######## imem_loader ########
--- config.mk ---
export PLATFORM = sky130hd
export DESIGN_NAME = imem_loader
export DESIGN_NICKNAME = d
export VERILOG_FILES = /design/src/rtl/upower_pkg.sv /design/src/rtl/byte_word_assembler.sv /design/src/rtl/imem_loader.sv
export SDC_FILE = /design/constraint.sdc
export NUM_CORES = 1
export LEC_CHECK = 0
export ABC_AREA = 0
export CORE_UTILIZATION = 30
export CTS_CLUSTER_SIZE = 8
export DETAILED_ROUTE_END_ITERATION = 7
export PLACE_DENSITY_LB_ADDON = 0.05
export SLEW_MARGIN = 30
export SYNTH_ARGS = -nofsm -noshare
export SYNTH_HDL_FRONTEND = slang
export SYNTH_SLANG_ARGS = --single-unit
--- constraint.sdc ---
create_clock -name clock -period 10.2 [get_ports clock]
set_clock_uncertainty 0.15 [all_clocks]
set_input_delay 2.04 -clock clock [delete_from_list [all_inputs] [get_ports clock]]
set_output_delay 2.04 -clock clock [all_outputs]
set_load 0.005 [all_outputs]
--- src/rtl/upower_pkg.sv ---
// Shared types and widths for the uPower instruction-memory loader.
package upower_pkg;

    localparam int unsigned INSTR_W = 32;
    localparam int unsigned BYTE_W  = 8;

    typedef enum logic [2:0] {
        IDLE,
        LEN,
        DATA,
        CSUM,
        DONE,
        ERROR
    } state_t;

endpackage

--- src/rtl/byte_word_assembler.sv ---
// Big-endian byte-to-word assembler: collects four bytes MSB first and
// flags the cycle in which the fourth byte is pushed.
module byte_word_assembler
    import upower_pkg::*;
(
    input  logic               clock,
    input  logic               reset,
    input  logic               clear,
    input  logic               push,
    input  logic [BYTE_W-1:0]  byte_in,
    output logic [INSTR_W-1:0] word,
    output logic               word_valid
);

    logic [1:0]                idx_q, idx_d;
    logic [INSTR_W-BYTE_W-1:0] shift_q, shift_d;

    // The word is presented combinationally so the 4th byte needs no extra cycle.
    assign word       = {shift_q, byte_in};
    assign word_valid = push && !clear && (idx_q == 2'd3);

    // Next byte index and shift contents.
    always_comb begin
        idx_d   = idx_q;
        shift_d = shift_q;
        if (clear) begin
            idx_d = '0;
        end else if (push) begin
            idx_d   = idx_q + 2'd1;
            shift_d = {shift_q[INSTR_W-2*BYTE_W-1:0], byte_in};
        end
    end

    // Byte index and shift register.
    always_ff @(posedge clock or posedge reset) begin
        if (reset) begin
            idx_q   <= '0;
            shift_q <= '0;
        end else begin
            idx_q   <= idx_d;
            shift_q <= shift_d;
        end
    end

endmodule

--- src/rtl/imem_loader.sv ---
// Instruction-memory program loader: length header, big-endian words,
// XOR checksum; holds the core in reset until a good load completes.
module imem_loader
    import upower_pkg::*;
#(
    parameter int unsigned          ADDR_W    = 32,
    parameter logic [ADDR_W-1:0]    BASE_ADDR = '0,
    parameter int unsigned          MAX_WORDS = 1024
) (
    input  logic               clock,
    input  logic               reset,
    input  logic               start,
    input  logic [BYTE_W-1:0]  byte_in,
    input  logic               byte_valid,
    output logic               byte_ready,
    output logic               imem_we,
    output logic [ADDR_W-1:0]  imem_addr,
    output logic [INSTR_W-1:0] imem_wdata,
    output logic               core_hold,
    output logic               load_done,
    output logic               load_error,
    output logic [ADDR_W-1:0]  words_loaded
);

    state_t              state_q, state_d;
    logic [INSTR_W-1:0]  len_q, len_d;
    logic [INSTR_W-1:0]  words_acc_q, words_acc_d;
    logic [BYTE_W-1:0]   csum_q, csum_d;
    logic                imem_we_q, imem_we_d;
    logic [ADDR_W-1:0]   imem_addr_q, imem_addr_d;
    logic [INSTR_W-1:0]  imem_wdata_q, imem_wdata_d;
    logic [ADDR_W-1:0]   words_loaded_q, words_loaded_d;

    logic                start_ok;
    logic                accept;
    logic [INSTR_W-1:0]  asm_word;
    logic                asm_valid;

    assign byte_ready = (state_q == LEN) || (state_q == DATA) || (state_q == CSUM);
    assign accept     = byte_valid && byte_ready;
    assign start_ok   = start && ((state_q == IDLE) || (state_q == DONE) || (state_q == ERROR));

    // Same assembler serves the length header and the data words.
    byte_word_assembler u_asm (
        .clock      (clock),
        .reset      (reset),
        .clear      (start_ok),
        .push       (accept && ((state_q == LEN) || (state_q == DATA))),
        .byte_in    (byte_in),
        .word       (asm_word),
        .word_valid (asm_valid)
    );

    // Next-state, checksum and write-strobe generation.
    always_comb begin
        state_d        = state_q;
        len_d          = len_q;
        words_acc_d    = words_acc_q;
        csum_d         = csum_q;
        imem_we_d      = 1'b0;
        imem_addr_d    = imem_addr_q;
        imem_wdata_d   = imem_wdata_q;
        words_loaded_d = words_loaded_q;
        case (state_q)
            IDLE, DONE, ERROR: begin
                if (start) begin
                    state_d        = LEN;
                    len_d          = '0;
                    words_acc_d    = '0;
                    csum_d         = '0;
                    words_loaded_d = '0;
                    imem_addr_d    = BASE_ADDR;
                end
            end
            LEN: begin
                if (asm_valid) begin
                    len_d = asm_word;
                    if (asm_word > INSTR_W'(MAX_WORDS)) state_d = ERROR;
                    else if (asm_word == '0)            state_d = CSUM;
                    else                                state_d = DATA;
                end
            end
            DATA: begin
                if (accept) csum_d = csum_q ^ byte_in;
                // words_acc tracks accepted words so CSUM is entered without
                // waiting for the registered strobe to land.
                if (asm_valid) begin
                    imem_we_d      = 1'b1;
                    imem_wdata_d   = asm_word;
                    imem_addr_d    = BASE_ADDR + words_loaded_q;
                    words_loaded_d = words_loaded_q + ADDR_W'(1);
                    words_acc_d    = words_acc_q + INSTR_W'(1);
                    if (words_acc_q + INSTR_W'(1) == len_q) state_d = CSUM;
                end
            end
            CSUM: begin
                if (accept) state_d = (byte_in == csum_q) ? DONE : ERROR;
            end
            default: state_d = IDLE;
        endcase
    end

    // Loader state registers.
    always_ff @(posedge clock or posedge reset) begin
        if (reset) begin
            state_q        <= IDLE;
            len_q          <= '0;
            words_acc_q    <= '0;
            csum_q         <= '0;
            imem_we_q      <= 1'b0;
            imem_addr_q    <= BASE_ADDR;
            imem_wdata_q   <= '0;
            words_loaded_q <= '0;
        end else begin
            state_q        <= state_d;
            len_q          <= len_d;
            words_acc_q    <= words_acc_d;
            csum_q         <= csum_d;
            imem_we_q      <= imem_we_d;
            imem_addr_q    <= imem_addr_d;
            imem_wdata_q   <= imem_wdata_d;
            words_loaded_q <= words_loaded_d;
        end
    end

    assign imem_we      = imem_we_q;
    assign imem_addr    = imem_addr_q;
    assign imem_wdata   = imem_wdata_q;
    assign words_loaded = words_loaded_q;
    assign load_done    = (state_q == DONE);
    assign load_error   = (state_q == ERROR);
    assign core_hold    = (state_q != DONE);

endmodule

imem_loader, routed clock nets over the placement:
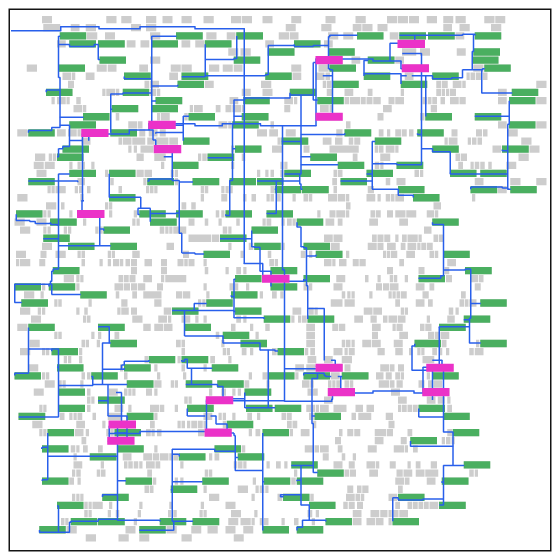
[flip-flops] green | count: 198
[cells driving clock nets] magenta | count: 17
[clock wires] blue | length: 2880 um
flops lie	spread over the die

==> results.rst <==
Metrics
=======

.. list-table::
   :header-rows: 1

   * - Metric
     - Value
   * - Run status
     - completed
   * - Ys cells
     - 1088
   * - Hold path endpoint
     - imem_wdata[1]
   * - RSZ-0062 raised after global routing
     - false
   * - Mux share
     - 0.00311
   * - Combinational group share of total power
     - 0.236
   * - Tcrit/Tclk final
     - 0.494
   * - Most used cell along the critical path
     - sky130_fd_sc_hd__buf_4
   * - Met3 wire len
     - approximately 900 um
   * - # port buffers
     - between 100 and 150
   * - Max Cap Violations
     - 0
   * - Worst R2R End
     - words_acc_q[31]
   * - Clk network pwr share
     - 0.300
   * - Fin util
     - 0.371
   * - Cell taking the most area after synthesis
     - sky130_fd_sc_hd__dfrtp_1
   * - Worst reg2reg path depth
     - 8
   * - Signal buf overhead
     - 0.107
   * - GR Layer Usage met1
     - 0.267
   * - P_int
     - 0.00141 W
   * - Global routing met3 resource utilization
     - 0.0339
   * - Worst flop-to-flop path startpoint
     - state_q[1]
   * - Critical path required time
     - roughly 10000 ps
   * - CTS clock-pin slew for the worst setup and hold paths
     - 80 ps
   * - Synthesis Warnings
     - 0
   * - Setup TNS
     - 0 ps
   * - VDD IR-drop max
     - approximately 0.00013 V
   * - Number of search-and-repair iterations in the first detailed-routing pass
     - 5
   * - Number of filler instances in the final layout
     - 3209
   * - Ranking of synthesized cells by instance count
     - sky130_fd_sc_hd__nand2_1, sky130_fd_sc_hd__dfrtp_1, sky130_fd_sc_hd__o21ai_0, sky130_fd_sc_hd__clkbuf_1, sky130_fd_sc_hd__nor2_1
   * - Final Max Slew Viols
     - 0
   * - Met2 Track Usage GR
     - 0.266
   * - Critical Path Sink Type
     - flop
   * - I/O pins
     - 113
   * - Maximum clock path buffer count
     - 2
   * - Tally of non-filler cells in the final layout
     - 1572
   * - Most frequent logic cell in the layout
     - sky130_fd_sc_hd__nand2_1
   * - Die X-Extent
     - 181 um
   * - Tap Count
     - around 400
   * - Cell class ranked first by area
     - registers
   * - Sw Share
     - 0.366
   * - Core Density at Floorplan
     - 0.305
   * - Placeable Area
     - 0.0316 mm^2
   * - Wire length of the first global-routing pass
     - 46.1 mm
   * - Logic gate fraction of the total cell area
     - 0.374
   * - Seq cells post-synth
     - 198
   * - Normalized max-slew margin
     - 0.400
   * - Via density per instance
     - around 5.0
   * - Share of Yosys cell area claimed by the top area cell type
     - 0.513
   * - 1st-iter DRT viols
     - ~520
   * - Total placed cells including tap cells
     - 1539
   * - Number of buffer and inverter instances along the worst setup path
     - 5
   * - Kind of cell adding the most delay to the critical path
     - buffers and inverters
   * - Kind of critical path
     - primary input to flop
   * - Share of flip-flops with an asynchronous set or reset after synthesis
     - 1.00
   * - Fraction of the yosys area taken by sequential cells
     - 0.513
   * - All-layer global routing usage
     - 0.180

######## sub_pipe32 ########
**src/rtl/sub_pipe32.sv**
```systemverilog
// sub_pipe32: two-stage pipelined 32-bit subtractor (a + ~b + 1)
// with 4-bit-group lookahead halves and valid/ready on both sides.
module sub_pipe32 (
  input  logic        clk,
  input  logic        rst,
  input  logic        in_valid,
  output logic        in_ready,
  input  logic [31:0] a,
  input  logic [31:0] b,
  output logic        out_valid,
  input  logic        out_ready,
  output logic [31:0] diff,
  output logic        borrow,
  output logic        overflow,
  output logic        zero
);

  // Flattened 4-way lookahead: carries out of positions 0..3.
  function automatic logic [3:0] lac4(
    input logic [3:0] g,
    input logic [3:0] p,
    input logic       ci
  );
    logic [3:0] c;
    c[0] = g[0] | (p[0] & ci);
    c[1] = g[1] | (p[1] & g[0]) | (p[1] & p[0] & ci);
    c[2] = g[2] | (p[2] & g[1]) | (p[2] & p[1] & g[0])
         | (p[2] & p[1] & p[0] & ci);
    c[3] = g[3] | (p[3] & g[2]) | (p[3] & p[2] & g[1])
         | (p[3] & p[2] & p[1] & g[0])
         | (p[3] & p[2] & p[1] & p[0] & ci);
    return c;
  endfunction

  // 16-bit add: bit lookahead in groups of 4, group lookahead on top.
  function automatic logic [16:0] cla16(
    input logic [15:0] x,
    input logic [15:0] y,
    input logic        ci
  );
    logic [15:0] g;
    logic [15:0] p;
    logic [15:0] s;
    logic [3:0]  gg;
    logic [3:0]  gp;
    logic [3:0]  gc;
    logic [3:0]  gin;
    logic [3:0]  t;
    g = x & y;
    p = x ^ y;
    for (int i = 0; i < 4; i++) begin
      t     = lac4(g[4*i +: 4], p[4*i +: 4], 1'b0);
      gg[i] = t[3];
      gp[i] = &p[4*i +: 4];
    end
    gc  = lac4(gg, gp, ci);
    gin = {gc[2:0], ci};
    for (int i = 0; i < 4; i++) begin
      t = lac4(g[4*i +: 4], p[4*i +: 4], gin[i]);
      s[4*i +: 4] = p[4*i +: 4] ^ {t[2:0], gin[i]};
    end
    return {gc[3], s};
  endfunction

  logic        s1_valid_q, s1_valid_d;
  logic [15:0] d_lo_q, d_lo_d;
  logic        c16_q, c16_d;
  logic [15:0] a_hi_q, a_hi_d;
  logic [15:0] nb_hi_q, nb_hi_d;
  logic        a31_q, a31_d;
  logic        b31_q, b31_d;

  logic        s2_valid_q, s2_valid_d;
  logic [31:0] diff_q, diff_d;
  logic        borrow_q, borrow_d;
  logic        overflow_q, overflow_d;
  logic        zero_q, zero_d;

  logic        s1_adv;
  logic        s2_adv;
  logic [16:0] lo_sum;
  logic [16:0] hi_sum;
  logic [31:0] full;

  always_comb begin
    s2_adv = !s2_valid_q || out_ready;
    s1_adv = !s1_valid_q || s2_adv;
    lo_sum = cla16(a[15:0], ~b[15:0], 1'b1);
    hi_sum = cla16(a_hi_q, nb_hi_q, c16_q);
    full   = {hi_sum[15:0], d_lo_q};

    s1_valid_d = s1_valid_q;
    d_lo_d     = d_lo_q;
    c16_d      = c16_q;
    a_hi_d     = a_hi_q;
    nb_hi_d    = nb_hi_q;
    a31_d      = a31_q;
    b31_d      = b31_q;
    s2_valid_d = s2_valid_q;
    diff_d     = diff_q;
    borrow_d   = borrow_q;
    overflow_d = overflow_q;
    zero_d     = zero_q;

    if (s1_adv) begin
      s1_valid_d = in_valid;
      d_lo_d     = lo_sum[15:0];
      c16_d      = lo_sum[16];
      a_hi_d     = a[31:16];
      nb_hi_d    = ~b[31:16];
      a31_d      = a[31];
      b31_d      = b[31];
    end

    if (s2_adv) begin
      s2_valid_d = s1_valid_q;
      diff_d     = full;
      borrow_d   = ~hi_sum[16];
      overflow_d = (a31_q != b31_q) && (full[31] != a31_q);
      zero_d     = (full == 32'd0);
    end
  end

  always_ff @(posedge clk) begin
    if (rst) begin
      s1_valid_q <= 1'b0;
      d_lo_q     <= '0;
      c16_q      <= 1'b0;
      a_hi_q     <= '0;
      nb_hi_q    <= '0;
      a31_q      <= 1'b0;
      b31_q      <= 1'b0;
      s2_valid_q <= 1'b0;
      diff_q     <= '0;
      borrow_q   <= 1'b0;
      overflow_q <= 1'b0;
      zero_q     <= 1'b0;
    end else begin
      s1_valid_q <= s1_valid_d;
      d_lo_q     <= d_lo_d;
      c16_q      <= c16_d;
      a_hi_q     <= a_hi_d;
      nb_hi_q    <= nb_hi_d;
      a31_q      <= a31_d;
      b31_q      <= b31_d;
      s2_valid_q <= s2_valid_d;
      diff_q     <= diff_d;
      borrow_q   <= borrow_d;
      overflow_q <= overflow_d;
      zero_q     <= zero_d;
    end
  end

  assign in_ready  = s1_adv;
  assign out_valid = s2_valid_q;
  assign diff      = diff_q;
  assign borrow    = borrow_q;
  assign overflow  = overflow_q;
  assign zero      = zero_q;

endmodule

```
**config.mk**
```make
export PLATFORM = sky130hd
export DESIGN_NAME = sub_pipe32
export DESIGN_NICKNAME = d
export VERILOG_FILES = /design/src/rtl/sub_pipe32.sv
export SDC_FILE = /design/constraint.sdc
export NUM_CORES = 1
export LEC_CHECK = 0
export ABC_AREA = 1
export CORE_MARGIN = 10
export CORE_UTILIZATION = 55
export CTS_CLUSTER_DIAMETER = 40
export DETAILED_ROUTE_END_ITERATION = 10
export PLACE_DENSITY = 0.82
export SLEW_MARGIN = 20
export SYNTH_ARGS = -nofsm -noshare
export SYNTH_HDL_FRONTEND = slang
export SYNTH_SLANG_ARGS = --single-unit
```
**constraint.sdc**
```tcl
create_clock -name clk -period 6.95 [get_ports clk]
set_clock_uncertainty 0.05 [all_clocks]
set_input_delay 1.39 -clock clk [delete_from_list [all_inputs] [get_ports clk]]
set_output_delay 1.39 -clock clk [all_outputs]
set_load 0.01 [all_outputs]
```
==> results.rst <==
Metrics
=======

.. list-table::
   :header-rows: 1

   * - Metric
     - Value
   * - Run status
     - completed
   * - Initial antenna violation count
     - 0
   * - Post-DP HPWL
     - 9.16 mm
   * - Total leakage power
     - 2.86 nW
   * - Die Outline Area
     - about 0.012 mm^2
   * - Share of Yosys cell area claimed by the top area cell type
     - 0.377
   * - P_int
     - 0.000873 W
   * - Met2 Track Usage GR
     - 0.309
   * - Placement row count
     - 33
   * - Sw Share
     - 0.289
   * - Worst setup path endpoint
     - in_ready
   * - Net count reported at finish
     - 834
   * - Dominant flop cell
     - sky130_fd_sc_hd__dfxtp_1
   * - Number of setup buffers added after CTS
     - 0
   * - Aoi share
     - 0.177
   * - Setup violation total in the final timing report
     - 0
   * - 1st-iter DRT viols
     - 322
   * - Type of element launching the critical path
     - primary input
   * - Clock latency reported for the late side of the worst-skew pair
     - around 340 ps
   * - Syn_area_per_cell
     - 7.30 um^2
   * - Class of the worst hold path
     - flop to flop
   * - RSZ-0062 raised after global routing
     - false
   * - GR Layer Usage met1
     - 0.228
   * - Seq cells post-synth
     - 87
   * - Hold path endpoint
     - diff[8]
   * - Worst slack, placed
     - 2410 ps
   * - Critical path peak fanout
     - 58
   * - Number of diodes
     - 0
   * - Fin util
     - 0.726
   * - Final Max Slew Viols
     - 0
   * - Critical path required time
     - 5510 ps
   * - Die X-Extent
     - 112 um
   * - Reg-to-reg slack, setup
     - 3810 ps
   * - Wire length on met2
     - between 5 and 6 mm
   * - Most used cell along the critical path
     - sky130_fd_sc_hd__clkdlybuf4s50_1
   * - P_comb
     - between 0.0002 and 0.0003 W
   * - Routability Congestion
     - 0.930
   * - Worst R2R End
     - zero
   * - I/O pins
     - 105
   * - Startpoint of the most critical hold path
     - d_lo_q[8]
   * - Area fraction in full adders, half adders and majority gates
     - 0.120
   * - Number of filler instances in the final layout
     - 656
   * - Worst reg2reg path depth
     - 21
   * - Hold Path Stages
     - 2
   * - Cells traversed along the worst timing path
     - clkdlybuf4s50_1, inv_1, nand2_1, buf_4, nor2_2, inv_2, clkdlybuf4s50_1
   * - Vias in the first global route
     - 4127
   * - Logic gate fraction of the total cell area
     - 0.413
   * - Final setup slack of the worst path
     - between 2000 and 2500 ps
   * - Cell area after layout
     - 0.00593 mm^2
   * - Sequential Power
     - between 0.0005 and 0.0006 W
   * - Standard cell with the maximum stage delay on the critical path
     - sky130_fd_sc_hd__clkdlybuf4s50_1
   * - Largest cells by area after synthesis
     - sky130_fd_sc_hd__dfxtp_1, sky130_fd_sc_hd__ha_1, sky130_fd_sc_hd__o21ai_0, sky130_fd_sc_hd__nand2_1, sky130_fd_sc_hd__inv_1
   * - Basic Gates by Area
     - 0.212
   * - Count of unique library cells instantiated by Yosys
     - 32
   * - VDD IR-drop max
     - 0.0000964 V
   * - Overall power
     - 0.00123 W
   * - Max Cap Violations
     - 0
   * - Number of search-and-repair iterations in the first detailed-routing pass
     - 6
sub_pipe32, met4 routing:
Bar = 20 um. Supply wires on this layer in grey.
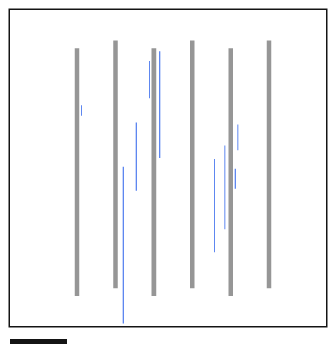
nets with wire on the layer	8
longest straight run	55.1 um

sub_pipe32, sequential cells grouped by signal name:
Other sequential cells in the stronger grey, the rest of the logic in the fainter grey.
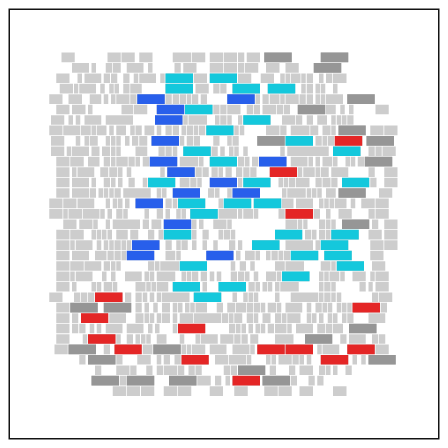
netlist name	colour	placed flops
diff	cyan	32
a_hi_q	red	15
d_lo_q	blue	16
not coloured	24


######## alu_md_flat ########
==> config.mk <==
export PLATFORM = sky130hd
export DESIGN_NAME = alu_md_flat
export DESIGN_NICKNAME = d
export VERILOG_FILES = /design/src/rtl/alu_md_pkg.sv /design/src/rtl/alu_md_if.sv /design/src/rtl/alu_md_md_unit.sv /design/src/rtl/alu_md.sv /design/src/flat_wrapper.sv
export SDC_FILE = /design/constraint.sdc
export NUM_CORES = 1
export LEC_CHECK = 0
export CAP_MARGIN = 15
export CORE_MARGIN = 2
export CORE_UTILIZATION = 38
export CTS_CLUSTER_SIZE = 25
export DETAILED_ROUTE_END_ITERATION = 8
export HOLD_SLACK_MARGIN = 0.03
export MAX_ROUTING_LAYER = met4
export PLACE_DENSITY_LB_ADDON = 0.3
export REMOVE_ABC_BUFFERS = 1
export SYNTH_ARGS = -nofsm -noshare
export SYNTH_HDL_FRONTEND = slang
export SYNTH_SLANG_ARGS = --single-unit
==> constraint.sdc <==
create_clock -name clk -period 6.6 [get_ports clk]
set_input_delay 1.65 -clock clk [delete_from_list [all_inputs] [get_ports clk]]
set_output_delay 1.65 -clock clk [all_outputs]
set_load 0.02 [all_outputs]
==> src/rtl/alu_md_pkg.sv <==
// Shared ALU op codes and multiply/divide state encoding for alu_md.
package alu_md_pkg;

    typedef enum logic [4:0] {
        OP_ADD   = 5'd0,
        OP_SUB   = 5'd1,
        OP_SLT   = 5'd2,
        OP_SLTU  = 5'd3,
        OP_XOR   = 5'd4,
        OP_AND   = 5'd5,
        OP_OR    = 5'd6,
        OP_NOR   = 5'd7,
        OP_LUI   = 5'd8,
        OP_SLL   = 5'd9,
        OP_SRL   = 5'd10,
        OP_SRA   = 5'd11,
        OP_MULT  = 5'd12,
        OP_MULTU = 5'd13,
        OP_DIV   = 5'd14,
        OP_DIVU  = 5'd15,
        OP_MFHI  = 5'd16,
        OP_MFLO  = 5'd17,
        OP_MTHI  = 5'd18,
        OP_MTLO  = 5'd19
    } alu_op_e;

    typedef enum logic [1:0] {
        ST_IDLE = 2'd0,
        ST_CALC = 2'd1,
        ST_DONE = 2'd2
    } md_state_e;

    function automatic logic is_md_op(alu_op_e op);
        return (op == OP_MULT) || (op == OP_MULTU) || (op == OP_DIV) || (op == OP_DIVU);
    endfunction

endpackage

==> src/rtl/alu_md_if.sv <==
// EX-stage ALU request/response bundle; the pipeline is master, alu_md is slave.
interface alu_md_if #(parameter int WIDTH = 32);
    import alu_md_pkg::*;

    logic             in_valid;
    logic             in_ready;
    alu_op_e          op;
    logic [WIDTH-1:0] a;
    logic [WIDTH-1:0] b;
    logic             flush;
    logic             out_valid;
    logic [WIDTH-1:0] out_result;
    logic [WIDTH-1:0] hi;
    logic [WIDTH-1:0] lo;

    modport master (output in_valid, op, a, b, flush,
                    input  in_ready, out_valid, out_result, hi, lo);
    modport slave  (input  in_valid, op, a, b, flush,
                    output in_ready, out_valid, out_result, hi, lo);
endinterface

==> src/rtl/alu_md_md_unit.sv <==
// Iterative shift-add multiplier / restoring divider with sign fix-up.
// ALU_MD_FAST_MUL_EN: multiplies use a single-cycle '*' and skip CALC.
module md_unit
    import alu_md_pkg::*;
#(
    parameter int WIDTH = 32,
    parameter int SHW   = $clog2(WIDTH)
) (
    input  logic             clk,
    input  logic             rst_n,
    input  logic             start_i,
    input  logic             flush_i,
    input  alu_op_e          op_i,
    input  logic [WIDTH-1:0] a_i,
    input  logic [WIDTH-1:0] b_i,
    output logic             busy_o,
    output logic             done_o,
    output logic [WIDTH-1:0] hi_n_o,
    output logic [WIDTH-1:0] lo_n_o
);
    localparam int DW = 2 * WIDTH;

    md_state_e        state_q;
    logic [SHW-1:0]   cnt_q;
    logic [DW-1:0]    acc_q;   // multiply: {hi,lo} product; divide: {remainder, quotient}
    logic [WIDTH-1:0] dvs_q;
    logic             is_div_q, a_neg_q, b_neg_q, div0_q;

    logic             sgn;
    logic [WIDTH-1:0] mag_a, mag_b;
    logic [WIDTH:0]   add_w, trial;
    logic [DW-1:0]    mul_nxt, div_nxt, prod;
    logic [WIDTH-1:0] quo, rem;

    always_comb begin
        sgn   = (op_i == OP_MULT) || (op_i == OP_DIV);
        mag_a = (sgn && a_i[WIDTH-1]) ? -a_i : a_i;
        mag_b = (sgn && b_i[WIDTH-1]) ? -b_i : b_i;

        add_w   = {1'b0, acc_q[DW-1:WIDTH]} + (acc_q[0] ? {1'b0, dvs_q} : '0);
        mul_nxt = {add_w, acc_q[WIDTH-1:1]};

        // A borrow out of the top bit means the partial remainder is below the divisor.
        trial   = {acc_q[DW-1:WIDTH], acc_q[WIDTH-1]} - {1'b0, dvs_q};
        div_nxt = trial[WIDTH] ? {acc_q[DW-2:0], 1'b0}
                               : {trial[WIDTH-1:0], acc_q[WIDTH-2:0], 1'b1};

        prod = (a_neg_q ^ b_neg_q) ? -acc_q : acc_q;
        quo  = acc_q[WIDTH-1:0];
        rem  = acc_q[DW-1:WIDTH];
        if (is_div_q) begin
            lo_n_o = div0_q ? '1 : ((a_neg_q ^ b_neg_q) ? -quo : quo);
            hi_n_o = a_neg_q ? -rem : rem;
        end else begin
            lo_n_o = prod[WIDTH-1:0];
            hi_n_o = prod[DW-1:WIDTH];
        end
    end

    assign busy_o = (state_q != ST_IDLE);
    assign done_o = (state_q == ST_DONE);

    always_ff @(posedge clk) begin
        if (!rst_n) begin
            state_q  <= ST_IDLE;
            cnt_q    <= '0;
            acc_q    <= '0;
            dvs_q    <= '0;
            is_div_q <= 1'b0;
            a_neg_q  <= 1'b0;
            b_neg_q  <= 1'b0;
            div0_q   <= 1'b0;
        end else begin
            case (state_q)
                ST_IDLE: if (start_i) begin
                    is_div_q <= (op_i == OP_DIV) || (op_i == OP_DIVU);
                    a_neg_q  <= sgn && a_i[WIDTH-1];
                    b_neg_q  <= sgn && b_i[WIDTH-1];
                    div0_q   <= (b_i == '0);
                    dvs_q    <= mag_b;
                    acc_q    <= {{WIDTH{1'b0}}, mag_a};
                    cnt_q    <= '0;
                    state_q  <= ST_CALC;
`ifdef ALU_MD_FAST_MUL_EN
                    if ((op_i == OP_MULT) || (op_i == OP_MULTU)) begin
                        acc_q   <= DW'(mag_a) * DW'(mag_b);
                        state_q <= ST_DONE;
                    end
`endif
                end
                ST_CALC: begin
                    if (flush_i) begin
                        state_q <= ST_IDLE;
                    end else begin
                        acc_q <= is_div_q ? div_nxt : mul_nxt;
                        cnt_q <= cnt_q + SHW'(1);
                        if (cnt_q == SHW'(WIDTH - 1))
                            state_q <= ST_DONE;
                    end
                end
                default: state_q <= ST_IDLE;
            endcase
        end
    end

endmodule

==> src/rtl/alu_md.sv <==
// EX-stage ALU: single-cycle logic/arith/shift ops, HI/LO moves, and a
// multi-cycle multiply/divide via md_unit (see ALU_MD_FAST_MUL_EN there).
module alu_md
    import alu_md_pkg::*;
#(
    parameter int WIDTH = 32,
    parameter int SHW   = $clog2(WIDTH)
) (
    input  logic     clk,
    input  logic     rst_n,
    alu_md_if.slave  bus
);
    logic [WIDTH-1:0] hi_q, hi_d, lo_q, lo_d, res_q, res_d, simple_res;
    logic             vld_q, vld_d;
    logic             accept, md_busy, md_done;
    logic [WIDTH-1:0] md_hi, md_lo;
    logic [SHW-1:0]   shamt;

    assign accept = bus.in_valid && bus.in_ready && !bus.flush;
    assign shamt  = bus.a[SHW-1:0];

    md_unit #(.WIDTH(WIDTH), .SHW(SHW)) u_md (
        .clk     (clk),
        .rst_n   (rst_n),
        .start_i (accept && is_md_op(bus.op)),
        .flush_i (bus.flush),
        .op_i    (bus.op),
        .a_i     (bus.a),
        .b_i     (bus.b),
        .busy_o  (md_busy),
        .done_o  (md_done),
        .hi_n_o  (md_hi),
        .lo_n_o  (md_lo)
    );

    always_comb begin
        simple_res = '0;
        case (bus.op)
            OP_ADD:  simple_res = bus.a + bus.b;
            OP_SUB:  simple_res = bus.a - bus.b;
            OP_SLT:  simple_res = {{(WIDTH-1){1'b0}}, $signed(bus.a) < $signed(bus.b)};
            OP_SLTU: simple_res = {{(WIDTH-1){1'b0}}, bus.a < bus.b};
            OP_XOR:  simple_res = bus.a ^ bus.b;
            OP_AND:  simple_res = bus.a & bus.b;
            OP_OR:   simple_res = bus.a | bus.b;
            OP_NOR:  simple_res = ~(bus.a | bus.b);
            OP_LUI:  simple_res = {bus.b[WIDTH/2-1:0], {(WIDTH/2){1'b0}}};
            OP_SLL:  simple_res = bus.b << shamt;
            OP_SRL:  simple_res = bus.b >> shamt;
            OP_SRA:  simple_res = $signed(bus.b) >>> shamt;
            OP_MFHI: simple_res = hi_q;
            OP_MFLO: simple_res = lo_q;
            OP_MTHI: simple_res = bus.a;
            OP_MTLO: simple_res = bus.a;
            default: simple_res = '0;
        endcase
    end

    // md_done and a simple accept are exclusive: accept needs the unit idle.
    always_comb begin
        hi_d  = hi_q;
        lo_d  = lo_q;
        res_d = res_q;
        vld_d = 1'b0;
        if (md_done && !bus.flush) begin
            hi_d  = md_hi;
            lo_d  = md_lo;
            res_d = md_lo;
            vld_d = 1'b1;
        end else if (accept && !is_md_op(bus.op)) begin
            res_d = simple_res;
            vld_d = 1'b1;
            if (bus.op == OP_MTHI) hi_d = bus.a;
            if (bus.op == OP_MTLO) lo_d = bus.a;
        end
    end

    always_ff @(posedge clk) begin
        if (!rst_n) begin
            hi_q  <= '0;
            lo_q  <= '0;
            res_q <= '0;
            vld_q <= 1'b0;
        end else begin
            hi_q  <= hi_d;
            lo_q  <= lo_d;
            res_q <= res_d;
            vld_q <= vld_d;
        end
    end

    assign bus.in_ready   = !md_busy;
    assign bus.out_valid  = vld_q;
    assign bus.out_result = res_q;
    assign bus.hi         = hi_q;
    assign bus.lo         = lo_q;

endmodule
==> src/flat_wrapper.sv <==
// flat-port wrapper written by rule: the top's interface ports become plain ports
module alu_md_flat import alu_md_pkg::*;
#(
    parameter int WIDTH = 32,
    parameter int SHW   = $clog2(WIDTH)
)
  (clk, rst_n, bus_in_valid, bus_op, bus_a, bus_b, bus_flush, bus_in_ready, bus_out_valid, bus_out_result, bus_hi, bus_lo);
  alu_md_if #(.WIDTH(WIDTH)) bus_i ();
  input  logic clk;
  input  logic rst_n;
  input wire logic [$bits(bus_i.in_valid)-1:0] bus_in_valid;
  input wire logic [$bits(bus_i.op)-1:0] bus_op;
  input wire logic [$bits(bus_i.a)-1:0] bus_a;
  input wire logic [$bits(bus_i.b)-1:0] bus_b;
  input wire logic [$bits(bus_i.flush)-1:0] bus_flush;
  output wire logic [$bits(bus_i.in_ready)-1:0] bus_in_ready;
  output wire logic [$bits(bus_i.out_valid)-1:0] bus_out_valid;
  output wire logic [$bits(bus_i.out_result)-1:0] bus_out_result;
  output wire logic [$bits(bus_i.hi)-1:0] bus_hi;
  output wire logic [$bits(bus_i.lo)-1:0] bus_lo;
  assign bus_i.in_valid = bus_in_valid;
  assign bus_i.op = bus_op;
  assign bus_i.a = bus_a;
  assign bus_i.b = bus_b;
  assign bus_i.flush = bus_flush;
  assign bus_in_ready = bus_i.in_ready;
  assign bus_out_valid = bus_i.out_valid;
  assign bus_out_result = bus_i.out_result;
  assign bus_hi = bus_i.hi;
  assign bus_lo = bus_i.lo;
  alu_md #(.WIDTH(WIDTH), .SHW(SHW)) u_core (.clk(clk), .rst_n(rst_n), .bus(bus_i));
endmodule
alu_md_flat, met4 routing:
Bar = 100 um. Supply wires on this layer in grey.
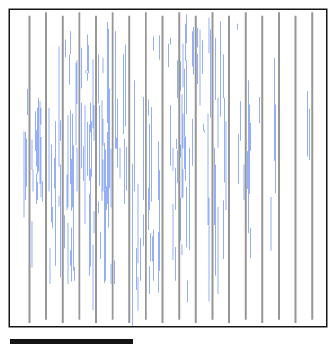
nets with wire on the layer	134
main direction	vertical
wire length on this layer	7700 um
wire length after detailed routing: 130 mm
vias after detailed routing: 28500

alu_md_flat, cell outlines without signal wires:
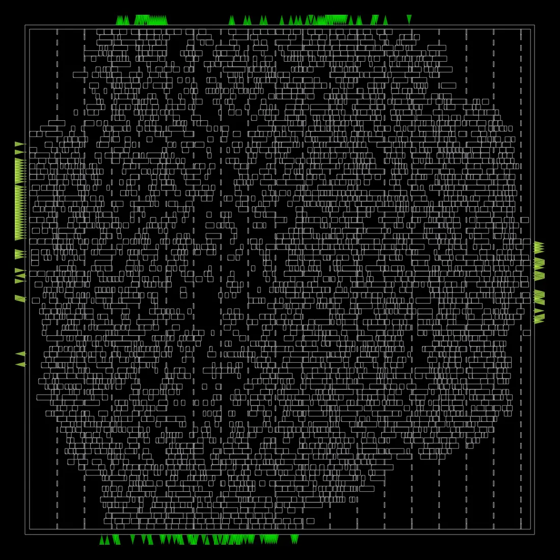
number of filler instances in the final layout: 6713
Tap Count: 855
tally of non-filler cells in the final layout: 4360

==> results.rst <==
Metrics
=======

.. list-table::
   :header-rows: 1

   * - Metric
     - Value
   * - Net count reported at finish
     - 3733
   * - Crit path DAT
     - 5920 ps
   * - Setup violation total in the final timing report
     - 0
   * - Wire length on met2
     - between 50 and 60 mm
   * - Seq cells post-synth
     - roughly 200
   * - Normalized max-slew margin
     - 0.208
   * - Layout cells sized above 1
     - 0.0785
   * - Cells traversed along the worst timing path
     - clkdlybuf4s50_1, ha_1, fa_1, a21o_1, a22o_1, o211ai_1, a211o_1, a31oi_1, a21bo_2, a311oi_1, xnor2_1, a211oi_1, a21oi_1
   * - Run status
     - completed
   * - Combinational group share of total power
     - 0.335
   * - Post-placement cell area
     - 0.0272 mm^2
   * - Post-route met1 wirelength
     - 52.6 mm
   * - Worst hold slack across all endpoints
     - 453 ps
   * - Share of flip-flops with an asynchronous set or reset after synthesis
     - 0
   * - Worst R2R End
     - u_core.u_md.acc_q[60]
   * - Synthesis Warnings
     - 0
   * - Time the final worst path needs with I/O delays and setup
     - 5470 ps
   * - Logic gate fraction of the total cell area
     - 0.671
   * - Routed length per placed instance
     - approximately 30 um
   * - GR Layer Usage met1
     - 0.500
   * - Top power consumer group
     - clock
   * - All-layer global routing usage
     - 0.388
   * - Number of synthesized flops with an enable pin
     - 0
   * - Clock buf/inv share
     - 0.0324
   * - Sequential Power
     - 0.00127 W
   * - Clk root buf
     - sky130_fd_sc_hd__clkbuf_16
   * - Kind of critical path
     - primary input to flop
   * - Sw Share
     - 0.381
   * - RSZ-0062 raised after global routing
     - false
   * - Via density per instance
     - 6.53
   * - Startpoint of the most critical hold path
     - u_core.u_md.dvs_q[29]
   * - CTS clock-pin slew for the worst setup and hold paths
     - 70 ps
   * - Worst reg2reg path depth
     - 14
   * - Highest-utilization routing layer at the global route stage
     - met2
   * - Final Max Slew Viols
     - 0
   * - Total placed cells including tap cells
     - 4308
   * - Mapped Cells
     - 3437
   * - Worst flop-to-flop path startpoint
     - u_core.u_md.acc_q[31]
   * - Worst Clk Skew
     - 34.6 ps
   * - Multi-input combinational cell area
     - 0.0189 mm^2
   * - Number of buffer and inverter instances along the worst setup path
     - 1
   * - Max Cap Violations
     - 0
   * - Achievable Freq
     - around 0.18 GHz
   * - Post-DP HPWL
     - 101 mm
   * - Instance count on the critical path
     - 13
   * - Syn_area_per_cell
     - between 7 and 8 um^2
   * - Most frequent logic cell in the layout
     - sky130_fd_sc_hd__nor2_1
   * - Detailed-route DRC error count
     - 0
   * - Setup TNS
     - 0 ps
   * - Fraction of the yosys area taken by sequential cells
     - 0.167
   * - Share of Yosys cell area claimed by the top area cell type
     - 0.167
   * - Worst slack, placed
     - roughly 660 ps
   * - Area fraction in full adders, half adders and majority gates
     - 0.0917
   * - Kind of cell adding the most delay to the critical path
     - AND-OR/OR-AND gates
   * - Number of hold buffers added after CTS
     - 0

######## nrisc_seq_ctrl ########
nrisc_seq_ctrl, signal metal coverage by tile:
Bar = 20 um. The die is cut into 11 by 11 equal tiles; dark purple is low, yellow is high, scaled to the fullest tile. Values are wire area over tile area, all layers added.
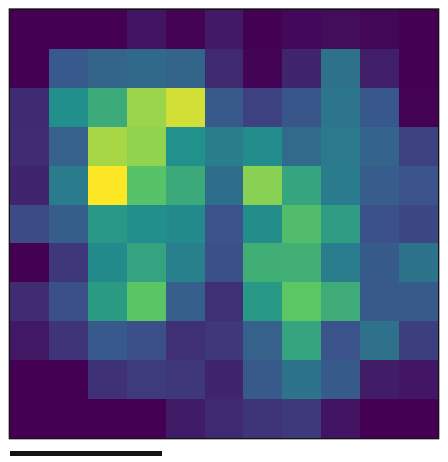
nrisc_seq_ctrl, cell outlines without signal wires:
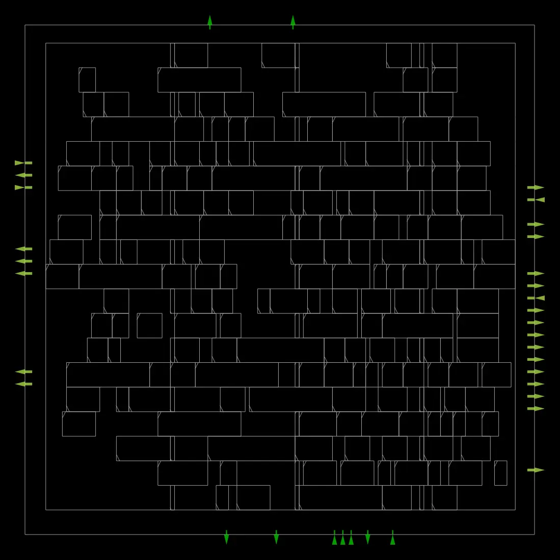
<file path="src/rtl/nrisc_pkg.sv">
// rtl/nrisc_pkg.sv - shared opcodes, ULA codes, state encoding and watchdog limit for the nRISC sequencer
package nrisc_pkg;

    typedef enum logic [2:0] {
        OP_ADD  = 3'b000,
        OP_SUB  = 3'b001,
        OP_LW   = 3'b010,
        OP_SW   = 3'b011,
        OP_BEQ  = 3'b100,
        OP_JR   = 3'b101,
        OP_MOVE = 3'b110,
        OP_HALT = 3'b111
    } opcode_e;

    typedef enum logic [2:0] {
        ST_IDLE   = 3'd0,
        ST_FETCH  = 3'd1,
        ST_DECODE = 3'd2,
        ST_EXEC   = 3'd3,
        ST_MEM    = 3'd4,
        ST_WB     = 3'd5,
        ST_HALTED = 3'd6
    } state_e;

    localparam logic [1:0] ULA_ADD = 2'b00;
    localparam logic [1:0] ULA_SUB = 2'b01;

    localparam logic [3:0] WD_LIMIT = 4'd15;

    function automatic logic is_mem_op(input opcode_e op);
        return (op == OP_LW) || (op == OP_SW);
    endfunction

endpackage

</file>
<file path="src/rtl/nrisc_mem_hs.sv">
// rtl/nrisc_mem_hs.sv - memory request/ack qualification with optional watchdog (NRISC_SEQ_WATCHDOG_EN)
module nrisc_mem_hs
    import nrisc_pkg::*;
(
`ifdef NRISC_SEQ_WATCHDOG_EN
    input  logic clk,
    input  logic rst_n,
`endif
    input  logic req_i,
    input  logic ack_i,
    output logic mem_req_o,
    output logic done_o,
    output logic timeout_o
);

    // The request is owned by the sequencer state, so it cannot change until an ack is qualified.
    assign mem_req_o = req_i;
    // An ack only counts while a request is outstanding.
    assign done_o    = req_i & ack_i;

`ifdef NRISC_SEQ_WATCHDOG_EN
    logic [3:0] wd_q;
    logic [3:0] wd_d;
    logic       waiting;

    assign waiting = req_i & ~ack_i;

    // Count consecutive unanswered request cycles; fire on the one that reaches the limit.
    always_comb begin
        wd_d      = 4'd0;
        timeout_o = 1'b0;
        if (waiting) begin
            wd_d = wd_q + 4'd1;
            if (wd_d == WD_LIMIT) begin
                timeout_o = 1'b1;
            end
        end
    end

    // Watchdog counter register.
    always_ff @(posedge clk or negedge rst_n) begin
        if (!rst_n) begin
            wd_q <= 4'd0;
        end else begin
            wd_q <= wd_d;
        end
    end
`else
    assign timeout_o = 1'b0;
`endif

endmodule

</file>
<file path="src/rtl/nrisc_seq_ctrl.sv">
// rtl/nrisc_seq_ctrl.sv - multicycle nRISC control sequencer top (watchdog via NRISC_SEQ_WATCHDOG_EN)
module nrisc_seq_ctrl
    import nrisc_pkg::*;
(
    input  logic       Clock,
    input  logic       Reset_n,
    input  logic       Start,
    input  logic [2:0] OpcodeIn,
    input  logic       Zero,
    input  logic       MemAck,
    output logic       MemReq,
    output logic       SelEndMem,
    output logic       LerMem,
    output logic       EscMem,
    output logic       EscIR,
    output logic       EscPC,
    output logic       Branch,
    output logic       Jump,
    output logic       EscReg,
    output logic       MemToReg,
    output logic       MoveReg,
    output logic       RegDest,
    output logic       ULAFonte,
    output logic [1:0] ULAOp,
    output logic       Busy,
    output logic       Halted,
    output logic       Erro,
    output logic [7:0] InstrCount
);

    state_e     state_q, state_d;
    opcode_e    opcode_q, opcode_d;
    logic [7:0] icount_q, icount_d;
    logic       halted_q, halted_d;
    logic       req, done, timeout;

    assign req = (state_q == ST_FETCH) || (state_q == ST_MEM);

    nrisc_mem_hs u_mem_hs (
`ifdef NRISC_SEQ_WATCHDOG_EN
        .clk       (Clock),
        .rst_n     (Reset_n),
`endif
        .req_i     (req),
        .ack_i     (MemAck),
        .mem_req_o (MemReq),
        .done_o    (done),
        .timeout_o (timeout)
    );

    // Next state, opcode latch, retire counter and per-state strobes.
    always_comb begin
        state_d   = state_q;
        opcode_d  = opcode_q;
        icount_d  = icount_q;
        SelEndMem = 1'b0;
        LerMem    = 1'b0;
        EscMem    = 1'b0;
        EscIR     = 1'b0;
        EscPC     = 1'b0;
        Branch    = 1'b0;
        Jump      = 1'b0;
        EscReg    = 1'b0;
        MemToReg  = 1'b0;
        MoveReg   = 1'b0;
        RegDest   = 1'b0;
        ULAFonte  = 1'b0;
        ULAOp     = ULA_ADD;
        case (state_q)
            ST_IDLE: begin
                if (Start) state_d = ST_FETCH;
            end
            ST_FETCH: begin
                LerMem = 1'b1;
                if (timeout) begin
                    state_d = ST_HALTED;
                end else if (done) begin
                    opcode_d = opcode_e'(OpcodeIn);
                    EscIR    = 1'b1;
                    EscPC    = 1'b1;
                    state_d  = ST_DECODE;
                end
            end
            ST_DECODE: begin
                if (opcode_q == OP_HALT)      state_d = ST_HALTED;
                else if (opcode_q == OP_MOVE) state_d = ST_WB;
                else                          state_d = ST_EXEC;
            end
            ST_EXEC: begin
                case (opcode_q)
                    OP_ADD:  begin ULAOp = ULA_ADD; state_d = ST_WB; end
                    OP_SUB:  begin ULAOp = ULA_SUB; state_d = ST_WB; end
                    OP_LW, OP_SW: begin
                        ULAFonte = 1'b1;
                        ULAOp    = ULA_ADD;
                        state_d  = ST_MEM;
                    end
                    OP_BEQ: begin
                        ULAOp   = ULA_SUB;
                        Branch  = 1'b1;
                        EscPC   = Zero;
                        state_d = ST_FETCH;
                    end
                    OP_JR: begin
                        Jump    = 1'b1;
                        EscPC   = 1'b1;
                        state_d = ST_FETCH;
                    end
                    default: state_d = ST_FETCH;
                endcase
            end
            ST_MEM: begin
                SelEndMem = 1'b1;
                LerMem    = (opcode_q == OP_LW);
                EscMem    = (opcode_q == OP_SW);
                if (timeout) begin
                    state_d = ST_HALTED;
                end else if (done) begin
                    state_d = (opcode_q == OP_LW) ? ST_WB : ST_FETCH;
                end
            end
            ST_WB: begin
                EscReg   = 1'b1;
                MemToReg = (opcode_q == OP_LW);
                RegDest  = (opcode_q == OP_LW);
                MoveReg  = (opcode_q == OP_MOVE);
                state_d  = ST_FETCH;
            end
            ST_HALTED: state_d = ST_HALTED;
            default:   state_d = ST_IDLE;
        endcase

        if ((state_d == ST_FETCH) && ((state_q == ST_EXEC) || (state_q == ST_MEM) || (state_q == ST_WB))) begin
            icount_d = icount_q + 8'd1;
        end else if ((state_d == ST_HALTED) && (state_q != ST_HALTED)) begin
            icount_d = icount_q + 8'd1;
        end
        halted_d = (state_d == ST_HALTED);
    end

    // Sequencer state and registered status.
    always_ff @(posedge Clock or negedge Reset_n) begin
        if (!Reset_n) begin
            state_q  <= ST_IDLE;
            opcode_q <= OP_ADD;
            icount_q <= 8'd0;
            halted_q <= 1'b0;
        end else begin
            state_q  <= state_d;
            opcode_q <= opcode_d;
            icount_q <= icount_d;
            halted_q <= halted_d;
        end
    end

`ifdef NRISC_SEQ_WATCHDOG_EN
    logic erro_q, erro_d;

    assign erro_d = erro_q | timeout;

    // Sticky watchdog fault flag.
    always_ff @(posedge Clock or negedge Reset_n) begin
        if (!Reset_n) begin
            erro_q <= 1'b0;
        end else begin
            erro_q <= erro_d;
        end
    end

    assign Erro = erro_q;
`else
    assign Erro = 1'b0;
`endif

    assign Busy       = (state_q != ST_IDLE) && (state_q != ST_HALTED);
    assign Halted     = halted_q;
    assign InstrCount = icount_q;

endmodule
</file>
<file path="config.mk">
export PLATFORM = sky130hd
export DESIGN_NAME = nrisc_seq_ctrl
export DESIGN_NICKNAME = d
export VERILOG_FILES = /design/src/rtl/nrisc_pkg.sv /design/src/rtl/nrisc_mem_hs.sv /design/src/rtl/nrisc_seq_ctrl.sv
export SDC_FILE = /design/constraint.sdc
export NUM_CORES = 1
export LEC_CHECK = 0
export CAP_MARGIN = 20
export CORE_MARGIN = 2
export CORE_UTILIZATION = 42
export DETAILED_ROUTE_END_ITERATION = 8
export PLACE_DENSITY = 0.75
export SETUP_SLACK_MARGIN = 0.02
export SLEW_MARGIN = 20
export SYNTH_ARGS = -nofsm -noshare
export SYNTH_HDL_FRONTEND = slang
export SYNTH_HIERARCHICAL = 1
export SYNTH_SLANG_ARGS = --single-unit
</file>
<file path="constraint.sdc">
create_clock -name Clock -period 2.1 [get_ports Clock]
set_input_delay 0.315 -clock Clock [delete_from_list [all_inputs] [get_ports Clock]]
set_output_delay 0.315 -clock Clock [all_outputs]
set_load 0.005 [all_outputs]
</file>
==> results.rst <==
Metrics
=======

.. list-table::
   :header-rows: 1

   * - Metric
     - Value
   * - Instance count on the critical path
     - 9
   * - Overall power
     - 0.000487 W
   * - Global routing met3 resource utilization
     - 0.0230
   * - Seq cells post-synth
     - 15
   * - Pwr dens
     - 276 mW/mm^2
   * - Area fraction in full adders, half adders and majority gates
     - 0.0108
   * - Critical Path Sink Type
     - flop
   * - P_comb
     - 0.0000266 W
   * - Worst slack, placed
     - -25.2 ps
   * - Uppermost layer routed
     - met4
   * - Number of filler instances in the final layout
     - 224
   * - 1st-iter DRT viols
     - 40
   * - Footprint of the flip-flops and latches
     - 379 um^2
   * - Worst Clk Skew
     - 13.8 ps
   * - Top power consumer group
     - registers
   * - Most used standard cell by instance count after synthesis
     - sky130_fd_sc_hd__dfrtp_1
   * - Run status
     - completed
   * - Inserted Clock Buffers
     - 3
   * - Ys cells
     - 132
   * - Kind of critical path
     - flop to flop
   * - Chip area estimate from yosys synthesis
     - 0.00115 mm^2
   * - CTS clock-pin slew for the worst setup and hold paths
     - 100 ps
   * - Final Max Slew Viols
     - 0
   * - Number of buffer and inverter instances along the worst setup path
     - 1
   * - GRT Residual Overflow
     - 0
   * - Mux share
     - 0.0423
   * - Maximum level of the CTS H-tree
     - 1
   * - Maximum clock path buffer count
     - 2
   * - I/O pins
     - 34
   * - Setup violation total in the final timing report
     - 0
   * - Post-Synth XOR/XNOR Area
     - 0.0152
   * - Crit path DAT
     - 2260 ps
   * - CTS tree
     - built
   * - Final setup slack of the worst path
     - 18.0 ps
   * - Flip-flop count of the largest register, all copies and words added
     - 8
   * - GR Layer Usage met1
     - 0.277
   * - Critical path peak fanout
     - 3
   * - Count of antenna-violating nets left after detailed routing
     - 0
   * - Mapped Cells
     - ~130
   * - Layout cells sized above 1
     - 0.314
   * - Share of flip-flops with an asynchronous set or reset after synthesis
     - 1.00
   * - Fin util
     - 0.658
   * - Reg-to-reg slack, setup
     - 20 ps
   * - Warning total across the stage logs
     - 29
   * - All-layer global routing usage
     - 0.213
   * - Sequential Power
     - 0.000289 W
Notes on 'signal metal coverage by tile' of nrisc_seq_ctrl above:
fullest tile	0.56
nearly empty tiles	17%
mean over tiles	0.17
densest ninth of the die	middle

Notes on 'cell outlines without signal wires' of nrisc_seq_ctrl above:
layout sequential cell count: 15
placement row count: 19


######## lsu_ctrl_flat ########
lsu_ctrl_flat, routed clock nets over the placement:
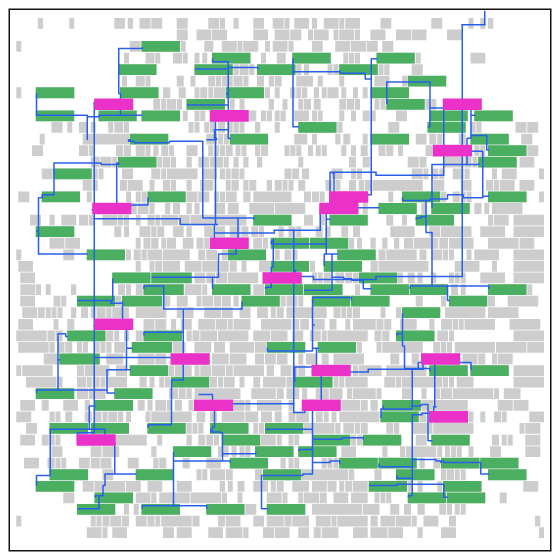
lsu_ctrl_flat, met4 routing:
Bar = 50 um. Supply wires on this layer in grey.
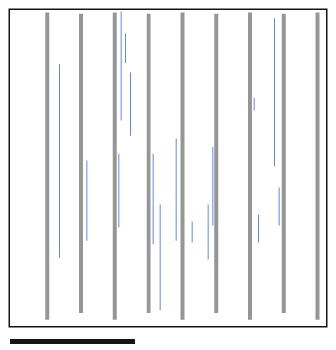
===== src/rtl/lsu_ctrl_if.sv =====
// lsu_ctrl_if: bundles the CPU-side request/response signals and the
// data-memory strobe/address/data signals of the load/store controller.
//   slave  : seen by lsu_ctrl (takes CPU requests, drives memory strobes)
//   master : seen by the CPU/memory environment around the controller
interface lsu_ctrl_if;
  logic        cpu_req;
  logic        cpu_we;
  logic [2:0]  cpu_funct3;
  logic [31:0] cpu_addr;
  logic [31:0] cpu_wdata;
  logic        cpu_ready;
  logic        cpu_done;
  logic        cpu_err;
  logic [31:0] cpu_rdata;
  logic        mem_rd;
  logic        mem_wr;
  logic [31:0] mem_addr;
  logic [31:0] mem_wr_data;
  logic [31:0] mem_rd_data;

  modport slave (
    input  cpu_req, cpu_we, cpu_funct3, cpu_addr, cpu_wdata,
    output cpu_ready, cpu_done, cpu_err, cpu_rdata,
    output mem_rd, mem_wr, mem_addr, mem_wr_data,
    input  mem_rd_data
  );

  modport master (
    output cpu_req, cpu_we, cpu_funct3, cpu_addr, cpu_wdata,
    input  cpu_ready, cpu_done, cpu_err, cpu_rdata,
    input  mem_rd, mem_wr, mem_addr, mem_wr_data,
    output mem_rd_data
  );
endinterface


===== src/rtl/lsu_ctrl.sv =====
// lsu_ctrl: RISC-V style load/store unit controller in front of a
// word-wide data memory with combinational reads. Sub-word stores are done
// as read-modify-write; loads are lane-selected and sign/zero extended.
// Ports:
//   clk   : clock, all state updates on the rising edge
//   rst_n : asynchronous active-low reset
//   bus   : lsu_ctrl_if.slave (CPU request/response + memory strobes)
//
// state  | meaning
// S_IDLE | ready, waiting for cpu_req
// S_RD   | memory word read (load, or first half of sb/sh)
// S_WR   | memory word write (sw, or second half of sb/sh)
// S_DONE | completion pulse, no error
// S_ERR  | completion pulse with error, no memory access made
module lsu_ctrl #(
  parameter int AW = 10
) (
  input  logic      clk,
  input  logic      rst_n,
  lsu_ctrl_if.slave bus
);

  typedef enum logic [2:0] {S_IDLE, S_RD, S_WR, S_DONE, S_ERR} state_t;

  state_t         r_state;
  state_t         w_next;
  logic           r_we;
  logic [2:0]     r_funct3;
  logic [AW-1:0]  r_addr;
  logic [31:0]    r_wdata;
  logic [31:0]    r_word;
  logic [31:0]    r_rdata;
  logic           w_accept;
  logic           w_illegal;
  logic [7:0]     w_byte;
  logic [15:0]    w_half;
  logic [31:0]    w_load;
  logic [31:0]    w_merge;

  assign w_accept = (r_state == S_IDLE) && bus.cpu_req;

  // Stores only support b/h/w; loads additionally bu/hu.
  always_comb begin
    w_illegal = 1'b0;
    case (bus.cpu_funct3)
      3'b000:  w_illegal = 1'b0;
      3'b001:  w_illegal = bus.cpu_addr[0];
      3'b010:  w_illegal = |bus.cpu_addr[1:0];
      3'b100:  w_illegal = bus.cpu_we;
      3'b101:  w_illegal = bus.cpu_we | bus.cpu_addr[0];
      default: w_illegal = 1'b1;
    endcase
  end

  always_comb begin
    w_next = r_state;
    case (r_state)
      S_IDLE: begin
        if (bus.cpu_req) begin
          if (w_illegal)                         w_next = S_ERR;
          else if (!bus.cpu_we)                  w_next = S_RD;
          else if (bus.cpu_funct3 == 3'b010)     w_next = S_WR;
          else                                   w_next = S_RD;
        end
      end
      S_RD:    w_next = r_we ? S_WR : S_DONE;
      S_WR:    w_next = S_DONE;
      S_DONE:  w_next = S_IDLE;
      S_ERR:   w_next = S_IDLE;
      default: w_next = S_IDLE;
    endcase
  end

  always_ff @(posedge clk or negedge rst_n) begin
    if (!rst_n) r_state <= S_IDLE;
    else        r_state <= w_next;
  end

  always_ff @(posedge clk or negedge rst_n) begin
    if (!rst_n) begin
      r_we     <= 1'b0;
      r_funct3 <= 3'b000;
      r_addr   <= '0;
      r_wdata  <= 32'h0;
      r_word   <= 32'h0;
      r_rdata  <= 32'h0;
    end else begin
      if (w_accept) begin
        r_we     <= bus.cpu_we;
        r_funct3 <= bus.cpu_funct3;
        r_addr   <= bus.cpu_addr[AW-1:0];
        r_wdata  <= bus.cpu_wdata;
      end
      if (r_state == S_RD) begin
        r_word <= bus.mem_rd_data;
        if (!r_we) r_rdata <= w_load;
      end
    end
  end

  // Load lane select and extension straight off the memory read data.
  always_comb begin
    case (r_addr[1:0])
      2'd0:    w_byte = bus.mem_rd_data[7:0];
      2'd1:    w_byte = bus.mem_rd_data[15:8];
      2'd2:    w_byte = bus.mem_rd_data[23:16];
      default: w_byte = bus.mem_rd_data[31:24];
    endcase
    w_half = r_addr[1] ? bus.mem_rd_data[31:16] : bus.mem_rd_data[15:0];
    case (r_funct3)
      3'b000:  w_load = {{24{w_byte[7]}}, w_byte};
      3'b001:  w_load = {{16{w_half[15]}}, w_half};
      3'b100:  w_load = {24'h0, w_byte};
      3'b101:  w_load = {16'h0, w_half};
      default: w_load = bus.mem_rd_data;
    endcase
  end

  // Store word: sw writes wdata as is, sb/sh patch one lane of the word read in S_RD.
  always_comb begin
    w_merge = r_word;
    case (r_funct3[1:0])
      2'b00: begin
        case (r_addr[1:0])
          2'd0:    w_merge[7:0]   = r_wdata[7:0];
          2'd1:    w_merge[15:8]  = r_wdata[7:0];
          2'd2:    w_merge[23:16] = r_wdata[7:0];
          default: w_merge[31:24] = r_wdata[7:0];
        endcase
      end
      2'b01: begin
        if (r_addr[1]) w_merge[31:16] = r_wdata[15:0];
        else           w_merge[15:0]  = r_wdata[15:0];
      end
      default: w_merge = r_wdata;
    endcase
  end

  assign bus.cpu_ready   = (r_state == S_IDLE);
  assign bus.cpu_done    = (r_state == S_DONE) || (r_state == S_ERR);
  assign bus.cpu_err     = (r_state == S_ERR);
  assign bus.cpu_rdata   = r_rdata;
  assign bus.mem_rd      = (r_state == S_RD);
  assign bus.mem_wr      = (r_state == S_WR);
  assign bus.mem_addr    = {{(32-AW){1'b0}}, r_addr[AW-1:2], 2'b00};
  assign bus.mem_wr_data = w_merge;

endmodule


===== src/flat_wrapper.sv =====
// flat-port wrapper written by rule: the top's interface ports become plain ports
module lsu_ctrl_flat 
#(
  parameter int AW = 10
)
  (clk, rst_n, bus_cpu_req, bus_cpu_we, bus_cpu_funct3, bus_cpu_addr, bus_cpu_wdata, bus_cpu_ready, bus_cpu_done, bus_cpu_err, bus_cpu_rdata, bus_mem_rd, bus_mem_wr, bus_mem_addr, bus_mem_wr_data, bus_mem_rd_data);
  lsu_ctrl_if bus_i ();
  input  logic clk;
  input  logic rst_n;
  input wire logic [$bits(bus_i.cpu_req)-1:0] bus_cpu_req;
  input wire logic [$bits(bus_i.cpu_we)-1:0] bus_cpu_we;
  input wire logic [$bits(bus_i.cpu_funct3)-1:0] bus_cpu_funct3;
  input wire logic [$bits(bus_i.cpu_addr)-1:0] bus_cpu_addr;
  input wire logic [$bits(bus_i.cpu_wdata)-1:0] bus_cpu_wdata;
  output wire logic [$bits(bus_i.cpu_ready)-1:0] bus_cpu_ready;
  output wire logic [$bits(bus_i.cpu_done)-1:0] bus_cpu_done;
  output wire logic [$bits(bus_i.cpu_err)-1:0] bus_cpu_err;
  output wire logic [$bits(bus_i.cpu_rdata)-1:0] bus_cpu_rdata;
  output wire logic [$bits(bus_i.mem_rd)-1:0] bus_mem_rd;
  output wire logic [$bits(bus_i.mem_wr)-1:0] bus_mem_wr;
  output wire logic [$bits(bus_i.mem_addr)-1:0] bus_mem_addr;
  output wire logic [$bits(bus_i.mem_wr_data)-1:0] bus_mem_wr_data;
  input wire logic [$bits(bus_i.mem_rd_data)-1:0] bus_mem_rd_data;
  assign bus_i.cpu_req = bus_cpu_req;
  assign bus_i.cpu_we = bus_cpu_we;
  assign bus_i.cpu_funct3 = bus_cpu_funct3;
  assign bus_i.cpu_addr = bus_cpu_addr;
  assign bus_i.cpu_wdata = bus_cpu_wdata;
  assign bus_cpu_ready = bus_i.cpu_ready;
  assign bus_cpu_done = bus_i.cpu_done;
  assign bus_cpu_err = bus_i.cpu_err;
  assign bus_cpu_rdata = bus_i.cpu_rdata;
  assign bus_mem_rd = bus_i.mem_rd;
  assign bus_mem_wr = bus_i.mem_wr;
  assign bus_mem_addr = bus_i.mem_addr;
  assign bus_mem_wr_data = bus_i.mem_wr_data;
  assign bus_i.mem_rd_data = bus_mem_rd_data;
  lsu_ctrl #(.AW(AW)) u_core (.clk(clk), .rst_n(rst_n), .bus(bus_i));
endmodule

===== config.mk =====
export PLATFORM = sky130hd
export DESIGN_NAME = lsu_ctrl_flat
export DESIGN_NICKNAME = d
export VERILOG_FILES = /design/src/rtl/lsu_ctrl_if.sv /design/src/rtl/lsu_ctrl.sv /design/src/flat_wrapper.sv
export SDC_FILE = /design/constraint.sdc
export NUM_CORES = 1
export LEC_CHECK = 0
export ABC_AREA = 1
export CAP_MARGIN = 20
export CORE_UTILIZATION = 40
export CTS_CLUSTER_DIAMETER = 80
export DETAILED_ROUTE_END_ITERATION = 10
export HOLD_SLACK_MARGIN = 0.02
export PLACE_DENSITY = 0.69
export RECOVER_POWER = 25
export SLEW_MARGIN = 20
export SYNTH_ARGS = -nofsm -noshare
export SYNTH_HDL_FRONTEND = slang
export SYNTH_SLANG_ARGS = --single-unit

===== constraint.sdc =====
create_clock -name clk -period 1.6 [get_ports clk]
set_input_delay 0.16 -clock clk [delete_from_list [all_inputs] [get_ports clk]]
set_output_delay 0.16 -clock clk [all_outputs]
set_load 0.05 [all_outputs]

==> results.rst <==
Metrics
=======

.. list-table::
   :header-rows: 1

   * - Metric
     - Value
   * - Run status
     - finished with violations
   * - Violated checks
     - negative setup slack
   * - Standard cell with the maximum stage delay on the critical path
     - sky130_fd_sc_hd__dfrtp_2
   * - Mux share
     - 0
   * - CP Launch Point
     - u_core.r_addr[0]
   * - Hold Path Stages
     - 3
   * - Clk sinks
     - 113
   * - Met2 Track Usage GR
     - 0.448
   * - Max Cap Violations
     - 0
   * - Number of hold buffers added after CTS
     - 1
   * - Area fraction in full adders, half adders and majority gates
     - 0
   * - Detailed-route DRC error count
     - 0
   * - Setup violation total in the final timing report
     - 40
   * - Wire length on met2
     - about 11 mm
   * - Most used standard cell by instance count after synthesis
     - sky130_fd_sc_hd__nand2_1
   * - # port buffers
     - 157
   * - Synthesis Warnings
     - 0
   * - Share of flip-flops with an asynchronous set or reset after synthesis
     - 1.00
   * - Routability Congestion
     - around 0.9
   * - Clock latency reported for the late side of the worst-skew pair
     - between 400 and 500 ps
   * - GRT Residual Overflow
     - 0
   * - Footprint of the flip-flops and latches
     - between 0.002 and 0.003 mm^2
   * - Chip area estimate from yosys synthesis
     - approximately 0.0062 mm^2
   * - RSZ-0062 raised after global routing
     - true
   * - Inserted Clock Buffers
     - 17
   * - Aoi share
     - 0.141
   * - Count of inverters other than clock inverters in the layout
     - 94
   * - Achievable Freq
     - 0.479 GHz
   * - Worst flop-to-flop path startpoint
     - u_core.r_funct3[1]
   * - Type of element launching the critical path
     - flop
   * - Seq cells post-synth
     - 113
   * - Sequential share of cell area
     - 0.287
   * - Count of antenna-violating nets left after detailed routing
     - 0
   * - Cells traversed along the worst timing path
     - inv_2, nand2_1, buf_6, a21oi_1, o21ai_0, buf_4, o2111ai_4, buf_12
   * - Cell area after synthesis
     - a little over 0.006 mm^2
   * - Dominant flop cell
     - sky130_fd_sc_hd__dfrtp_1
   * - Final setup slack of the worst path
     - -489 ps
   * - Maximum level of the CTS H-tree
     - 4
   * - I/O pins
     - between 200 and 250
   * - Via density per instance
     - 5.17
   * - Routed length per placed instance
     - ~17 um
   * - Clock buf/inv share
     - 0.0657
   * - Mapped Cells
     - 839
   * - 1st-iter DRT viols
     - 560
   * - Warning total across the stage logs
     - 51
   * - Post-route met1 wirelength
     - 9.05 mm
   * - Dominant combinational cell family by area after synthesis
     - simple AND/OR/NAND/NOR gates
   * - Worst Clk Skew
     - ~6.5 ps
   * - Met3 wire len
     - 1.39 mm
   * - All-layer global routing usage
     - 0.271
   * - Uppermost layer routed
     - met4
   * - Cell class ranked first by area
     - multi-input combinational cells
   * - Fraction of the yosys area taken by sequential cells
     - 0.453
   * - GR Layer Usage met1
     - 0.355
   * - Tally of non-filler cells in the final layout
     - 1244
   * - Worst hold slack across all endpoints
     - 285 ps
   * - Cell taking the most area after synthesis
     - sky130_fd_sc_hd__dfrtp_1
   * - Signal buf overhead
     - 0.264
   * - Hold path endpoint
     - u_core.r_wdata[28]
   * - Time the final worst path needs with I/O delays and setup
     - 2090 ps
   * - Cell area after layout
     - 0.00987 mm^2
   * - Transition at the pin with the smallest max-transition slack
     - 946 ps
   * - Most frequent logic cell in the layout
     - sky130_fd_sc_hd__nand2_1
About 'routed clock nets over the placement' of lsu_ctrl_flat:
[flip-flops] green | count: 113
[clock wires] blue | length: 1700 um
[cells driving clock nets] magenta | count: 17
flops lie	spread over the die

About 'met4 routing' of lsu_ctrl_flat:
share of all routed wire	2.3%
longest straight run	77.5 um
wire length after detailed routing: 21.5 mm
vias after detailed routing: 6433


######## bcd_scan_display ########
**config.mk**
```make
export PLATFORM = sky130hd
export DESIGN_NAME = bcd_scan_display
export DESIGN_NICKNAME = d
export VERILOG_FILES = /design/src/rtl/bcd_scan_display.sv
export SDC_FILE = /design/constraint.sdc
export NUM_CORES = 1
export LEC_CHECK = 0
export CAP_MARGIN = 20
export CORE_ASPECT_RATIO = 1.4
export CORE_MARGIN = 2
export CORE_UTILIZATION = 50
export DETAILED_ROUTE_END_ITERATION = 16
export PLACE_DENSITY = 0.73
export SLEW_MARGIN = 40
export SYNTH_ARGS = -nofsm -noshare
export SYNTH_HDL_FRONTEND = slang
export SYNTH_SLANG_ARGS = --single-unit
```
**constraint.sdc**
```tcl
create_clock -name CP -period 2.5 [get_ports CP]
set_input_delay 0.25 -clock CP [delete_from_list [all_inputs] [get_ports CP]]
set_output_delay 0.25 -clock CP [all_outputs]
set_load 0.005 [all_outputs]
```
**src/rtl/bcd_scan_display.sv**
```systemverilog
// bcd_scan_display: six-digit time-multiplexed driver for a common-anode
// seven-segment display. The time is snapshotted once per scan frame so a
// frame never mixes old and new digits. The block also provides anti-ghost
// blanking at the start of each slot, per-digit blink, flashing colon DPs
// and hour leading-zero blanking.
module bcd_scan_display #(
    parameter int SCAN_DIV  = 1000,      // clock cycles per digit slot (>= 2)
    parameter int BLANK_CYC = 20,        // all-anodes-off cycles at slot start
    parameter int BLINK_DIV = 25000000,  // clock cycles per blink half-period
    parameter bit LZB       = 1'b1       // blank hour-tens digit when it is 0
) (
    input  logic       CP,
    input  logic       nCLR,
    input  logic [7:0] Hour,
    input  logic [7:0] Min,
    input  logic [7:0] Sec,
    input  logic [5:0] Blink,
    output logic [5:0] AN,
    output logic [6:0] SEG,
    output logic       DP
);

    localparam int PRE_W = $clog2(SCAN_DIV);
    localparam int BLK_W = $clog2(BLINK_DIV);

    localparam logic [PRE_W-1:0] PRE_LAST   = PRE_W'(SCAN_DIV - 1);
    localparam logic [PRE_W-1:0] BLANK_END  = PRE_W'(BLANK_CYC);
    localparam logic [BLK_W-1:0] BLINK_LAST = BLK_W'(BLINK_DIV - 1);
    localparam logic [2:0]       IDX_LAST   = 3'd5;

    logic [PRE_W-1:0] pre_q, pre_d;
    logic [2:0]       idx_q, idx_d;
    logic [23:0]      snap_q, snap_d;
    logic [BLK_W-1:0] blink_cnt_q, blink_cnt_d;
    logic             blink_phase_q, blink_phase_d;
    logic [5:0]       an_q, an_d;
    logic [6:0]       seg_q, seg_d;
    logic             dp_q, dp_d;

    logic [3:0]       digit;
    logic             seg_blank;

    // Next-state logic: slot prescaler, digit index, frame snapshot, blink timer.
    always_comb begin
        // NOTE: every signal gets a default first so no path leaves it unassigned,
        // which would otherwise infer a latch.
        pre_d         = pre_q + 1'b1;
        idx_d         = idx_q;
        snap_d        = snap_q;
        blink_cnt_d   = blink_cnt_q + 1'b1;
        blink_phase_d = blink_phase_q;

        if (pre_q == PRE_LAST) begin
            pre_d = '0;
            if (idx_q == IDX_LAST) begin
                // Entering slot 0: take a fresh copy of the time for the whole frame.
                idx_d  = '0;
                snap_d = {Hour, Min, Sec};
            end else begin
                idx_d = idx_q + 1'b1;
            end
        end

        if (blink_cnt_q == BLINK_LAST) begin
            blink_cnt_d   = '0;
            blink_phase_d = ~blink_phase_q;
        end
    end

    // Output decode: digit select, segment pattern, blanking overrides and colon DP.
    always_comb begin
        case (idx_q)
            3'd0:    digit = snap_q[3:0];    // seconds ones
            3'd1:    digit = snap_q[7:4];    // seconds tens
            3'd2:    digit = snap_q[11:8];   // minutes ones
            3'd3:    digit = snap_q[15:12];  // minutes tens
            3'd4:    digit = snap_q[19:16];  // hours ones
            default: digit = snap_q[23:20];  // hours tens
        endcase

        // Anodes stay dark briefly at each slot start so the previous digit's
        // segments do not ghost onto the newly selected anode.
        if (pre_q < BLANK_END) an_d = 6'h3F;
        else                   an_d = ~(6'b00_0001 << idx_q);

        case (digit)
            4'd0:    seg_d = 7'h40;
            4'd1:    seg_d = 7'h79;
            4'd2:    seg_d = 7'h24;
            4'd3:    seg_d = 7'h30;
            4'd4:    seg_d = 7'h19;
            4'd5:    seg_d = 7'h12;
            4'd6:    seg_d = 7'h02;
            4'd7:    seg_d = 7'h78;
            4'd8:    seg_d = 7'h00;
            4'd9:    seg_d = 7'h10;
            default: seg_d = 7'h3F;  // non-BCD nibble shows a dash
        endcase

        // Blink is taken live so set-mode feedback does not wait for a frame.
        seg_blank = (Blink[idx_q] && blink_phase_q) ||
                    (LZB && (idx_q == IDX_LAST) && (snap_q[23:20] == 4'h0));
        if (seg_blank) seg_d = 7'h7F;

        // Colon dots sit after the minutes-ones and hours-ones digits.
        dp_d = ~(((idx_q == 3'd2) || (idx_q == 3'd4)) && !blink_phase_q && (an_d != 6'h3F));
    end

    // State and registered outputs, all cleared asynchronously by nCLR.
    always_ff @(posedge CP or negedge nCLR) begin
        if (!nCLR) begin
            pre_q         <= '0;
            idx_q         <= '0;
            snap_q        <= '0;
            blink_cnt_q   <= '0;
            blink_phase_q <= 1'b0;
            an_q          <= 6'h3F;
            seg_q         <= 7'h7F;
            dp_q          <= 1'b1;
        end else begin
            // NOTE: non-blocking assignments so every register samples the
            // pre-edge values, independent of statement order.
            pre_q         <= pre_d;
            idx_q         <= idx_d;
            snap_q        <= snap_d;
            blink_cnt_q   <= blink_cnt_d;
            blink_phase_q <= blink_phase_d;
            an_q          <= an_d;
            seg_q         <= seg_d;
            dp_q          <= dp_d;
        end
    end

    assign AN  = an_q;
    assign SEG = seg_q;
    assign DP  = dp_q;

endmodule

```
==> results.rst <==
Metrics
=======

.. list-table::
   :header-rows: 1

   * - Metric
     - Value
   * - Run status
     - completed
   * - Class of the worst hold path
     - primary input to asynchronous set/reset pin
   * - Post-placement cell area
     - 0.00427 mm^2
   * - Wire length of the first global-routing pass
     - 12.6 mm
   * - Inserted Clock Buffers
     - 9
   * - Clk sinks
     - about 77
   * - Fin util
     - 0.620
   * - Setup TNS
     - 0 ps
   * - Switching power
     - between 0.0005 and 0.0006 W
   * - Top power consumer group
     - registers
   * - Multi-input combinational cell area
     - 0.00163 mm^2
   * - 1st-iter DRT viols
     - 86
   * - Clock latency reported for the late side of the worst-skew pair
     - 350 ps
   * - GRT Residual Overflow
     - 0
   * - Syn_area_per_cell
     - 11.1 um^2
   * - Critical Path Sink Type
     - flop
   * - Initial antenna violation count
     - 0
   * - Max Cap Violations
     - 0
   * - Mapped Cells
     - ~330
   * - Aoi share
     - 0.0990
   * - CP Launch Point
     - idx_q[0]
   * - Layout clock buffer count
     - 14
   * - Logic gate fraction of the total cell area
     - 0.363
   * - Sequential share of cell area
     - 0.432
   * - Cell class ranked first by area
     - registers
   * - Cell area after layout
     - 0.00450 mm^2
   * - Count of antenna-violating nets left after detailed routing
     - 0
   * - Reg power frac
     - 0.526
   * - Area grow syn2layout
     - 21.6%
   * - Overall power
     - 0.00247 W
   * - Maximum level of the CTS H-tree
     - 3
   * - Final Max Slew Viols
     - 0
   * - Mux share
     - 0.0980
   * - Cell taking the most area after synthesis
     - sky130_fd_sc_hd__dfrtp_1
   * - Reg-to-reg slack, setup
     - between 150 and 200 ps
   * - Worst setup path endpoint
     - SEG[3]
   * - P_int
     - about 0.0020 W
   * - Highest-utilization routing layer at the global route stage
     - met2
   * - Worst flop-to-flop path startpoint
     - idx_q[0]
   * - Seq cells post-synth
     - 77
   * - Worst reg2reg path depth
     - 7
   * - Multi-input comb cells
     - between 200 and 250
   * - Maximum clock path buffer count
     - 2
bcd_scan_display, cell outlines without signal wires:
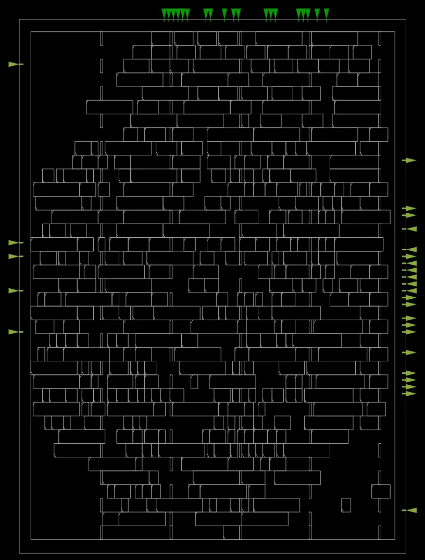
Tap Count: 97
Placeable Area: 0.00727 mm^2
placement row count: 37
number of filler instances in the final layout: 605
tally of non-filler cells in the final layout: 486


######## bus_src_arbiter_flat ########
bus_src_arbiter_flat, sizing map:
Bar = 20 um.
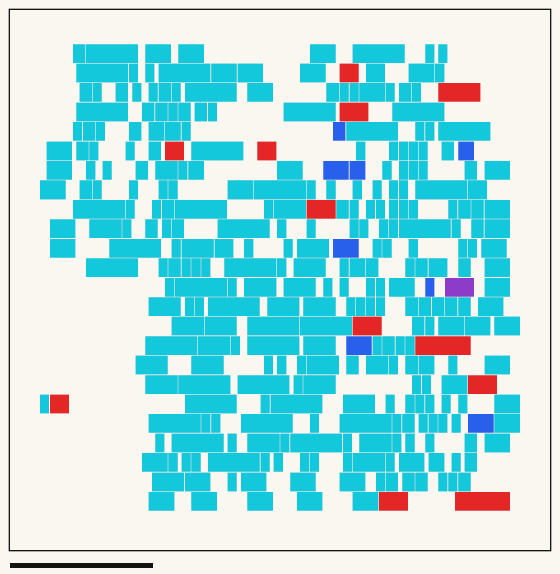
bus_src_arbiter_flat, signal metal coverage by tile:
Bar = 20 um. The die is cut into 15 by 15 equal tiles; dark purple is low, yellow is high, scaled to the fullest tile. Values are wire area over tile area, all layers added.
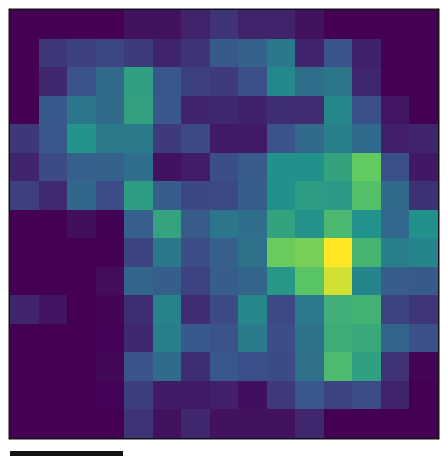
[src/rtl/bus_src_arbiter_if.sv]
// Handshake bundle between the control unit (master) and the bus-source arbiter (slave).
// Parameters must match those of the arbiter instance that uses this bundle.
interface bus_src_arbiter_if #(
    parameter int N_SRC = 24,
    parameter int SEL_W = 5,
    parameter int CNT_W = 8
);
    logic [N_SRC-1:0] req;
    logic             enable;
    logic             lock;
    logic             clr_err;
    logic [SEL_W-1:0] sel;
    logic             sel_valid;
    logic             conflict;
    logic             conflict_sticky;
    logic [CNT_W-1:0] conflict_cnt;

    modport master (
        output req, enable, lock, clr_err,
        input  sel, sel_valid, conflict, conflict_sticky, conflict_cnt
    );

    modport slave (
        input  req, enable, lock, clr_err,
        output sel, sel_valid, conflict, conflict_sticky, conflict_cnt
    );
endinterface

[src/rtl/bus_src_arbiter.sv]
// Registered bus-source arbiter: encodes the drive requests into a mux select with
// optional grant lock and round-robin, and tracks multi-driver conflicts.
//
// state     | meaning
// ST_IDLE   | no grant, bus undriven (sel keeps its last value)
// ST_GRANT  | sel valid, re-arbitrated on every enabled cycle
// ST_LOCKED | sel valid and pinned while lock and req[sel] stay high
module bus_src_arbiter #(
    parameter int N_SRC   = 24,
    parameter int SEL_W   = 5,
    parameter int RR_MODE = 0,
    parameter int CNT_W   = 8
) (
    input  logic             clock,
    input  logic             clear,
    bus_src_arbiter_if.slave bus
);
    localparam logic [1:0] ST_IDLE   = 2'd0;
    localparam logic [1:0] ST_GRANT  = 2'd1;
    localparam logic [1:0] ST_LOCKED = 2'd2;

    logic [1:0]       state;
    logic [SEL_W-1:0] sel;
    logic             sel_valid;
    logic [SEL_W-1:0] rr_ptr;
    logic             conflict;
    logic             conflict_sticky;
    logic [CNT_W-1:0] conflict_cnt;

    logic [SEL_W-1:0] winner;
    logic             found;
    logic             holder_req;
    logic             multi;

    // Scan starts at index 0 for fixed priority, or just past the last winner for round-robin.
    always_comb begin
        int base;
        int idx;
        winner = '0;
        found  = 1'b0;
        base   = (RR_MODE != 0) ? int'(rr_ptr) + 1 : 0;
        for (int k = 0; k < N_SRC; k++) begin
            idx = base + k;
            if (idx >= N_SRC) idx = idx - N_SRC;
            if (!found && bus.req[SEL_W'(idx)]) begin
                found  = 1'b1;
                winner = SEL_W'(idx);
            end
        end
    end

    assign holder_req = bus.req[sel];
    assign multi      = ($countones(bus.req) >= 2);

    always_ff @(posedge clock) begin
        if (clear) begin
            state           <= ST_IDLE;
            sel             <= '0;
            sel_valid       <= 1'b0;
            rr_ptr          <= SEL_W'(N_SRC - 1);
            conflict        <= 1'b0;
            conflict_sticky <= 1'b0;
            conflict_cnt    <= '0;
        end else begin
            conflict <= multi;
            if (bus.clr_err) begin
                conflict_sticky <= 1'b0;
                conflict_cnt    <= '0;
            end else if (multi) begin
                conflict_sticky <= 1'b1;
                if (conflict_cnt != {CNT_W{1'b1}}) conflict_cnt <= conflict_cnt + 1'b1;
            end

            if (bus.enable) begin
                if ((state == ST_GRANT || state == ST_LOCKED) && bus.lock && holder_req) begin
                    state <= ST_LOCKED;
                end else if (found) begin
                    state     <= ST_GRANT;
                    sel       <= winner;
                    sel_valid <= 1'b1;
                    rr_ptr    <= winner;
                end else begin
                    state     <= ST_IDLE;
                    sel_valid <= 1'b0;
                end
            end
        end
    end

    assign bus.sel             = sel;
    assign bus.sel_valid       = sel_valid;
    assign bus.conflict        = conflict;
    assign bus.conflict_sticky = conflict_sticky;
    assign bus.conflict_cnt    = conflict_cnt;
endmodule
[src/flat_wrapper.sv]
// flat-port wrapper written by rule: the top's interface ports become plain ports
module bus_src_arbiter_flat 
#(
    parameter int N_SRC   = 24,
    parameter int SEL_W   = 5,
    parameter int RR_MODE = 0,
    parameter int CNT_W   = 8
)
  (clock, clear, bus_req, bus_enable, bus_lock, bus_clr_err, bus_sel, bus_sel_valid, bus_conflict, bus_conflict_sticky, bus_conflict_cnt);
  bus_src_arbiter_if #(.N_SRC(N_SRC), .SEL_W(SEL_W), .CNT_W(CNT_W)) bus_i ();
  input  logic clock;
  input  logic clear;
  input wire logic [$bits(bus_i.req)-1:0] bus_req;
  input wire logic [$bits(bus_i.enable)-1:0] bus_enable;
  input wire logic [$bits(bus_i.lock)-1:0] bus_lock;
  input wire logic [$bits(bus_i.clr_err)-1:0] bus_clr_err;
  output wire logic [$bits(bus_i.sel)-1:0] bus_sel;
  output wire logic [$bits(bus_i.sel_valid)-1:0] bus_sel_valid;
  output wire logic [$bits(bus_i.conflict)-1:0] bus_conflict;
  output wire logic [$bits(bus_i.conflict_sticky)-1:0] bus_conflict_sticky;
  output wire logic [$bits(bus_i.conflict_cnt)-1:0] bus_conflict_cnt;
  assign bus_i.req = bus_req;
  assign bus_i.enable = bus_enable;
  assign bus_i.lock = bus_lock;
  assign bus_i.clr_err = bus_clr_err;
  assign bus_sel = bus_i.sel;
  assign bus_sel_valid = bus_i.sel_valid;
  assign bus_conflict = bus_i.conflict;
  assign bus_conflict_sticky = bus_i.conflict_sticky;
  assign bus_conflict_cnt = bus_i.conflict_cnt;
  bus_src_arbiter #(.N_SRC(N_SRC), .SEL_W(SEL_W), .RR_MODE(RR_MODE), .CNT_W(CNT_W)) u_core (.clock(clock), .clear(clear), .bus(bus_i));
endmodule
[config.mk]
export PLATFORM = sky130hd
export DESIGN_NAME = bus_src_arbiter_flat
export DESIGN_NICKNAME = d
export VERILOG_FILES = /design/src/rtl/bus_src_arbiter_if.sv /design/src/rtl/bus_src_arbiter.sv /design/src/flat_wrapper.sv
export SDC_FILE = /design/constraint.sdc
export NUM_CORES = 1
export LEC_CHECK = 0
export ABC_AREA = 1
export CAP_MARGIN = 40
export CORE_MARGIN = 4
export CORE_UTILIZATION = 45
export CTS_BUF_LIST = sky130_fd_sc_hd__clkbuf_4
export DETAILED_ROUTE_END_ITERATION = 10
export GPL_TIMING_DRIVEN = 0
export PLACE_DENSITY = 0.78
export SYNTH_ARGS = -nofsm -noshare
export SYNTH_HDL_FRONTEND = slang
export SYNTH_SLANG_ARGS = --single-unit
[constraint.sdc]
create_clock -name clock -period 8.45 [get_ports clock]
set_input_delay 2.535 -clock clock [delete_from_list [all_inputs] [get_ports clock]]
set_output_delay 2.535 -clock clock [all_outputs]
set_load 0.01 [all_outputs]
==> results.rst <==
Metrics
=======

.. list-table::
   :header-rows: 1

   * - Metric
     - Value
   * - Number of hold buffers added after CTS
     - 0
   * - Vias in the first global route
     - 1826
   * - Worst hold slack across all endpoints
     - 480 ps
   * - Buffer count excluding the clock tree in the final layout
     - 45
   * - Layout sequential cell count
     - 17
   * - Multi-input combinational cell area
     - 0.00146 mm^2
   * - Net count reported at finish
     - 394
   * - Run status
     - completed
   * - Area grow syn2layout
     - 25.5%
   * - Reported clock group power
     - 0.0000432 W
   * - Reg power frac
     - 0.182
   * - Critical Path Sink Type
     - flop
   * - Instance count on the critical path
     - 20
   * - Syn_area_per_cell
     - between 7 and 8 um^2
   * - Mux share
     - 0
   * - Area fraction in full adders, half adders and majority gates
     - 0.333
   * - Dominant flop cell
     - sky130_fd_sc_hd__dfxtp_1
   * - Most frequent logic cell in the layout
     - sky130_fd_sc_hd__inv_1
   * - Post-placement cell area
     - 0.00254 mm^2
   * - Time the final worst path needs with I/O delays and setup
     - 7650 ps
   * - Number of gates resized after CTS
     - 0
   * - Kind of cell adding the most delay to the critical path
     - adder cells
   * - Post-DP HPWL
     - 3.78 mm
   * - Clock buf/inv share
     - 0.0107
   * - Final Max Slew Viols
     - 0
   * - Cell area after synthesis
     - roughly 0.0020 mm^2
   * - Mapped Cells
     - 274
   * - Number of nets produced by synthesis
     - 346
   * - Sequential share of cell area
     - 0.132
   * - RSZ-0062 raised after global routing
     - false
   * - Global routing met3 resource utilization
     - 0.0211
   * - Share of Yosys cell area claimed by the top area cell type
     - 0.186
   * - Highest-utilization routing layer at the global route stage
     - met2
   * - Wire length after detailed routing
     - 4.26 mm
   * - Worst flop-to-flop path startpoint
     - u_core.bus.sel[0]
   * - Top power consumer group
     - combinational cells
   * - Routed length per placed instance
     - around 11 um
   * - Die X-Extent
     - 75.4 um
   * - Count of unique library cells instantiated by Yosys
     - 30
   * - Via density per instance
     - 5.01
   * - Critical path required time
     - ~8600 ps
   * - Cell area after layout
     - 0.00257 mm^2
   * - Warning total across the stage logs
     - 31
Notes on 'sizing map' of bus_src_arbiter_flat above:
size	colour	cells
drive 2	blue	8
drive 3 to 4	red	12
drive 6 and up	purple	1
drive 1 or less	cyan	300

Notes on 'signal metal coverage by tile' of bus_src_arbiter_flat above:
emptiest ninth of the die	bottom left
mean over tiles	0.12
nearly empty tiles	22%
fullest tile	0.51


######## pc_sequencer_flat ########
pc_sequencer_flat, signal metal coverage by tile:
Bar = 50 um. The die is cut into 33 by 33 equal tiles; dark purple is low, yellow is high, scaled to the fullest tile. Values are wire area over tile area, all layers added.
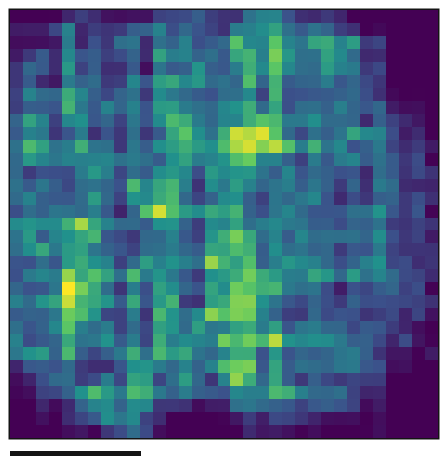
pc_sequencer_flat, routed clock nets over the placement:
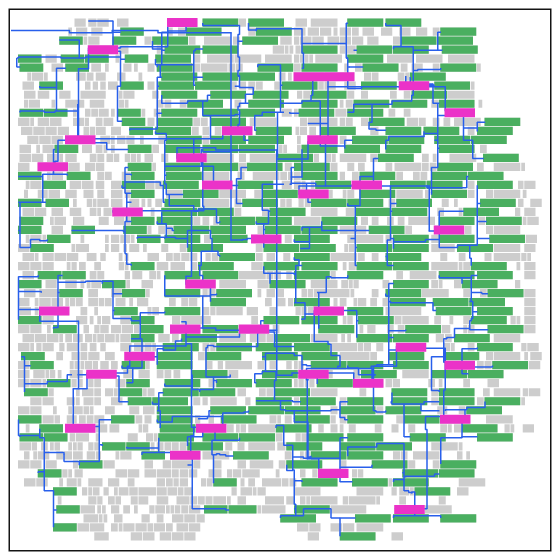
==> config.mk <==
export PLATFORM = sky130hd
export DESIGN_NAME = pc_sequencer_flat
export DESIGN_NICKNAME = d
export VERILOG_FILES = /design/src/rtl/pc_sequencer_if.sv /design/src/rtl/pc_sequencer.sv /design/src/flat_wrapper.sv
export SDC_FILE = /design/constraint.sdc
export NUM_CORES = 1
export LEC_CHECK = 0
export CAP_MARGIN = 20
export CORE_MARGIN = 2
export CORE_UTILIZATION = 60
export CTS_CLUSTER_DIAMETER = 50
export CTS_CLUSTER_SIZE = 16
export DETAILED_ROUTE_END_ITERATION = 10
export PLACE_DENSITY = 0.8
export SLEW_MARGIN = 20
export SYNTH_ARGS = -nofsm -noshare
export SYNTH_HDL_FRONTEND = slang
export SYNTH_SLANG_ARGS = --single-unit
==> constraint.sdc <==
create_clock -name clock -period 4.8 [get_ports clock]
set_input_delay 0.96 -clock clock [delete_from_list [all_inputs] [get_ports clock]]
set_output_delay 0.96 -clock clock [all_outputs]
set_load 0.005 [all_outputs]
==> src/rtl/pc_sequencer_if.sv <==
// Bus between the EX-stage control-flow decode / next-address mux and the PC sequencer.
// The master side drives the flags and the mux output; the slave side is the sequencer.
interface pc_sequencer_if #(
  parameter int PTR_W = 3
);
  logic             stall;
  logic             is_branch;
  logic             branch_taken;
  logic             is_jump;
  logic             is_call;
  logic             is_jr;
  logic             is_ret;
  logic             is_halt;
  logic             resume;
  logic [31:0]      next_address;
  logic [31:0]      pc;
  logic [31:0]      pc_1;
  logic [31:0]      stack_top;
  logic [2:0]       pc_select;
  logic             halted;
  logic [PTR_W:0]   stack_depth;
  logic             fault;

  modport master (
    output stall, is_branch, branch_taken, is_jump, is_call, is_jr, is_ret, is_halt,
           resume, next_address,
    input  pc, pc_1, stack_top, pc_select, halted, stack_depth, fault
  );

  modport slave (
    input  stall, is_branch, branch_taken, is_jump, is_call, is_jr, is_ret, is_halt,
           resume, next_address,
    output pc, pc_1, stack_top, pc_select, halted, stack_depth, fault
  );
endinterface

==> src/rtl/pc_sequencer.sv <==
// PC register, next-address mux select and hardware return-address stack for EX.
// RUN/HALTED/FAULT control; stack over/underflow parks the core in a sticky FAULT.
module pc_sequencer #(
  parameter logic [31:0] RESET_PC    = 32'h0000_0000,
  parameter int          STACK_DEPTH = 8,
  parameter int          PTR_W       = 3
) (
  input logic            clock,
  input logic            reset,
  pc_sequencer_if.slave  bus
);

  localparam logic [1:0] ST_RUN    = 2'd0;
  localparam logic [1:0] ST_HALTED = 2'd1;
  localparam logic [1:0] ST_FAULT  = 2'd2;

  localparam logic [2:0] SEL_STACK  = 3'b000;
  localparam logic [2:0] SEL_JR     = 3'b001;
  localparam logic [2:0] SEL_NPC    = 3'b010;
  localparam logic [2:0] SEL_JUMP   = 3'b011;
  localparam logic [2:0] SEL_BRANCH = 3'b100;
  localparam logic [2:0] SEL_HALT   = 3'b101;

  localparam logic [PTR_W:0] DEPTH_FULL = (PTR_W + 1)'(STACK_DEPTH);
  localparam logic [PTR_W:0] DEPTH_ONE  = {{PTR_W{1'b0}}, 1'b1};

  logic [1:0]       state_r;
  logic [31:0]      pc_r;
  logic [31:0]      pc_1_r;
  logic [PTR_W:0]   depth_r;
  logic             fault_r;
  logic             halted_r;
  logic [31:0]      entries_r [STACK_DEPTH];

  logic [2:0]       sel_s;
  logic [1:0]       next_state_s;
  logic             push_s;
  logic             pop_s;
  logic             fault_set_s;
  logic [PTR_W:0]   depth_m1_s;
  logic             depth_empty_s;
  logic             depth_full_s;

  assign depth_m1_s    = depth_r - DEPTH_ONE;
  assign depth_empty_s = (depth_r == {(PTR_W + 1){1'b0}});
  assign depth_full_s  = (depth_r == DEPTH_FULL);

  // Select the mux source and the stack/state action for this cycle.
  always_comb begin
    sel_s        = SEL_HALT;
    next_state_s = state_r;
    push_s       = 1'b0;
    pop_s        = 1'b0;
    fault_set_s  = 1'b0;
    if (reset) begin
      sel_s = SEL_HALT;
    end else if (bus.stall) begin
      sel_s = SEL_HALT;
    end else begin
      case (state_r)
        ST_RUN: begin
          if (bus.is_halt) begin
            sel_s        = SEL_HALT;
            next_state_s = ST_HALTED;
          end else if (bus.is_ret) begin
            if (depth_empty_s) begin
              sel_s        = SEL_HALT;
              fault_set_s  = 1'b1;
              next_state_s = ST_FAULT;
            end else begin
              sel_s = SEL_STACK;
              pop_s = 1'b1;
            end
          end else if (bus.is_jr) begin
            sel_s = SEL_JR;
          end else if (bus.is_call) begin
            if (depth_full_s) begin
              sel_s        = SEL_HALT;
              fault_set_s  = 1'b1;
              next_state_s = ST_FAULT;
            end else begin
              sel_s  = SEL_JUMP;
              push_s = 1'b1;
            end
          end else if (bus.is_jump) begin
            sel_s = SEL_JUMP;
          end else if (bus.is_branch && bus.branch_taken) begin
            sel_s = SEL_BRANCH;
          end else begin
            sel_s = SEL_NPC;
          end
        end
        ST_HALTED: begin
          if (bus.resume) begin
            sel_s        = SEL_NPC;
            next_state_s = ST_RUN;
          end else begin
            sel_s = SEL_HALT;
          end
        end
        ST_FAULT: begin
          sel_s = SEL_HALT;
        end
        default: begin
          // An illegal encoding is treated like a stack fault so the core stays parked.
          sel_s        = SEL_HALT;
          fault_set_s  = 1'b1;
          next_state_s = ST_FAULT;
        end
      endcase
    end
  end

  // State, PC, depth and sticky flags; stall freezes everything.
  always_ff @(posedge clock) begin
    if (reset) begin
      state_r  <= ST_RUN;
      pc_r     <= RESET_PC;
      pc_1_r   <= RESET_PC + 32'd1;
      depth_r  <= {(PTR_W + 1){1'b0}};
      fault_r  <= 1'b0;
      halted_r <= 1'b0;
    end else if (!bus.stall) begin
      state_r  <= next_state_s;
      pc_r     <= bus.next_address;
      pc_1_r   <= bus.next_address + 32'd1;
      fault_r  <= fault_r | fault_set_s;
      halted_r <= (next_state_s != ST_RUN);
      if (push_s) begin
        depth_r <= depth_r + DEPTH_ONE;
      end else if (pop_s) begin
        depth_r <= depth_m1_s;
      end
    end
  end

  // Return-address storage; a push writes the slot just above the current top.
  always_ff @(posedge clock) begin
    if (reset) begin
      for (int i = 0; i < STACK_DEPTH; i++) begin
        entries_r[i] <= 32'h0000_0000;
      end
    end else if (!bus.stall && push_s) begin
      entries_r[depth_r[PTR_W-1:0]] <= pc_1_r;
    end
  end

  assign bus.pc          = pc_r;
  assign bus.pc_1        = pc_1_r;
  assign bus.stack_top   = depth_empty_s ? 32'h0000_0000 : entries_r[depth_m1_s[PTR_W-1:0]];
  assign bus.pc_select   = sel_s;
  assign bus.halted      = halted_r;
  assign bus.stack_depth = depth_r;
  assign bus.fault       = fault_r;

endmodule
==> src/flat_wrapper.sv <==
// flat-port wrapper written by rule: the top's interface ports become plain ports
module pc_sequencer_flat 
#(
  parameter logic [31:0] RESET_PC    = 32'h0000_0000,
  parameter int          STACK_DEPTH = 8,
  parameter int          PTR_W       = 3
)
  (clock, reset, bus_stall, bus_is_branch, bus_branch_taken, bus_is_jump, bus_is_call, bus_is_jr, bus_is_ret, bus_is_halt, bus_resume, bus_next_address, bus_pc, bus_pc_1, bus_stack_top, bus_pc_select, bus_halted, bus_stack_depth, bus_fault);
  pc_sequencer_if #(.PTR_W(PTR_W)) bus_i ();
  input logic clock;
  input logic reset;
  input wire logic [$bits(bus_i.stall)-1:0] bus_stall;
  input wire logic [$bits(bus_i.is_branch)-1:0] bus_is_branch;
  input wire logic [$bits(bus_i.branch_taken)-1:0] bus_branch_taken;
  input wire logic [$bits(bus_i.is_jump)-1:0] bus_is_jump;
  input wire logic [$bits(bus_i.is_call)-1:0] bus_is_call;
  input wire logic [$bits(bus_i.is_jr)-1:0] bus_is_jr;
  input wire logic [$bits(bus_i.is_ret)-1:0] bus_is_ret;
  input wire logic [$bits(bus_i.is_halt)-1:0] bus_is_halt;
  input wire logic [$bits(bus_i.resume)-1:0] bus_resume;
  input wire logic [$bits(bus_i.next_address)-1:0] bus_next_address;
  output wire logic [$bits(bus_i.pc)-1:0] bus_pc;
  output wire logic [$bits(bus_i.pc_1)-1:0] bus_pc_1;
  output wire logic [$bits(bus_i.stack_top)-1:0] bus_stack_top;
  output wire logic [$bits(bus_i.pc_select)-1:0] bus_pc_select;
  output wire logic [$bits(bus_i.halted)-1:0] bus_halted;
  output wire logic [$bits(bus_i.stack_depth)-1:0] bus_stack_depth;
  output wire logic [$bits(bus_i.fault)-1:0] bus_fault;
  assign bus_i.stall = bus_stall;
  assign bus_i.is_branch = bus_is_branch;
  assign bus_i.branch_taken = bus_branch_taken;
  assign bus_i.is_jump = bus_is_jump;
  assign bus_i.is_call = bus_is_call;
  assign bus_i.is_jr = bus_is_jr;
  assign bus_i.is_ret = bus_is_ret;
  assign bus_i.is_halt = bus_is_halt;
  assign bus_i.resume = bus_resume;
  assign bus_i.next_address = bus_next_address;
  assign bus_pc = bus_i.pc;
  assign bus_pc_1 = bus_i.pc_1;
  assign bus_stack_top = bus_i.stack_top;
  assign bus_pc_select = bus_i.pc_select;
  assign bus_halted = bus_i.halted;
  assign bus_stack_depth = bus_i.stack_depth;
  assign bus_fault = bus_i.fault;
  pc_sequencer #(.RESET_PC(RESET_PC), .STACK_DEPTH(STACK_DEPTH), .PTR_W(PTR_W)) u_core (.clock(clock), .reset(reset), .bus(bus_i));
endmodule
==> results.rst <==
Metrics
=======

.. list-table::
   :header-rows: 1

   * - Metric
     - Value
   * - Critical Path Sink Type
     - output pin
   * - Vias after detailed routing
     - 10400
   * - Clk network pwr share
     - 0.436
   * - Wire length on met2
     - 18.0 mm
   * - Sw Share
     - 0.226
   * - Hold Path Stages
     - 2
   * - Worst Clk Skew
     - 10.6 ps
   * - Core Density at Floorplan
     - 0.607
   * - Share of Yosys cell area claimed by the top area cell type
     - 0.507
   * - VDD IR-drop max
     - 0.000302 V
   * - Kind of cell adding the most delay to the critical path
     - buffers and inverters
   * - Layout clock buffer count
     - 39
   * - GRT Residual Overflow
     - 0
   * - Sequential share of cell area
     - 0.502
   * - I/O pins
     - 148
   * - Net count reported at finish
     - between 1000 and 1500
   * - Largest register by flop count
     - u_core.entries_r
   * - Die X-Extent
     - 163 um
   * - P_comb
     - between 0.0004 and 0.0005 W
   * - Cell area after layout
     - 0.0182 mm^2
   * - Syn_area_per_cell
     - 12.7 um^2
   * - Worst setup path endpoint
     - bus_stack_top[7]
   * - Inserted Clock Buffers
     - 34
   * - Footprint of the flip-flops and latches
     - 0.00913 mm^2
   * - Slowest stage delay, CP
     - 700 ps
   * - Highest-count cells in the layout ignoring fill and taps
     - sky130_fd_sc_hd__edfxtp_1, sky130_fd_sc_hd__and2_1, sky130_fd_sc_hd__clkdlybuf4s50_1
   * - Critical path required time
     - 3840 ps
   * - Startpoint of the most critical hold path
     - u_core.bus.fault
   * - Clk sinks
     - 328
   * - Run status
     - completed
   * - Met3 wire len
     - about 3.1 mm
   * - Final Max Slew Viols
     - 0
   * - Placeable Area
     - 0.0250 mm^2
   * - Number of nets produced by synthesis
     - 1247
   * - All-layer global routing usage
     - 0.285
   * - Time the final worst path needs with I/O delays and setup
     - around 4100 ps
   * - Clock buf/inv share
     - 0.0674
   * - Routability Congestion
     - 0.885
   * - Die Y
     - 163 um
   * - Combinational group share of total power
     - 0.064
   * - 1st-iter DRT viols
     - roughly 1000
   * - Basic Gates by Area
     - 0.193
   * - Setup violation total in the final timing report
     - 0
   * - Layout cells sized above 1
     - 0.133
   * - Fraction of the yosys area taken by sequential cells
     - 0.602
   * - Uppermost layer routed
     - met4
   * - Max Cap Violations
     - 0
   * - Crit path DAT
     - 3160 ps
   * - Post-DP HPWL
     - ~23 mm
   * - RSZ-0062 raised after global routing
     - false
   * - Placement row count
     - 58
Notes on 'signal metal coverage by tile' of pc_sequencer_flat above:
fullest tile	0.69
tiles over half the peak	19%
emptiest ninth of the die	bottom right
nearly empty tiles	8.6%
mean over tiles	0.23

Notes on 'routed clock nets over the placement' of pc_sequencer_flat above:
[cells driving clock nets] magenta | count: 34
[flip-flops] green | count: 328
[clock wires] blue | length: 3640 um
flops lie	spread over the die


######## fetch_buffer ########
File: config.mk
export PLATFORM = sky130hd
export DESIGN_NAME = fetch_buffer
export DESIGN_NICKNAME = d
export VERILOG_FILES = /design/src/rtl/fetch_pkg.sv /design/src/rtl/fetch_buffer_ring.sv /design/src/rtl/fetch_buffer.sv
export SDC_FILE = /design/constraint.sdc
export NUM_CORES = 1
export LEC_CHECK = 0
export CAP_MARGIN = 30
export CORE_MARGIN = 8
export CORE_UTILIZATION = 48
export DETAILED_ROUTE_END_ITERATION = 10
export GPL_TIMING_DRIVEN = 0
export PLACE_DENSITY = 0.83
export SYNTH_ARGS = -nofsm -noshare
export SYNTH_HDL_FRONTEND = slang
export SYNTH_SLANG_ARGS = --single-unit
File: constraint.sdc
create_clock -name clock -period 3.3 [get_ports clock]
set_clock_uncertainty 0.15 [all_clocks]
set_input_delay 0.66 -clock clock [delete_from_list [all_inputs] [get_ports clock]]
set_output_delay 0.66 -clock clock [all_outputs]
set_load 0.03 [all_outputs]
File: src/rtl/fetch_pkg.sv
// Shared types and defaults for the instruction fetch buffer.
package fetch_pkg;

    typedef enum logic {
        FB_RUN   = 1'b0,
        FB_DRAIN = 1'b1
    } fb_state_e;

    localparam int unsigned FB_DEPTH_DEFAULT = 4;
    localparam int unsigned XLEN_DEFAULT     = 32;

    // Ring pointers carry one extra wrap bit above the index.
    function automatic int unsigned fb_ptr_width(input int unsigned depth);
        return $clog2(depth) + 1;
    endfunction

endpackage

File: src/rtl/fetch_buffer_ring.sv
// Entry storage for the fetch buffer: PC written at allocation, instruction written on fill,
// and a filled bit per entry. One allocation port, one fill port, one read port.
module fetch_buffer_ring #(
    parameter int unsigned DEPTH = 4,
    parameter int unsigned XLEN  = 32
) (
    input  logic                     clk_i,
    input  logic                     rst_i,
    input  logic                     alloc_en_i,
    input  logic [$clog2(DEPTH)-1:0] alloc_idx_i,
    input  logic [XLEN-1:0]          alloc_pc_i,
    input  logic                     fill_en_i,
    input  logic [$clog2(DEPTH)-1:0] fill_idx_i,
    input  logic [XLEN-1:0]          fill_inst_i,
    input  logic [$clog2(DEPTH)-1:0] rd_idx_i,
    output logic [XLEN-1:0]          rd_pc_o,
    output logic [XLEN-1:0]          rd_inst_o,
    output logic                     rd_filled_o
);

    logic [XLEN-1:0]  pc_q   [DEPTH];
    logic [XLEN-1:0]  pc_d   [DEPTH];
    logic [XLEN-1:0]  inst_q [DEPTH];
    logic [XLEN-1:0]  inst_d [DEPTH];
    logic [DEPTH-1:0] filled_q;
    logic [DEPTH-1:0] filled_d;

    // Allocation and fill never target the same slot: a fill only happens for an
    // entry that was allocated in an earlier cycle.
    always_comb begin
        pc_d     = pc_q;
        inst_d   = inst_q;
        filled_d = filled_q;
        if (alloc_en_i) begin
            pc_d[alloc_idx_i]     = alloc_pc_i;
            filled_d[alloc_idx_i] = 1'b0;
        end
        if (fill_en_i) begin
            inst_d[fill_idx_i]   = fill_inst_i;
            filled_d[fill_idx_i] = 1'b1;
        end
    end

    always_ff @(posedge clk_i) begin
        if (rst_i) begin
            filled_q <= '0;
        end else begin
            filled_q <= filled_d;
        end
    end

    always_ff @(posedge clk_i) begin
        pc_q   <= pc_d;
        inst_q <= inst_d;
    end

    assign rd_pc_o     = pc_q[rd_idx_i];
    assign rd_inst_o   = inst_q[rd_idx_i];
    assign rd_filled_o = filled_q[rd_idx_i];

endmodule

File: src/rtl/fetch_buffer.sv
// Instruction fetch buffer: issues in-order imem reads for the FetchUnit PC, pairs responses
// with their PC in a ring, and drains in-flight reads after a branch flush.
module fetch_buffer
    import fetch_pkg::*;
#(
    parameter int unsigned DEPTH = FB_DEPTH_DEFAULT,
    parameter int unsigned XLEN  = XLEN_DEFAULT
) (
    input  logic            clock,
    input  logic            reset,
    input  logic [XLEN-1:0] io_pc,
    input  logic            io_flush,
    output logic            io_stall_en,
    output logic            io_imem_req_valid,
    input  logic            io_imem_req_ready,
    output logic [XLEN-1:0] io_imem_req_addr,
    input  logic            io_imem_resp_valid,
    input  logic [XLEN-1:0] io_imem_resp_data,
    output logic            io_out_valid,
    input  logic            io_out_ready,
    output logic [XLEN-1:0] io_out_pc,
    output logic [XLEN-1:0] io_out_inst
);

    localparam int unsigned   PW      = fb_ptr_width(DEPTH);
    localparam int unsigned   IW      = PW - 1;
    localparam logic [PW-1:0] DEPTH_P = PW'(DEPTH);
    localparam logic [PW-1:0] ONE_P   = PW'(1);

    fb_state_e     state_q, state_d;
    logic [PW-1:0] head_q, head_d;
    logic [PW-1:0] fill_q, fill_d;
    logic [PW-1:0] tail_q, tail_d;
    logic [PW-1:0] drop_q, drop_d;

    logic [PW-1:0] alloc;
    logic [PW-1:0] pending;
    logic [PW-1:0] outstanding;
    logic          req_fire;
    logic          resp_accept;
    logic          deq;
    logic          rd_filled;

    assign alloc            = tail_q - head_q;
    assign pending          = tail_q - fill_q;
    assign outstanding      = pending + drop_q;
    assign io_imem_req_addr = io_pc;

    always_comb begin
        state_d           = state_q;
        head_d            = head_q;
        fill_d            = fill_q;
        tail_d            = tail_q;
        drop_d            = drop_q;
        io_imem_req_valid = 1'b0;
        resp_accept       = 1'b0;

        if (!reset && state_q == FB_RUN && !io_flush) begin
            io_imem_req_valid = alloc < DEPTH_P;
        end
        req_fire     = io_imem_req_valid && io_imem_req_ready;
        // Stall is dropped in a flush cycle so the FetchUnit redirect takes effect.
        io_stall_en  = reset || (!req_fire && !io_flush);
        io_out_valid = !reset && (alloc != '0) && rd_filled;
        deq          = io_out_valid && io_out_ready;

        if (io_flush) begin
            head_d  = '0;
            fill_d  = '0;
            tail_d  = '0;
            // A same-cycle response belongs to the oldest outstanding read and is discarded.
            drop_d  = outstanding - PW'(io_imem_resp_valid && (outstanding != '0));
            state_d = (drop_d != '0) ? FB_DRAIN : FB_RUN;
        end else begin
            case (state_q)
                FB_RUN: begin
                    resp_accept = io_imem_resp_valid && (pending != '0);
                    if (req_fire)    tail_d = tail_q + ONE_P;
                    if (resp_accept) fill_d = fill_q + ONE_P;
                    if (deq)         head_d = head_q + ONE_P;
                end
                FB_DRAIN: begin
                    if (io_imem_resp_valid && (drop_q != '0)) drop_d = drop_q - ONE_P;
                    if (drop_d == '0) state_d = FB_RUN;
                end
                default: state_d = FB_RUN;
            endcase
        end
    end

    always_ff @(posedge clock) begin
        if (reset) begin
            state_q <= FB_RUN;
            head_q  <= '0;
            fill_q  <= '0;
            tail_q  <= '0;
            drop_q  <= '0;
        end else begin
            state_q <= state_d;
            head_q  <= head_d;
            fill_q  <= fill_d;
            tail_q  <= tail_d;
            drop_q  <= drop_d;
        end
    end

    fetch_buffer_ring #(
        .DEPTH(DEPTH),
        .XLEN (XLEN)
    ) u_ring (
        .clk_i      (clock),
        .rst_i      (reset),
        .alloc_en_i (req_fire),
        .alloc_idx_i(tail_q[IW-1:0]),
        .alloc_pc_i (io_pc),
        .fill_en_i  (resp_accept),
        .fill_idx_i (fill_q[IW-1:0]),
        .fill_inst_i(io_imem_resp_data),
        .rd_idx_i   (head_q[IW-1:0]),
        .rd_pc_o    (io_out_pc),
        .rd_inst_o  (io_out_inst),
        .rd_filled_o(rd_filled)
    );

endmodule

fetch_buffer, sequential cells grouped by signal name:
Other sequential cells in the stronger grey, the rest of the logic in the fainter grey.
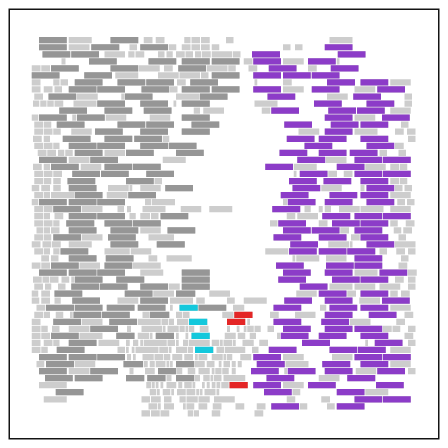
netlist name	colour	placed flops
fill_q	red	3
u_ring.inst_q	purple	128
u_ring.filled_q	cyan	4
not coloured	138
footprint of the flip-flops and latches: 0.00803 mm^2
sequential share of cell area: 0.588
fin util: 0.624
Sequential Power: 0.00385 W

==> results.rst <==
Metrics
=======

.. list-table::
   :header-rows: 1

   * - Metric
     - Value
   * - Number of diodes
     - 1
   * - Die X-Extent
     - roughly 170 um
   * - Hold Path Stages
     - 1
   * - Run status
     - completed
   * - CTS tree
     - built
   * - Post-route met1 wirelength
     - about 9 mm
   * - Class of the worst hold path
     - flop to flop
   * - Switching power
     - 0.00153 W
   * - All-layer global routing usage
     - 0.161
   * - Wire length of the first global-routing pass
     - 33.9 mm
   * - Layout cells sized above 1
     - 0.247
   * - Number of nets produced by synthesis
     - 592
   * - Total placed cells including tap cells
     - 953
   * - Area fraction in full adders, half adders and majority gates
     - 0.0243
   * - Count of inverters other than clock inverters in the layout
     - 17
   * - Chip area estimate from yosys synthesis
     - 0.0107 mm^2
   * - Total leakage power
     - 4.64 nW
   * - Highest-utilization routing layer at the global route stage
     - met2
   * - Initial antenna violation count
     - 0
   * - Reported clock group power
     - 0.00287 W
   * - Uppermost layer routed
     - met4
   * - Maximum clock path buffer count
     - 3
   * - Ys cells
     - 503
   * - Vias in the first global route
     - approximately 6100
   * - Dominant flop cell
     - sky130_fd_sc_hd__edfxtp_1
   * - Met2 Track Usage GR
     - 0.267
   * - Time the final worst path needs with I/O delays and setup
     - 3230 ps
   * - Final Max Slew Viols
     - 0
   * - Kind of cell adding the most delay to the critical path
     - buffers and inverters
   * - Warning total across the stage logs
     - 35
   * - GRT Residual Overflow
     - 0
   * - Highest-count cells in the layout ignoring fill and taps
     - sky130_fd_sc_hd__edfxtp_1, sky130_fd_sc_hd__clkdlybuf4s50_1, sky130_fd_sc_hd__mux4_2
   * - Layout sequential cell count
     - 273
   * - Standard cell with the maximum stage delay on the critical path
     - sky130_fd_sc_hd__dfxtp_1
   * - Sw Share
     - 0.210
   * - 1st-iter DRT viols
     - between 300 and 400
   * - Wire length on met2
     - 10.5 mm
   * - Crit path DAT
     - between 2000 and 2500 ps
   * - Cell taking the most area after synthesis
     - sky130_fd_sc_hd__edfxtp_1
   * - I/O pins
     - 169
   * - Wire length after detailed routing
     - 21.9 mm
   * - Overall power
     - 0.00727 W
   * - Top power consumer group
     - registers
   * - Met3 wire len
     - 1.81 mm
   * - Slowest stage delay, CP
     - between 500 and 600 ps
   * - Cells traversed along the worst timing path
     - clkbuf_4, buf_2, mux4_2, dlygate4sd2_1
   * - Die Y
     - 165 um
   * - P_comb
     - 0.000552 W
   * - Core Density at Floorplan
     - 0.489
   * - Cell area after layout
     - ~0.014 mm^2
   * - Cell class ranked first by area
     - registers
   * - Max Cap Violations
     - 0

######## regfile_wb_stage_flat ########
regfile_wb_stage_flat, signal metal coverage by tile:
Bar = 50 um. The die is cut into 21 by 21 equal tiles; dark purple is low, yellow is high, scaled to the fullest tile. Values are wire area over tile area, all layers added.
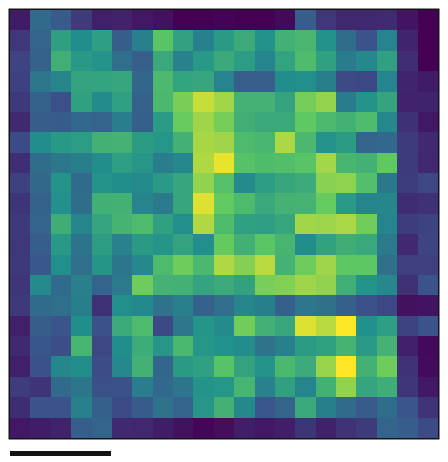
regfile_wb_stage_flat, sequential cells grouped by signal name:
Other sequential cells in the stronger grey, the rest of the logic in the fainter grey.
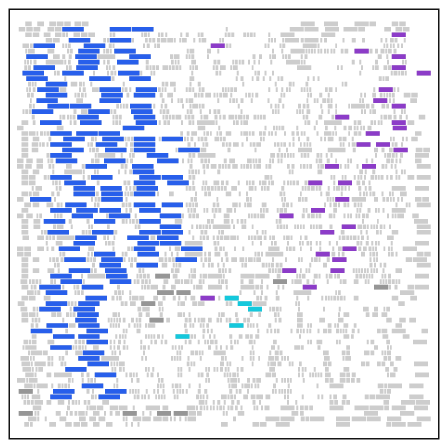
$ cat config.mk
export PLATFORM = sky130hd
export DESIGN_NAME = regfile_wb_stage_flat
export DESIGN_NICKNAME = d
export VERILOG_FILES = /design/src/rtl/regfile_pkg.sv /design/src/rtl/regfile_wb_stage_if.sv /design/src/rtl/wb_queue.sv /design/src/rtl/regfile_wb_stage.sv /design/src/flat_wrapper.sv
export SDC_FILE = /design/constraint.sdc
export NUM_CORES = 1
export LEC_CHECK = 0
export ABC_AREA = 1
export CAP_MARGIN = 20
export CELL_PAD_IN_SITES_DETAIL_PLACEMENT = 0
export CELL_PAD_IN_SITES_GLOBAL_PLACEMENT = 1
export CORE_MARGIN = 3
export CORE_UTILIZATION = 37
export CTS_CLUSTER_DIAMETER = 60
export DETAILED_ROUTE_END_ITERATION = 10
export PLACE_DENSITY_LB_ADDON = 0.1
export SLEW_MARGIN = 0
export SYNTH_ARGS = -nofsm -noshare
export SYNTH_HDL_FRONTEND = slang
export SYNTH_SLANG_ARGS = --single-unit
export TNS_END_PERCENT = 5
$ cat constraint.sdc
create_clock -name clk_i -period 4.95 [get_ports clk_i]
set_clock_uncertainty 0.05 [all_clocks]
set_input_delay 0.99 -clock clk_i [delete_from_list [all_inputs] [get_ports clk_i]]
set_output_delay 0.99 -clock clk_i [all_outputs]
set_load 0.05 [all_outputs]
$ cat src/rtl/regfile_pkg.sv
// Shared types and constants for the register-file writeback stage.
package regfile_pkg;

    localparam int unsigned RegAddrWidth = 5;
    localparam int unsigned NumRegs      = 32;
    localparam int unsigned WbDataWidth  = 32;

    // One queued register-file write.
    typedef struct packed {
        logic [RegAddrWidth-1:0] rd;
        logic [WbDataWidth-1:0]  wdata;
    } wb_entry_t;

    typedef enum logic [1:0] {
        IDLE   = 2'd0,
        SETUP  = 2'd1,
        STROBE = 2'd2
    } wb_state_e;

    // One-hot decode of a destination register index.
    function automatic logic [NumRegs-1:0] rd_onehot(input logic [RegAddrWidth-1:0] rd);
        logic [NumRegs-1:0] v;
        v     = '0;
        v[rd] = 1'b1;
        return v;
    endfunction

endpackage

$ cat src/rtl/regfile_wb_stage_if.sv
// Result-in / register-file-out / hazard-lookup bundle of the writeback stage.
interface regfile_wb_stage_if
    import regfile_pkg::*;
#(
    parameter int unsigned DataWidth = WbDataWidth
);
    logic                    alu_valid_i;
    logic                    alu_ready_o;
    logic [RegAddrWidth-1:0] alu_rd_i;
    logic [DataWidth-1:0]    alu_wdata_i;

    logic                    lsu_valid_i;
    logic                    lsu_ready_o;
    logic [RegAddrWidth-1:0] lsu_rd_i;
    logic [DataWidth-1:0]    lsu_wdata_i;

    logic                    rf_req_w_o;
    logic [RegAddrWidth-1:0] rf_waddr_o;
    logic [DataWidth-1:0]    rf_wdata_o;

    logic [NumRegs-1:0]      pend_mask_o;

    logic [RegAddrWidth-1:0] fwd_addr_i;
    logic                    fwd_hit_o;
    logic [DataWidth-1:0]    fwd_data_o;

    // Writeback stage side.
    modport slave (
        input  alu_valid_i, alu_rd_i, alu_wdata_i,
        input  lsu_valid_i, lsu_rd_i, lsu_wdata_i,
        input  fwd_addr_i,
        output alu_ready_o, lsu_ready_o,
        output rf_req_w_o, rf_waddr_o, rf_wdata_o,
        output pend_mask_o, fwd_hit_o, fwd_data_o
    );

    // Producer / consumer side (execution units, decode, register file).
    modport master (
        output alu_valid_i, alu_rd_i, alu_wdata_i,
        output lsu_valid_i, lsu_rd_i, lsu_wdata_i,
        output fwd_addr_i,
        input  alu_ready_o, lsu_ready_o,
        input  rf_req_w_o, rf_waddr_o, rf_wdata_o,
        input  pend_mask_o, fwd_hit_o, fwd_data_o
    );

endinterface

$ cat src/rtl/wb_queue.sv
// In-order result queue: up to two pushes (entry0 older) and one pop per cycle,
// with an oldest-first view of all slots for mask and forwarding logic.
module wb_queue
    import regfile_pkg::*;
#(
    parameter  int unsigned Depth = 4,
    localparam int unsigned PtrW  = $clog2(Depth),
    localparam int unsigned CntW  = PtrW + 1
) (
    input  logic            i_clk,
    input  logic            i_rst,
    input  logic            i_push0,
    input  wb_entry_t       i_entry0,
    input  logic            i_push1,
    input  wb_entry_t       i_entry1,
    input  logic            i_pop,
    output wb_entry_t       o_head,
    output logic [CntW-1:0] o_count,
    output wb_entry_t       o_entries [Depth],
    output logic [Depth-1:0] o_valid
);

    wb_entry_t       r_mem [Depth];
    logic [PtrW-1:0] r_wr_ptr;
    logic [PtrW-1:0] r_rd_ptr;
    logic [CntW-1:0] r_count;
    logic [CntW-1:0] w_n_push;

    assign w_n_push = CntW'(i_push0) + CntW'(i_push1);

    // Pointer and occupancy tracking; pointers wrap modulo Depth.
    always_ff @(posedge i_clk) begin
        if (i_rst) begin
            r_wr_ptr <= '0;
            r_rd_ptr <= '0;
            r_count  <= '0;
        end else begin
            if (i_push0 && i_push1) begin
                r_wr_ptr <= r_wr_ptr + PtrW'(2);
            end else if (i_push0) begin
                r_wr_ptr <= r_wr_ptr + PtrW'(1);
            end
            if (i_pop) begin
                r_rd_ptr <= r_rd_ptr + PtrW'(1);
            end
            r_count <= r_count + w_n_push - CntW'(i_pop);
        end
    end

    // Entry storage; contents are don't-care until the count covers them.
    always_ff @(posedge i_clk) begin
        if (i_push0) begin
            r_mem[r_wr_ptr] <= i_entry0;
        end
        if (i_push1) begin
            r_mem[r_wr_ptr + PtrW'(1)] <= i_entry1;
        end
    end

    // Oldest-first view of the queue contents.
    always_comb begin
        for (int k = 0; k < Depth; k++) begin
            o_entries[k] = r_mem[r_rd_ptr + PtrW'(k)];
            o_valid[k]   = (CntW'(k) < r_count);
        end
    end

    assign o_head  = r_mem[r_rd_ptr];
    assign o_count = r_count;

endmodule

$ cat src/rtl/regfile_wb_stage.sv
// Writeback stage: queues ALU/LSU results and replays them to the register
// file as setup-then-strobe writes; exposes pending mask and forwarding.
module regfile_wb_stage
    import regfile_pkg::*;
#(
    parameter int unsigned DataWidth = WbDataWidth,
    parameter int unsigned Depth     = 4
) (
    input  logic               clk_i,
    input  logic               rst_i,
    regfile_wb_stage_if.slave  bus
);

    localparam int unsigned PtrW = $clog2(Depth);
    localparam int unsigned CntW = PtrW + 1;

    wb_state_e               r_state;
    logic                    r_req_w;
    logic [RegAddrWidth-1:0] r_waddr;
    logic [DataWidth-1:0]    r_wdata;

    logic [CntW-1:0]  w_count;
    logic [CntW-1:0]  w_free;
    wb_entry_t        w_head;
    wb_entry_t        w_entries [Depth];
    logic [Depth-1:0] w_valid;

    logic      w_lsu_push;
    logic      w_alu_push;
    logic      w_push0;
    logic      w_push1;
    wb_entry_t w_entry0;
    wb_entry_t w_entry1;
    logic      w_pop;
    logic      w_inflight;

    logic [NumRegs-1:0]   w_mask;
    logic                 w_fwd_hit;
    logic [DataWidth-1:0] w_fwd_data;

    // Ready depends only on occupancy and lsu_valid_i; the LSU has first claim.
    always_comb begin
        w_free          = CntW'(Depth) - w_count;
        bus.lsu_ready_o = (w_free >= CntW'(1));
        bus.alu_ready_o = bus.lsu_valid_i ? (w_free >= CntW'(2)) : (w_free >= CntW'(1));
    end

    // Accepted results to x0 are swallowed; LSU entry goes ahead of ALU entry.
    always_comb begin
        w_lsu_push = bus.lsu_valid_i && bus.lsu_ready_o && (bus.lsu_rd_i != '0);
        w_alu_push = bus.alu_valid_i && bus.alu_ready_o && (bus.alu_rd_i != '0);
        w_push0    = w_lsu_push || w_alu_push;
        w_push1    = w_lsu_push && w_alu_push;
        w_entry1   = '{rd: bus.alu_rd_i, wdata: bus.alu_wdata_i};
        w_entry0   = w_lsu_push ? '{rd: bus.lsu_rd_i, wdata: bus.lsu_wdata_i} : w_entry1;
    end

    // Head leaves the queue whenever the write port is free to take it.
    assign w_pop      = ((r_state == IDLE) || (r_state == STROBE)) && (w_count != '0);
    assign w_inflight = (r_state != IDLE);

    wb_queue #(
        .Depth (Depth)
    ) u_queue (
        .i_clk     (clk_i),
        .i_rst     (rst_i),
        .i_push0   (w_push0),
        .i_entry0  (w_entry0),
        .i_push1   (w_push1),
        .i_entry1  (w_entry1),
        .i_pop     (w_pop),
        .o_head    (w_head),
        .o_count   (w_count),
        .o_entries (w_entries),
        .o_valid   (w_valid)
    );

    // Write sequencer: load address/data, hold a setup cycle, then strobe.
    always_ff @(posedge clk_i) begin
        if (rst_i) begin
            r_state <= IDLE;
            r_req_w <= 1'b0;
            r_waddr <= '0;
            r_wdata <= '0;
        end else begin
            case (r_state)
                IDLE: begin
                    r_req_w <= 1'b0;
                    if (w_pop) begin
                        r_waddr <= w_head.rd;
                        r_wdata <= w_head.wdata;
                        r_state <= SETUP;
                    end
                end
                SETUP: begin
                    r_req_w <= 1'b1;
                    r_state <= STROBE;
                end
                STROBE: begin
                    r_req_w <= 1'b0;
                    if (w_pop) begin
                        r_waddr <= w_head.rd;
                        r_wdata <= w_head.wdata;
                        r_state <= SETUP;
                    end else begin
                        r_state <= IDLE;
                    end
                end
                default: begin
                    r_req_w <= 1'b0;
                    r_state <= IDLE;
                end
            endcase
        end
    end

    // Pending destinations: every queued entry plus the one being written.
    always_comb begin
        w_mask = '0;
        if (w_inflight) begin
            w_mask = w_mask | rd_onehot(r_waddr);
        end
        for (int k = 0; k < Depth; k++) begin
            if (w_valid[k]) begin
                w_mask = w_mask | rd_onehot(w_entries[k].rd);
            end
        end
    end

    // Forwarding: scan oldest to youngest so the youngest match wins.
    always_comb begin
        w_fwd_hit  = 1'b0;
        w_fwd_data = '0;
        if (bus.fwd_addr_i != '0) begin
            if (w_inflight && (r_waddr == bus.fwd_addr_i)) begin
                w_fwd_hit  = 1'b1;
                w_fwd_data = r_wdata;
            end
            for (int k = 0; k < Depth; k++) begin
                if (w_valid[k] && (w_entries[k].rd == bus.fwd_addr_i)) begin
                    w_fwd_hit  = 1'b1;
                    w_fwd_data = w_entries[k].wdata;
                end
            end
        end
    end

    assign bus.rf_req_w_o  = r_req_w;
    assign bus.rf_waddr_o  = r_waddr;
    assign bus.rf_wdata_o  = r_wdata;
    assign bus.pend_mask_o = w_mask;
    assign bus.fwd_hit_o   = w_fwd_hit;
    assign bus.fwd_data_o  = w_fwd_data;

endmodule

$ cat src/flat_wrapper.sv
// flat-port wrapper written by rule: the top's interface ports become plain ports
module regfile_wb_stage_flat import regfile_pkg::*;
#(
    parameter int unsigned DataWidth = WbDataWidth,
    parameter int unsigned Depth     = 4
)
  (clk_i, rst_i, bus_alu_valid_i, bus_alu_rd_i, bus_alu_wdata_i, bus_lsu_valid_i, bus_lsu_rd_i, bus_lsu_wdata_i, bus_fwd_addr_i, bus_alu_ready_o, bus_lsu_ready_o, bus_rf_req_w_o, bus_rf_waddr_o, bus_rf_wdata_o, bus_pend_mask_o, bus_fwd_hit_o, bus_fwd_data_o);
  regfile_wb_stage_if #(.DataWidth(DataWidth)) bus_i ();
  input  logic clk_i;
  input  logic rst_i;
  input wire logic [$bits(bus_i.alu_valid_i)-1:0] bus_alu_valid_i;
  input wire logic [$bits(bus_i.alu_rd_i)-1:0] bus_alu_rd_i;
  input wire logic [$bits(bus_i.alu_wdata_i)-1:0] bus_alu_wdata_i;
  input wire logic [$bits(bus_i.lsu_valid_i)-1:0] bus_lsu_valid_i;
  input wire logic [$bits(bus_i.lsu_rd_i)-1:0] bus_lsu_rd_i;
  input wire logic [$bits(bus_i.lsu_wdata_i)-1:0] bus_lsu_wdata_i;
  input wire logic [$bits(bus_i.fwd_addr_i)-1:0] bus_fwd_addr_i;
  output wire logic [$bits(bus_i.alu_ready_o)-1:0] bus_alu_ready_o;
  output wire logic [$bits(bus_i.lsu_ready_o)-1:0] bus_lsu_ready_o;
  output wire logic [$bits(bus_i.rf_req_w_o)-1:0] bus_rf_req_w_o;
  output wire logic [$bits(bus_i.rf_waddr_o)-1:0] bus_rf_waddr_o;
  output wire logic [$bits(bus_i.rf_wdata_o)-1:0] bus_rf_wdata_o;
  output wire logic [$bits(bus_i.pend_mask_o)-1:0] bus_pend_mask_o;
  output wire logic [$bits(bus_i.fwd_hit_o)-1:0] bus_fwd_hit_o;
  output wire logic [$bits(bus_i.fwd_data_o)-1:0] bus_fwd_data_o;
  assign bus_i.alu_valid_i = bus_alu_valid_i;
  assign bus_i.alu_rd_i = bus_alu_rd_i;
  assign bus_i.alu_wdata_i = bus_alu_wdata_i;
  assign bus_i.lsu_valid_i = bus_lsu_valid_i;
  assign bus_i.lsu_rd_i = bus_lsu_rd_i;
  assign bus_i.lsu_wdata_i = bus_lsu_wdata_i;
  assign bus_i.fwd_addr_i = bus_fwd_addr_i;
  assign bus_alu_ready_o = bus_i.alu_ready_o;
  assign bus_lsu_ready_o = bus_i.lsu_ready_o;
  assign bus_rf_req_w_o = bus_i.rf_req_w_o;
  assign bus_rf_waddr_o = bus_i.rf_waddr_o;
  assign bus_rf_wdata_o = bus_i.rf_wdata_o;
  assign bus_pend_mask_o = bus_i.pend_mask_o;
  assign bus_fwd_hit_o = bus_i.fwd_hit_o;
  assign bus_fwd_data_o = bus_i.fwd_data_o;
  regfile_wb_stage #(.DataWidth(DataWidth), .Depth(Depth)) u_core (.clk_i(clk_i), .rst_i(rst_i), .bus(bus_i));
endmodule
==> results.rst <==
Metrics
=======

.. list-table::
   :header-rows: 1

   * - Metric
     - Value
   * - GR Layer Usage met1
     - 0.519
   * - Top power consumer group
     - combinational cells
   * - Mapped Cells
     - roughly 2400
   * - Post-placement cell area
     - 0.0187 mm^2
   * - Crit path DAT
     - 3520 ps
   * - Reported clock group power
     - between 0.001 and 0.0015 W
   * - Cells traversed along the worst timing path
     - inv_2, nand2_1, nand2_2, nand2_1, nand2_1, xor2_1, nor2_1, nand3_2, inv_4, buf_12, nor2_1, a21oi_1, buf_12
   * - Share of flip-flops with an asynchronous set or reset after synthesis
     - 0
   * - Largest register by flop count
     - u_core.u_queue.r_mem
   * - Placeable Area
     - 0.0414 mm^2
   * - Number of hold buffers added after CTS
     - 0
   * - RSZ-0062 raised after global routing
     - false
   * - Ranking of synthesized cells by instance count
     - sky130_fd_sc_hd__nand2_1, sky130_fd_sc_hd__o21ai_0, sky130_fd_sc_hd__nor2_1, sky130_fd_sc_hd__inv_1, sky130_fd_sc_hd__edfxtp_1
   * - Post-route met1 wirelength
     - between 30 and 40 mm
   * - Clk root buf
     - sky130_fd_sc_hd__clkbuf_16
   * - Cell class ranked first by area
     - multi-input combinational cells
   * - Critical Path Sink Type
     - output pin
   * - Run status
     - completed
   * - Layout cells sized above 1
     - 0.0723
   * - Number of nets produced by synthesis
     - 2487
   * - Maximum clock path buffer count
     - 2
   * - CTS clock-pin slew for the worst setup and hold paths
     - 80 ps
   * - Multi-input combinational cell area
     - just under 0.009 mm^2
   * - Clock latency reported for the late side of the worst-skew pair
     - 470 ps
   * - Worst slack, placed
     - around 370 ps
   * - Layout sequential cell count
     - 197
   * - Switching power
     - 0.00884 W
   * - Post-DP HPWL
     - roughly 51 mm
   * - Class of the worst hold path
     - flop to flop
   * - Count of unique library cells instantiated by Yosys
     - between 40 and 50
   * - Most used cell along the critical path
     - sky130_fd_sc_hd__nand2_1
   * - Number of filler instances in the final layout
     - 4200
   * - Maximum level of the CTS H-tree
     - 4
   * - Area fraction in full adders, half adders and majority gates
     - 0.0156
   * - Core Density at Floorplan
     - 0.380
About 'signal metal coverage by tile' of regfile_wb_stage_flat:
tiles over half the peak	44%
emptiest ninth of the die	bottom left
densest ninth of the die	middle
mean over tiles	0.25
wire length after detailed routing: 66.6 mm
routed length per placed instance: 22.0 um
all-layer global routing usage: 0.292

About 'sequential cells grouped by signal name' of regfile_wb_stage_flat:
netlist name	colour	placed flops
u_core.u_queue.r_mem	blue	148
u_core.bus.rf_waddr_o	cyan	5
u_core.bus.rf_wdata_o	purple	32
sequential share of cell area: 0.282
Sequential Power: 0.00332 W


######## stage_if_buffered ########
<file path="src/rtl/stage_if_buffered_pkg.sv">
// Constants shared by the buffered fetch stage: codebase widths, the NOP
// used as the idle instruction, and the byte size of one instruction.
package stage_if_buffered_pkg;

  localparam int MEM_ADDR_WIDTH = 32;
  localparam int WORD_WIDTH     = 32;
  localparam logic [31:0] NOP_INST = 32'h0000_0013;
  localparam int INST_BYTES     = 4;

endpackage

</file>
<file path="src/rtl/stage_if_buffered_inst_queue.sv">
// Synchronous FIFO of {pc, inst} pairs between instruction memory and decode.
// A flush empties the queue and takes priority over a same-cycle push.
module inst_queue
  import stage_if_buffered_pkg::*;
#(
  parameter int WIDTH = 64,
  parameter int DEPTH = 4
) (
  input  logic                         clk,
  input  logic                         rst,
  input  logic                         flush,
  input  logic                         push,
  input  logic [WIDTH-1:0]             push_data,
  input  logic                         pop,
  output logic [WIDTH-1:0]             head_data,
  output logic                         empty,
  output logic                         full,
  output logic [$clog2(DEPTH+1)-1:0]   count
);

  localparam int PTR_W = $clog2(DEPTH);
  localparam int CNT_W = $clog2(DEPTH + 1);

  logic [WIDTH-1:0] mem [DEPTH];
  logic [PTR_W-1:0] wr_ptr;
  logic [PTR_W-1:0] rd_ptr;
  logic             do_push;
  logic             do_pop;

  assign empty     = (count == '0);
  assign full      = (count == CNT_W'(DEPTH));
  assign head_data = mem[rd_ptr];
  assign do_pop    = pop && !empty;
  // A push into a full queue is only legal when the head leaves in the same cycle.
  assign do_push   = push && (!full || do_pop);

  always_ff @(posedge clk) begin
    if (rst || flush) begin
      wr_ptr <= '0;
      rd_ptr <= '0;
      count  <= '0;
    end else begin
      if (do_push) wr_ptr <= wr_ptr + PTR_W'(1);
      if (do_pop)  rd_ptr <= rd_ptr + PTR_W'(1);
      count <= count + CNT_W'(do_push) - CNT_W'(do_pop);
    end
  end

  always_ff @(posedge clk) begin
    if (do_push && !flush) mem[wr_ptr] <= push_data;
  end

endmodule

</file>
<file path="src/rtl/stage_if_buffered.sv">
// Buffered fetch stage: issues PC requests to instruction memory under a credit
// limit, queues responses for decode and drops stale responses after a redirect.
module stage_if_buffered
  import stage_if_buffered_pkg::*;
#(
  parameter int ADDR_WIDTH      = stage_if_buffered_pkg::MEM_ADDR_WIDTH,
  parameter int WORD_WIDTH      = stage_if_buffered_pkg::WORD_WIDTH,
  parameter int FETCH_DEPTH     = 4,
  parameter int MAX_OUTSTANDING = 2,
  parameter logic [ADDR_WIDTH-1:0] RESET_PC = '0
) (
  input  logic                  clk,
  input  logic                  rst,
  input  logic                  redirect_en,
  input  logic [ADDR_WIDTH-1:0] redirect_tgt,
  output logic                  imem_req_valid,
  output logic [ADDR_WIDTH-1:0] imem_req_addr,
  input  logic                  imem_req_ready,
  input  logic                  imem_resp_valid,
  input  logic [WORD_WIDTH-1:0] imem_resp_data,
  output logic                  inst_valid,
  input  logic                  inst_ready,
  output logic [WORD_WIDTH-1:0] inst,
  output logic [ADDR_WIDTH-1:0] inst_pc
);

  localparam int OUT_W   = $clog2(MAX_OUTSTANDING + 1);
  localparam int CNT_W   = $clog2(FETCH_DEPTH + 1);
  localparam int ENTRY_W = ADDR_WIDTH + WORD_WIDTH;
  localparam logic [ADDR_WIDTH-1:0] PC_STEP = ADDR_WIDTH'(INST_BYTES);

  logic [ADDR_WIDTH-1:0] fetch_pc;
  logic [ADDR_WIDTH-1:0] resp_pc;
  logic [ADDR_WIDTH-1:0] target_pc;
  logic [OUT_W-1:0]      outstanding;
  logic [OUT_W-1:0]      discard;
  logic [CNT_W-1:0]      occupancy;
  logic [ENTRY_W-1:0]    head_entry;
  logic [31:0]           credits_used;
  logic                  q_empty;
  logic                  q_full;
  logic                  accept;
  logic                  resp_keep;
  logic                  pop;

  assign target_pc    = redirect_tgt & ~ADDR_WIDTH'(3);
  assign credits_used = 32'(outstanding) + 32'(occupancy);

  // Every in-flight request already owns a queue slot, so responses never stall.
  assign imem_req_valid = !redirect_en && !q_full
                          && (credits_used < 32'(FETCH_DEPTH))
                          && (32'(outstanding) < 32'(MAX_OUTSTANDING));
  assign imem_req_addr  = fetch_pc;
  assign accept         = imem_req_valid && imem_req_ready;
  assign resp_keep      = imem_resp_valid && (discard == '0) && !redirect_en;

  assign inst_valid = !q_empty;
  assign pop        = inst_valid && inst_ready;
  assign inst       = inst_valid ? head_entry[WORD_WIDTH-1:0] : WORD_WIDTH'(NOP_INST);
  assign inst_pc    = inst_valid ? head_entry[ENTRY_W-1:WORD_WIDTH] : '0;

  inst_queue #(
    .WIDTH (ENTRY_W),
    .DEPTH (FETCH_DEPTH)
  ) u_queue (
    .clk       (clk),
    .rst       (rst),
    .flush     (redirect_en),
    .push      (resp_keep),
    .push_data ({resp_pc, imem_resp_data}),
    .pop       (pop),
    .head_data (head_entry),
    .empty     (q_empty),
    .full      (q_full),
    .count     (occupancy)
  );

  always_ff @(posedge clk) begin
    if (rst) begin
      fetch_pc    <= RESET_PC;
      resp_pc     <= RESET_PC;
      outstanding <= '0;
      discard     <= '0;
    end else if (redirect_en) begin
      // Whatever is still in flight after this edge belongs to the old path.
      fetch_pc    <= target_pc;
      resp_pc     <= target_pc;
      outstanding <= outstanding - OUT_W'(imem_resp_valid);
      discard     <= outstanding - OUT_W'(imem_resp_valid);
    end else begin
      if (accept)    fetch_pc <= fetch_pc + PC_STEP;
      if (resp_keep) resp_pc  <= resp_pc + PC_STEP;
      outstanding <= outstanding + OUT_W'(accept) - OUT_W'(imem_resp_valid);
      if (imem_resp_valid && (discard != '0)) discard <= discard - OUT_W'(1);
    end
  end

endmodule

</file>
<file path="config.mk">
export PLATFORM = sky130hd
export DESIGN_NAME = stage_if_buffered
export DESIGN_NICKNAME = d
export VERILOG_FILES = /design/src/rtl/stage_if_buffered_pkg.sv /design/src/rtl/stage_if_buffered_inst_queue.sv /design/src/rtl/stage_if_buffered.sv
export SDC_FILE = /design/constraint.sdc
export NUM_CORES = 1
export LEC_CHECK = 0
export CORE_UTILIZATION = 49
export CTS_BUF_LIST = sky130_fd_sc_hd__clkbuf_4
export DETAILED_ROUTE_END_ITERATION = 8
export GPL_TIMING_DRIVEN = 1
export PLACE_DENSITY = 0.72
export SLEW_MARGIN = 20
export SYNTH_ARGS = -nofsm -noshare
export SYNTH_HDL_FRONTEND = slang
export SYNTH_SLANG_ARGS = --single-unit
</file>
<file path="constraint.sdc">
create_clock -name clk -period 5.3 [get_ports clk]
set_input_delay 1.59 -clock clk [delete_from_list [all_inputs] [get_ports clk]]
set_output_delay 1.59 -clock clk [all_outputs]
set_load 0.005 [all_outputs]
</file>
==> results.rst <==
Metrics
=======

.. list-table::
   :header-rows: 1

   * - Metric
     - Value
   * - All-layer global routing usage
     - 0.204
   * - Total placed cells including tap cells
     - between 1000 and 1500
   * - Reg power frac
     - 0.532
   * - Warning total across the stage logs
     - 31
   * - Post-placement cell area
     - 0.0154 mm^2
   * - Total leakage power
     - around 5.4 nW
   * - Standard cell with the maximum stage delay on the critical path
     - sky130_fd_sc_hd__nor3_1
   * - Final setup slack of the worst path
     - between 500 and 600 ps
   * - Crit path DAT
     - 3120 ps
   * - CTS clock-pin slew for the worst setup and hold paths
     - 60 ps
   * - Post-DP HPWL
     - 17.3 mm
   * - CTS tree
     - built
   * - Count of unique library cells instantiated by Yosys
     - 55
   * - Aoi share
     - 0.0531
   * - Worst flop-to-flop path startpoint
     - u_queue.count[1]
   * - Mapped Cells
     - 880
   * - Ys cells
     - 880
   * - Clk root buf
     - sky130_fd_sc_hd__clkbuf_4
   * - Clk network pwr share
     - 0.374
   * - Number of hold buffers added after CTS
     - 0
   * - Area fraction in full adders, half adders and majority gates
     - 0.0137
   * - Time the final worst path needs with I/O delays and setup
     - between 4000 and 5000 ps
   * - Largest register by flop count
     - u_queue.mem
   * - Area grow syn2layout
     - 22.8%
   * - Detailed-route DRC error count
     - 0
   * - Normalized max-slew margin
     - 0.462
   * - Layout cells sized above 1
     - 0.193
   * - Sw Share
     - 0.230
   * - Ranking of synthesized cells by instance count
     - sky130_fd_sc_hd__edfxtp_1, sky130_fd_sc_hd__dfxtp_1, sky130_fd_sc_hd__and2_1, sky130_fd_sc_hd__mux4_2, sky130_fd_sc_hd__nor2_1
   * - Core Density at Floorplan
     - 0.498
   * - Die Outline Area
     - around 0.028 mm^2
   * - 1st-iter DRT viols
     - 576
   * - Mux share
     - 0.107
   * - Dominant combinational cell family by area after synthesis
     - simple AND/OR/NAND/NOR gates
   * - Net count reported at finish
     - roughly 1200
   * - GR Layer Usage met1
     - 0.279
   * - Final Max Slew Viols
     - 0
   * - Layout sequential cell count
     - between 300 and 400
   * - Post-Synth XOR/XNOR Area
     - 0.0308
   * - Kind of critical path
     - flop to output pin
   * - Setup violation total in the final timing report
     - 0
   * - Signal buf overhead
     - 0.110
   * - Chip area estimate from yosys synthesis
     - roughly 0.013 mm^2
   * - Worst hold slack across all endpoints
     - about 530 ps
   * - Wire length of the first global-routing pass
     - 44.4 mm
   * - Instance count on the critical path
     - 5
   * - Class of the worst hold path
     - flop to flop
   * - Run status
     - completed
   * - Wire length after detailed routing
     - 27.7 mm
   * - Clk sinks
     - between 300 and 400
   * - Die Y
     - ~170 um
   * - Share of Yosys cell area claimed by the top area cell type
     - 0.557
   * - Maximum level of the CTS H-tree
     - 3
   * - Share of flip-flops with an asynchronous set or reset after synthesis
     - 0
   * - Achievable Freq
     - roughly 0.21 GHz
   * - Routed length per placed instance
     - 18.6 um
   * - Transition at the pin with the smallest max-transition slack
     - around 800 ps
   * - Most used standard cell by instance count after synthesis
     - sky130_fd_sc_hd__edfxtp_1
   * - Post-route met1 wirelength
     - ~13 mm
   * - Wire length on met2
     - 13.3 mm
   * - Kind of cell adding the most delay to the critical path
     - buffers and inverters
   * - Highest-count cells in the layout ignoring fill and taps
     - sky130_fd_sc_hd__edfxtp_1, sky130_fd_sc_hd__clkdlybuf4s50_1, sky130_fd_sc_hd__clkbuf_4
   * - Top power consumer group
     - registers
   * - Number of gates resized after CTS
     - 0
   * - Layout clock buffer count
     - 114
   * - Synthesis Warnings
     - 0
stage_if_buffered, cell outlines without signal wires:
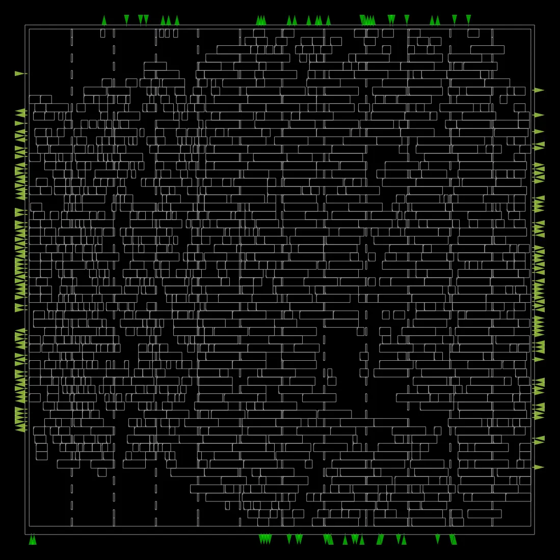
Placeable Area: 0.0269 mm^2
fin util: 0.611
placement row count: 60
tally of non-filler cells in the final layout: 1490
Tap Count: 341

stage_if_buffered, signal metal coverage by tile:
Bar = 50 um. The die is cut into 33 by 33 equal tiles; dark purple is low, yellow is high, scaled to the fullest tile. Values are wire area over tile area, all layers added.
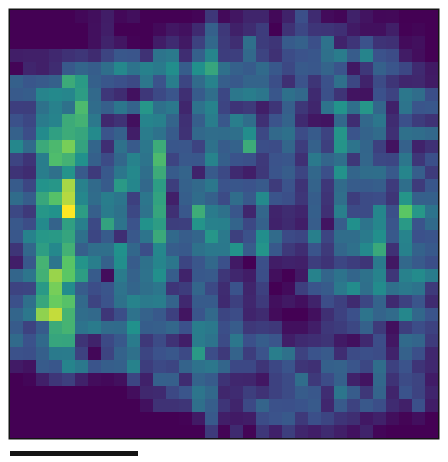
fullest tile	0.62
mean over tiles	0.16
nearly empty tiles	9.5%
tiles over half the peak	7.5%
densest ninth of the die	left middle

stage_if_buffered, met4 routing:
Bar = 50 um. Supply wires on this layer in grey.
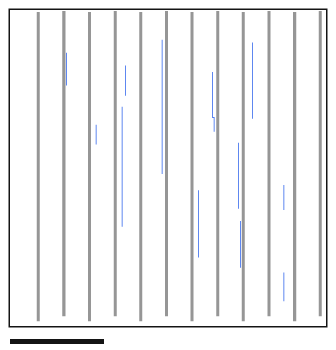
wire length on this layer	372 um
nets with wire on the layer	8


######## multi_seg7_driver ########
## config.mk

```make
export PLATFORM = sky130hd
export DESIGN_NAME = multi_seg7_driver
export DESIGN_NICKNAME = d
export VERILOG_FILES = /design/src/rtl/multi_seg7_driver.sv
export SDC_FILE = /design/constraint.sdc
export NUM_CORES = 1
export LEC_CHECK = 0
export ABC_CLOCK_PERIOD_IN_PS = 5600
export CORE_MARGIN = 3
export CORE_UTILIZATION = 30
export DETAILED_ROUTE_END_ITERATION = 8
export GPL_ROUTABILITY_DRIVEN = 1
export PLACE_DENSITY = 0.49
export SKIP_LAST_GASP = 1
export SLEW_MARGIN = 10
export SYNTH_ARGS = -nofsm -noshare
export SYNTH_HDL_FRONTEND = slang
export SYNTH_SLANG_ARGS = --single-unit
```

## constraint.sdc

```tcl
create_clock -name clk -period 5.6 [get_ports clk]
set_input_delay 0.56 -clock clk [delete_from_list [all_inputs] [get_ports clk]]
set_output_delay 0.56 -clock clk [all_outputs]
set_load 0.05 [all_outputs]
```

## src/rtl/multi_seg7_driver.sv

```systemverilog
// Registered multi-digit seven-segment driver.
// Shows an unsigned value on active-low HEX displays in hex or decimal. Hex results
// appear one edge after load. Decimal results come from a sequential double-dabble
// converter that holds busy high for WIDTH cycles. Supports leading-zero blanking and
// an all-dash overflow display.
module multi_seg7_driver #(
    parameter int WIDTH      = 8,
    parameter int NUM_DIGITS = 3
) (
    input  logic                        clk,
    input  logic                        reset_n,
    input  logic                        load,
    input  logic [WIDTH-1:0]            num,
    input  logic                        hex_mode,
    input  logic                        blank_lz,
    output logic                        busy,
    output logic                        overflow,
    output logic [NUM_DIGITS-1:0][6:0]  HEX
);

    localparam int BCD_W = 4 * NUM_DIGITS;
    localparam int CNT_W = $clog2(WIDTH + 1);

    localparam logic [0:0] IDLE = 1'b0;
    localparam logic [0:0] CONV = 1'b1;

    localparam logic [6:0] SEG_DASH  = 7'h3F;
    localparam logic [6:0] SEG_BLANK = 7'h7F;

    logic [0:0]       state;
    logic [WIDTH-1:0] bin_reg;
    logic [BCD_W-1:0] bcd_reg;
    logic             ovf_sticky;
    logic             blank_cap;
    logic [CNT_W-1:0] cnt;

    logic [WIDTH+BCD_W-1:0] hex_wide;
    logic                   hex_ovf;
    logic [BCD_W-1:0]       bcd_adj;
    logic [BCD_W-1:0]       bcd_shift;
    logic [WIDTH-1:0]       bin_shift;
    logic                   shift_out;
    logic                   conv_ovf;

    // Active-low glyph for one nibble, bit 6 = segment g.
    function automatic logic [6:0] glyph(input logic [3:0] d);
        logic [6:0] seg;
        case (d)
            4'h0: seg = 7'h40;
            4'h1: seg = 7'h79;
            4'h2: seg = 7'h24;
            4'h3: seg = 7'h30;
            4'h4: seg = 7'h19;
            4'h5: seg = 7'h12;
            4'h6: seg = 7'h02;
            4'h7: seg = 7'h78;
            4'h8: seg = 7'h00;
            4'h9: seg = 7'h10;
            4'hA: seg = 7'h08;
            4'hB: seg = 7'h03;
            4'hC: seg = 7'h27;
            4'hD: seg = 7'h21;
            4'hE: seg = 7'h06;
            default: seg = 7'h0E;
        endcase
        return seg;
    endfunction

    // Turns a digit vector into segment patterns. Overflow forces dashes; otherwise
    // zero digits above the highest nonzero one are blanked when requested, and
    // digit 0 always shows a glyph.
    function automatic logic [NUM_DIGITS-1:0][6:0] format_display(
        input logic [BCD_W-1:0] digits,
        input logic             ovf,
        input logic             blank
    );
        logic [NUM_DIGITS-1:0][6:0] segs;
        logic                       seen;
        segs = '0;
        seen = 1'b0;
        for (int k = NUM_DIGITS - 1; k >= 0; k--) begin
            if (ovf) begin
                segs[k] = SEG_DASH;
            end else if (blank && !seen && (k != 0) && (digits[4*k +: 4] == 4'd0)) begin
                segs[k] = SEG_BLANK;
            end else begin
                segs[k] = glyph(digits[4*k +: 4]);
                seen    = 1'b1;
            end
        end
        return segs;
    endfunction

    assign busy = (state == CONV);

    // Hex path: zero-extend num to the full digit width; any bit beyond it overflows.
    always_comb begin
        hex_wide = {{BCD_W{1'b0}}, num};
        hex_ovf  = |(hex_wide >> BCD_W);
    end

    // One double-dabble step: add-3 correction, then shift the BCD:bin pair left.
    always_comb begin
        bcd_adj = bcd_reg;
        for (int k = 0; k < NUM_DIGITS; k++) begin
            if (bcd_reg[4*k +: 4] >= 4'd5) begin
                bcd_adj[4*k +: 4] = bcd_reg[4*k +: 4] + 4'd3;
            end
        end
        {shift_out, bcd_shift, bin_shift} = {bcd_adj, bin_reg, 1'b0};
        conv_ovf = ovf_sticky | shift_out;
    end

    // Control FSM, converter registers and the registered display outputs.
    always_ff @(posedge clk or negedge reset_n) begin
        if (!reset_n) begin
            state      <= IDLE;
            bin_reg    <= '0;
            bcd_reg    <= '0;
            ovf_sticky <= 1'b0;
            blank_cap  <= 1'b0;
            cnt        <= '0;
            overflow   <= 1'b0;
            HEX        <= {NUM_DIGITS{SEG_BLANK}};
        end else if (state == IDLE) begin
            if (load) begin
                if (hex_mode) begin
                    HEX      <= format_display(hex_wide[BCD_W-1:0], hex_ovf, blank_lz);
                    overflow <= hex_ovf;
                end else begin
                    bin_reg    <= num;
                    bcd_reg    <= '0;
                    ovf_sticky <= 1'b0;
                    blank_cap  <= blank_lz;
                    cnt        <= CNT_W'(WIDTH);
                    state      <= CONV;
                end
            end
        end else begin
            // Intermediate values stay internal; HEX only changes on the final shift.
            bin_reg    <= bin_shift;
            bcd_reg    <= bcd_shift;
            ovf_sticky <= conv_ovf;
            cnt        <= cnt - 1'b1;
            if (cnt == CNT_W'(1)) begin
                HEX      <= format_display(bcd_shift, conv_ovf, blank_cap);
                overflow <= conv_ovf;
                state    <= IDLE;
            end
        end
    end

endmodule

```

multi_seg7_driver, sizing map:
Bar = 20 um.
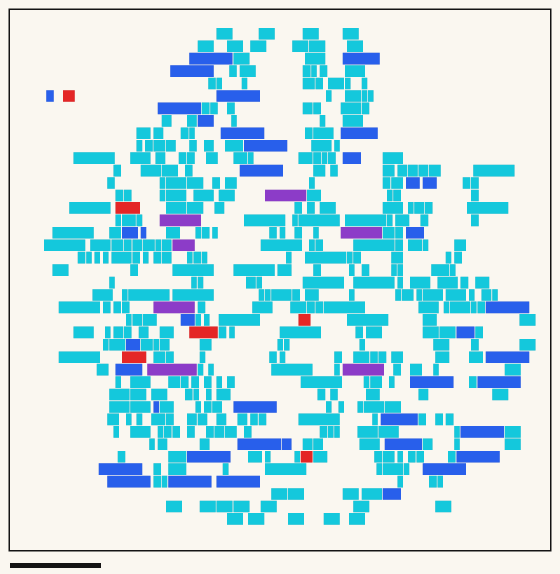
size	colour	cells	most used
drive 6 and up	purple	7	clkbuf_16
drive 2	blue	40	dfstp_2
drive 3 to 4	red	6	buf_4
drive 1 or less	cyan	405	nand2_1

multi_seg7_driver, routed clock nets over the placement:
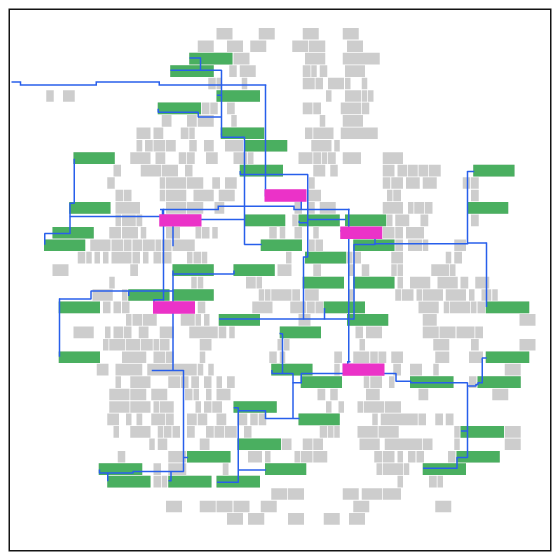
[flip-flops] green | count: 49
[clock wires] blue | length: 787 um
[cells driving clock nets] magenta | count: 5
routed clock nets	6
flops lie	spread over the die
Clk network pwr share: 0.125
Worst Clk Skew: 4.54 ps
reported clock group power: 0.000362 W
clock latency reported for the late side of the worst-skew pair: 290 ps

==> results.rst <==
Metrics
=======

.. list-table::
   :header-rows: 1

   * - Metric
     - Value
   * - Number of gates resized after CTS
     - 0
   * - Transition at the pin with the smallest max-transition slack
     - 1010 ps
   * - Crit path DAT
     - 3230 ps
   * - Placement row count
     - 40
   * - Dominant combinational cell family by area after synthesis
     - AND-OR/OR-AND gates
   * - I/O pins
     - 36
   * - Wire length on met2
     - 4.67 mm
   * - Synthesis Warnings
     - 0
   * - Pin count of the biggest net entering global routing
     - 50
   * - Share of flip-flops with an asynchronous set or reset after synthesis
     - 1.00
   * - Worst reg2reg path depth
     - 11
   * - All-layer global routing usage
     - 0.135
   * - Instance count on the critical path
     - 11
   * - Critical Path Sink Type
     - flop
   * - Setup TNS
     - 0 ps
   * - Largest cells by area after synthesis
     - sky130_fd_sc_hd__dfrtp_1, sky130_fd_sc_hd__dfstp_2, sky130_fd_sc_hd__ha_1, sky130_fd_sc_hd__o21ai_0, sky130_fd_sc_hd__nand2_1
   * - Tally of non-filler cells in the final layout
     - between 600 and 700
   * - Most frequent logic cell in the layout
     - sky130_fd_sc_hd__nand2_1
   * - Layout sequential cell count
     - 49
   * - Fin util
     - 0.364
   * - Layout cells sized above 1
     - 0.116
   * - Worst slack, placed
     - 2630 ps
   * - Dominant flop cell
     - sky130_fd_sc_hd__dfrtp_1
   * - Post-placement cell area
     - around 0.0043 mm^2
   * - Cell area after synthesis
     - around 0.0038 mm^2
   * - Share of Yosys cell area claimed by the top area cell type
     - 0.186
   * - Number of buffer and inverter instances along the worst setup path
     - 1
   * - Final Max Slew Viols
     - 0
   * - Slowest stage delay, CP
     - roughly 580 ps
   * - Time the final worst path needs with I/O delays and setup
     - 2990 ps
   * - Multi-input comb cells
     - approximately 340
   * - Number of search-and-repair iterations in the first detailed-routing pass
     - 4
   * - Placeable Area
     - 0.0122 mm^2
   * - Global routing met3 resource utilization
     - 0.0211
   * - Die Y
     - roughly 120 um
   * - Basic Gates by Area
     - 0.172
   * - Chip area estimate from yosys synthesis
     - 0.00377 mm^2
   * - Count of antenna-violating nets left after detailed routing
     - 0
   * - Area fraction in full adders, half adders and majority gates
     - 0.123
   * - Routability Congestion
     - between 0.8 and 0.9
   * - Total placed cells including tap cells
     - 618
   * - Clock buf/inv share
     - 0.0390
   * - Die X-Extent
     - ~120 um
   * - Cell area after layout
     - roughly 0.0044 mm^2
   * - Tap Count
     - 168
   * - Worst flop-to-flop path startpoint
     - bcd_reg[1]
   * - Reg-to-reg slack, setup
     - 2610 ps
   * - Combinational group share of total power
     - 0.641
   * - Ys cells
     - about 430
   * - Standard cell with the maximum stage delay on the critical path
     - sky130_fd_sc_hd__a21oi_1
   * - Run status
     - completed
   * - CTS tree
     - built

######## mat_mult_seq ########
mat_mult_seq, signal metal coverage by tile:
Bar = 20 um. The die is cut into 13 by 13 equal tiles; dark purple is low, yellow is high, scaled to the fullest tile. Values are wire area over tile area, all layers added.
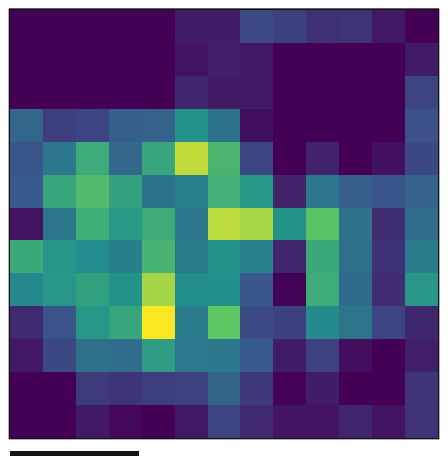
mat_mult_seq, sizing map:
Bar = 20 um.
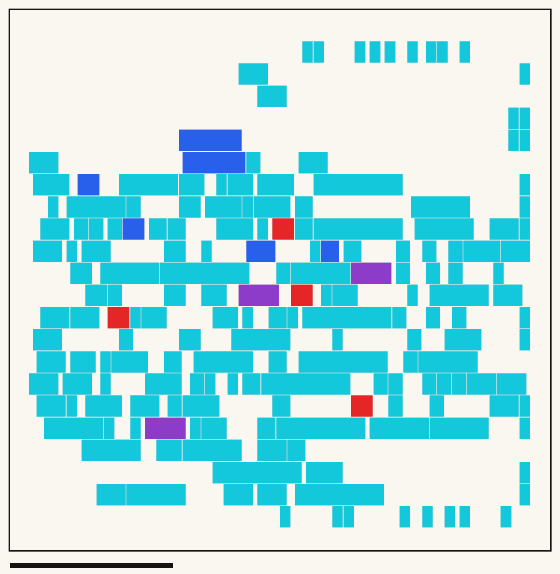
## src/rtl/mat_mult_seq.sv

```systemverilog
// mat_mult_seq: address/strobe sequencer for an NxN matrix multiply C=A*B.
// Define MM_PERF_CNT_EN to build the active/held cycle counters.
module mat_mult_seq #(
    parameter int N      = 8,
    parameter int AW     = 6,
    parameter int RD_LAT = 1
) (
    input  logic          clk,
    input  logic          reset,
    input  logic          start,
    input  logic          hold,
    output logic [AW-1:0] a_addr,
    output logic [AW-1:0] b_addr,
    output logic          mac_en,
    output logic          mac_clr,
    output logic [AW-1:0] c_addr,
    output logic          c_we,
    output logic          busy,
    output logic          done,
    output logic [15:0]   cycle_count,
    output logic [15:0]   hold_count
);
    localparam int LN = $clog2(N);
    localparam int LW = AW + 3;

    typedef enum logic [1:0] {IDLE, RUN, DRAIN, DONE} state_e;

    state_e        state_q, state_d;
    logic [LN-1:0] i_q, j_q, k_q, i_d, j_d, k_d;
    logic [LW-1:0] dl_q [RD_LAT];
    logic [LW-1:0] dl_in;
    logic [AW-1:0] c_addr_q, c_addr_d;
    logic          w_q, w_d;
    logic          adv, issue, term, pend;

    assign a_addr = {i_q, k_q};
    assign b_addr = {k_q, j_q};
    assign c_addr = c_addr_q;
    assign done   = state_q == DONE;

    always_comb begin
        busy  = state_q == RUN || state_q == DRAIN;
        adv   = !(hold && busy);
        issue = state_q == RUN && !hold;
        term  = &{i_q, j_q, k_q};
        pend  = 1'b0;
        for (int x = 0; x < RD_LAT; x++) pend = pend | dl_q[x][LW-1];
        case (state_q)
            IDLE:    state_d = start ? RUN : IDLE;
            RUN:     state_d = issue && term ? DRAIN : RUN;
            DRAIN:   state_d = !hold && !pend ? DONE : DRAIN;
            DONE:    state_d = start ? DONE : IDLE;
            default: state_d = IDLE;
        endcase
        k_d      = issue ? k_q + 1'b1 : k_q;
        j_d      = issue && &k_q ? j_q + 1'b1 : j_q;
        i_d      = issue && &{j_q, k_q} ? i_q + 1'b1 : i_q;
        dl_in    = {issue, k_q == '0, &k_q, i_q, j_q};
        mac_en   = dl_q[RD_LAT-1][LW-1] && adv;
        mac_clr  = mac_en && dl_q[RD_LAT-1][LW-2];
        // the write stage freezes with the rest so a held write is re-presented
        w_d      = adv ? mac_en && dl_q[RD_LAT-1][LW-3] : w_q;
        c_addr_d = mac_en && dl_q[RD_LAT-1][LW-3] ? dl_q[RD_LAT-1][AW-1:0] : c_addr_q;
        c_we     = w_q && adv;
    end

    always_ff @(posedge clk) begin
        if (reset) begin
            state_q  <= IDLE;
            i_q      <= '0;
            j_q      <= '0;
            k_q      <= '0;
            w_q      <= 1'b0;
            c_addr_q <= '0;
            for (int x = 0; x < RD_LAT; x++) dl_q[x] <= '0;
        end else begin
            state_q  <= state_d;
            i_q      <= i_d;
            j_q      <= j_d;
            k_q      <= k_d;
            w_q      <= w_d;
            c_addr_q <= c_addr_d;
            if (adv) begin
                dl_q[0] <= dl_in;
                for (int x = 1; x < RD_LAT; x++) dl_q[x] <= dl_q[x-1];
            end
        end
    end

`ifdef MM_PERF_CNT_EN
    logic [15:0] cyc_q, hld_q;

    always_ff @(posedge clk) begin
        if (reset || (state_q == IDLE && start)) begin
            cyc_q <= '0;
            hld_q <= '0;
        end else if (busy) begin
            cyc_q <= cyc_q + {15'd0, ~&cyc_q};
            hld_q <= hld_q + {15'd0, hold && ~&hld_q};
        end
    end

    assign cycle_count = cyc_q;
    assign hold_count  = hld_q;
`else
    assign cycle_count = '0;
    assign hold_count  = '0;
`endif
endmodule

```

## config.mk

```make
export PLATFORM = sky130hd
export DESIGN_NAME = mat_mult_seq
export DESIGN_NICKNAME = d
export VERILOG_FILES = /design/src/rtl/mat_mult_seq.sv
export SDC_FILE = /design/constraint.sdc
export NUM_CORES = 1
export LEC_CHECK = 0
export CAP_MARGIN = 15
export CORE_MARGIN = 2
export CORE_UTILIZATION = 40
export CTS_CLUSTER_DIAMETER = 100
export CTS_CLUSTER_SIZE = 10
export DETAILED_ROUTE_END_ITERATION = 8
export PLACE_DENSITY = 0.79
export RECOVER_POWER = 25
export SKIP_CTS_REPAIR_TIMING = 1
export SYNTH_ARGS = -nofsm -noshare
export SYNTH_HDL_FRONTEND = slang
export SYNTH_SLANG_ARGS = --single-unit
```

## constraint.sdc

```tcl
create_clock -name clk -period 2.2 [get_ports clk]
set_clock_uncertainty 0.1 [all_clocks]
set_input_delay 0.33 -clock clk [delete_from_list [all_inputs] [get_ports clk]]
set_output_delay 0.33 -clock clk [all_outputs]
set_load 0.01 [all_outputs]
```

==> results.rst <==
Metrics
=======

.. list-table::
   :header-rows: 1

   * - Metric
     - Value
   * - Worst slack, placed
     - 39.9 ps
   * - GR Layer Usage met1
     - 0.152
   * - Die Y
     - 66.4 um
   * - Class of the worst hold path
     - flop to flop
   * - Fraction of the yosys area taken by sequential cells
     - 0.405
   * - Run status
     - completed
   * - Total placed cells including tap cells
     - 227
   * - Kind of cell adding the most delay to the critical path
     - buffers and inverters
   * - P_int
     - slightly below 0.0007 W
   * - Switching power
     - 0.000219 W
   * - Slowest stage delay, CP
     - 530 ps
   * - Achievable Freq
     - slightly below 0.5 GHz
   * - Core Density at Floorplan
     - 0.422
   * - Most frequent logic cell in the layout
     - sky130_fd_sc_hd__conb_1
   * - Post-DP HPWL
     - 2.00 mm
   * - Met2 Track Usage GR
     - 0.196
   * - Top power consumer group
     - registers
   * - Signal buf overhead
     - 0.176
   * - Reg power frac
     - 0.584
   * - Cells traversed along the worst timing path
     - inv_1, ha_1, buf_4, clkdlybuf4s50_1
   * - Die Outline Area
     - 0.00440 mm^2
   * - Total leakage power
     - 0.757 nW
   * - Maximum level of the CTS H-tree
     - 1
   * - Area fraction in full adders, half adders and majority gates
     - 0.0724
   * - Largest cells by area after synthesis
     - sky130_fd_sc_hd__dfxtp_1, sky130_fd_sc_hd__buf_4, sky130_fd_sc_hd__edfxtp_1, sky130_fd_sc_hd__ha_1, sky130_fd_sc_hd__a21oi_1
   * - Layout sequential cell count
     - 27
   * - Critical Path Sink Type
     - output pin
   * - Max Cap Violations
     - 0
   * - Multi-input comb cells
     - 111
Notes on 'signal metal coverage by tile' of mat_mult_seq above:
nearly empty tiles	24%
emptiest ninth of the die	top right
fullest tile	0.37
mean over tiles	0.093
wire length after detailed routing: 2.55 mm
all-layer global routing usage: 0.122
vias after detailed routing: 1031
routed length per placed instance: 11.1 um

Notes on 'sizing map' of mat_mult_seq above:
size	colour	cells
drive 1 or less	cyan	170
drive 3 to 4	red	4
drive 2	blue	6
drive 6 and up	purple	3
area grow syn2layout: 11.5%
buffer count excluding the clock tree in the final layout: 32
final setup slack of the worst path: 141 ps
cell area after layout: 0.00173 mm^2


######## hazard_control_unit ########
### src/rtl/hazard_control_unit_pkg.sv
// Shared encodings for the hazard control unit: forwarding selects and
// the sys handshake FSM states.
package hazard_control_unit_pkg;

  localparam logic [1:0] FWD_REGFILE = 2'b00;
  localparam logic [1:0] FWD_MEMWB   = 2'b01;
  localparam logic [1:0] FWD_EXMEM   = 2'b10;

  typedef enum logic [1:0] {
    S_IDLE   = 2'b00,
    S_REQ    = 2'b01,
    S_ACKLOW = 2'b10,
    S_DONE   = 2'b11
  } sys_state_t;

endpackage

### src/rtl/hazard_control_unit_forwarding_unit.sv
// EX-stage operand forwarding selects. Purely combinational; the younger
// producer in EX/MEM wins over the older one in MEM/WB, and x0 never forwards.
module forwarding_unit
  import hazard_control_unit_pkg::*;
(
  input  logic [4:0] ID_EX_Rs1,
  input  logic [4:0] ID_EX_Rs2,
  input  logic [4:0] EX_MEM_Rd,
  input  logic       EX_MEM_reg_write,
  input  logic [4:0] MEM_WB_Rd,
  input  logic       MEM_WB_reg_write,
  output logic [1:0] forward_a,
  output logic [1:0] forward_b
);

  function automatic logic [1:0] select_source(input logic [4:0] rs,
                                               input logic [4:0] exmem_rd,
                                               input logic       exmem_we,
                                               input logic [4:0] memwb_rd,
                                               input logic       memwb_we);
    logic [1:0] sel;
    sel = FWD_REGFILE;
    if (exmem_we && (exmem_rd != 5'd0) && (exmem_rd == rs))
      sel = FWD_EXMEM;
    else if (memwb_we && (memwb_rd != 5'd0) && (memwb_rd == rs))
      sel = FWD_MEMWB;
    return sel;
  endfunction

  // Operand A and B selects from the two in-flight producers.
  always_comb begin
    forward_a = select_source(ID_EX_Rs1, EX_MEM_Rd, EX_MEM_reg_write,
                              MEM_WB_Rd, MEM_WB_reg_write);
    forward_b = select_source(ID_EX_Rs2, EX_MEM_Rd, EX_MEM_reg_write,
                              MEM_WB_Rd, MEM_WB_reg_write);
  end

endmodule

### src/rtl/hazard_control_unit.sv
// Pipeline hazard controller: load-use stall, branch flush, forwarding,
// whole-pipeline freeze around the sys I/O handshake, and a saturating
// stall/freeze cycle counter for performance debug.
module hazard_control_unit
  import hazard_control_unit_pkg::*;
#(
  parameter int SYS_TIMEOUT = 1000,
  parameter int CNT_W       = 16
) (
  input  logic             clk,
  input  logic             rst,
  input  logic [4:0]       IF_ID_Rs1,
  input  logic [4:0]       IF_ID_Rs2,
  input  logic [4:0]       ID_EX_Rs1,
  input  logic [4:0]       ID_EX_Rs2,
  input  logic [4:0]       ID_EX_Rd,
  input  logic             ID_EX_mem_read,
  input  logic [4:0]       EX_MEM_Rd,
  input  logic             EX_MEM_reg_write,
  input  logic             EX_MEM_sys,
  input  logic             branch_taken,
  input  logic [4:0]       MEM_WB_Rd,
  input  logic             MEM_WB_reg_write,
  input  logic             sys_ack,
  output logic             stall,
  output logic             flush,
  output logic             freeze,
  output logic [1:0]       forward_a,
  output logic [1:0]       forward_b,
  output logic             sys_req,
  output logic             sys_timeout,
  output logic [CNT_W-1:0] stall_cnt
);

  // Last timeout-counter value before giving up; unused when SYS_TIMEOUT is 0.
  localparam logic [31:0] TMO_LAST = (SYS_TIMEOUT > 0) ? 32'(SYS_TIMEOUT - 1) : 32'd0;

  sys_state_t  state;
  logic [31:0] tmo_cnt;
  logic        load_use;

  forwarding_unit u_forwarding_unit (
    .ID_EX_Rs1        (ID_EX_Rs1),
    .ID_EX_Rs2        (ID_EX_Rs2),
    .EX_MEM_Rd        (EX_MEM_Rd),
    .EX_MEM_reg_write (EX_MEM_reg_write),
    .MEM_WB_Rd        (MEM_WB_Rd),
    .MEM_WB_reg_write (MEM_WB_reg_write),
    .forward_a        (forward_a),
    .forward_b        (forward_b)
  );

  // Hazard resolution with priority freeze > flush > stall. Freeze rises in the
  // same cycle sys reaches MEM so nothing advances before the request goes out;
  // S_DONE drops it for exactly one cycle to let the sys instruction retire.
  always_comb begin
    load_use = ID_EX_mem_read && (ID_EX_Rd != 5'd0) &&
               ((ID_EX_Rd == IF_ID_Rs1) || (ID_EX_Rd == IF_ID_Rs2));
    freeze   = ((state == S_IDLE) && EX_MEM_sys) ||
               (state == S_REQ) || (state == S_ACKLOW);
    flush    = branch_taken && !freeze;
    stall    = load_use && !flush && !freeze;
  end

  // sys handshake FSM with registered request, timeout counter and sticky timeout flag.
  always_ff @(posedge clk or posedge rst) begin
    if (rst) begin
      state       <= S_IDLE;
      sys_req     <= 1'b0;
      sys_timeout <= 1'b0;
      tmo_cnt     <= 32'd0;
    end else begin
      case (state)
        S_IDLE: begin
          if (EX_MEM_sys) begin
            state   <= S_REQ;
            sys_req <= 1'b1;
            tmo_cnt <= 32'd0;
          end
        end
        S_REQ: begin
          if (sys_ack) begin
            state   <= S_ACKLOW;
            sys_req <= 1'b0;
          end else if ((SYS_TIMEOUT != 0) && (tmo_cnt == TMO_LAST)) begin
            state       <= S_DONE;
            sys_req     <= 1'b0;
            sys_timeout <= 1'b1;
          end else begin
            tmo_cnt <= tmo_cnt + 32'd1;
          end
        end
        S_ACKLOW: begin
          if (!sys_ack) state <= S_DONE;
        end
        S_DONE: begin
          state <= S_IDLE;
        end
        default: begin
          state   <= S_IDLE;
          sys_req <= 1'b0;
        end
      endcase
    end
  end

  // Saturating count of cycles the front end is held by stall or freeze.
  always_ff @(posedge clk or posedge rst) begin
    if (rst) begin
      stall_cnt <= '0;
    end else if ((stall || freeze) && (stall_cnt != {CNT_W{1'b1}})) begin
      stall_cnt <= stall_cnt + CNT_W'(1);
    end
  end

endmodule

### config.mk
export PLATFORM = sky130hd
export DESIGN_NAME = hazard_control_unit
export DESIGN_NICKNAME = d
export VERILOG_FILES = /design/src/rtl/hazard_control_unit_pkg.sv /design/src/rtl/hazard_control_unit_forwarding_unit.sv /design/src/rtl/hazard_control_unit.sv
export SDC_FILE = /design/constraint.sdc
export NUM_CORES = 1
export LEC_CHECK = 0
export CORE_AREA = 2 2 106 108
export CTS_BUF_LIST = sky130_fd_sc_hd__clkbuf_16
export DETAILED_ROUTE_END_ITERATION = 10
export DIE_AREA = 0 0 108 110
export HOLD_SLACK_MARGIN = 0.15
export PLACE_DENSITY_LB_ADDON = 0.08
export SYNTH_ARGS = -nofsm -noshare
export SYNTH_HDL_FRONTEND = slang
export SYNTH_SLANG_ARGS = --single-unit
### constraint.sdc
create_clock -name clk -period 4.8 [get_ports clk]
set_clock_uncertainty 0.05 [all_clocks]
set_input_delay 1.44 -clock clk [delete_from_list [all_inputs] [get_ports clk]]
set_output_delay 1.44 -clock clk [all_outputs]
set_load 0.05 [all_outputs]
==> results.rst <==
Metrics
=======

.. list-table::
   :header-rows: 1

   * - Metric
     - Value
   * - Run status
     - completed
   * - Syn_area_per_cell
     - 9.27 um^2
   * - Reg power frac
     - 0.332
   * - Cell area after synthesis
     - between 0.003 and 0.004 mm^2
   * - Wire length of the first global-routing pass
     - 13.7 mm
   * - Class of the worst hold path
     - flop to flop
   * - Reg-to-reg slack, setup
     - ~2300 ps
   * - Time the final worst path needs with I/O delays and setup
     - 4720 ps
   * - Logic gate fraction of the total cell area
     - 0.420
   * - Dominant combinational cell family by area after synthesis
     - simple AND/OR/NAND/NOR gates
   * - Die X-Extent
     - 108 um
   * - P_int
     - between 0.001 and 0.0015 W
   * - Setup violation total in the final timing report
     - 0
   * - All-layer global routing usage
     - 0.145
   * - Combinational group share of total power
     - 0.389
   * - Initial antenna violation count
     - 0
   * - Share of flip-flops with an asynchronous set or reset after synthesis
     - 1.00
hazard_control_unit, cell outlines without signal wires:
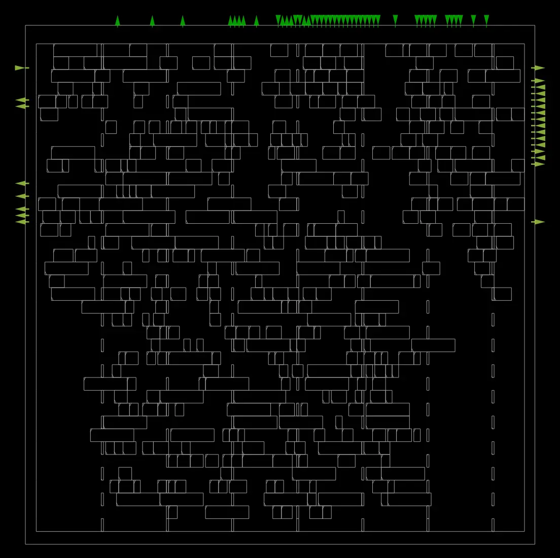
sequential share of cell area: 0.302
layout sequential cell count: 52
fin util: 0.403
tally of non-filler cells in the final layout: 558

hazard_control_unit, sizing map:
Bar = 20 um.
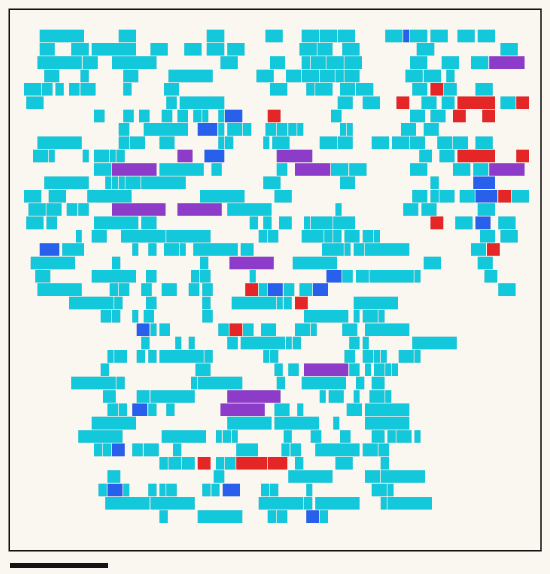
size	colour	cells	most used
drive 3 to 4	red	18	buf_4
drive 2	blue	17	mux2_2
drive 1 or less	cyan	371	clkdlybuf4s50_1
drive 6 and up	purple	12	clkbuf_16
final setup slack of the worst path: 78.0 ps
cell area after layout: 0.00431 mm^2
area grow syn2layout: 36.3%


######## rc4_ksa_fsm_flat ########
rc4_ksa_fsm_flat, routed clock nets over the placement:
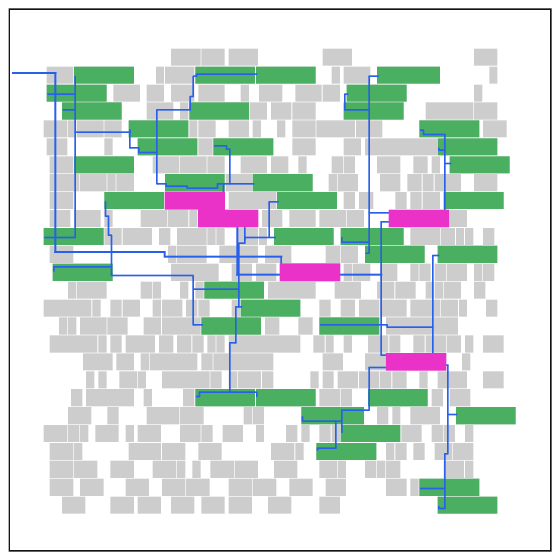
rc4_ksa_fsm_flat, sequential cells grouped by signal name:
Other sequential cells in the stronger grey, the rest of the logic in the fainter grey.
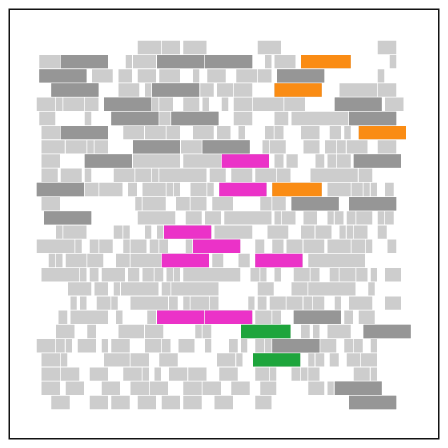
File: src/rtl/rc4_ksa_fsm_if.sv
// Handshake and shared S-RAM bus between the RC4 KSA controller and its environment.
// The controller takes the master modport; the RAM and neighbouring stages take slave.
interface rc4_ksa_fsm_if;
  logic       start;
  logic       finish_ack;
  logic       done;
  logic [7:0] s_addr;
  logic [7:0] s_data;
  logic       s_wren;
  logic [7:0] s_q;

  modport master (
    input  start, finish_ack, s_q,
    output s_addr, s_data, s_wren, done
  );

  modport slave (
    output start, finish_ack, s_q,
    input  s_addr, s_data, s_wren, done
  );
endinterface

File: src/rtl/rc4_ksa_fsm.sv
// RC4 key-scheduling controller: permutes a shared 256x8 S RAM in place.
// Each iteration reads S[i], reads S[j], then writes both halves of the swap.
module rc4_ksa_fsm #(
  parameter int KEY_BYTES = 3
) (
  input  logic                   CLOCK_50,
  input  logic                   rst,
  input  logic [8*KEY_BYTES-1:0] secret_key,
  rc4_ksa_fsm_if.master          bus
);

  localparam int KW = (KEY_BYTES > 1) ? $clog2(KEY_BYTES) : 1;
  localparam logic [KW-1:0] K_LAST = KW'(KEY_BYTES - 1);

  localparam logic [3:0] IDLE = 4'd0;
  localparam logic [3:0] RD_I = 4'd1;
  localparam logic [3:0] WT_I = 4'd2;
  localparam logic [3:0] RD_J = 4'd3;
  localparam logic [3:0] WT_J = 4'd4;
  localparam logic [3:0] WR_I = 4'd5;
  localparam logic [3:0] WR_J = 4'd6;
  localparam logic [3:0] INC  = 4'd7;
  localparam logic [3:0] DONE = 4'd8;

  logic [3:0]    state;
  logic [7:0]    i, j, si, sj;
  logic [KW-1:0] k;
  logic          inc_hold;
  logic          done_r;
  logic [7:0]    key_byte;

  // Byte 0 of the key sits in the most significant position.
  always_comb begin
    key_byte = 8'h00;
    for (int b = 0; b < KEY_BYTES; b++) begin
      if (k == KW'(b)) key_byte = secret_key[8*(KEY_BYTES-1-b) +: 8];
    end
  end

  // INC spends two cycles so every iteration is a fixed 8 cycles; done is
  // registered one edge after DONE is entered, and an acknowledge only counts
  // once done is actually visible to the consumer.
  always_ff @(posedge CLOCK_50 or posedge rst) begin
    if (rst) begin
      state    <= IDLE;
      i        <= 8'h00;
      j        <= 8'h00;
      k        <= '0;
      si       <= 8'h00;
      sj       <= 8'h00;
      inc_hold <= 1'b0;
      done_r   <= 1'b0;
    end else begin
      case (state)
        IDLE: begin
          i        <= 8'h00;
          j        <= 8'h00;
          k        <= '0;
          inc_hold <= 1'b0;
          if (bus.start) state <= RD_I;
        end
        RD_I: state <= WT_I;
        WT_I: begin
          si    <= bus.s_q;
          j     <= j + bus.s_q + key_byte;
          state <= RD_J;
        end
        RD_J: state <= WT_J;
        WT_J: begin
          sj    <= bus.s_q;
          state <= WR_I;
        end
        WR_I: state <= WR_J;
        WR_J: state <= INC;
        INC: begin
          if (!inc_hold) begin
            inc_hold <= 1'b1;
          end else begin
            inc_hold <= 1'b0;
            if (i == 8'hFF) begin
              state <= DONE;
            end else begin
              i     <= i + 8'd1;
              k     <= (k == K_LAST) ? '0 : k + 1'b1;
              state <= RD_I;
            end
          end
        end
        DONE: if (done_r && bus.finish_ack) state <= IDLE;
        default: state <= IDLE;
      endcase
      done_r <= (state == DONE) && !(done_r && bus.finish_ack);
    end
  end

  // RAM bus is a pure decode of the registered state and datapath registers.
  always_comb begin
    bus.s_addr = 8'h00;
    bus.s_data = 8'h00;
    bus.s_wren = 1'b0;
    case (state)
      RD_I, WT_I: bus.s_addr = i;
      RD_J, WT_J: bus.s_addr = j;
      WR_I: begin
        bus.s_addr = i;
        bus.s_data = sj;
        bus.s_wren = 1'b1;
      end
      WR_J: begin
        bus.s_addr = j;
        bus.s_data = si;
        bus.s_wren = 1'b1;
      end
      default: ;
    endcase
  end

  assign bus.done = done_r;

endmodule

File: src/flat_wrapper.sv
// flat-port wrapper written by rule: the top's interface ports become plain ports
module rc4_ksa_fsm_flat 
#(
  parameter int KEY_BYTES = 3
)
  (CLOCK_50, rst, secret_key, bus_start, bus_finish_ack, bus_s_q, bus_s_addr, bus_s_data, bus_s_wren, bus_done);
  rc4_ksa_fsm_if bus_i ();
  input  logic CLOCK_50;
  input  logic rst;
  input  logic [8*KEY_BYTES-1:0] secret_key;
  input wire logic [$bits(bus_i.start)-1:0] bus_start;
  input wire logic [$bits(bus_i.finish_ack)-1:0] bus_finish_ack;
  input wire logic [$bits(bus_i.s_q)-1:0] bus_s_q;
  output wire logic [$bits(bus_i.s_addr)-1:0] bus_s_addr;
  output wire logic [$bits(bus_i.s_data)-1:0] bus_s_data;
  output wire logic [$bits(bus_i.s_wren)-1:0] bus_s_wren;
  output wire logic [$bits(bus_i.done)-1:0] bus_done;
  assign bus_i.start = bus_start;
  assign bus_i.finish_ack = bus_finish_ack;
  assign bus_i.s_q = bus_s_q;
  assign bus_s_addr = bus_i.s_addr;
  assign bus_s_data = bus_i.s_data;
  assign bus_s_wren = bus_i.s_wren;
  assign bus_done = bus_i.done;
  rc4_ksa_fsm #(.KEY_BYTES(KEY_BYTES)) u_core (.CLOCK_50(CLOCK_50), .rst(rst), .secret_key(secret_key), .bus(bus_i));
endmodule
File: config.mk
export PLATFORM = sky130hd
export DESIGN_NAME = rc4_ksa_fsm_flat
export DESIGN_NICKNAME = d
export VERILOG_FILES = /design/src/rtl/rc4_ksa_fsm_if.sv /design/src/rtl/rc4_ksa_fsm.sv /design/src/flat_wrapper.sv
export SDC_FILE = /design/constraint.sdc
export NUM_CORES = 1
export LEC_CHECK = 0
export CAP_MARGIN = 20
export CORE_MARGIN = 5
export CORE_UTILIZATION = 52
export CTS_BUF_LIST = sky130_fd_sc_hd__clkbuf_16
export CTS_CLUSTER_SIZE = 28
export DETAILED_ROUTE_END_ITERATION = 7
export GPL_TIMING_DRIVEN = 0
export PLACE_DENSITY_LB_ADDON = 0.08
export REMOVE_ABC_BUFFERS = 1
export SLEW_MARGIN = 10
export SYNTH_ARGS = -nofsm -noshare
export SYNTH_HDL_FRONTEND = slang
export SYNTH_SLANG_ARGS = --single-unit
File: constraint.sdc
create_clock -name CLOCK_50 -period 3.2 [get_ports CLOCK_50]
set_input_delay 0.64 -clock CLOCK_50 [delete_from_list [all_inputs] [get_ports CLOCK_50]]
set_output_delay 0.64 -clock CLOCK_50 [all_outputs]
set_load 0.05 [all_outputs]
==> results.rst <==
Metrics
=======

.. list-table::
   :header-rows: 1

   * - Metric
     - Value
   * - Class of the worst hold path
     - flop to flop
   * - Number of synthesized flops with an enable pin
     - 0
   * - Clock buf/inv share
     - 0.0606
   * - Critical Path Sink Type
     - output pin
   * - Placement row count
     - 26
   * - Highest-utilization routing layer at the global route stage
     - met2
   * - Pin count of the biggest net entering global routing
     - 30
   * - Initial antenna violation count
     - 0
   * - Sw Share
     - 0.301
   * - Type of element launching the critical path
     - flop
   * - Sequential share of cell area
     - 0.283
   * - Vias after detailed routing
     - 2296
   * - Overall power
     - 0.00216 W
   * - Post-placement cell area
     - about 0.0032 mm^2
   * - Worst setup path endpoint
     - bus_s_wren
   * - Sequential Power
     - 0.000637 W
   * - Die X-Extent
     - 82.0 um
   * - Maximum level of the CTS H-tree
     - 2
   * - Number of filler instances in the final layout
     - 411
   * - Cells traversed along the worst timing path
     - inv_1, nor2_4, o21ba_2, clkdlybuf4s50_1
   * - Basic Gates by Area
     - 0.142
   * - Normalized max-slew margin
     - 0.445
   * - Critical path required time
     - 2560 ps
   * - Run status
     - completed
   * - Warning total across the stage logs
     - 25
   * - Post-route met1 wirelength
     - 2.72 mm
   * - Combinational group share of total power
     - 0.371
   * - Time the final worst path needs with I/O delays and setup
     - slightly above 3000 ps
   * - Cell area after layout
     - 0.00355 mm^2
   * - I/O pins
     - 54
   * - Hold Path Stages
     - 1
About 'routed clock nets over the placement' of rc4_ksa_fsm_flat:
[cells driving clock nets] magenta | count: 5
[clock wires] blue | length: 520 um
[flip-flops] green | count: 40
routed clock nets	6
flops lie	spread over the die

About 'sequential cells grouped by signal name' of rc4_ksa_fsm_flat:
netlist name	colour	placed flops
u_core.k	green	2
u_core.j	magenta	8
u_core.state	orange	4
not coloured	26
fin util: 0.700
footprint of the flip-flops and latches: 0.00100 mm^2


######## ahb_arbiter ########
ahb_arbiter, signal metal coverage by tile:
Bar = 50 um. The die is cut into 26 by 26 equal tiles; dark purple is low, yellow is high, scaled to the fullest tile. Values are wire area over tile area, all layers added.
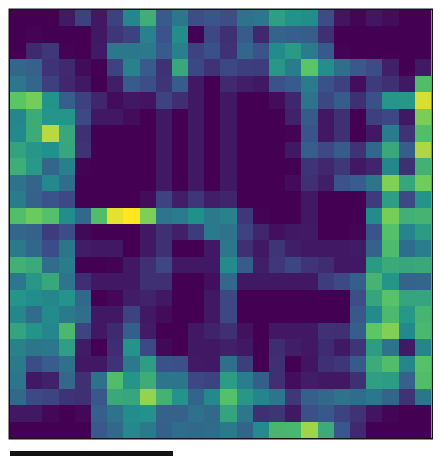
### src/rtl/ahb_arbiter.sv
// Two-master AHB arbiter: address/data phase ownership tracking, locked transfers, bus muxing.
// Define ARB_ROUND_ROBIN_EN to alternate between simultaneous requesters instead of fixed priority.
module ahb_arbiter #(
  parameter int unsigned DEFAULT_MASTER = 0
) (
  input  logic        clk,
  input  logic        reset,

  input  logic        m0_hbusreq,
  input  logic        m0_hlock,
  input  logic [31:0] m0_haddr,
  input  logic [1:0]  m0_htrans,
  input  logic        m0_hwrite,
  input  logic [2:0]  m0_hsize,
  input  logic [31:0] m0_hwdata,
  output logic        m0_hgrant,
  output logic        m0_hready,
  output logic [1:0]  m0_hresp,
  output logic [31:0] m0_hrdata,

  input  logic        m1_hbusreq,
  input  logic        m1_hlock,
  input  logic [31:0] m1_haddr,
  input  logic [1:0]  m1_htrans,
  input  logic        m1_hwrite,
  input  logic [2:0]  m1_hsize,
  input  logic [31:0] m1_hwdata,
  output logic        m1_hgrant,
  output logic        m1_hready,
  output logic [1:0]  m1_hresp,
  output logic [31:0] m1_hrdata,

  output logic [31:0] HADDR,
  output logic [1:0]  HTRANS,
  output logic        HWRITE,
  output logic [2:0]  HSIZE,
  output logic [31:0] HWDATA,
  input  logic [31:0] HRDATA,
  input  logic        HREADY,
  input  logic [1:0]  HRESP,
  output logic        HMASTER
);

  localparam logic DefMaster = (DEFAULT_MASTER != 0);
  localparam logic [1:0] RespOkay = 2'b00;

  logic hmaster_q;
  logic dmaster_q;
  logic dvalid_q;
  logic lock_q;
  logic next_owner;
  logic owner_hlock;

`ifdef ARB_ROUND_ROBIN_EN
  logic last_q;
`endif

  // Next address-phase owner.
  always_comb begin
    next_owner = DefMaster;
    if (m0_hbusreq && m1_hbusreq) begin
`ifdef ARB_ROUND_ROBIN_EN
      next_owner = ~last_q;
`else
      next_owner = 1'b1;
`endif
    end else if (m1_hbusreq) begin
      next_owner = 1'b1;
    end else if (m0_hbusreq) begin
      next_owner = 1'b0;
    end
  end

  assign owner_hlock = hmaster_q ? m1_hlock : m0_hlock;

  // Everything advances only on completed transfers; HREADY low freezes the arbiter.
  always_ff @(posedge clk or negedge reset) begin
    if (!reset) begin
      hmaster_q <= DefMaster;
      dmaster_q <= 1'b0;
      dvalid_q  <= 1'b0;
      lock_q    <= 1'b0;
    end else if (HREADY) begin
      dmaster_q <= hmaster_q;
      dvalid_q  <= HTRANS[1];
      lock_q    <= owner_hlock;
      if (!lock_q) begin
        hmaster_q <= next_owner;
      end
    end
  end

`ifdef ARB_ROUND_ROBIN_EN
  always_ff @(posedge clk or negedge reset) begin
    if (!reset) begin
      last_q <= 1'b0;
    end else if (HREADY && !lock_q && (next_owner != hmaster_q)) begin
      last_q <= next_owner;
    end
  end
`endif

  assign m0_hgrant = (hmaster_q == 1'b0);
  assign m1_hgrant = (hmaster_q == 1'b1);
  assign HMASTER   = hmaster_q;

  // Address phase follows the address owner, write data follows the data owner.
  always_comb begin
    HADDR  = m0_haddr;
    HTRANS = m0_htrans;
    HWRITE = m0_hwrite;
    HSIZE  = m0_hsize;
    if (hmaster_q) begin
      HADDR  = m1_haddr;
      HTRANS = m1_htrans;
      HWRITE = m1_hwrite;
      HSIZE  = m1_hsize;
    end
  end

  assign HWDATA = dmaster_q ? m1_hwdata : m0_hwdata;

  // Only the master owning an active data phase sees the slave's ready/response.
  always_comb begin
    m0_hready = 1'b0;
    m1_hready = 1'b0;
    m0_hresp  = RespOkay;
    m1_hresp  = RespOkay;
    if (dvalid_q) begin
      if (dmaster_q) begin
        m1_hready = HREADY;
        m1_hresp  = HRESP;
      end else begin
        m0_hready = HREADY;
        m0_hresp  = HRESP;
      end
    end
  end

  assign m0_hrdata = HRDATA;
  assign m1_hrdata = HRDATA;

endmodule

### config.mk
export PLATFORM = sky130hd
export DESIGN_NAME = ahb_arbiter
export DESIGN_NICKNAME = d
export VERILOG_FILES = /design/src/rtl/ahb_arbiter.sv
export SDC_FILE = /design/constraint.sdc
export NUM_CORES = 1
export LEC_CHECK = 0
export CAP_MARGIN = 25
export CORE_AREA = 8 8 121 123
export DETAILED_ROUTE_END_ITERATION = 8
export DIE_AREA = 0 0 129 131
export SYNTH_ARGS = -nofsm -noshare
export SYNTH_HDL_FRONTEND = slang
export SYNTH_SLANG_ARGS = --single-unit
### constraint.sdc
create_clock -name clk -period 1.7 [get_ports clk]
set_input_delay 0.34 -clock clk [delete_from_list [all_inputs] [get_ports clk]]
set_output_delay 0.34 -clock clk [all_outputs]
set_load 0.01 [all_outputs]
==> results.rst <==
Metrics
=======

.. list-table::
   :header-rows: 1

   * - Metric
     - Value
   * - Seq cells post-synth
     - 4
   * - Critical path peak fanout
     - 5
   * - Setup violation total in the final timing report
     - 19
   * - Violated checks
     - negative setup slack
   * - Class of the worst hold path
     - primary input to asynchronous set/reset pin
   * - Reported clock group power
     - 0.000374 W
   * - Warning total across the stage logs
     - 29
   * - Tally of non-filler cells in the final layout
     - 522
   * - VDD IR-drop max
     - 0.000264 V
   * - Number of setup buffers added after CTS
     - 14
   * - Final setup slack of the worst path
     - -103 ps
   * - Most frequent logic cell in the layout
     - sky130_fd_sc_hd__clkdlybuf4s50_1
   * - Worst hold slack across all endpoints
     - ~340 ps
   * - Ys cells
     - 163
   * - Worst slack, placed
     - -239 ps
   * - Run status
     - finished with violations
   * - Wire length on met2
     - 4.34 mm
   * - Maximum level of the CTS H-tree
     - 1
   * - Fin util
     - 0.303
   * - Multi-input combinational cell area
     - slightly below 0.001 mm^2
   * - Clock latency reported for the late side of the worst-skew pair
     - roughly 220 ps
   * - Core Density at Floorplan
     - 0.121
   * - Largest cells by area after synthesis
     - sky130_fd_sc_hd__mux2_2, sky130_fd_sc_hd__buf_4, sky130_fd_sc_hd__dfrtp_1, sky130_fd_sc_hd__mux2_4, sky130_fd_sc_hd__buf_2
About 'signal metal coverage by tile' of ahb_arbiter:
fullest tile	0.39
emptiest ninth of the die	middle
mean over tiles	0.090
nearly empty tiles	23%
tiles over half the peak	15%


######## alu_arbiter ########
alu_arbiter, met4 routing:
Bar = 20 um. Supply wires on this layer in grey.
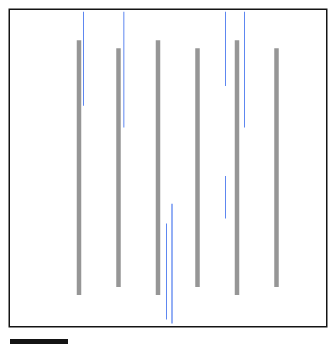
File: src/rtl/alu_arbiter_pkg.sv
// rtl/alu_arbiter_pkg.sv - shared ALU op-code constants and op legality helper
//
// Purpose : op-code encodings shared by the ALU and its arbiter, plus
//           is_legal_op() which flags the two unassigned encodings (010, 011).
// Ports   : none (package)
package alu_arbiter_pkg;

    localparam int OP_W = 3;

    localparam logic [OP_W-1:0] OP_ADD = 3'b000;  // ext=1 selects subtract
    localparam logic [OP_W-1:0] OP_SLL = 3'b001;
    localparam logic [OP_W-1:0] OP_XOR = 3'b100;
    localparam logic [OP_W-1:0] OP_SR  = 3'b101;  // ext=1 selects arithmetic shift
    localparam logic [OP_W-1:0] OP_OR  = 3'b110;
    localparam logic [OP_W-1:0] OP_AND = 3'b111;

    function automatic logic is_legal_op(input logic [OP_W-1:0] s);
        case (s)
            OP_ADD, OP_SLL, OP_XOR, OP_SR, OP_OR, OP_AND: return 1'b1;
            default:                                      return 1'b0;
        endcase
    endfunction

endpackage

File: src/rtl/alu_arbiter_rr_arbiter.sv
// rtl/alu_arbiter_rr_arbiter.sv - generic round-robin one-hot grant generator
//
// Purpose : grants the first set request bit at or above ptr, wrapping modulo N.
// Ports   : i_req [N-1:0]  request vector
//           i_ptr [PW-1:0] highest-priority index (must be < N)
//           o_gnt [N-1:0]  one-hot grant, zero when no request
module rr_arbiter #(
    parameter int N  = 2,
    parameter int PW = 1
) (
    input  logic [N-1:0]  i_req,
    input  logic [PW-1:0] i_ptr,
    output logic [N-1:0]  o_gnt
);

    logic [2*N-1:0] w_req_dbl;
    logic [2*N-1:0] w_req_rot;
    logic [N-1:0]   w_oh_rot;
    logic [2*N-1:0] w_oh_dbl;

    // Rotate requests so that ptr lands at bit 0; a doubled vector makes the
    // wrap free and avoids any variable bit indexing.
    assign w_req_dbl = {i_req, i_req};
    assign w_req_rot = w_req_dbl >> i_ptr;

    // Fixed priority on the rotated vector: lowest offset wins.
    always_comb begin
        w_oh_rot = '0;
        for (int k = N - 1; k >= 0; k--) begin
            if (w_req_rot[k]) begin
                w_oh_rot    = '0;
                w_oh_rot[k] = 1'b1;
            end
        end
    end

    // Rotate the one-hot back into requester numbering.
    assign w_oh_dbl = {w_oh_rot, w_oh_rot} << i_ptr;
    assign o_gnt    = w_oh_dbl[2*N-1:N];

endmodule

File: src/rtl/alu_arbiter.sv
// rtl/alu_arbiter.sv - round-robin sharing of one combinational ALU with a one-entry response slot
//
// Purpose : arbitrates NREQ requesters onto the ALU operand bus and registers
//           the ALU result into a valid/ready response slot.
// Ports   : clk, rst_n                      clock, async active-low reset
//           req_valid/req_ready             per-requester handshake
//           req_a/req_b/req_s/req_ext       packed per-requester operands
//           alu_a/alu_b/alu_s/alu_ext/alu_y ALU bus (alu_y is combinational)
//           rsp_valid/rsp_ready/rsp_y/rsp_id/rsp_err  response slot
// Option  : ALU_ARB_STATS_EN adds stat_grants (per-requester saturating
//           16-bit grant counters) and stat_stall (saturating stall count).
module alu_arbiter
    import alu_arbiter_pkg::*;
#(
    parameter int DATA_W = 32,
    parameter int OP     = 3,
    parameter int NREQ   = 2,
    parameter int ID_W   = 2
) (
    input  logic                 clk,
    input  logic                 rst_n,
    input  logic [NREQ-1:0]      req_valid,
    output logic [NREQ-1:0]      req_ready,
    input  logic [NREQ*DATA_W-1:0] req_a,
    input  logic [NREQ*DATA_W-1:0] req_b,
    input  logic [NREQ*OP-1:0]   req_s,
    input  logic [NREQ-1:0]      req_ext,
    output logic [DATA_W-1:0]    alu_a,
    output logic [DATA_W-1:0]    alu_b,
    output logic [OP-1:0]        alu_s,
    output logic                 alu_ext,
    input  logic [DATA_W-1:0]    alu_y,
    output logic                 rsp_valid,
    input  logic                 rsp_ready,
    output logic [DATA_W-1:0]    rsp_y,
    output logic [ID_W-1:0]      rsp_id,
    output logic                 rsp_err
`ifdef ALU_ARB_STATS_EN
    ,
    output logic [NREQ*16-1:0]   stat_grants,
    output logic [15:0]          stat_stall
`endif
);

    logic [ID_W-1:0]   r_rr;
    logic              r_rsp_valid;
    logic [DATA_W-1:0] r_rsp_y;
    logic [ID_W-1:0]   r_rsp_id;
    logic              r_rsp_err;

    logic [NREQ-1:0]   w_gnt;
    logic [ID_W-1:0]   w_gnt_idx;
    logic [ID_W-1:0]   w_rr_next;
    logic              w_slot_free;
    logic              w_accept;

    rr_arbiter #(
        .N  (NREQ),
        .PW (ID_W)
    ) u_rr (
        .i_req (req_valid),
        .i_ptr (r_rr),
        .o_gnt (w_gnt)
    );

    assign w_slot_free = !r_rsp_valid || rsp_ready;
    // rst_n gates ready so nothing is accepted while reset is asserted.
    assign req_ready   = w_gnt & {NREQ{w_slot_free && rst_n}};
    assign w_accept    = |req_ready;

    // Grant index and operand mux; all zero when nothing is granted.
    always_comb begin
        w_gnt_idx = '0;
        alu_a     = '0;
        alu_b     = '0;
        alu_s     = '0;
        alu_ext   = 1'b0;
        for (int i = 0; i < NREQ; i++) begin
            if (w_gnt[i]) begin
                w_gnt_idx = ID_W'(i);
                alu_a     = req_a[i*DATA_W +: DATA_W];
                alu_b     = req_b[i*DATA_W +: DATA_W];
                alu_s     = req_s[i*OP +: OP];
                alu_ext   = req_ext[i];
            end
        end
    end

    assign w_rr_next = (w_gnt_idx == ID_W'(NREQ - 1)) ? '0 : w_gnt_idx + ID_W'(1);

    always_ff @(posedge clk or negedge rst_n) begin
        if (!rst_n) begin
            r_rr        <= '0;
            r_rsp_valid <= 1'b0;
            r_rsp_y     <= '0;
            r_rsp_id    <= '0;
            r_rsp_err   <= 1'b0;
        end else if (w_accept) begin
            // Covers the drain-and-reload case: the slot simply stays valid.
            r_rsp_valid <= 1'b1;
            r_rsp_y     <= alu_y;
            r_rsp_id    <= w_gnt_idx;
            r_rsp_err   <= !is_legal_op(3'(alu_s));
            r_rr        <= w_rr_next;
        end else if (rsp_ready) begin
            r_rsp_valid <= 1'b0;
        end
    end

    assign rsp_valid = r_rsp_valid;
    assign rsp_y     = r_rsp_y;
    assign rsp_id    = r_rsp_id;
    assign rsp_err   = r_rsp_err;

`ifdef ALU_ARB_STATS_EN
    logic [15:0] r_grants [NREQ];
    logic [15:0] r_stall;

    always_ff @(posedge clk or negedge rst_n) begin
        if (!rst_n) begin
            for (int i = 0; i < NREQ; i++) r_grants[i] <= '0;
            r_stall <= '0;
        end else begin
            for (int i = 0; i < NREQ; i++) begin
                if (req_ready[i] && req_valid[i] && r_grants[i] != 16'hFFFF)
                    r_grants[i] <= r_grants[i] + 16'd1;
            end
            if (r_rsp_valid && !rsp_ready && r_stall != 16'hFFFF)
                r_stall <= r_stall + 16'd1;
        end
    end

    for (genvar g = 0; g < NREQ; g++) begin : g_stat
        assign stat_grants[g*16 +: 16] = r_grants[g];
    end
    assign stat_stall = r_stall;
`endif

endmodule
File: config.mk
export PLATFORM = sky130hd
export DESIGN_NAME = alu_arbiter
export DESIGN_NICKNAME = d
export VERILOG_FILES = /design/src/rtl/alu_arbiter_pkg.sv /design/src/rtl/alu_arbiter_rr_arbiter.sv /design/src/rtl/alu_arbiter.sv
export SDC_FILE = /design/constraint.sdc
export NUM_CORES = 1
export LEC_CHECK = 0
export CORE_MARGIN = 10
export CORE_UTILIZATION = 28
export DETAILED_ROUTE_END_ITERATION = 10
export PLACE_DENSITY = 0.95
export SYNTH_ARGS = -nofsm -noshare
export SYNTH_HDL_FRONTEND = slang
export SYNTH_SLANG_ARGS = --single-unit
File: constraint.sdc
create_clock -name clk -period 3.85 [get_ports clk]
set_input_delay 0.385 -clock clk [delete_from_list [all_inputs] [get_ports clk]]
set_output_delay 0.385 -clock clk [all_outputs]
set_load 0.02 [all_outputs]
==> results.rst <==
Metrics
=======

.. list-table::
   :header-rows: 1

   * - Metric
     - Value
   * - Run status
     - completed
   * - Ys cells
     - 174
   * - Tcrit/Tclk final
     - 0.822
   * - Switching power
     - around 0.00063 W
   * - Cell area after synthesis
     - roughly 0.0022 mm^2
   * - Area grow syn2layout
     - 135%
   * - All-layer global routing usage
     - 0.199
   * - Post-DP HPWL
     - ~11 mm
   * - Multi-input comb cells
     - 117
   * - Layout sequential cell count
     - 36
   * - CTS tree
     - built
   * - Reg-to-reg slack, setup
     - 2060 ps
   * - Worst flop-to-flop path startpoint
     - rsp_valid
   * - Fin util
     - 0.672
   * - Final setup slack of the worst path
     - approximately 680 ps
   * - GR Layer Usage met1
     - 0.211
   * - Kind of cell adding the most delay to the critical path
     - buffers and inverters
   * - Count of unique library cells instantiated by Yosys
     - 25
   * - Worst Clk Skew
     - 5.46 ps
   * - Kind of critical path
     - primary input to output pin
   * - Mux share
     - 0.212
   * - Placement row count
     - 32
   * - Via density per instance
     - 4.80
   * - Tap Count
     - between 100 and 150
   * - Worst setup path endpoint
     - alu_b[27]
   * - Instance count on the critical path
     - 5
   * - Footprint of the flip-flops and latches
     - around 900 um^2
   * - Share of Yosys cell area claimed by the top area cell type
     - 0.410
   * - Basic Gates by Area
     - 0.0313
   * - Aoi share
     - 0.291
   * - Wire length of the first global-routing pass
     - roughly 18 mm
   * - Dominant combinational cell family by area after synthesis
     - AND-OR/OR-AND gates
   * - Net count reported at finish
     - 619
   * - Fraction of the yosys area taken by sequential cells
     - 0.410
   * - Pin count of the biggest net entering global routing
     - 37
   * - 1st-iter DRT viols
     - about 55
   * - Setup TNS
     - 0 ps
   * - Most frequent logic cell in the layout
     - sky130_fd_sc_hd__clkdlybuf4s50_1
   * - Ranking of synthesized cells by instance count
     - sky130_fd_sc_hd__a22o_1, sky130_fd_sc_hd__dfrtp_1, sky130_fd_sc_hd__mux2_4, sky130_fd_sc_hd__buf_2, sky130_fd_sc_hd__clkbuf_1
   * - GRT Residual Overflow
     - 0
   * - Slowest stage delay, CP
     - 630 ps
   * - Worst hold slack across all endpoints
     - roughly 500 ps
   * - Sequential Power
     - 0.000490 W
   * - Most used standard cell by instance count after synthesis
     - sky130_fd_sc_hd__a22o_1
   * - Hold Fails Final Rpt
     - 0
   * - Overall power
     - 0.00186 W
   * - Normalized max-slew margin
     - 0.573
Notes on 'met4 routing' of alu_arbiter above:
wire length on this layer	224 um
nets with wire on the layer	7
longest straight run	40.8 um
wire length after detailed routing: 12.7 mm
vias after detailed routing: 2640


######## regfile_mp_sb_flat ########
regfile_mp_sb_flat, cell outlines without signal wires:
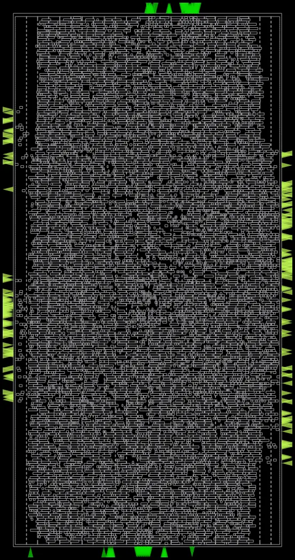
regfile_mp_sb_flat, sequential cells grouped by signal name:
Other cells in grey.
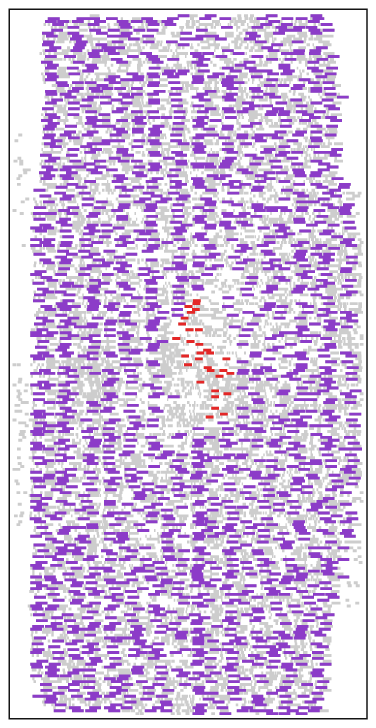
regfile_mp_sb_flat, met4 routing:
Bar = 100 um. Supply wires on this layer in grey.
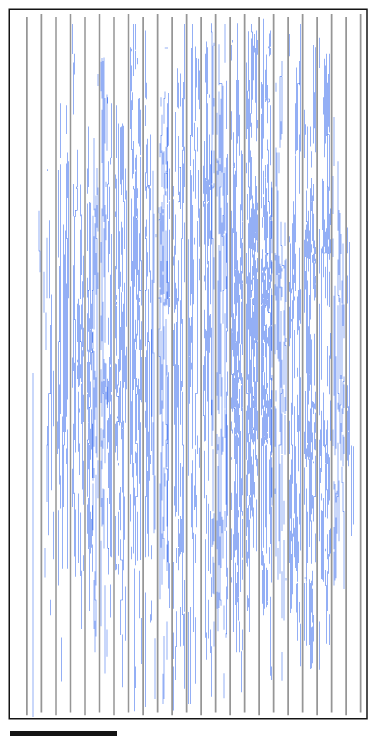
`src/rtl/regfile_mp_sb_pkg.sv`:
```
// regfile_mp_sb_pkg: shared defaults, address/data types and the hardwired-zero register index
package regfile_mp_sb_pkg;
  localparam int XLEN_D = 64;
  localparam int NREG_D = 32;
  localparam int AW_D = $clog2(NREG_D);
  typedef logic [AW_D-1:0] reg_addr_t;
  typedef logic [XLEN_D-1:0] xlen_t;
  localparam reg_addr_t REG_ZERO = '0;
endpackage

```
`src/rtl/regfile_mp_sb_if.sv`:
```
// regfile_mp_sb_if: read, write and scoreboard bundle between decode/writeback and the register file
interface regfile_mp_sb_if #(
  parameter int XLEN = 64,
  parameter int AW = 5,
  parameter int NREAD = 2,
  parameter int NWRITE = 1
);
  logic [NREAD-1:0] ren;
  logic [NREAD*AW-1:0] raddr;
  logic [NREAD*XLEN-1:0] rdata;
  logic [NREAD-1:0] rbusy;
  logic [NWRITE-1:0] wen;
  logic [NWRITE*AW-1:0] waddr;
  logic [NWRITE*XLEN-1:0] wdata;
  logic sb_set;
  logic [AW-1:0] sb_addr;
  logic sb_flush;
  logic any_busy;
  modport master (
    output ren, raddr, wen, waddr, wdata, sb_set, sb_addr, sb_flush,
    input rdata, rbusy, any_busy
  );
  modport slave (
    input ren, raddr, wen, waddr, wdata, sb_set, sb_addr, sb_flush,
    output rdata, rbusy, any_busy
  );
endinterface

```
`src/rtl/regfile_mp_sb_wr_sel.sv`:
```
// regfile_wr_sel: finds whether any write port targets an address and picks the highest-index port's data
module regfile_wr_sel #(
  parameter int XLEN = 64,
  parameter int AW = 5,
  parameter int NWRITE = 1
) (
  input  logic [AW-1:0]          i_addr,
  input  logic [NWRITE-1:0]      i_wen,
  input  logic [NWRITE*AW-1:0]   i_waddr,
  input  logic [NWRITE*XLEN-1:0] i_wdata,
  output logic                   o_hit,
  output logic [XLEN-1:0]        o_data
);
  // ascending scan so a later (higher-index) match overrides an earlier one
  always_comb begin
    o_hit = 1'b0;
    o_data = '0;
    for (int j = 0; j < NWRITE; j++) begin
      if (i_wen[j] && i_waddr[j*AW +: AW] == i_addr) begin
        o_hit = 1'b1;
        o_data = i_wdata[j*XLEN +: XLEN];
      end
    end
  end
endmodule

```
`src/rtl/regfile_mp_sb.sv`:
```
// regfile_mp_sb: multi-port integer register file with x0=0, optional write bypass and busy scoreboard
module regfile_mp_sb
  import regfile_mp_sb_pkg::*;
#(
  parameter int XLEN = XLEN_D,
  parameter int NREG = NREG_D,
  parameter int AW = AW_D,
  parameter int NREAD = 2,
  parameter int NWRITE = 1,
  parameter int BYPASS = 1
) (
  input logic clk,
  input logic rst,
  regfile_mp_sb_if.slave bus
);
  if (NREG != (1 << AW) || NREAD < 1 || NWRITE < 1) begin : g_bad_params
    $error("regfile_mp_sb: need NREG == 2**AW, NREAD >= 1, NWRITE >= 1");
  end
  logic [XLEN-1:0] r_rf [NREG];
  logic [NREG-1:0] r_busy;
  logic            w_hit [1:NREG-1];
  logic [XLEN-1:0] w_wd [1:NREG-1];
  for (genvar r = 1; r < NREG; r++) begin : g_ns
    regfile_wr_sel #(.XLEN(XLEN), .AW(AW), .NWRITE(NWRITE)) u_sel (
      .i_addr(AW'(r)),
      .i_wen(bus.wen),
      .i_waddr(bus.waddr),
      .i_wdata(bus.wdata),
      .o_hit(w_hit[r]),
      .o_data(w_wd[r])
    );
  end
  // register and busy update; x0 is never written, and a new issue (set) outranks flush and writeback clears
  always_ff @(posedge clk) begin
    if (rst) begin
      for (int k = 0; k < NREG; k++) r_rf[k] <= '0;
      r_busy <= '0;
    end else begin
      for (int k = 1; k < NREG; k++) begin
        if (w_hit[k]) r_rf[k] <= w_wd[k];
        r_busy[k] <= (bus.sb_set && bus.sb_addr == AW'(k)) || (!bus.sb_flush && !w_hit[k] && r_busy[k]);
      end
    end
  end
  for (genvar i = 0; i < NREAD; i++) begin : g_rd
    logic [AW-1:0]   w_a;
    logic            w_en;
    logic            w_fhit;
    logic [XLEN-1:0] w_fdata;
    assign w_a = bus.raddr[i*AW +: AW];
    assign w_en = bus.ren[i] && w_a != AW'(REG_ZERO);
    regfile_wr_sel #(.XLEN(XLEN), .AW(AW), .NWRITE(NWRITE)) u_fwd (
      .i_addr(w_a),
      .i_wen(bus.wen),
      .i_waddr(bus.waddr),
      .i_wdata(bus.wdata),
      .o_hit(w_fhit),
      .o_data(w_fdata)
    );
    assign bus.rdata[i*XLEN +: XLEN] = !w_en ? '0 : (BYPASS != 0 && w_fhit) ? w_fdata : r_rf[w_a];
    assign bus.rbusy[i] = w_en && r_busy[w_a] && !(BYPASS != 0 && w_fhit);
  end
  assign bus.any_busy = |r_busy;
endmodule

```
`src/flat_wrapper.sv`:
```
// flat-port wrapper written by rule: the top's interface ports become plain ports
module regfile_mp_sb_flat import regfile_mp_sb_pkg::*;
#(
  parameter int XLEN = XLEN_D,
  parameter int NREG = NREG_D,
  parameter int AW = AW_D,
  parameter int NREAD = 2,
  parameter int NWRITE = 1,
  parameter int BYPASS = 1
)
  (clk, rst, bus_ren, bus_raddr, bus_wen, bus_waddr, bus_wdata, bus_sb_set, bus_sb_addr, bus_sb_flush, bus_rdata, bus_rbusy, bus_any_busy);
  regfile_mp_sb_if #(.XLEN(XLEN), .AW(AW), .NREAD(NREAD), .NWRITE(NWRITE)) bus_i ();
  input logic clk;
  input logic rst;
  input wire logic [$bits(bus_i.ren)-1:0] bus_ren;
  input wire logic [$bits(bus_i.raddr)-1:0] bus_raddr;
  input wire logic [$bits(bus_i.wen)-1:0] bus_wen;
  input wire logic [$bits(bus_i.waddr)-1:0] bus_waddr;
  input wire logic [$bits(bus_i.wdata)-1:0] bus_wdata;
  input wire logic [$bits(bus_i.sb_set)-1:0] bus_sb_set;
  input wire logic [$bits(bus_i.sb_addr)-1:0] bus_sb_addr;
  input wire logic [$bits(bus_i.sb_flush)-1:0] bus_sb_flush;
  output wire logic [$bits(bus_i.rdata)-1:0] bus_rdata;
  output wire logic [$bits(bus_i.rbusy)-1:0] bus_rbusy;
  output wire logic [$bits(bus_i.any_busy)-1:0] bus_any_busy;
  assign bus_i.ren = bus_ren;
  assign bus_i.raddr = bus_raddr;
  assign bus_i.wen = bus_wen;
  assign bus_i.waddr = bus_waddr;
  assign bus_i.wdata = bus_wdata;
  assign bus_i.sb_set = bus_sb_set;
  assign bus_i.sb_addr = bus_sb_addr;
  assign bus_i.sb_flush = bus_sb_flush;
  assign bus_rdata = bus_i.rdata;
  assign bus_rbusy = bus_i.rbusy;
  assign bus_any_busy = bus_i.any_busy;
  regfile_mp_sb #(.XLEN(XLEN), .NREG(NREG), .AW(AW), .NREAD(NREAD), .NWRITE(NWRITE), .BYPASS(BYPASS)) u_core (.clk(clk), .rst(rst), .bus(bus_i));
endmodule
```
`config.mk`:
```
export PLATFORM = sky130hd
export DESIGN_NAME = regfile_mp_sb_flat
export DESIGN_NICKNAME = d
export VERILOG_FILES = /design/src/rtl/regfile_mp_sb_pkg.sv /design/src/rtl/regfile_mp_sb_if.sv /design/src/rtl/regfile_mp_sb_wr_sel.sv /design/src/rtl/regfile_mp_sb.sv /design/src/flat_wrapper.sv
export SDC_FILE = /design/constraint.sdc
export NUM_CORES = 2
export LEC_CHECK = 0
export CAP_MARGIN = 20
export CORE_ASPECT_RATIO = 2
export CORE_MARGIN = 2
export CORE_UTILIZATION = 50
export DETAILED_ROUTE_END_ITERATION = 10
export GPL_TIMING_DRIVEN = 0
export PLACE_DENSITY = 0.66
export SLEW_MARGIN = 25
export SYNTH_ARGS = -nofsm -noshare
export SYNTH_HDL_FRONTEND = slang
export SYNTH_SLANG_ARGS = --single-unit
```
`constraint.sdc`:
```
create_clock -name clk -period 11.7 [get_ports clk]
set_input_delay 3.51 -clock clk [delete_from_list [all_inputs] [get_ports clk]]
set_output_delay 3.51 -clock clk [all_outputs]
set_load 0.05 [all_outputs]
```
==> results.rst <==
Metrics
=======

.. list-table::
   :header-rows: 1

   * - Metric
     - Value
   * - Run status
     - finished with violations
   * - Violated checks
     - negative setup slack
   * - Warning total across the stage logs
     - 27
   * - Clk network pwr share
     - 0.363
   * - 1st-iter DRT viols
     - 13700
   * - Hold Path Stages
     - 2
   * - Number of diodes
     - 32
   * - Detailed-route DRC error count
     - 0
   * - Max Cap Violations
     - 0
   * - Tcrit/Tclk final
     - 1.03
   * - Type of element launching the critical path
     - primary input
   * - Via density per instance
     - 7.38
   * - Clk root buf
     - sky130_fd_sc_hd__clkbuf_16
   * - Dominant flop cell
     - sky130_fd_sc_hd__edfxtp_1
   * - Most used standard cell by instance count after synthesis
     - sky130_fd_sc_hd__and2_1
   * - # port buffers
     - 215
   * - Layout cells sized above 1
     - 0.214
   * - Seq cells post-synth
     - 2015
   * - Worst R2R End
     - u_core.r_busy[8]
   * - Hold Fails Final Rpt
     - 0
   * - Worst setup path endpoint
     - bus_rdata[106]
   * - Basic Gates by Area
     - 0.134
   * - Slowest stage delay, CP
     - 820 ps
   * - Wire length on met2
     - 226 mm
   * - Sequential Power
     - about 0.0085 W
   * - Kind of cell adding the most delay to the critical path
     - buffers and inverters
   * - Critical Path Sink Type
     - output pin
   * - VDD IR-drop max
     - 0.000127 V
   * - Number of nets produced by synthesis
     - 7563
   * - Setup violation total in the final timing report
     - approximately 77
   * - Startpoint of the most critical hold path
     - u_core.r_busy[18]
   * - Multi-input comb cells
     - about 4600
   * - Multi-input combinational cell area
     - 0.0451 mm^2
   * - Ys cells
     - about 7500
   * - Number of hold buffers added after CTS
     - 0
   * - Post-DP HPWL
     - 366 mm
   * - Maximum clock path buffer count
     - 4
   * - Post-Synth XOR/XNOR Area
     - 0.000809
   * - Pwr dens
     - ~140 mW/mm^2
   * - Sw Share
     - 0.279
   * - Layout clock buffer count
     - 214
   * - Global routing met3 resource utilization
     - 0.157
   * - Reported clock group power
     - 0.00644 W
   * - Largest register by flop count
     - u_core.r_rf
   * - Final setup slack of the worst path
     - -329 ps
Notes on 'cell outlines without signal wires' of regfile_mp_sb_flat above:
sequential share of cell area: 0.492
placement row count: 241

Notes on 'sequential cells grouped by signal name' of regfile_mp_sb_flat above:
netlist name	colour	placed flops	where
u_core.r_rf	purple	1984	spread over the die
u_core.r_busy	red	31	middle

Notes on 'met4 routing' of regfile_mp_sb_flat above:
main direction	vertical
wire length on this layer	55.5 mm
nets with wire on the layer	550
longest straight run	322 um
share of all routed wire	11%
wire length after detailed routing: 497 mm
vias after detailed routing: 80700


######## kv_table ########
kv_table, cell outlines without signal wires:
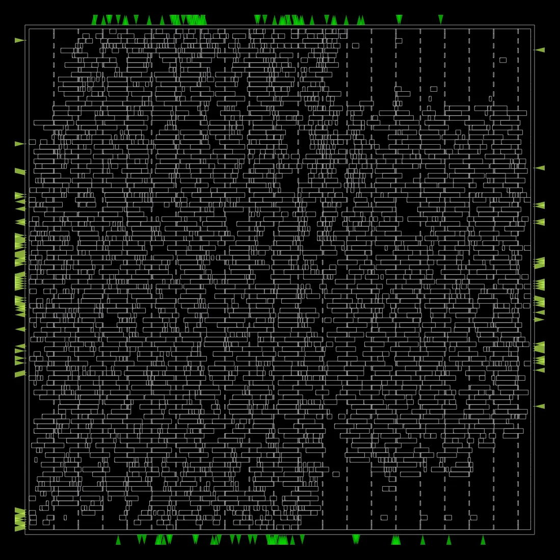
kv_table, sequential cells grouped by signal name:
Other sequential cells in the stronger grey, the rest of the logic in the fainter grey.
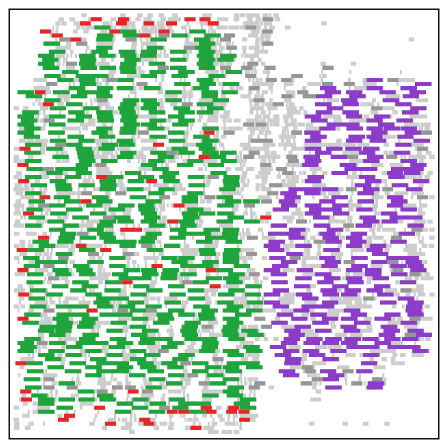
kv_table, routed clock nets over the placement:
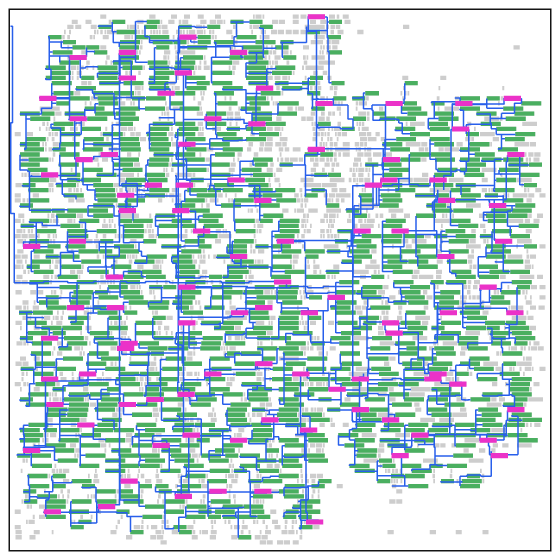
==> config.mk <==
export PLATFORM = sky130hd
export DESIGN_NAME = kv_table
export DESIGN_NICKNAME = d
export VERILOG_FILES = /design/src/rtl/kv_table.sv
export SDC_FILE = /design/constraint.sdc
export NUM_CORES = 1
export LEC_CHECK = 0
export ABC_CLOCK_PERIOD_IN_PS = 28100
export CAP_MARGIN = 20
export CORE_MARGIN = 2
export CORE_UTILIZATION = 45
export DETAILED_ROUTE_END_ITERATION = 10
export PLACE_DENSITY_LB_ADDON = 0.15
export SYNTH_ARGS = -nofsm -noshare
export SYNTH_HDL_FRONTEND = slang
export SYNTH_SLANG_ARGS = --single-unit
==> constraint.sdc <==
create_clock -name clk -period 28.1 [get_ports clk]
set_input_delay 7.025 -clock clk [delete_from_list [all_inputs] [get_ports clk]]
set_output_delay 7.025 -clock clk [all_outputs]
set_load 0.1 [all_outputs]
==> src/rtl/kv_table.sv <==
// kv_table: DEPTH-entry key/value store, sequential search one entry per clock, fixed DEPTH+1 cycle latency.
// One request in flight; req_ready stays low until the response handshake. `define KV_STATS_EN adds lookup hit/miss counters.
module kv_table #(
  parameter int DEPTH = 8,
  parameter int KEY_W = 32,
  parameter int VAL_W = 64
) (
  input  logic                   clk,
  input  logic                   rst_n,
  input  logic                   req_valid,
  output logic                   req_ready,
  input  logic [1:0]             req_op,
  input  logic [KEY_W-1:0]       req_key,
  input  logic [VAL_W-1:0]       req_val,
  output logic                   rsp_valid,
  input  logic                   rsp_ready,
  output logic [1:0]             rsp_status,
  output logic [VAL_W-1:0]       rsp_val,
  output logic [$clog2(DEPTH):0] count
`ifdef KV_STATS_EN
  ,
  output logic [15:0]            hit_cnt,
  output logic [15:0]            miss_cnt
`endif
);
  localparam int IW = $clog2(DEPTH);
  localparam int CW = IW + 1;
  localparam logic [1:0] IDLE = 2'd0, SEARCH = 2'd1, RESP = 2'd2;
  localparam logic [1:0] OP_LOOKUP = 2'd0, OP_INSERT = 2'd1, OP_DELETE = 2'd2;
  localparam logic [1:0] ST_OK = 2'd0, ST_MISS = 2'd1, ST_FULL = 2'd2, ST_BADOP = 2'd3;

  logic [1:0]       state;
  logic [KEY_W-1:0] keys [DEPTH];
  logic [VAL_W-1:0] vals [DEPTH];
  logic [DEPTH-1:0] vld;

  logic [1:0]       cur_op;
  logic [KEY_W-1:0] cur_key;
  logic [VAL_W-1:0] cur_val;
  logic [IW-1:0]    idx, hit_idx, free_idx;
  logic             hit, free_found;

  logic             accept, last, commit, match, empty, hit_n, free_n;
  logic [IW-1:0]    hit_idx_n, free_idx_n, wr_idx;
  logic             wr_val, wr_key;

  // Search state folded with the entry under examination, so the final cycle commits with full knowledge.
  always_comb begin
    accept     = (state == IDLE) && req_valid && req_ready;
    last       = (idx == IW'(DEPTH - 1));
    commit     = (state == SEARCH) && last;
    match      = vld[idx] && (keys[idx] == cur_key);
    empty      = !vld[idx];
    hit_n      = hit | match;
    hit_idx_n  = (match && !hit) ? idx : hit_idx;
    free_n     = free_found | empty;
    free_idx_n = (empty && !free_found) ? idx : free_idx;
    wr_val     = commit && (cur_op == OP_INSERT) && (hit_n || free_n);
    wr_key     = commit && (cur_op == OP_INSERT) && !hit_n && free_n;
    wr_idx     = hit_n ? hit_idx_n : free_idx_n;
  end

  assign rsp_valid = (state == RESP);

  // Payload storage carries no reset; only the valid bits define table contents.
  always_ff @(posedge clk) begin
    if (rst_n) begin
      if (wr_val) vals[wr_idx] <= cur_val;
      if (wr_key) keys[wr_idx] <= cur_key;
    end
  end

  always_ff @(posedge clk) begin
    if (!rst_n) begin
      state      <= IDLE;
      req_ready  <= 1'b0;
      vld        <= '0;
      count      <= '0;
      rsp_status <= ST_OK;
      rsp_val    <= '0;
      cur_op     <= OP_LOOKUP;
      cur_key    <= '0;
      cur_val    <= '0;
      idx        <= '0;
      hit_idx    <= '0;
      free_idx   <= '0;
      hit        <= 1'b0;
      free_found <= 1'b0;
    end else begin
      case (state)
        IDLE: begin
          req_ready <= 1'b1;
          if (accept) begin
            req_ready  <= 1'b0;
            cur_op     <= req_op;
            cur_key    <= req_key;
            cur_val    <= req_val;
            idx        <= '0;
            hit        <= 1'b0;
            free_found <= 1'b0;
            state      <= SEARCH;
          end
        end
        SEARCH: begin
          hit        <= hit_n;
          hit_idx    <= hit_idx_n;
          free_found <= free_n;
          free_idx   <= free_idx_n;
          idx        <= idx + IW'(1);
          if (last) begin
            state   <= RESP;
            rsp_val <= '0;
            case (cur_op)
              OP_LOOKUP: begin
                rsp_status <= hit_n ? ST_OK : ST_MISS;
                if (hit_n) rsp_val <= vals[hit_idx_n];
              end
              OP_INSERT: begin
                if (hit_n) begin
                  rsp_status <= ST_OK;
                end else if (free_n) begin
                  rsp_status       <= ST_OK;
                  vld[free_idx_n]  <= 1'b1;
                  count            <= count + CW'(1);
                end else begin
                  rsp_status <= ST_FULL;
                end
              end
              OP_DELETE: begin
                if (hit_n) begin
                  rsp_status     <= ST_OK;
                  vld[hit_idx_n] <= 1'b0;
                  count          <= count - CW'(1);
                end else begin
                  rsp_status <= ST_MISS;
                end
              end
              default: rsp_status <= ST_BADOP;
            endcase
          end
        end
        RESP: begin
          if (rsp_ready) begin
            state     <= IDLE;
            req_ready <= 1'b1;
          end
        end
        default: state <= IDLE;
      endcase
    end
  end

`ifdef KV_STATS_EN
  always_ff @(posedge clk) begin
    if (!rst_n) begin
      hit_cnt  <= '0;
      miss_cnt <= '0;
    end else if (rsp_valid && rsp_ready && (cur_op == OP_LOOKUP)) begin
      if (rsp_status == ST_OK && hit_cnt != 16'hFFFF)    hit_cnt  <= hit_cnt + 16'd1;
      if (rsp_status == ST_MISS && miss_cnt != 16'hFFFF) miss_cnt <= miss_cnt + 16'd1;
    end
  end
`endif

endmodule
==> results.rst <==
Metrics
=======

.. list-table::
   :header-rows: 1

   * - Metric
     - Value
   * - Warning total across the stage logs
     - 30
   * - P_comb
     - 0.000117 W
   * - Run status
     - completed
   * - RSZ-0062 raised after global routing
     - false
   * - Critical path peak fanout
     - 50
   * - Area grow syn2layout
     - 17.2%
   * - Number of setup buffers added after CTS
     - 0
   * - GRT Residual Overflow
     - 0
   * - Total leakage power
     - approximately 14 nW
   * - P_int
     - 0.00233 W
   * - Flip-flop count of the largest register, all copies and words added
     - between 500 and 600
   * - Area fraction in full adders, half adders and majority gates
     - 0.00193
   * - Number of nets produced by synthesis
     - 2583
   * - Most frequent logic cell in the layout
     - sky130_fd_sc_hd__edfxtp_1
   * - Share of flip-flops with an asynchronous set or reset after synthesis
     - 0
   * - Mux share
     - 0.0709
   * - Reg power frac
     - 0.526
   * - Ys cells
     - ~2500
   * - CTS clock-pin slew for the worst setup and hold paths
     - 60 ps
   * - Highest-utilization routing layer at the global route stage
     - met2
   * - Post-Synth XOR/XNOR Area
     - 0.00773
   * - Number of search-and-repair iterations in the first detailed-routing pass
     - 5
   * - Count of inverters other than clock inverters in the layout
     - 10
   * - Clock buf/inv share
     - 0.0767
   * - Overall power
     - between 0.002 and 0.003 W
   * - Initial antenna violation count
     - 1
   * - Worst hold slack across all endpoints
     - 468 ps
   * - Sw Share
     - 0.213
   * - Worst setup path endpoint
     - vals[1][2]
   * - Mapped Cells
     - 2476
   * - Global routing met3 resource utilization
     - 0.0357
   * - Core Density at Floorplan
     - 0.452
   * - Setup TNS
     - 0 ps
   * - Vias in the first global route
     - between 20000 and 25000
   * - CTS tree
     - built
   * - Via density per instance
     - 5.55
   * - Achievable Freq
     - ~0.1 GHz
   * - Number of buffer and inverter instances along the worst setup path
     - 4
   * - Layout cells sized above 1
     - 0.105
   * - Wire length on met2
     - 42.4 mm
   * - Most used cell along the critical path
     - sky130_fd_sc_hd__buf_4
   * - Slowest stage delay, CP
     - 750 ps
   * - Count of unique library cells instantiated by Yosys
     - 57
   * - Die Outline Area
     - 0.0828 mm^2
   * - Dominant flop cell
     - sky130_fd_sc_hd__edfxtp_1
   * - Routability Congestion
     - 0.768
   * - Crit path DAT
     - 9990 ps
   * - Detailed-route DRC error count
     - 0
   * - CP Launch Point
     - rst_n
   * - Count of antenna-violating nets left after detailed routing
     - 0
   * - Signal buf overhead
     - 0.0493
   * - Time the final worst path needs with I/O delays and setup
     - 9720 ps
   * - Synthesis Warnings
     - 0
   * - Wire length of the first global-routing pass
     - 129 mm
   * - Cells traversed along the worst timing path
     - clkdlybuf4s50_1, inv_4, nor3_1, nand3_1, nor3_2, buf_4, buf_4
   * - All-layer global routing usage
     - 0.206
   * - Hold Path Stages
     - 1
   * - Placement row count
     - 104
   * - Instance count on the critical path
     - 7
   * - VDD IR-drop max
     - 0.0000541 V
   * - Met3 wire len
     - 4.79 mm
   * - Largest cells by area after synthesis
     - sky130_fd_sc_hd__edfxtp_1, sky130_fd_sc_hd__dfxtp_1, sky130_fd_sc_hd__nand2_1, sky130_fd_sc_hd__mux4_2, sky130_fd_sc_hd__mux2i_1
## Picture notes: 'cell outlines without signal wires' of kv_table
fin util: 0.530
tally of non-filler cells in the final layout: 3786

## Picture notes: 'sequential cells grouped by signal name' of kv_table
netlist name	colour	placed flops
cur_val	red	64
vals	green	512
keys	purple	256
footprint of the flip-flops and latches: 0.0269 mm^2
Sequential Power: 0.00156 W
sequential share of cell area: 0.634

## Picture notes: 'routed clock nets over the placement' of kv_table
[cells driving clock nets] magenta | count: 99
[clock wires] blue | length: 10700 um
[flip-flops] green | count: 961
flops lie	spread over the die
Worst Clk Skew: 36.1 ps
clock latency reported for the late side of the worst-skew pair: 660 ps
Clk network pwr share: 0.434
reported clock group power: 0.00129 W


######## viterbi_ber_monitor ########
viterbi_ber_monitor, met4 routing:
Bar = 50 um. Supply wires on this layer in grey.
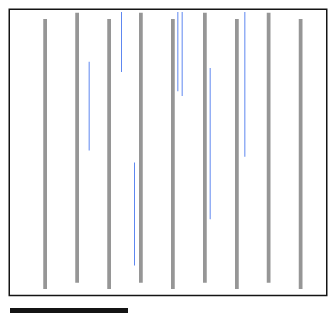
viterbi_ber_monitor, routed clock nets over the placement:
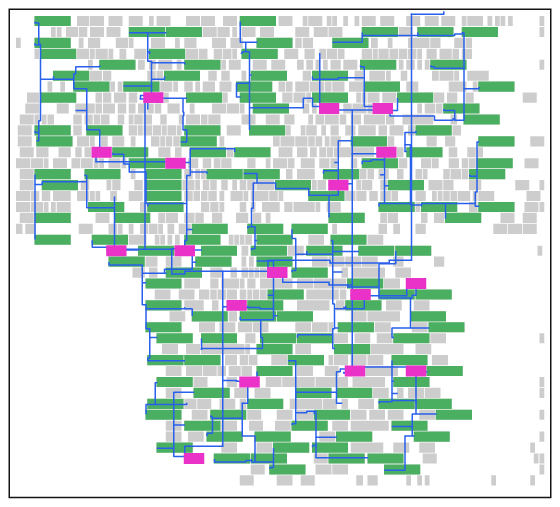
File: config.mk
export PLATFORM = sky130hd
export DESIGN_NAME = viterbi_ber_monitor
export DESIGN_NICKNAME = d
export VERILOG_FILES = /design/src/rtl/viterbi_ber_monitor.sv
export SDC_FILE = /design/constraint.sdc
export NUM_CORES = 1
export LEC_CHECK = 0
export ABC_CLOCK_PERIOD_IN_PS = 10500
export CORE_ASPECT_RATIO = 0.9
export CORE_UTILIZATION = 49
export CTS_BUF_LIST = sky130_fd_sc_hd__clkbuf_8
export CTS_CLUSTER_SIZE = 20
export DETAILED_ROUTE_END_ITERATION = 8
export PLACE_DENSITY = 0.85
export SYNTH_ARGS = -nofsm -noshare
export SYNTH_HDL_FRONTEND = slang
export SYNTH_SLANG_ARGS = --single-unit
File: constraint.sdc
create_clock -name clk -period 10.5 [get_ports clk]
set_input_delay 1.575 -clock clk [delete_from_list [all_inputs] [get_ports clk]]
set_output_delay 1.575 -clock clk [all_outputs]
set_load 0.01 [all_outputs]
File: src/rtl/viterbi_ber_monitor.sv
// viterbi_ber_monitor: locks to decoder latency against a reference tap and counts residual bit errors.
// Optional first-error capture is built only when BER_MON_FIRST_ERR_EN is defined.
module viterbi_ber_monitor #(
    parameter int MAX_LAT  = 64,
    parameter int WIN      = 32,
    parameter int LOCK_THR = 2,
    parameter int LOSS_THR = 8,
    parameter int CNT_W    = 32
) (
    input  logic                       clk,
    input  logic                       rst,
    input  logic                       ref_valid_i,
    input  logic                       ref_bit_i,
    input  logic                       dec_valid_i,
    input  logic                       dec_bit_i,
    input  logic                       clear_i,
    output logic                       locked_o,
    output logic [$clog2(MAX_LAT)-1:0] lat_o,
    output logic                       lost_o,
    output logic [CNT_W-1:0]           bit_ct_o,
    output logic [CNT_W-1:0]           err_ct_o,
    output logic [CNT_W-1:0]           first_err_o,
    output logic                       first_err_vld_o
);
    localparam int LW = $clog2(MAX_LAT);
    localparam int WW = $clog2(WIN + 2);

    typedef enum logic {SEARCH, LOCKED} state_t;

    state_t             state_q, state_d;
    logic [MAX_LAT-1:0] h_q;
    logic [LW-1:0]      lat_q, lat_d;
    logic [WW-1:0]      wcnt_q, wcnt_d, wmiss_q, wmiss_d, wtot;
    logic [CNT_W-1:0]   bit_q, bit_d, err_q, err_d;
    logic               lost_q, lost_d, miss, wend;

    assign miss = dec_bit_i ^ h_q[lat_q];
    assign wtot = wmiss_q + WW'(miss);
    assign wend = wcnt_q == WW'(WIN - 1);

    always_ff @(posedge clk or negedge rst) begin
        if (!rst) begin
            h_q     <= '0;
            state_q <= SEARCH;
            lat_q   <= '0;
            wcnt_q  <= '0;
            wmiss_q <= '0;
            bit_q   <= '0;
            err_q   <= '0;
            lost_q  <= 1'b0;
        end else begin
            if (ref_valid_i) h_q <= {h_q[MAX_LAT-2:0], ref_bit_i};
            state_q <= state_d;
            lat_q   <= lat_d;
            wcnt_q  <= wcnt_d;
            wmiss_q <= wmiss_d;
            bit_q   <= bit_d;
            err_q   <= err_d;
            lost_q  <= lost_d;
        end
    end

    // The window-completing bit is counted in LOCKED before any loss decision.
    always_comb begin
        state_d = state_q;
        lat_d   = lat_q;
        wcnt_d  = wcnt_q;
        wmiss_d = wmiss_q;
        bit_d   = bit_q;
        err_d   = err_q;
        lost_d  = 1'b0;
        if (dec_valid_i) begin
            wcnt_d  = wend ? '0 : wcnt_q + 1'b1;
            wmiss_d = wend ? '0 : wtot;
            if (state_q == LOCKED) begin
                bit_d = &bit_q ? bit_q : bit_q + 1'b1;
                err_d = (miss && !(&err_q)) ? err_q + 1'b1 : err_q;
                if (wend && wtot >= WW'(LOSS_THR)) begin
                    state_d = SEARCH;
                    lat_d   = '0;
                    lost_d  = 1'b1;
                end
            end else if (wend) begin
                state_d = wtot <= WW'(LOCK_THR) ? LOCKED : SEARCH;
                lat_d   = wtot <= WW'(LOCK_THR) ? lat_q :
                          lat_q == LW'(MAX_LAT - 1) ? '0 : lat_q + 1'b1;
            end
        end
        if (clear_i) begin
            bit_d = '0;
            err_d = '0;
        end
    end

    assign locked_o = state_q == LOCKED;
    assign lat_o    = lat_q;
    assign lost_o   = lost_q;
    assign bit_ct_o = bit_q;
    assign err_ct_o = err_q;

`ifdef BER_MON_FIRST_ERR_EN
    logic [CNT_W-1:0] fe_q, fe_d;
    logic             fe_vld_q, fe_vld_d;

    always_ff @(posedge clk or negedge rst) begin
        if (!rst) begin
            fe_q     <= '0;
            fe_vld_q <= 1'b0;
        end else begin
            fe_q     <= fe_d;
            fe_vld_q <= fe_vld_d;
        end
    end

    always_comb begin
        fe_d     = fe_q;
        fe_vld_d = fe_vld_q;
        if (dec_valid_i && miss && state_q == LOCKED && !fe_vld_q) begin
            fe_d     = bit_q;
            fe_vld_d = 1'b1;
        end
        if (clear_i) begin
            fe_d     = '0;
            fe_vld_d = 1'b0;
        end
    end

    assign first_err_o     = fe_q;
    assign first_err_vld_o = fe_vld_q;
`else
    assign first_err_o     = '0;
    assign first_err_vld_o = 1'b0;
`endif

endmodule

==> results.rst <==
Metrics
=======

.. list-table::
   :header-rows: 1

   * - Metric
     - Value
   * - Run status
     - completed
   * - Overall power
     - 0.00139 W
   * - Critical Path Sink Type
     - flop
   * - Ys cells
     - 699
   * - Setup violation total in the final timing report
     - 0
   * - Number of gates resized after CTS
     - 0
   * - Placeable Area
     - 0.0154 mm^2
   * - Layout cells sized above 1
     - 0.168
   * - Core Density at Floorplan
     - 0.502
   * - Tap Count
     - just over 200
   * - Worst Clk Skew
     - 21.6 ps
   * - Inserted Clock Buffers
     - 17
   * - Kind of critical path
     - flop to flop
   * - Highest-utilization routing layer at the global route stage
     - met2
   * - Crit path DAT
     - 5380 ps
   * - GR Layer Usage met1
     - 0.273
   * - Syn_area_per_cell
     - between 10 and 15 um^2
   * - Largest cells by area after synthesis
     - sky130_fd_sc_hd__dfrtp_1, sky130_fd_sc_hd__mux2_2, sky130_fd_sc_hd__mux4_2, sky130_fd_sc_hd__buf_4, sky130_fd_sc_hd__xor2_1
   * - Uppermost layer routed
     - met4
   * - Worst slack, placed
     - 5450 ps
   * - VDD IR-drop max
     - between 0.00008 and 0.00009 V
   * - Post-Synth XOR/XNOR Area
     - 0.0421
   * - Share of flip-flops with an asynchronous set or reset after synthesis
     - 1.00
   * - Number of hold buffers added after CTS
     - 0
   * - Reg power frac
     - 0.505
   * - P_int
     - 0.000978 W
   * - Dominant combinational cell family by area after synthesis
     - multiplexers
   * - Most frequent logic cell in the layout
     - sky130_fd_sc_hd__dfrtp_1
   * - Class of the worst hold path
     - flop to flop
   * - Chip area estimate from yosys synthesis
     - between 0.007 and 0.008 mm^2
   * - Met3 wire len
     - 594 um
   * - Area fraction in full adders, half adders and majority gates
     - 0.0113
   * - Top power consumer group
     - registers
   * - Worst R2R End
     - lat_o[2]
   * - Share of Yosys cell area claimed by the top area cell type
     - 0.480
   * - Cell area after synthesis
     - 0.00772 mm^2
   * - Most used standard cell by instance count after synthesis
     - sky130_fd_sc_hd__dfrtp_1
   * - P_comb
     - 0.000287 W
   * - Detailed-route DRC error count
     - 0
   * - Routability Congestion
     - 0.793
   * - Die X-Extent
     - 134 um
   * - Placement row count
     - roughly 43
   * - Worst flop-to-flop path startpoint
     - lat_o[0]
   * - Multi-input comb cells
     - 497
   * - Total leakage power
     - 3.77 nW
About 'met4 routing' of viterbi_ber_monitor:
main direction	vertical
share of all routed wire	2.0%
wire length after detailed routing: 14.7 mm
vias after detailed routing: 5456

About 'routed clock nets over the placement' of viterbi_ber_monitor:
[cells driving clock nets] magenta | count: 17
[flip-flops] green | count: 148
[clock wires] blue | length: 1680 um
routed clock nets	18
flops lie	spread over the die


######## stream_mux3 ########
[config.mk]
export PLATFORM = sky130hd
export DESIGN_NAME = stream_mux3
export DESIGN_NICKNAME = d
export VERILOG_FILES = /design/src/rtl/ctrl_mux_pkg.sv /design/src/rtl/rr_arbiter3.sv /design/src/rtl/stream_mux3.sv
export SDC_FILE = /design/constraint.sdc
export NUM_CORES = 1
export LEC_CHECK = 0
export CAP_MARGIN = 15
export CORE_AREA = 2 2 54 76
export CTS_CLUSTER_DIAMETER = 30
export DETAILED_ROUTE_END_ITERATION = 7
export DIE_AREA = 0 0 56 78
export PLACE_DENSITY = 0.85
export SKIP_CTS_REPAIR_TIMING = 1
export SLEW_MARGIN = 20
export SYNTH_ARGS = -nofsm -noshare
export SYNTH_HDL_FRONTEND = slang
export SYNTH_HIERARCHICAL = 1
export SYNTH_SLANG_ARGS = --single-unit
[constraint.sdc]
create_clock -name clk -period 3.1 [get_ports clk]
set_input_delay 0.62 -clock clk [delete_from_list [all_inputs] [get_ports clk]]
set_output_delay 0.62 -clock clk [all_outputs]
set_load 0.01 [all_outputs]
[src/rtl/ctrl_mux_pkg.sv]
// Shared types for the controller datapath mux/demux pair: source tags,
// merge-mux FSM states and small index helpers.
package ctrl_mux_pkg;

   localparam int NUM_SRC = 3;

   typedef enum logic [1:0] {
      SRC_1    = 2'b00,
      SRC_2    = 2'b01,
      SRC_3    = 2'b10,
      SRC_NONE = 2'b11
   } src_t;

   typedef enum logic {
      IDLE   = 1'b0,
      LOCKED = 1'b1
   } mux_state_t;

   // Successor of a source index, wrapping 2 -> 0.
   function automatic logic [1:0] next_src(input logic [1:0] s);
      return (s == 2'd2) ? 2'd0 : s + 2'd1;
   endfunction

   function automatic logic [2:0] idx_to_onehot(input logic [1:0] s);
      logic [2:0] oh;
      oh = '0;
      case (s)
         2'd0:    oh = 3'b001;
         2'd1:    oh = 3'b010;
         2'd2:    oh = 3'b100;
         default: oh = 3'b000;
      endcase
      return oh;
   endfunction

endpackage

[src/rtl/rr_arbiter3.sv]
// Three-way round-robin arbiter with lock override; purely combinational.
module rr_arbiter3
   import ctrl_mux_pkg::*;
(
   input  logic [2:0] req,
   input  logic [1:0] ptr,
   input  logic       lock_en,
   input  logic [1:0] lock_src,
   output logic [2:0] grant
);

   logic [1:0] cand;
   logic       found;

   always_comb begin
      // NOTE: every variable written here gets a default first, so no path leaves it unassigned and no latch is inferred.
      grant = '0;
      cand  = ptr;
      found = 1'b0;
      if (lock_en) begin
         // A locked packet owns the output even while its source bubbles.
         grant = idx_to_onehot(lock_src);
      end else begin
         for (int k = 0; k < NUM_SRC; k++) begin
            if (!found && ((req & idx_to_onehot(cand)) != 3'b000)) begin
               grant = idx_to_onehot(cand);
               found = 1'b1;
            end
            cand = next_src(cand);
         end
      end
   end

endmodule

[src/rtl/stream_mux3.sv]
// Three-to-one valid/ready merge with round-robin arbitration, packet locking
// and a single registered output stage tagged with the source index.
module stream_mux3
   import ctrl_mux_pkg::*;
#(
   parameter int WIDTH = 16
) (
   input  logic                              clk,
   input  logic                              rst_n,
   input  logic [NUM_SRC-1:0][WIDTH-1:0]     in_data,
   input  logic [NUM_SRC-1:0]                in_valid,
   input  logic [NUM_SRC-1:0]                in_last,
   output logic [NUM_SRC-1:0]                in_ready,
   output logic [WIDTH-1:0]                  out_data,
   output logic [1:0]                        out_src,
   output logic                              out_last,
   output logic                              out_valid,
   input  logic                              out_ready
);

   mux_state_t       state;
   logic [1:0]       ptr;
   logic [1:0]       lock_src;
   logic [2:0]       grant;
   logic             load_en;
   logic             xfer;
   logic [1:0]       sel_idx;
   logic [WIDTH-1:0] sel_data;
   logic             sel_last;

   rr_arbiter3 u_arb (
      .req      (in_valid),
      .ptr      (ptr),
      .lock_en  (state == LOCKED),
      .lock_src (lock_src),
      .grant    (grant)
   );

   assign load_en  = !out_valid || out_ready;
   // Gated by rst_n so no source sees an accept while reset is held.
   assign in_ready = (rst_n && load_en) ? grant : 3'b000;
   assign xfer     = |(in_valid & in_ready);

   always_comb begin
      sel_idx  = 2'd0;
      sel_data = in_data[0];
      sel_last = in_last[0];
      if (grant[1]) begin
         sel_idx  = 2'd1;
         sel_data = in_data[1];
         sel_last = in_last[1];
      end else if (grant[2]) begin
         sel_idx  = 2'd2;
         sel_data = in_data[2];
         sel_last = in_last[2];
      end
   end

   // NOTE: sequential state uses non-blocking assignments so every register samples pre-edge values.
   always_ff @(posedge clk) begin
      if (!rst_n) begin
         out_valid <= 1'b0;
         out_data  <= '0;
         out_last  <= 1'b0;
         out_src   <= SRC_NONE;
         state     <= IDLE;
         ptr       <= 2'd0;
         lock_src  <= 2'd0;
      end else begin
         if (xfer) begin
            out_valid <= 1'b1;
            out_data  <= sel_data;
            out_last  <= sel_last;
            out_src   <= sel_idx;
         end else if (out_ready) begin
            out_valid <= 1'b0;
         end

         if (xfer) begin
            case (state)
               IDLE: begin
                  if (sel_last) begin
                     ptr <= next_src(sel_idx);
                  end else begin
                     lock_src <= sel_idx;
                     state    <= LOCKED;
                  end
               end
               LOCKED: begin
                  if (sel_last) begin
                     ptr   <= next_src(lock_src);
                     state <= IDLE;
                  end
               end
               default: state <= IDLE;
            endcase
         end
      end
   end

endmodule
==> results.rst <==
Metrics
=======

.. list-table::
   :header-rows: 1

   * - Metric
     - Value
   * - Clk root buf
     - sky130_fd_sc_hd__clkbuf_8
   * - Signal buf overhead
     - 0.362
   * - Final setup slack of the worst path
     - 121 ps
   * - 1st-iter DRT viols
     - 29
   * - Post-placement cell area
     - 0.00232 mm^2
   * - Inserted Clock Buffers
     - 3
   * - Most used cell along the critical path
     - sky130_fd_sc_hd__clkdlybuf4s50_1
   * - VDD IR-drop max
     - 0.000366 V
   * - Synthesis Warnings
     - 6
   * - Area fraction in full adders, half adders and majority gates
     - 0
   * - Clock buf/inv share
     - 0.0195
   * - Layout sequential cell count
     - 25
   * - Critical Path Sink Type
     - output pin
   * - Flip-flop count of the largest register, all copies and words added
     - 16
   * - Initial antenna violation count
     - 0
   * - Slowest stage delay, CP
     - around 530 ps
   * - Share of flip-flops with an asynchronous set or reset after synthesis
     - 0
   * - Cells traversed along the worst timing path
     - clkdlybuf4s50_1, nor2b_1, o21ai_0, a32o_2, and3_1, clkdlybuf4s50_1
   * - Switching power
     - 0.000257 W
   * - Placeable Area
     - 0.00364 mm^2
   * - Wire length on met2
     - between 2 and 2.5 mm
   * - # port buffers
     - 79
   * - Wire length after detailed routing
     - 3.94 mm
   * - Worst flop-to-flop path startpoint
     - state
   * - Area grow syn2layout
     - 64.8%
   * - Instance count on the critical path
     - 6
   * - Worst hold slack across all endpoints
     - between 400 and 500 ps
   * - Die Outline Area
     - 0.00437 mm^2
   * - Class of the worst hold path
     - flop to flop
   * - Worst setup path endpoint
     - in_ready[1]
   * - CTS clock-pin slew for the worst setup and hold paths
     - 80 ps
   * - Footprint of the flip-flops and latches
     - 500 um^2
   * - Chip area estimate from yosys synthesis
     - 0.00144 mm^2
   * - Hold Fails Final Rpt
     - 0
   * - Total leakage power
     - 0.896 nW
   * - Top power consumer group
     - registers
   * - Fraction of the yosys area taken by sequential cells
     - 0.348
   * - Seq cells post-synth
     - 25
   * - Multi-input comb cells
     - 136
   * - Dominant combinational cell family by area after synthesis
     - multiplexers
   * - Kind of critical path
     - primary input to output pin
   * - CP Launch Point
     - in_valid[2]
   * - Most frequent logic cell in the layout
     - sky130_fd_sc_hd__clkdlybuf4s50_1
   * - Post-DP HPWL
     - 3.21 mm
   * - Cell taking the most area after synthesis
     - sky130_fd_sc_hd__dfxtp_1
   * - Worst Clk Skew
     - 3.24 ps
   * - Largest register by flop count
     - out_data
   * - Number of synthesized flops with an enable pin
     - 0
   * - Mapped Cells
     - around 170
   * - Final Max Slew Viols
     - 0
   * - Number of search-and-repair iterations in the first detailed-routing pass
     - 4
   * - Vias after detailed routing
     - 1491
   * - Post-Synth XOR/XNOR Area
     - 0
   * - Pwr dens
     - 377 mW/mm^2
   * - Run status
     - completed
   * - Count of inverters other than clock inverters in the layout
     - 3
   * - Share of Yosys cell area claimed by the top area cell type
     - 0.348
stream_mux3, sizing map:
Bar = 20 um.
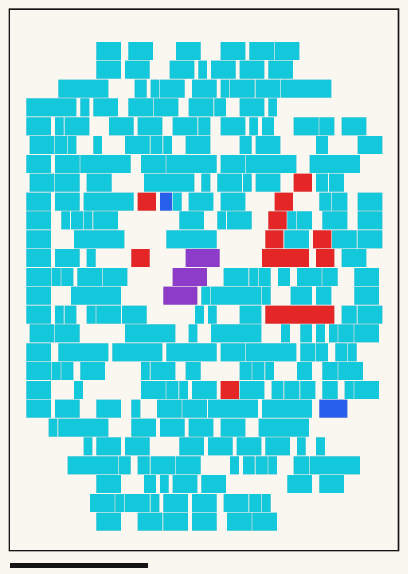
size	colour	cells
drive 2	blue	2
drive 1 or less	cyan	240
drive 3 to 4	red	11
drive 6 and up	purple	3
cell area after layout: 0.00237 mm^2
buffer count excluding the clock tree in the final layout: 88

stream_mux3, cell outlines without signal wires:
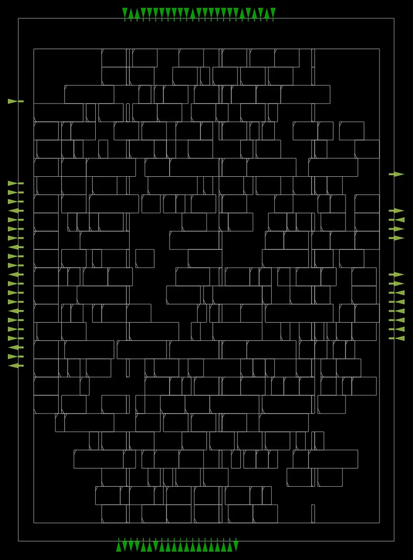
Tap Count: 42
placement row count: 26
number of filler instances in the final layout: 322
sequential share of cell area: 0.211


######## fetch_unit ########
===== src/rtl/fetch_unit.sv =====
// Instruction-fetch front end: owns the PC, addresses the synchronous RAM, latches the IR,
// resolves branches locally and freezes on HALT until reset.
module fetch_unit (
    input  logic        clk,
    input  logic        rst_n,
    input  logic [7:0]  start_pc,
    input  logic [15:0] ram_rddata,
    input  logic        ir_ack,
    input  logic        use_data_addr,
    input  logic [7:0]  data_addr,
    input  logic        Z_in,
    input  logic        N_in,
    input  logic        V_in,
    output logic [7:0]  ram_addr,
    output logic [7:0]  pc,
    output logic [15:0] ir,
    output logic        ir_valid,
    output logic        halted
);
    // state  | meaning
    // RESET  | load start_pc on the first edge after release
    // FETCH  | present pc to the RAM
    // LATCH  | RAM data valid; capture IR, bump pc, pick next state from opcode
    // ISSUE  | ir_valid to controller, wait for ir_ack
    // BRANCH | resolve condition on current flags, maybe load target
    // HALT   | frozen until reset
    typedef enum logic [2:0] {
        S_RESET, S_FETCH, S_LATCH, S_ISSUE, S_BRANCH, S_HALT
    } state_t;

    state_t     state;
    logic       branch_taken;
    logic [7:0] branch_target;

    always_comb begin
        branch_taken = 1'b0;
        unique case (ir[10:8])
            3'b000:  branch_taken = 1'b1;
            3'b001:  branch_taken = Z_in;
            3'b010:  branch_taken = ~Z_in;
            3'b011:  branch_taken = N_in ^ V_in;
            3'b100:  branch_taken = (N_in ^ V_in) | Z_in;
            default: branch_taken = 1'b0;
        endcase
    end

    // Sign extension of an 8-bit offset onto an 8-bit PC is the identity modulo 256.
    assign branch_target = pc + ir[7:0];

    always_comb begin
        ram_addr = pc;
        unique case (state)
            S_RESET: ram_addr = 8'd0;
            S_ISSUE: ram_addr = use_data_addr ? data_addr : pc;
            default: ram_addr = pc;
        endcase
    end

    assign ir_valid = (state == S_ISSUE);

    always_ff @(posedge clk or negedge rst_n) begin
        if (!rst_n) begin
            state  <= S_RESET;
            pc     <= 8'd0;
            ir     <= 16'd0;
            halted <= 1'b0;
        end else begin
            unique case (state)
                S_RESET: begin
                    pc    <= start_pc;
                    state <= S_FETCH;
                end
                S_FETCH: state <= S_LATCH;
                S_LATCH: begin
                    ir <= ram_rddata;
                    pc <= pc + 8'd1;
                    unique case (ram_rddata[15:13])
                        3'b001: state <= S_BRANCH;
                        3'b111: begin
                            state  <= S_HALT;
                            halted <= 1'b1;
                        end
                        default: state <= S_ISSUE;
                    endcase
                end
                S_ISSUE: begin
                    if (ir_ack) state <= S_FETCH;
                end
                S_BRANCH: begin
                    if (branch_taken) pc <= branch_target;
                    state <= S_FETCH;
                end
                S_HALT: state <= S_HALT;
                default: state <= S_RESET;
            endcase
        end
    end
endmodule


===== config.mk =====
export PLATFORM = sky130hd
export DESIGN_NAME = fetch_unit
export DESIGN_NICKNAME = d
export VERILOG_FILES = /design/src/rtl/fetch_unit.sv
export SDC_FILE = /design/constraint.sdc
export NUM_CORES = 1
export LEC_CHECK = 0
export CAP_MARGIN = 15
export CORE_MARGIN = 1.5
export CORE_UTILIZATION = 30
export CTS_BUF_LIST = sky130_fd_sc_hd__clkbuf_4 sky130_fd_sc_hd__clkbuf_8
export DETAILED_ROUTE_END_ITERATION = 8
export DONT_BUFFER_PORTS = 1
export HOLD_SLACK_MARGIN = 0.02
export PLACE_DENSITY = 0.52
export SLEW_MARGIN = 5
export SYNTH_ARGS = -nofsm -noshare
export SYNTH_HDL_FRONTEND = slang
export SYNTH_SLANG_ARGS = --single-unit

===== constraint.sdc =====
create_clock -name clk -period 2.2 [get_ports clk]
set_clock_uncertainty 0.1 [all_clocks]
set_input_delay 0.22 -clock clk [delete_from_list [all_inputs] [get_ports clk]]
set_output_delay 0.22 -clock clk [all_outputs]
set_load 0.01 [all_outputs]

fetch_unit, signal metal coverage by tile:
Bar = 20 um. The die is cut into 16 by 16 equal tiles; dark purple is low, yellow is high, scaled to the fullest tile. Values are wire area over tile area, all layers added.
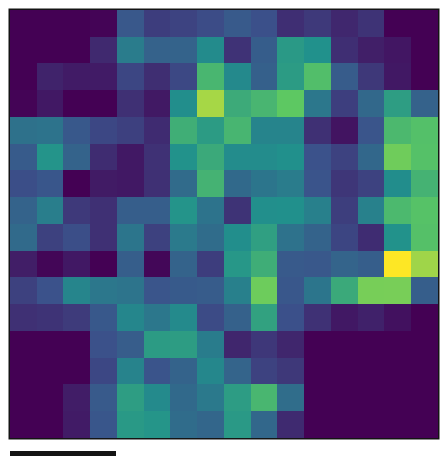
mean over tiles	0.11
fullest tile	0.39
emptiest ninth of the die	bottom right
nearly empty tiles	20%
densest ninth of the die	right middle

fetch_unit, sizing map:
Bar = 20 um.
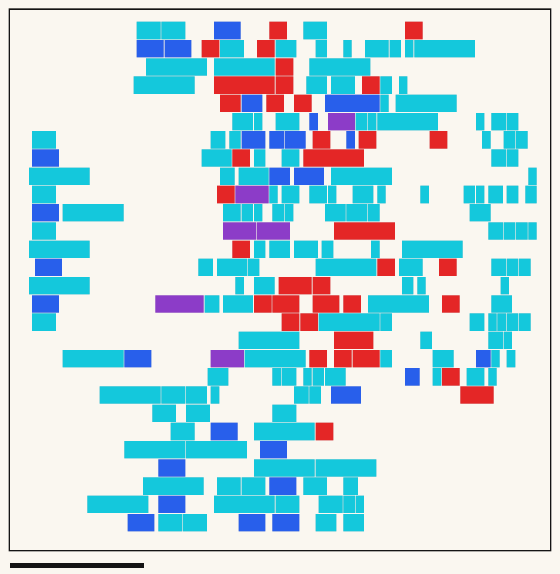
size	colour	cells	most used
drive 6 and up	purple	6	clkbuf_8
drive 1 or less	cyan	156	dfrtp_1
drive 3 to 4	red	37	buf_4
drive 2	blue	28	mux2_2
buffer count excluding the clock tree in the final layout: 46
area grow syn2layout: 31.9%
final setup slack of the worst path: -52.5 ps
cell area after layout: 0.00238 mm^2

==> results.rst <==
Metrics
=======

.. list-table::
   :header-rows: 1

   * - Metric
     - Value
   * - CTS clock-pin slew for the worst setup and hold paths
     - approximately 100 ps
   * - Cell taking the most area after synthesis
     - sky130_fd_sc_hd__dfrtp_1
   * - Critical path required time
     - 2270 ps
   * - Number of setup buffers added after CTS
     - 2
   * - Wire length after detailed routing
     - 4.43 mm
   * - CP Launch Point
     - state[1]
   * - GRT Residual Overflow
     - 0
   * - Post-placement cell area
     - 0.00201 mm^2
   * - Aoi share
     - 0.182
   * - Setup violation total in the final timing report
     - 3
   * - Clk network pwr share
     - 0.103
   * - Highest-count cells in the layout ignoring fill and taps
     - sky130_fd_sc_hd__dfrtp_1, sky130_fd_sc_hd__buf_4, sky130_fd_sc_hd__nand2_1
   * - Run status
     - finished with violations
   * - I/O pins
     - around 73
   * - Detailed-route DRC error count
     - 0
   * - Count of unique library cells instantiated by Yosys
     - 40
   * - Syn_area_per_cell
     - 9.81 um^2
   * - Core Density at Floorplan
     - 0.309
   * - Net count reported at finish
     - 275
   * - Violated checks
     - negative setup slack
   * - Synthesis Warnings
     - 0
   * - Multi-input combinational cell area
     - 0.00110 mm^2
   * - Global routing met3 resource utilization
     - 0.0193
   * - Number of filler instances in the final layout
     - 578
   * - Share of Yosys cell area claimed by the top area cell type
     - 0.388
   * - Ys cells
     - 184
   * - Worst hold slack across all endpoints
     - between 20 and 25 ps
   * - Post-DP HPWL
     - 3.36 mm
   * - Overall power
     - 0.00318 W
   * - # port buffers
     - 0
   * - Die X-Extent
     - roughly 81 um
   * - P_comb
     - 0.00176 W
   * - Basic Gates by Area
     - 0.155
   * - Sequential share of cell area
     - 0.294
   * - Maximum level of the CTS H-tree
     - 1
   * - Final setup slack of the worst path
     - -52.5 ps
   * - Count of antenna-violating nets left after detailed routing
     - 0
   * - Fin util
     - 0.407
   * - Clk root buf
     - sky130_fd_sc_hd__clkbuf_8

######## plic_clkgate_ctrl_flat ########
plic_clkgate_ctrl_flat, sizing map:
Bar = 20 um.
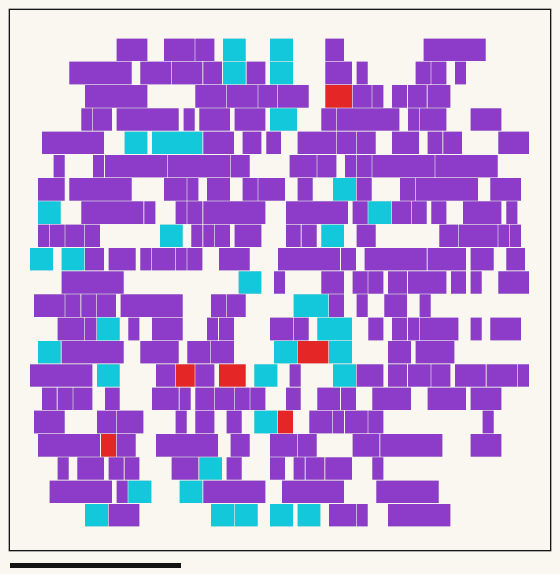
plic_clkgate_ctrl_flat, signal metal coverage by tile:
Bar = 20 um. The die is cut into 13 by 13 equal tiles; dark purple is low, yellow is high, scaled to the fullest tile. Values are wire area over tile area, all layers added.
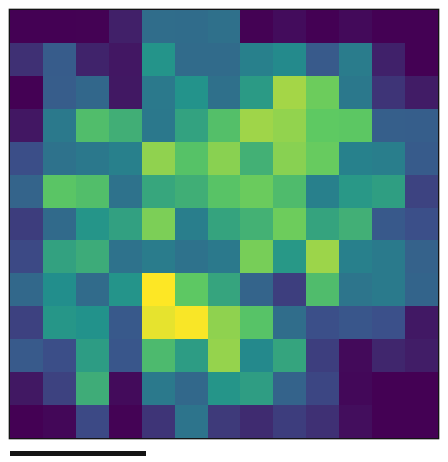
<file path="config.mk">
export PLATFORM = sky130hd
export DESIGN_NAME = plic_clkgate_ctrl_flat
export DESIGN_NICKNAME = d
export VERILOG_FILES = /design/src/rtl/plic_clkgate_if.sv /design/src/rtl/plic_clkgate_ctrl.sv /design/src/flat_wrapper.sv
export SDC_FILE = /design/constraint.sdc
export NUM_CORES = 1
export LEC_CHECK = 0
export CORE_MARGIN = 2
export CORE_UTILIZATION = 50
export DETAILED_ROUTE_END_ITERATION = 8
export PLACE_DENSITY = 0.79
export SYNTH_ARGS = -nofsm -noshare
export SYNTH_HDL_FRONTEND = slang
export SYNTH_SLANG_ARGS = --single-unit
</file>
<file path="constraint.sdc">
create_clock -name clk -period 3.1 [get_ports clk]
set_clock_uncertainty 0.05 [all_clocks]
set_input_delay 0.31 -clock clk [delete_from_list [all_inputs] [get_ports clk]]
set_output_delay 0.31 -clock clk [all_outputs]
set_load 0.1 [all_outputs]
</file>
<file path="src/rtl/plic_clkgate_if.sv">
// Bundle of configuration, wake-request and gate-status signals between the
// requester/config side and the PLIC clock-gating controller.
interface plic_clkgate_if #(
  parameter int unsigned NUM_REQ = 4,
  parameter int unsigned CNT_W   = 8,
  parameter int unsigned STAT_W  = 16
);
  logic               cfg_gate_en;
  logic [CNT_W-1:0]   cfg_idle_thresh;
  logic [NUM_REQ-1:0] req;
  logic               busy;
  logic [NUM_REQ-1:0] ack;
  logic               clk_en;
  logic               gated;
  logic [STAT_W-1:0]  gate_events;

  modport master (
    output cfg_gate_en, cfg_idle_thresh, req, busy,
    input  ack, clk_en, gated, gate_events
  );

  modport slave (
    input  cfg_gate_en, cfg_idle_thresh, req, busy,
    output ack, clk_en, gated, gate_events
  );
endinterface

</file>
<file path="src/rtl/plic_clkgate_ctrl.sv">
// Idle-based clock-gating controller: drops the gated-domain clock enable after a
// programmable quiet period and re-enables it, with a settle delay, on wake requests.
module plic_clkgate_ctrl #(
  parameter int unsigned NUM_REQ     = 4,
  parameter int unsigned CNT_W       = 8,
  parameter int unsigned WAKE_CYCLES = 2,
  parameter int unsigned STAT_W      = 16
) (
  input  logic           clk,
  input  logic           rst,
  plic_clkgate_if.slave  bus
);

  localparam int unsigned WAKE_W = (WAKE_CYCLES > 1) ? $clog2(WAKE_CYCLES) : 1;
  localparam logic [WAKE_W-1:0] WAKE_LAST = WAKE_W'(WAKE_CYCLES - 1);

  typedef enum logic [1:0] {
    ST_RUN,
    ST_IDLE,
    ST_GATED,
    ST_WAKE
  } state_t;

  state_t            state_q, state_d;
  logic [CNT_W-1:0]  idle_cnt_q, idle_cnt_d;
  logic [WAKE_W-1:0] wake_cnt_q, wake_cnt_d;
  logic [STAT_W-1:0] gate_events_q, gate_events_d;
  logic              clk_en_q, clk_en_d;
  logic              gated_q, gated_d;

  logic              quiet;
  logic [CNT_W-1:0]  thresh_eff;

  always_comb begin
    quiet         = ~|bus.req & ~bus.busy;
    thresh_eff    = (bus.cfg_idle_thresh == '0) ? CNT_W'(1) : bus.cfg_idle_thresh;
    state_d       = state_q;
    idle_cnt_d    = idle_cnt_q;
    wake_cnt_d    = wake_cnt_q;
    gate_events_d = gate_events_q;

    case (state_q)
      ST_RUN: begin
        if (bus.cfg_gate_en && quiet) begin
          state_d    = ST_IDLE;
          idle_cnt_d = CNT_W'(1);
        end else begin
          idle_cnt_d = '0;
        end
      end
      ST_IDLE: begin
        // A wake condition arriving on the threshold cycle wins over gating.
        if (!quiet || !bus.cfg_gate_en) begin
          state_d    = ST_RUN;
          idle_cnt_d = '0;
        end else if (idle_cnt_q >= thresh_eff) begin
          state_d = ST_GATED;
          if (gate_events_q != '1) gate_events_d = gate_events_q + STAT_W'(1);
        end else if (idle_cnt_q != '1) begin
          idle_cnt_d = idle_cnt_q + CNT_W'(1);
        end
      end
      ST_GATED: begin
        if ((|bus.req) || bus.busy || !bus.cfg_gate_en) begin
          state_d    = ST_WAKE;
          wake_cnt_d = '0;
        end
      end
      ST_WAKE: begin
        if (wake_cnt_q == WAKE_LAST) begin
          state_d  = ST_RUN;
          idle_cnt_d = '0;
        end else begin
          wake_cnt_d = wake_cnt_q + WAKE_W'(1);
        end
      end
      default: state_d = ST_RUN;
    endcase

    clk_en_d = (state_d != ST_GATED);
    gated_d  = (state_d == ST_GATED);
  end

  always_ff @(posedge clk) begin
    if (rst) begin
      state_q       <= ST_RUN;
      idle_cnt_q    <= '0;
      wake_cnt_q    <= '0;
      gate_events_q <= '0;
      clk_en_q      <= 1'b1;
      gated_q       <= 1'b0;
    end else begin
      state_q       <= state_d;
      idle_cnt_q    <= idle_cnt_d;
      wake_cnt_q    <= wake_cnt_d;
      gate_events_q <= gate_events_d;
      clk_en_q      <= clk_en_d;
      gated_q       <= gated_d;
    end
  end

  assign bus.ack         = (state_q == ST_RUN) ? bus.req : '0;
  assign bus.clk_en      = clk_en_q;
  assign bus.gated       = gated_q;
  assign bus.gate_events = gate_events_q;

endmodule

</file>
<file path="src/flat_wrapper.sv">
// flat-port wrapper written by rule: the top's interface ports become plain ports
module plic_clkgate_ctrl_flat 
#(
  parameter int unsigned NUM_REQ     = 4,
  parameter int unsigned CNT_W       = 8,
  parameter int unsigned WAKE_CYCLES = 2,
  parameter int unsigned STAT_W      = 16
)
  (clk, rst, bus_cfg_gate_en, bus_cfg_idle_thresh, bus_req, bus_busy, bus_ack, bus_clk_en, bus_gated, bus_gate_events);
  plic_clkgate_if #(.NUM_REQ(NUM_REQ), .CNT_W(CNT_W), .STAT_W(STAT_W)) bus_i ();
  input  logic clk;
  input  logic rst;
  input wire logic [$bits(bus_i.cfg_gate_en)-1:0] bus_cfg_gate_en;
  input wire logic [$bits(bus_i.cfg_idle_thresh)-1:0] bus_cfg_idle_thresh;
  input wire logic [$bits(bus_i.req)-1:0] bus_req;
  input wire logic [$bits(bus_i.busy)-1:0] bus_busy;
  output wire logic [$bits(bus_i.ack)-1:0] bus_ack;
  output wire logic [$bits(bus_i.clk_en)-1:0] bus_clk_en;
  output wire logic [$bits(bus_i.gated)-1:0] bus_gated;
  output wire logic [$bits(bus_i.gate_events)-1:0] bus_gate_events;
  assign bus_i.cfg_gate_en = bus_cfg_gate_en;
  assign bus_i.cfg_idle_thresh = bus_cfg_idle_thresh;
  assign bus_i.req = bus_req;
  assign bus_i.busy = bus_busy;
  assign bus_ack = bus_i.ack;
  assign bus_clk_en = bus_i.clk_en;
  assign bus_gated = bus_i.gated;
  assign bus_gate_events = bus_i.gate_events;
  plic_clkgate_ctrl #(.NUM_REQ(NUM_REQ), .CNT_W(CNT_W), .WAKE_CYCLES(WAKE_CYCLES), .STAT_W(STAT_W)) u_core (.clk(clk), .rst(rst), .bus(bus_i));
endmodule
</file>
==> results.rst <==
Metrics
=======

.. list-table::
   :header-rows: 1

   * - Metric
     - Value
   * - Run status
     - completed
   * - Inserted Clock Buffers
     - 5
   * - Clock latency reported for the late side of the worst-skew pair
     - 330 ps
   * - Post-placement cell area
     - roughly 0.0021 mm^2
   * - CTS clock-pin slew for the worst setup and hold paths
     - 100 ps
   * - Fin util
     - 0.656
   * - Vias in the first global route
     - 1550
   * - Tap Count
     - 46
   * - Worst setup path endpoint
     - u_core.idle_cnt_q[5]
   * - Cell taking the most area after synthesis
     - sky130_fd_sc_hd__dfxtp_1
   * - Hold Path Stages
     - 2
   * - Combinational group share of total power
     - 0.104
   * - RSZ-0062 raised after global routing
     - false
   * - Most frequent logic cell in the layout
     - sky130_fd_sc_hd__dfxtp_1
   * - Hold Fails Final Rpt
     - 0
   * - Largest cells by area after synthesis
     - sky130_fd_sc_hd__dfxtp_1, sky130_fd_sc_hd__ha_1, sky130_fd_sc_hd__a21oi_1, sky130_fd_sc_hd__o21ai_0, sky130_fd_sc_hd__or3_1
   * - Wire length on met2
     - 1.90 mm
   * - Pin count of the biggest net entering global routing
     - 14
   * - Post-DP HPWL
     - slightly above 3 mm
   * - Via density per instance
     - 5.64
   * - Count of antenna-violating nets left after detailed routing
     - 0
   * - Number of diodes
     - 0
   * - Worst reg2reg path depth
     - 9
   * - Mux share
     - 0.00573
   * - Share of flip-flops with an asynchronous set or reset after synthesis
     - 0
   * - Sequential Power
     - 0.000373 W
   * - GRT Residual Overflow
     - 0
   * - Critical Path Sink Type
     - flop
   * - Met2 Track Usage GR
     - 0.350
   * - 1st-iter DRT viols
     - 69
   * - Footprint of the flip-flops and latches
     - 581 um^2
About 'sizing map' of plic_clkgate_ctrl_flat:
size	colour	cells	most used
drive 2	red	6	clkinv_2
drive 1 or less	purple	218	dfxtp_1
drive 3 to 4	cyan	33	buf_4

About 'signal metal coverage by tile' of plic_clkgate_ctrl_flat:
fullest tile	0.40
tiles over half the peak	36%
emptiest ninth of the die	bottom right
wire length after detailed routing: 4.00 mm
routed length per placed instance: 13.2 um
vias after detailed routing: 1710
all-layer global routing usage: 0.215



## Gallery

Met4 routing.
panel A
Bar = 100 um. Supply wires on this layer in grey.
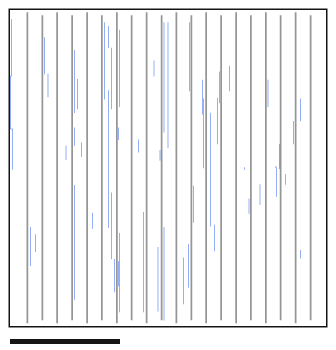
panel B
Bar = 20 um. Supply wires on this layer in grey.
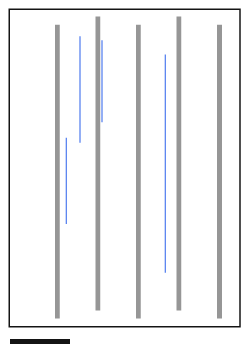
panel C
Bar = 50 um. Supply wires on this layer in grey.
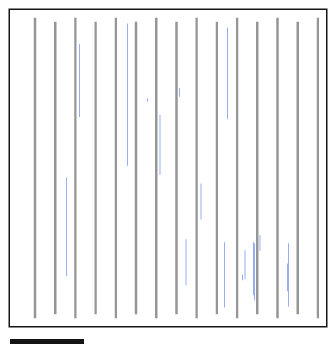
panel D
Bar = 50 um. Supply wires on this layer in grey.
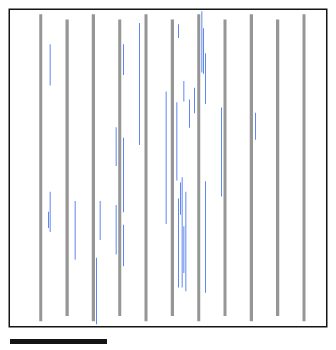
panel E
Bar = 50 um. Supply wires on this layer in grey.
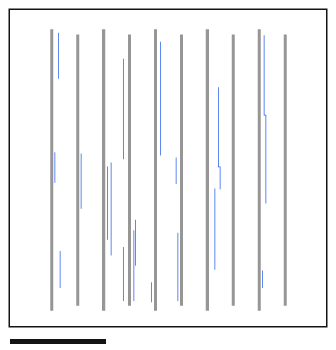
panel F
Bar = 50 um. Supply wires on this layer in grey.
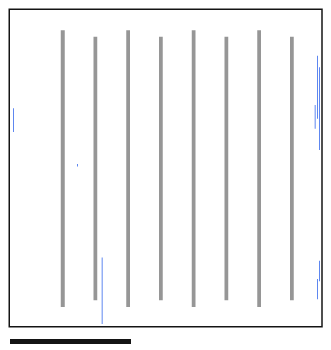
Panel D comes from pc_sequencer_flat.
Panel E comes from fetch_buffer.
Panel A comes from kv_table.
Panel B comes from bcd_scan_display.
Panel F comes from ahb_arbiter.
Panel C comes from regfile_wb_stage_flat.
Of these, smallest die: panel B


==> layout pictures side by side <==
Routed clock nets over the placement.
picture 1
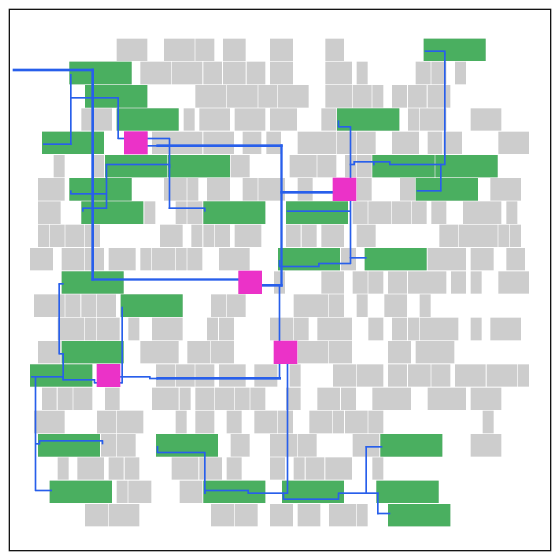
picture 2
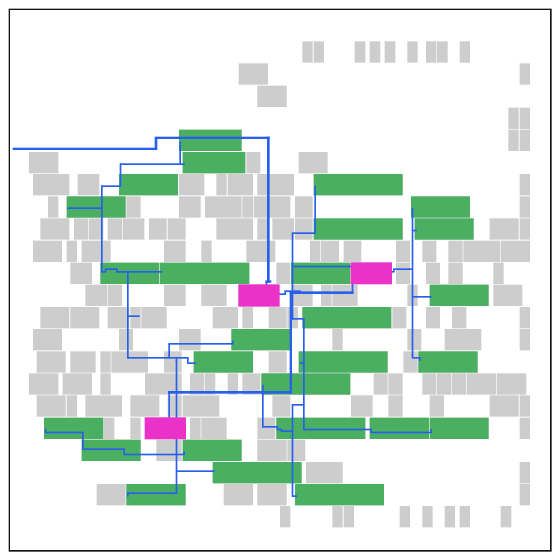
picture 3
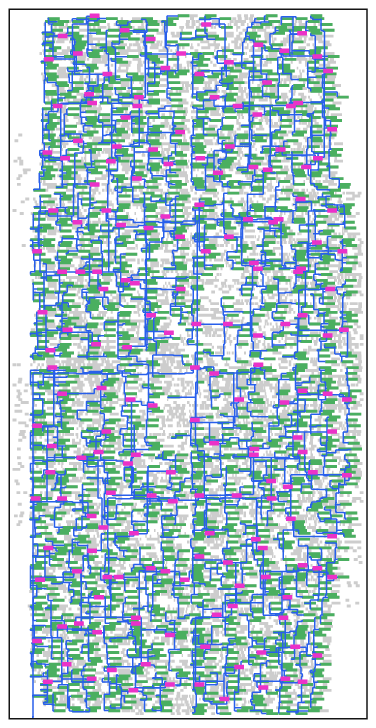
picture 4
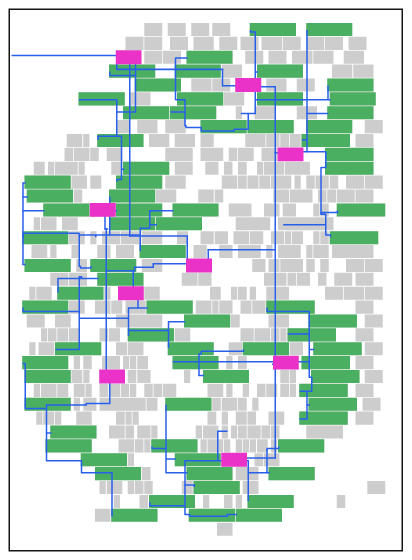
picture 5
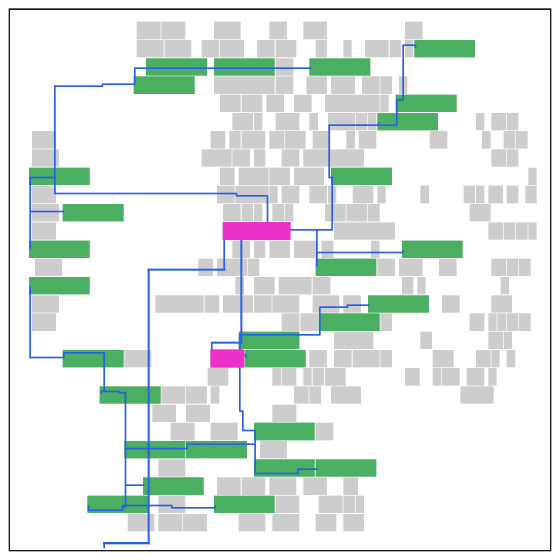
picture 6
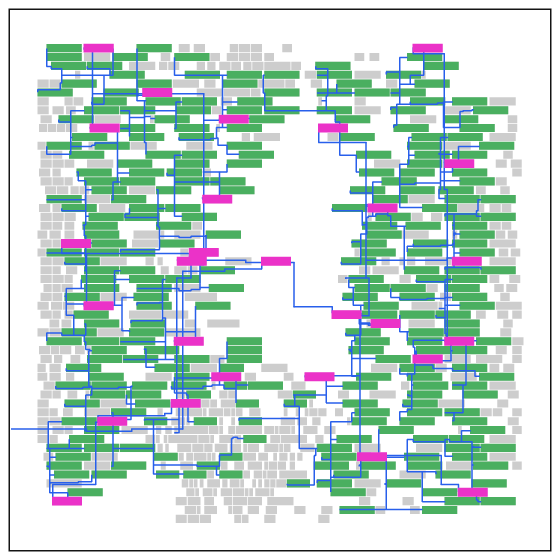
Of these, most sequential cells: picture 3
Picture 5 comes from fetch_unit.
Picture 2 comes from mat_mult_seq.
Picture 6 comes from fetch_buffer.
Picture 4 comes from bcd_scan_display.
Picture 1 comes from plic_clkgate_ctrl_flat.
Picture 3 comes from regfile_mp_sb_flat.

No activity file was given, so power comes from the tool's default toggle rates.
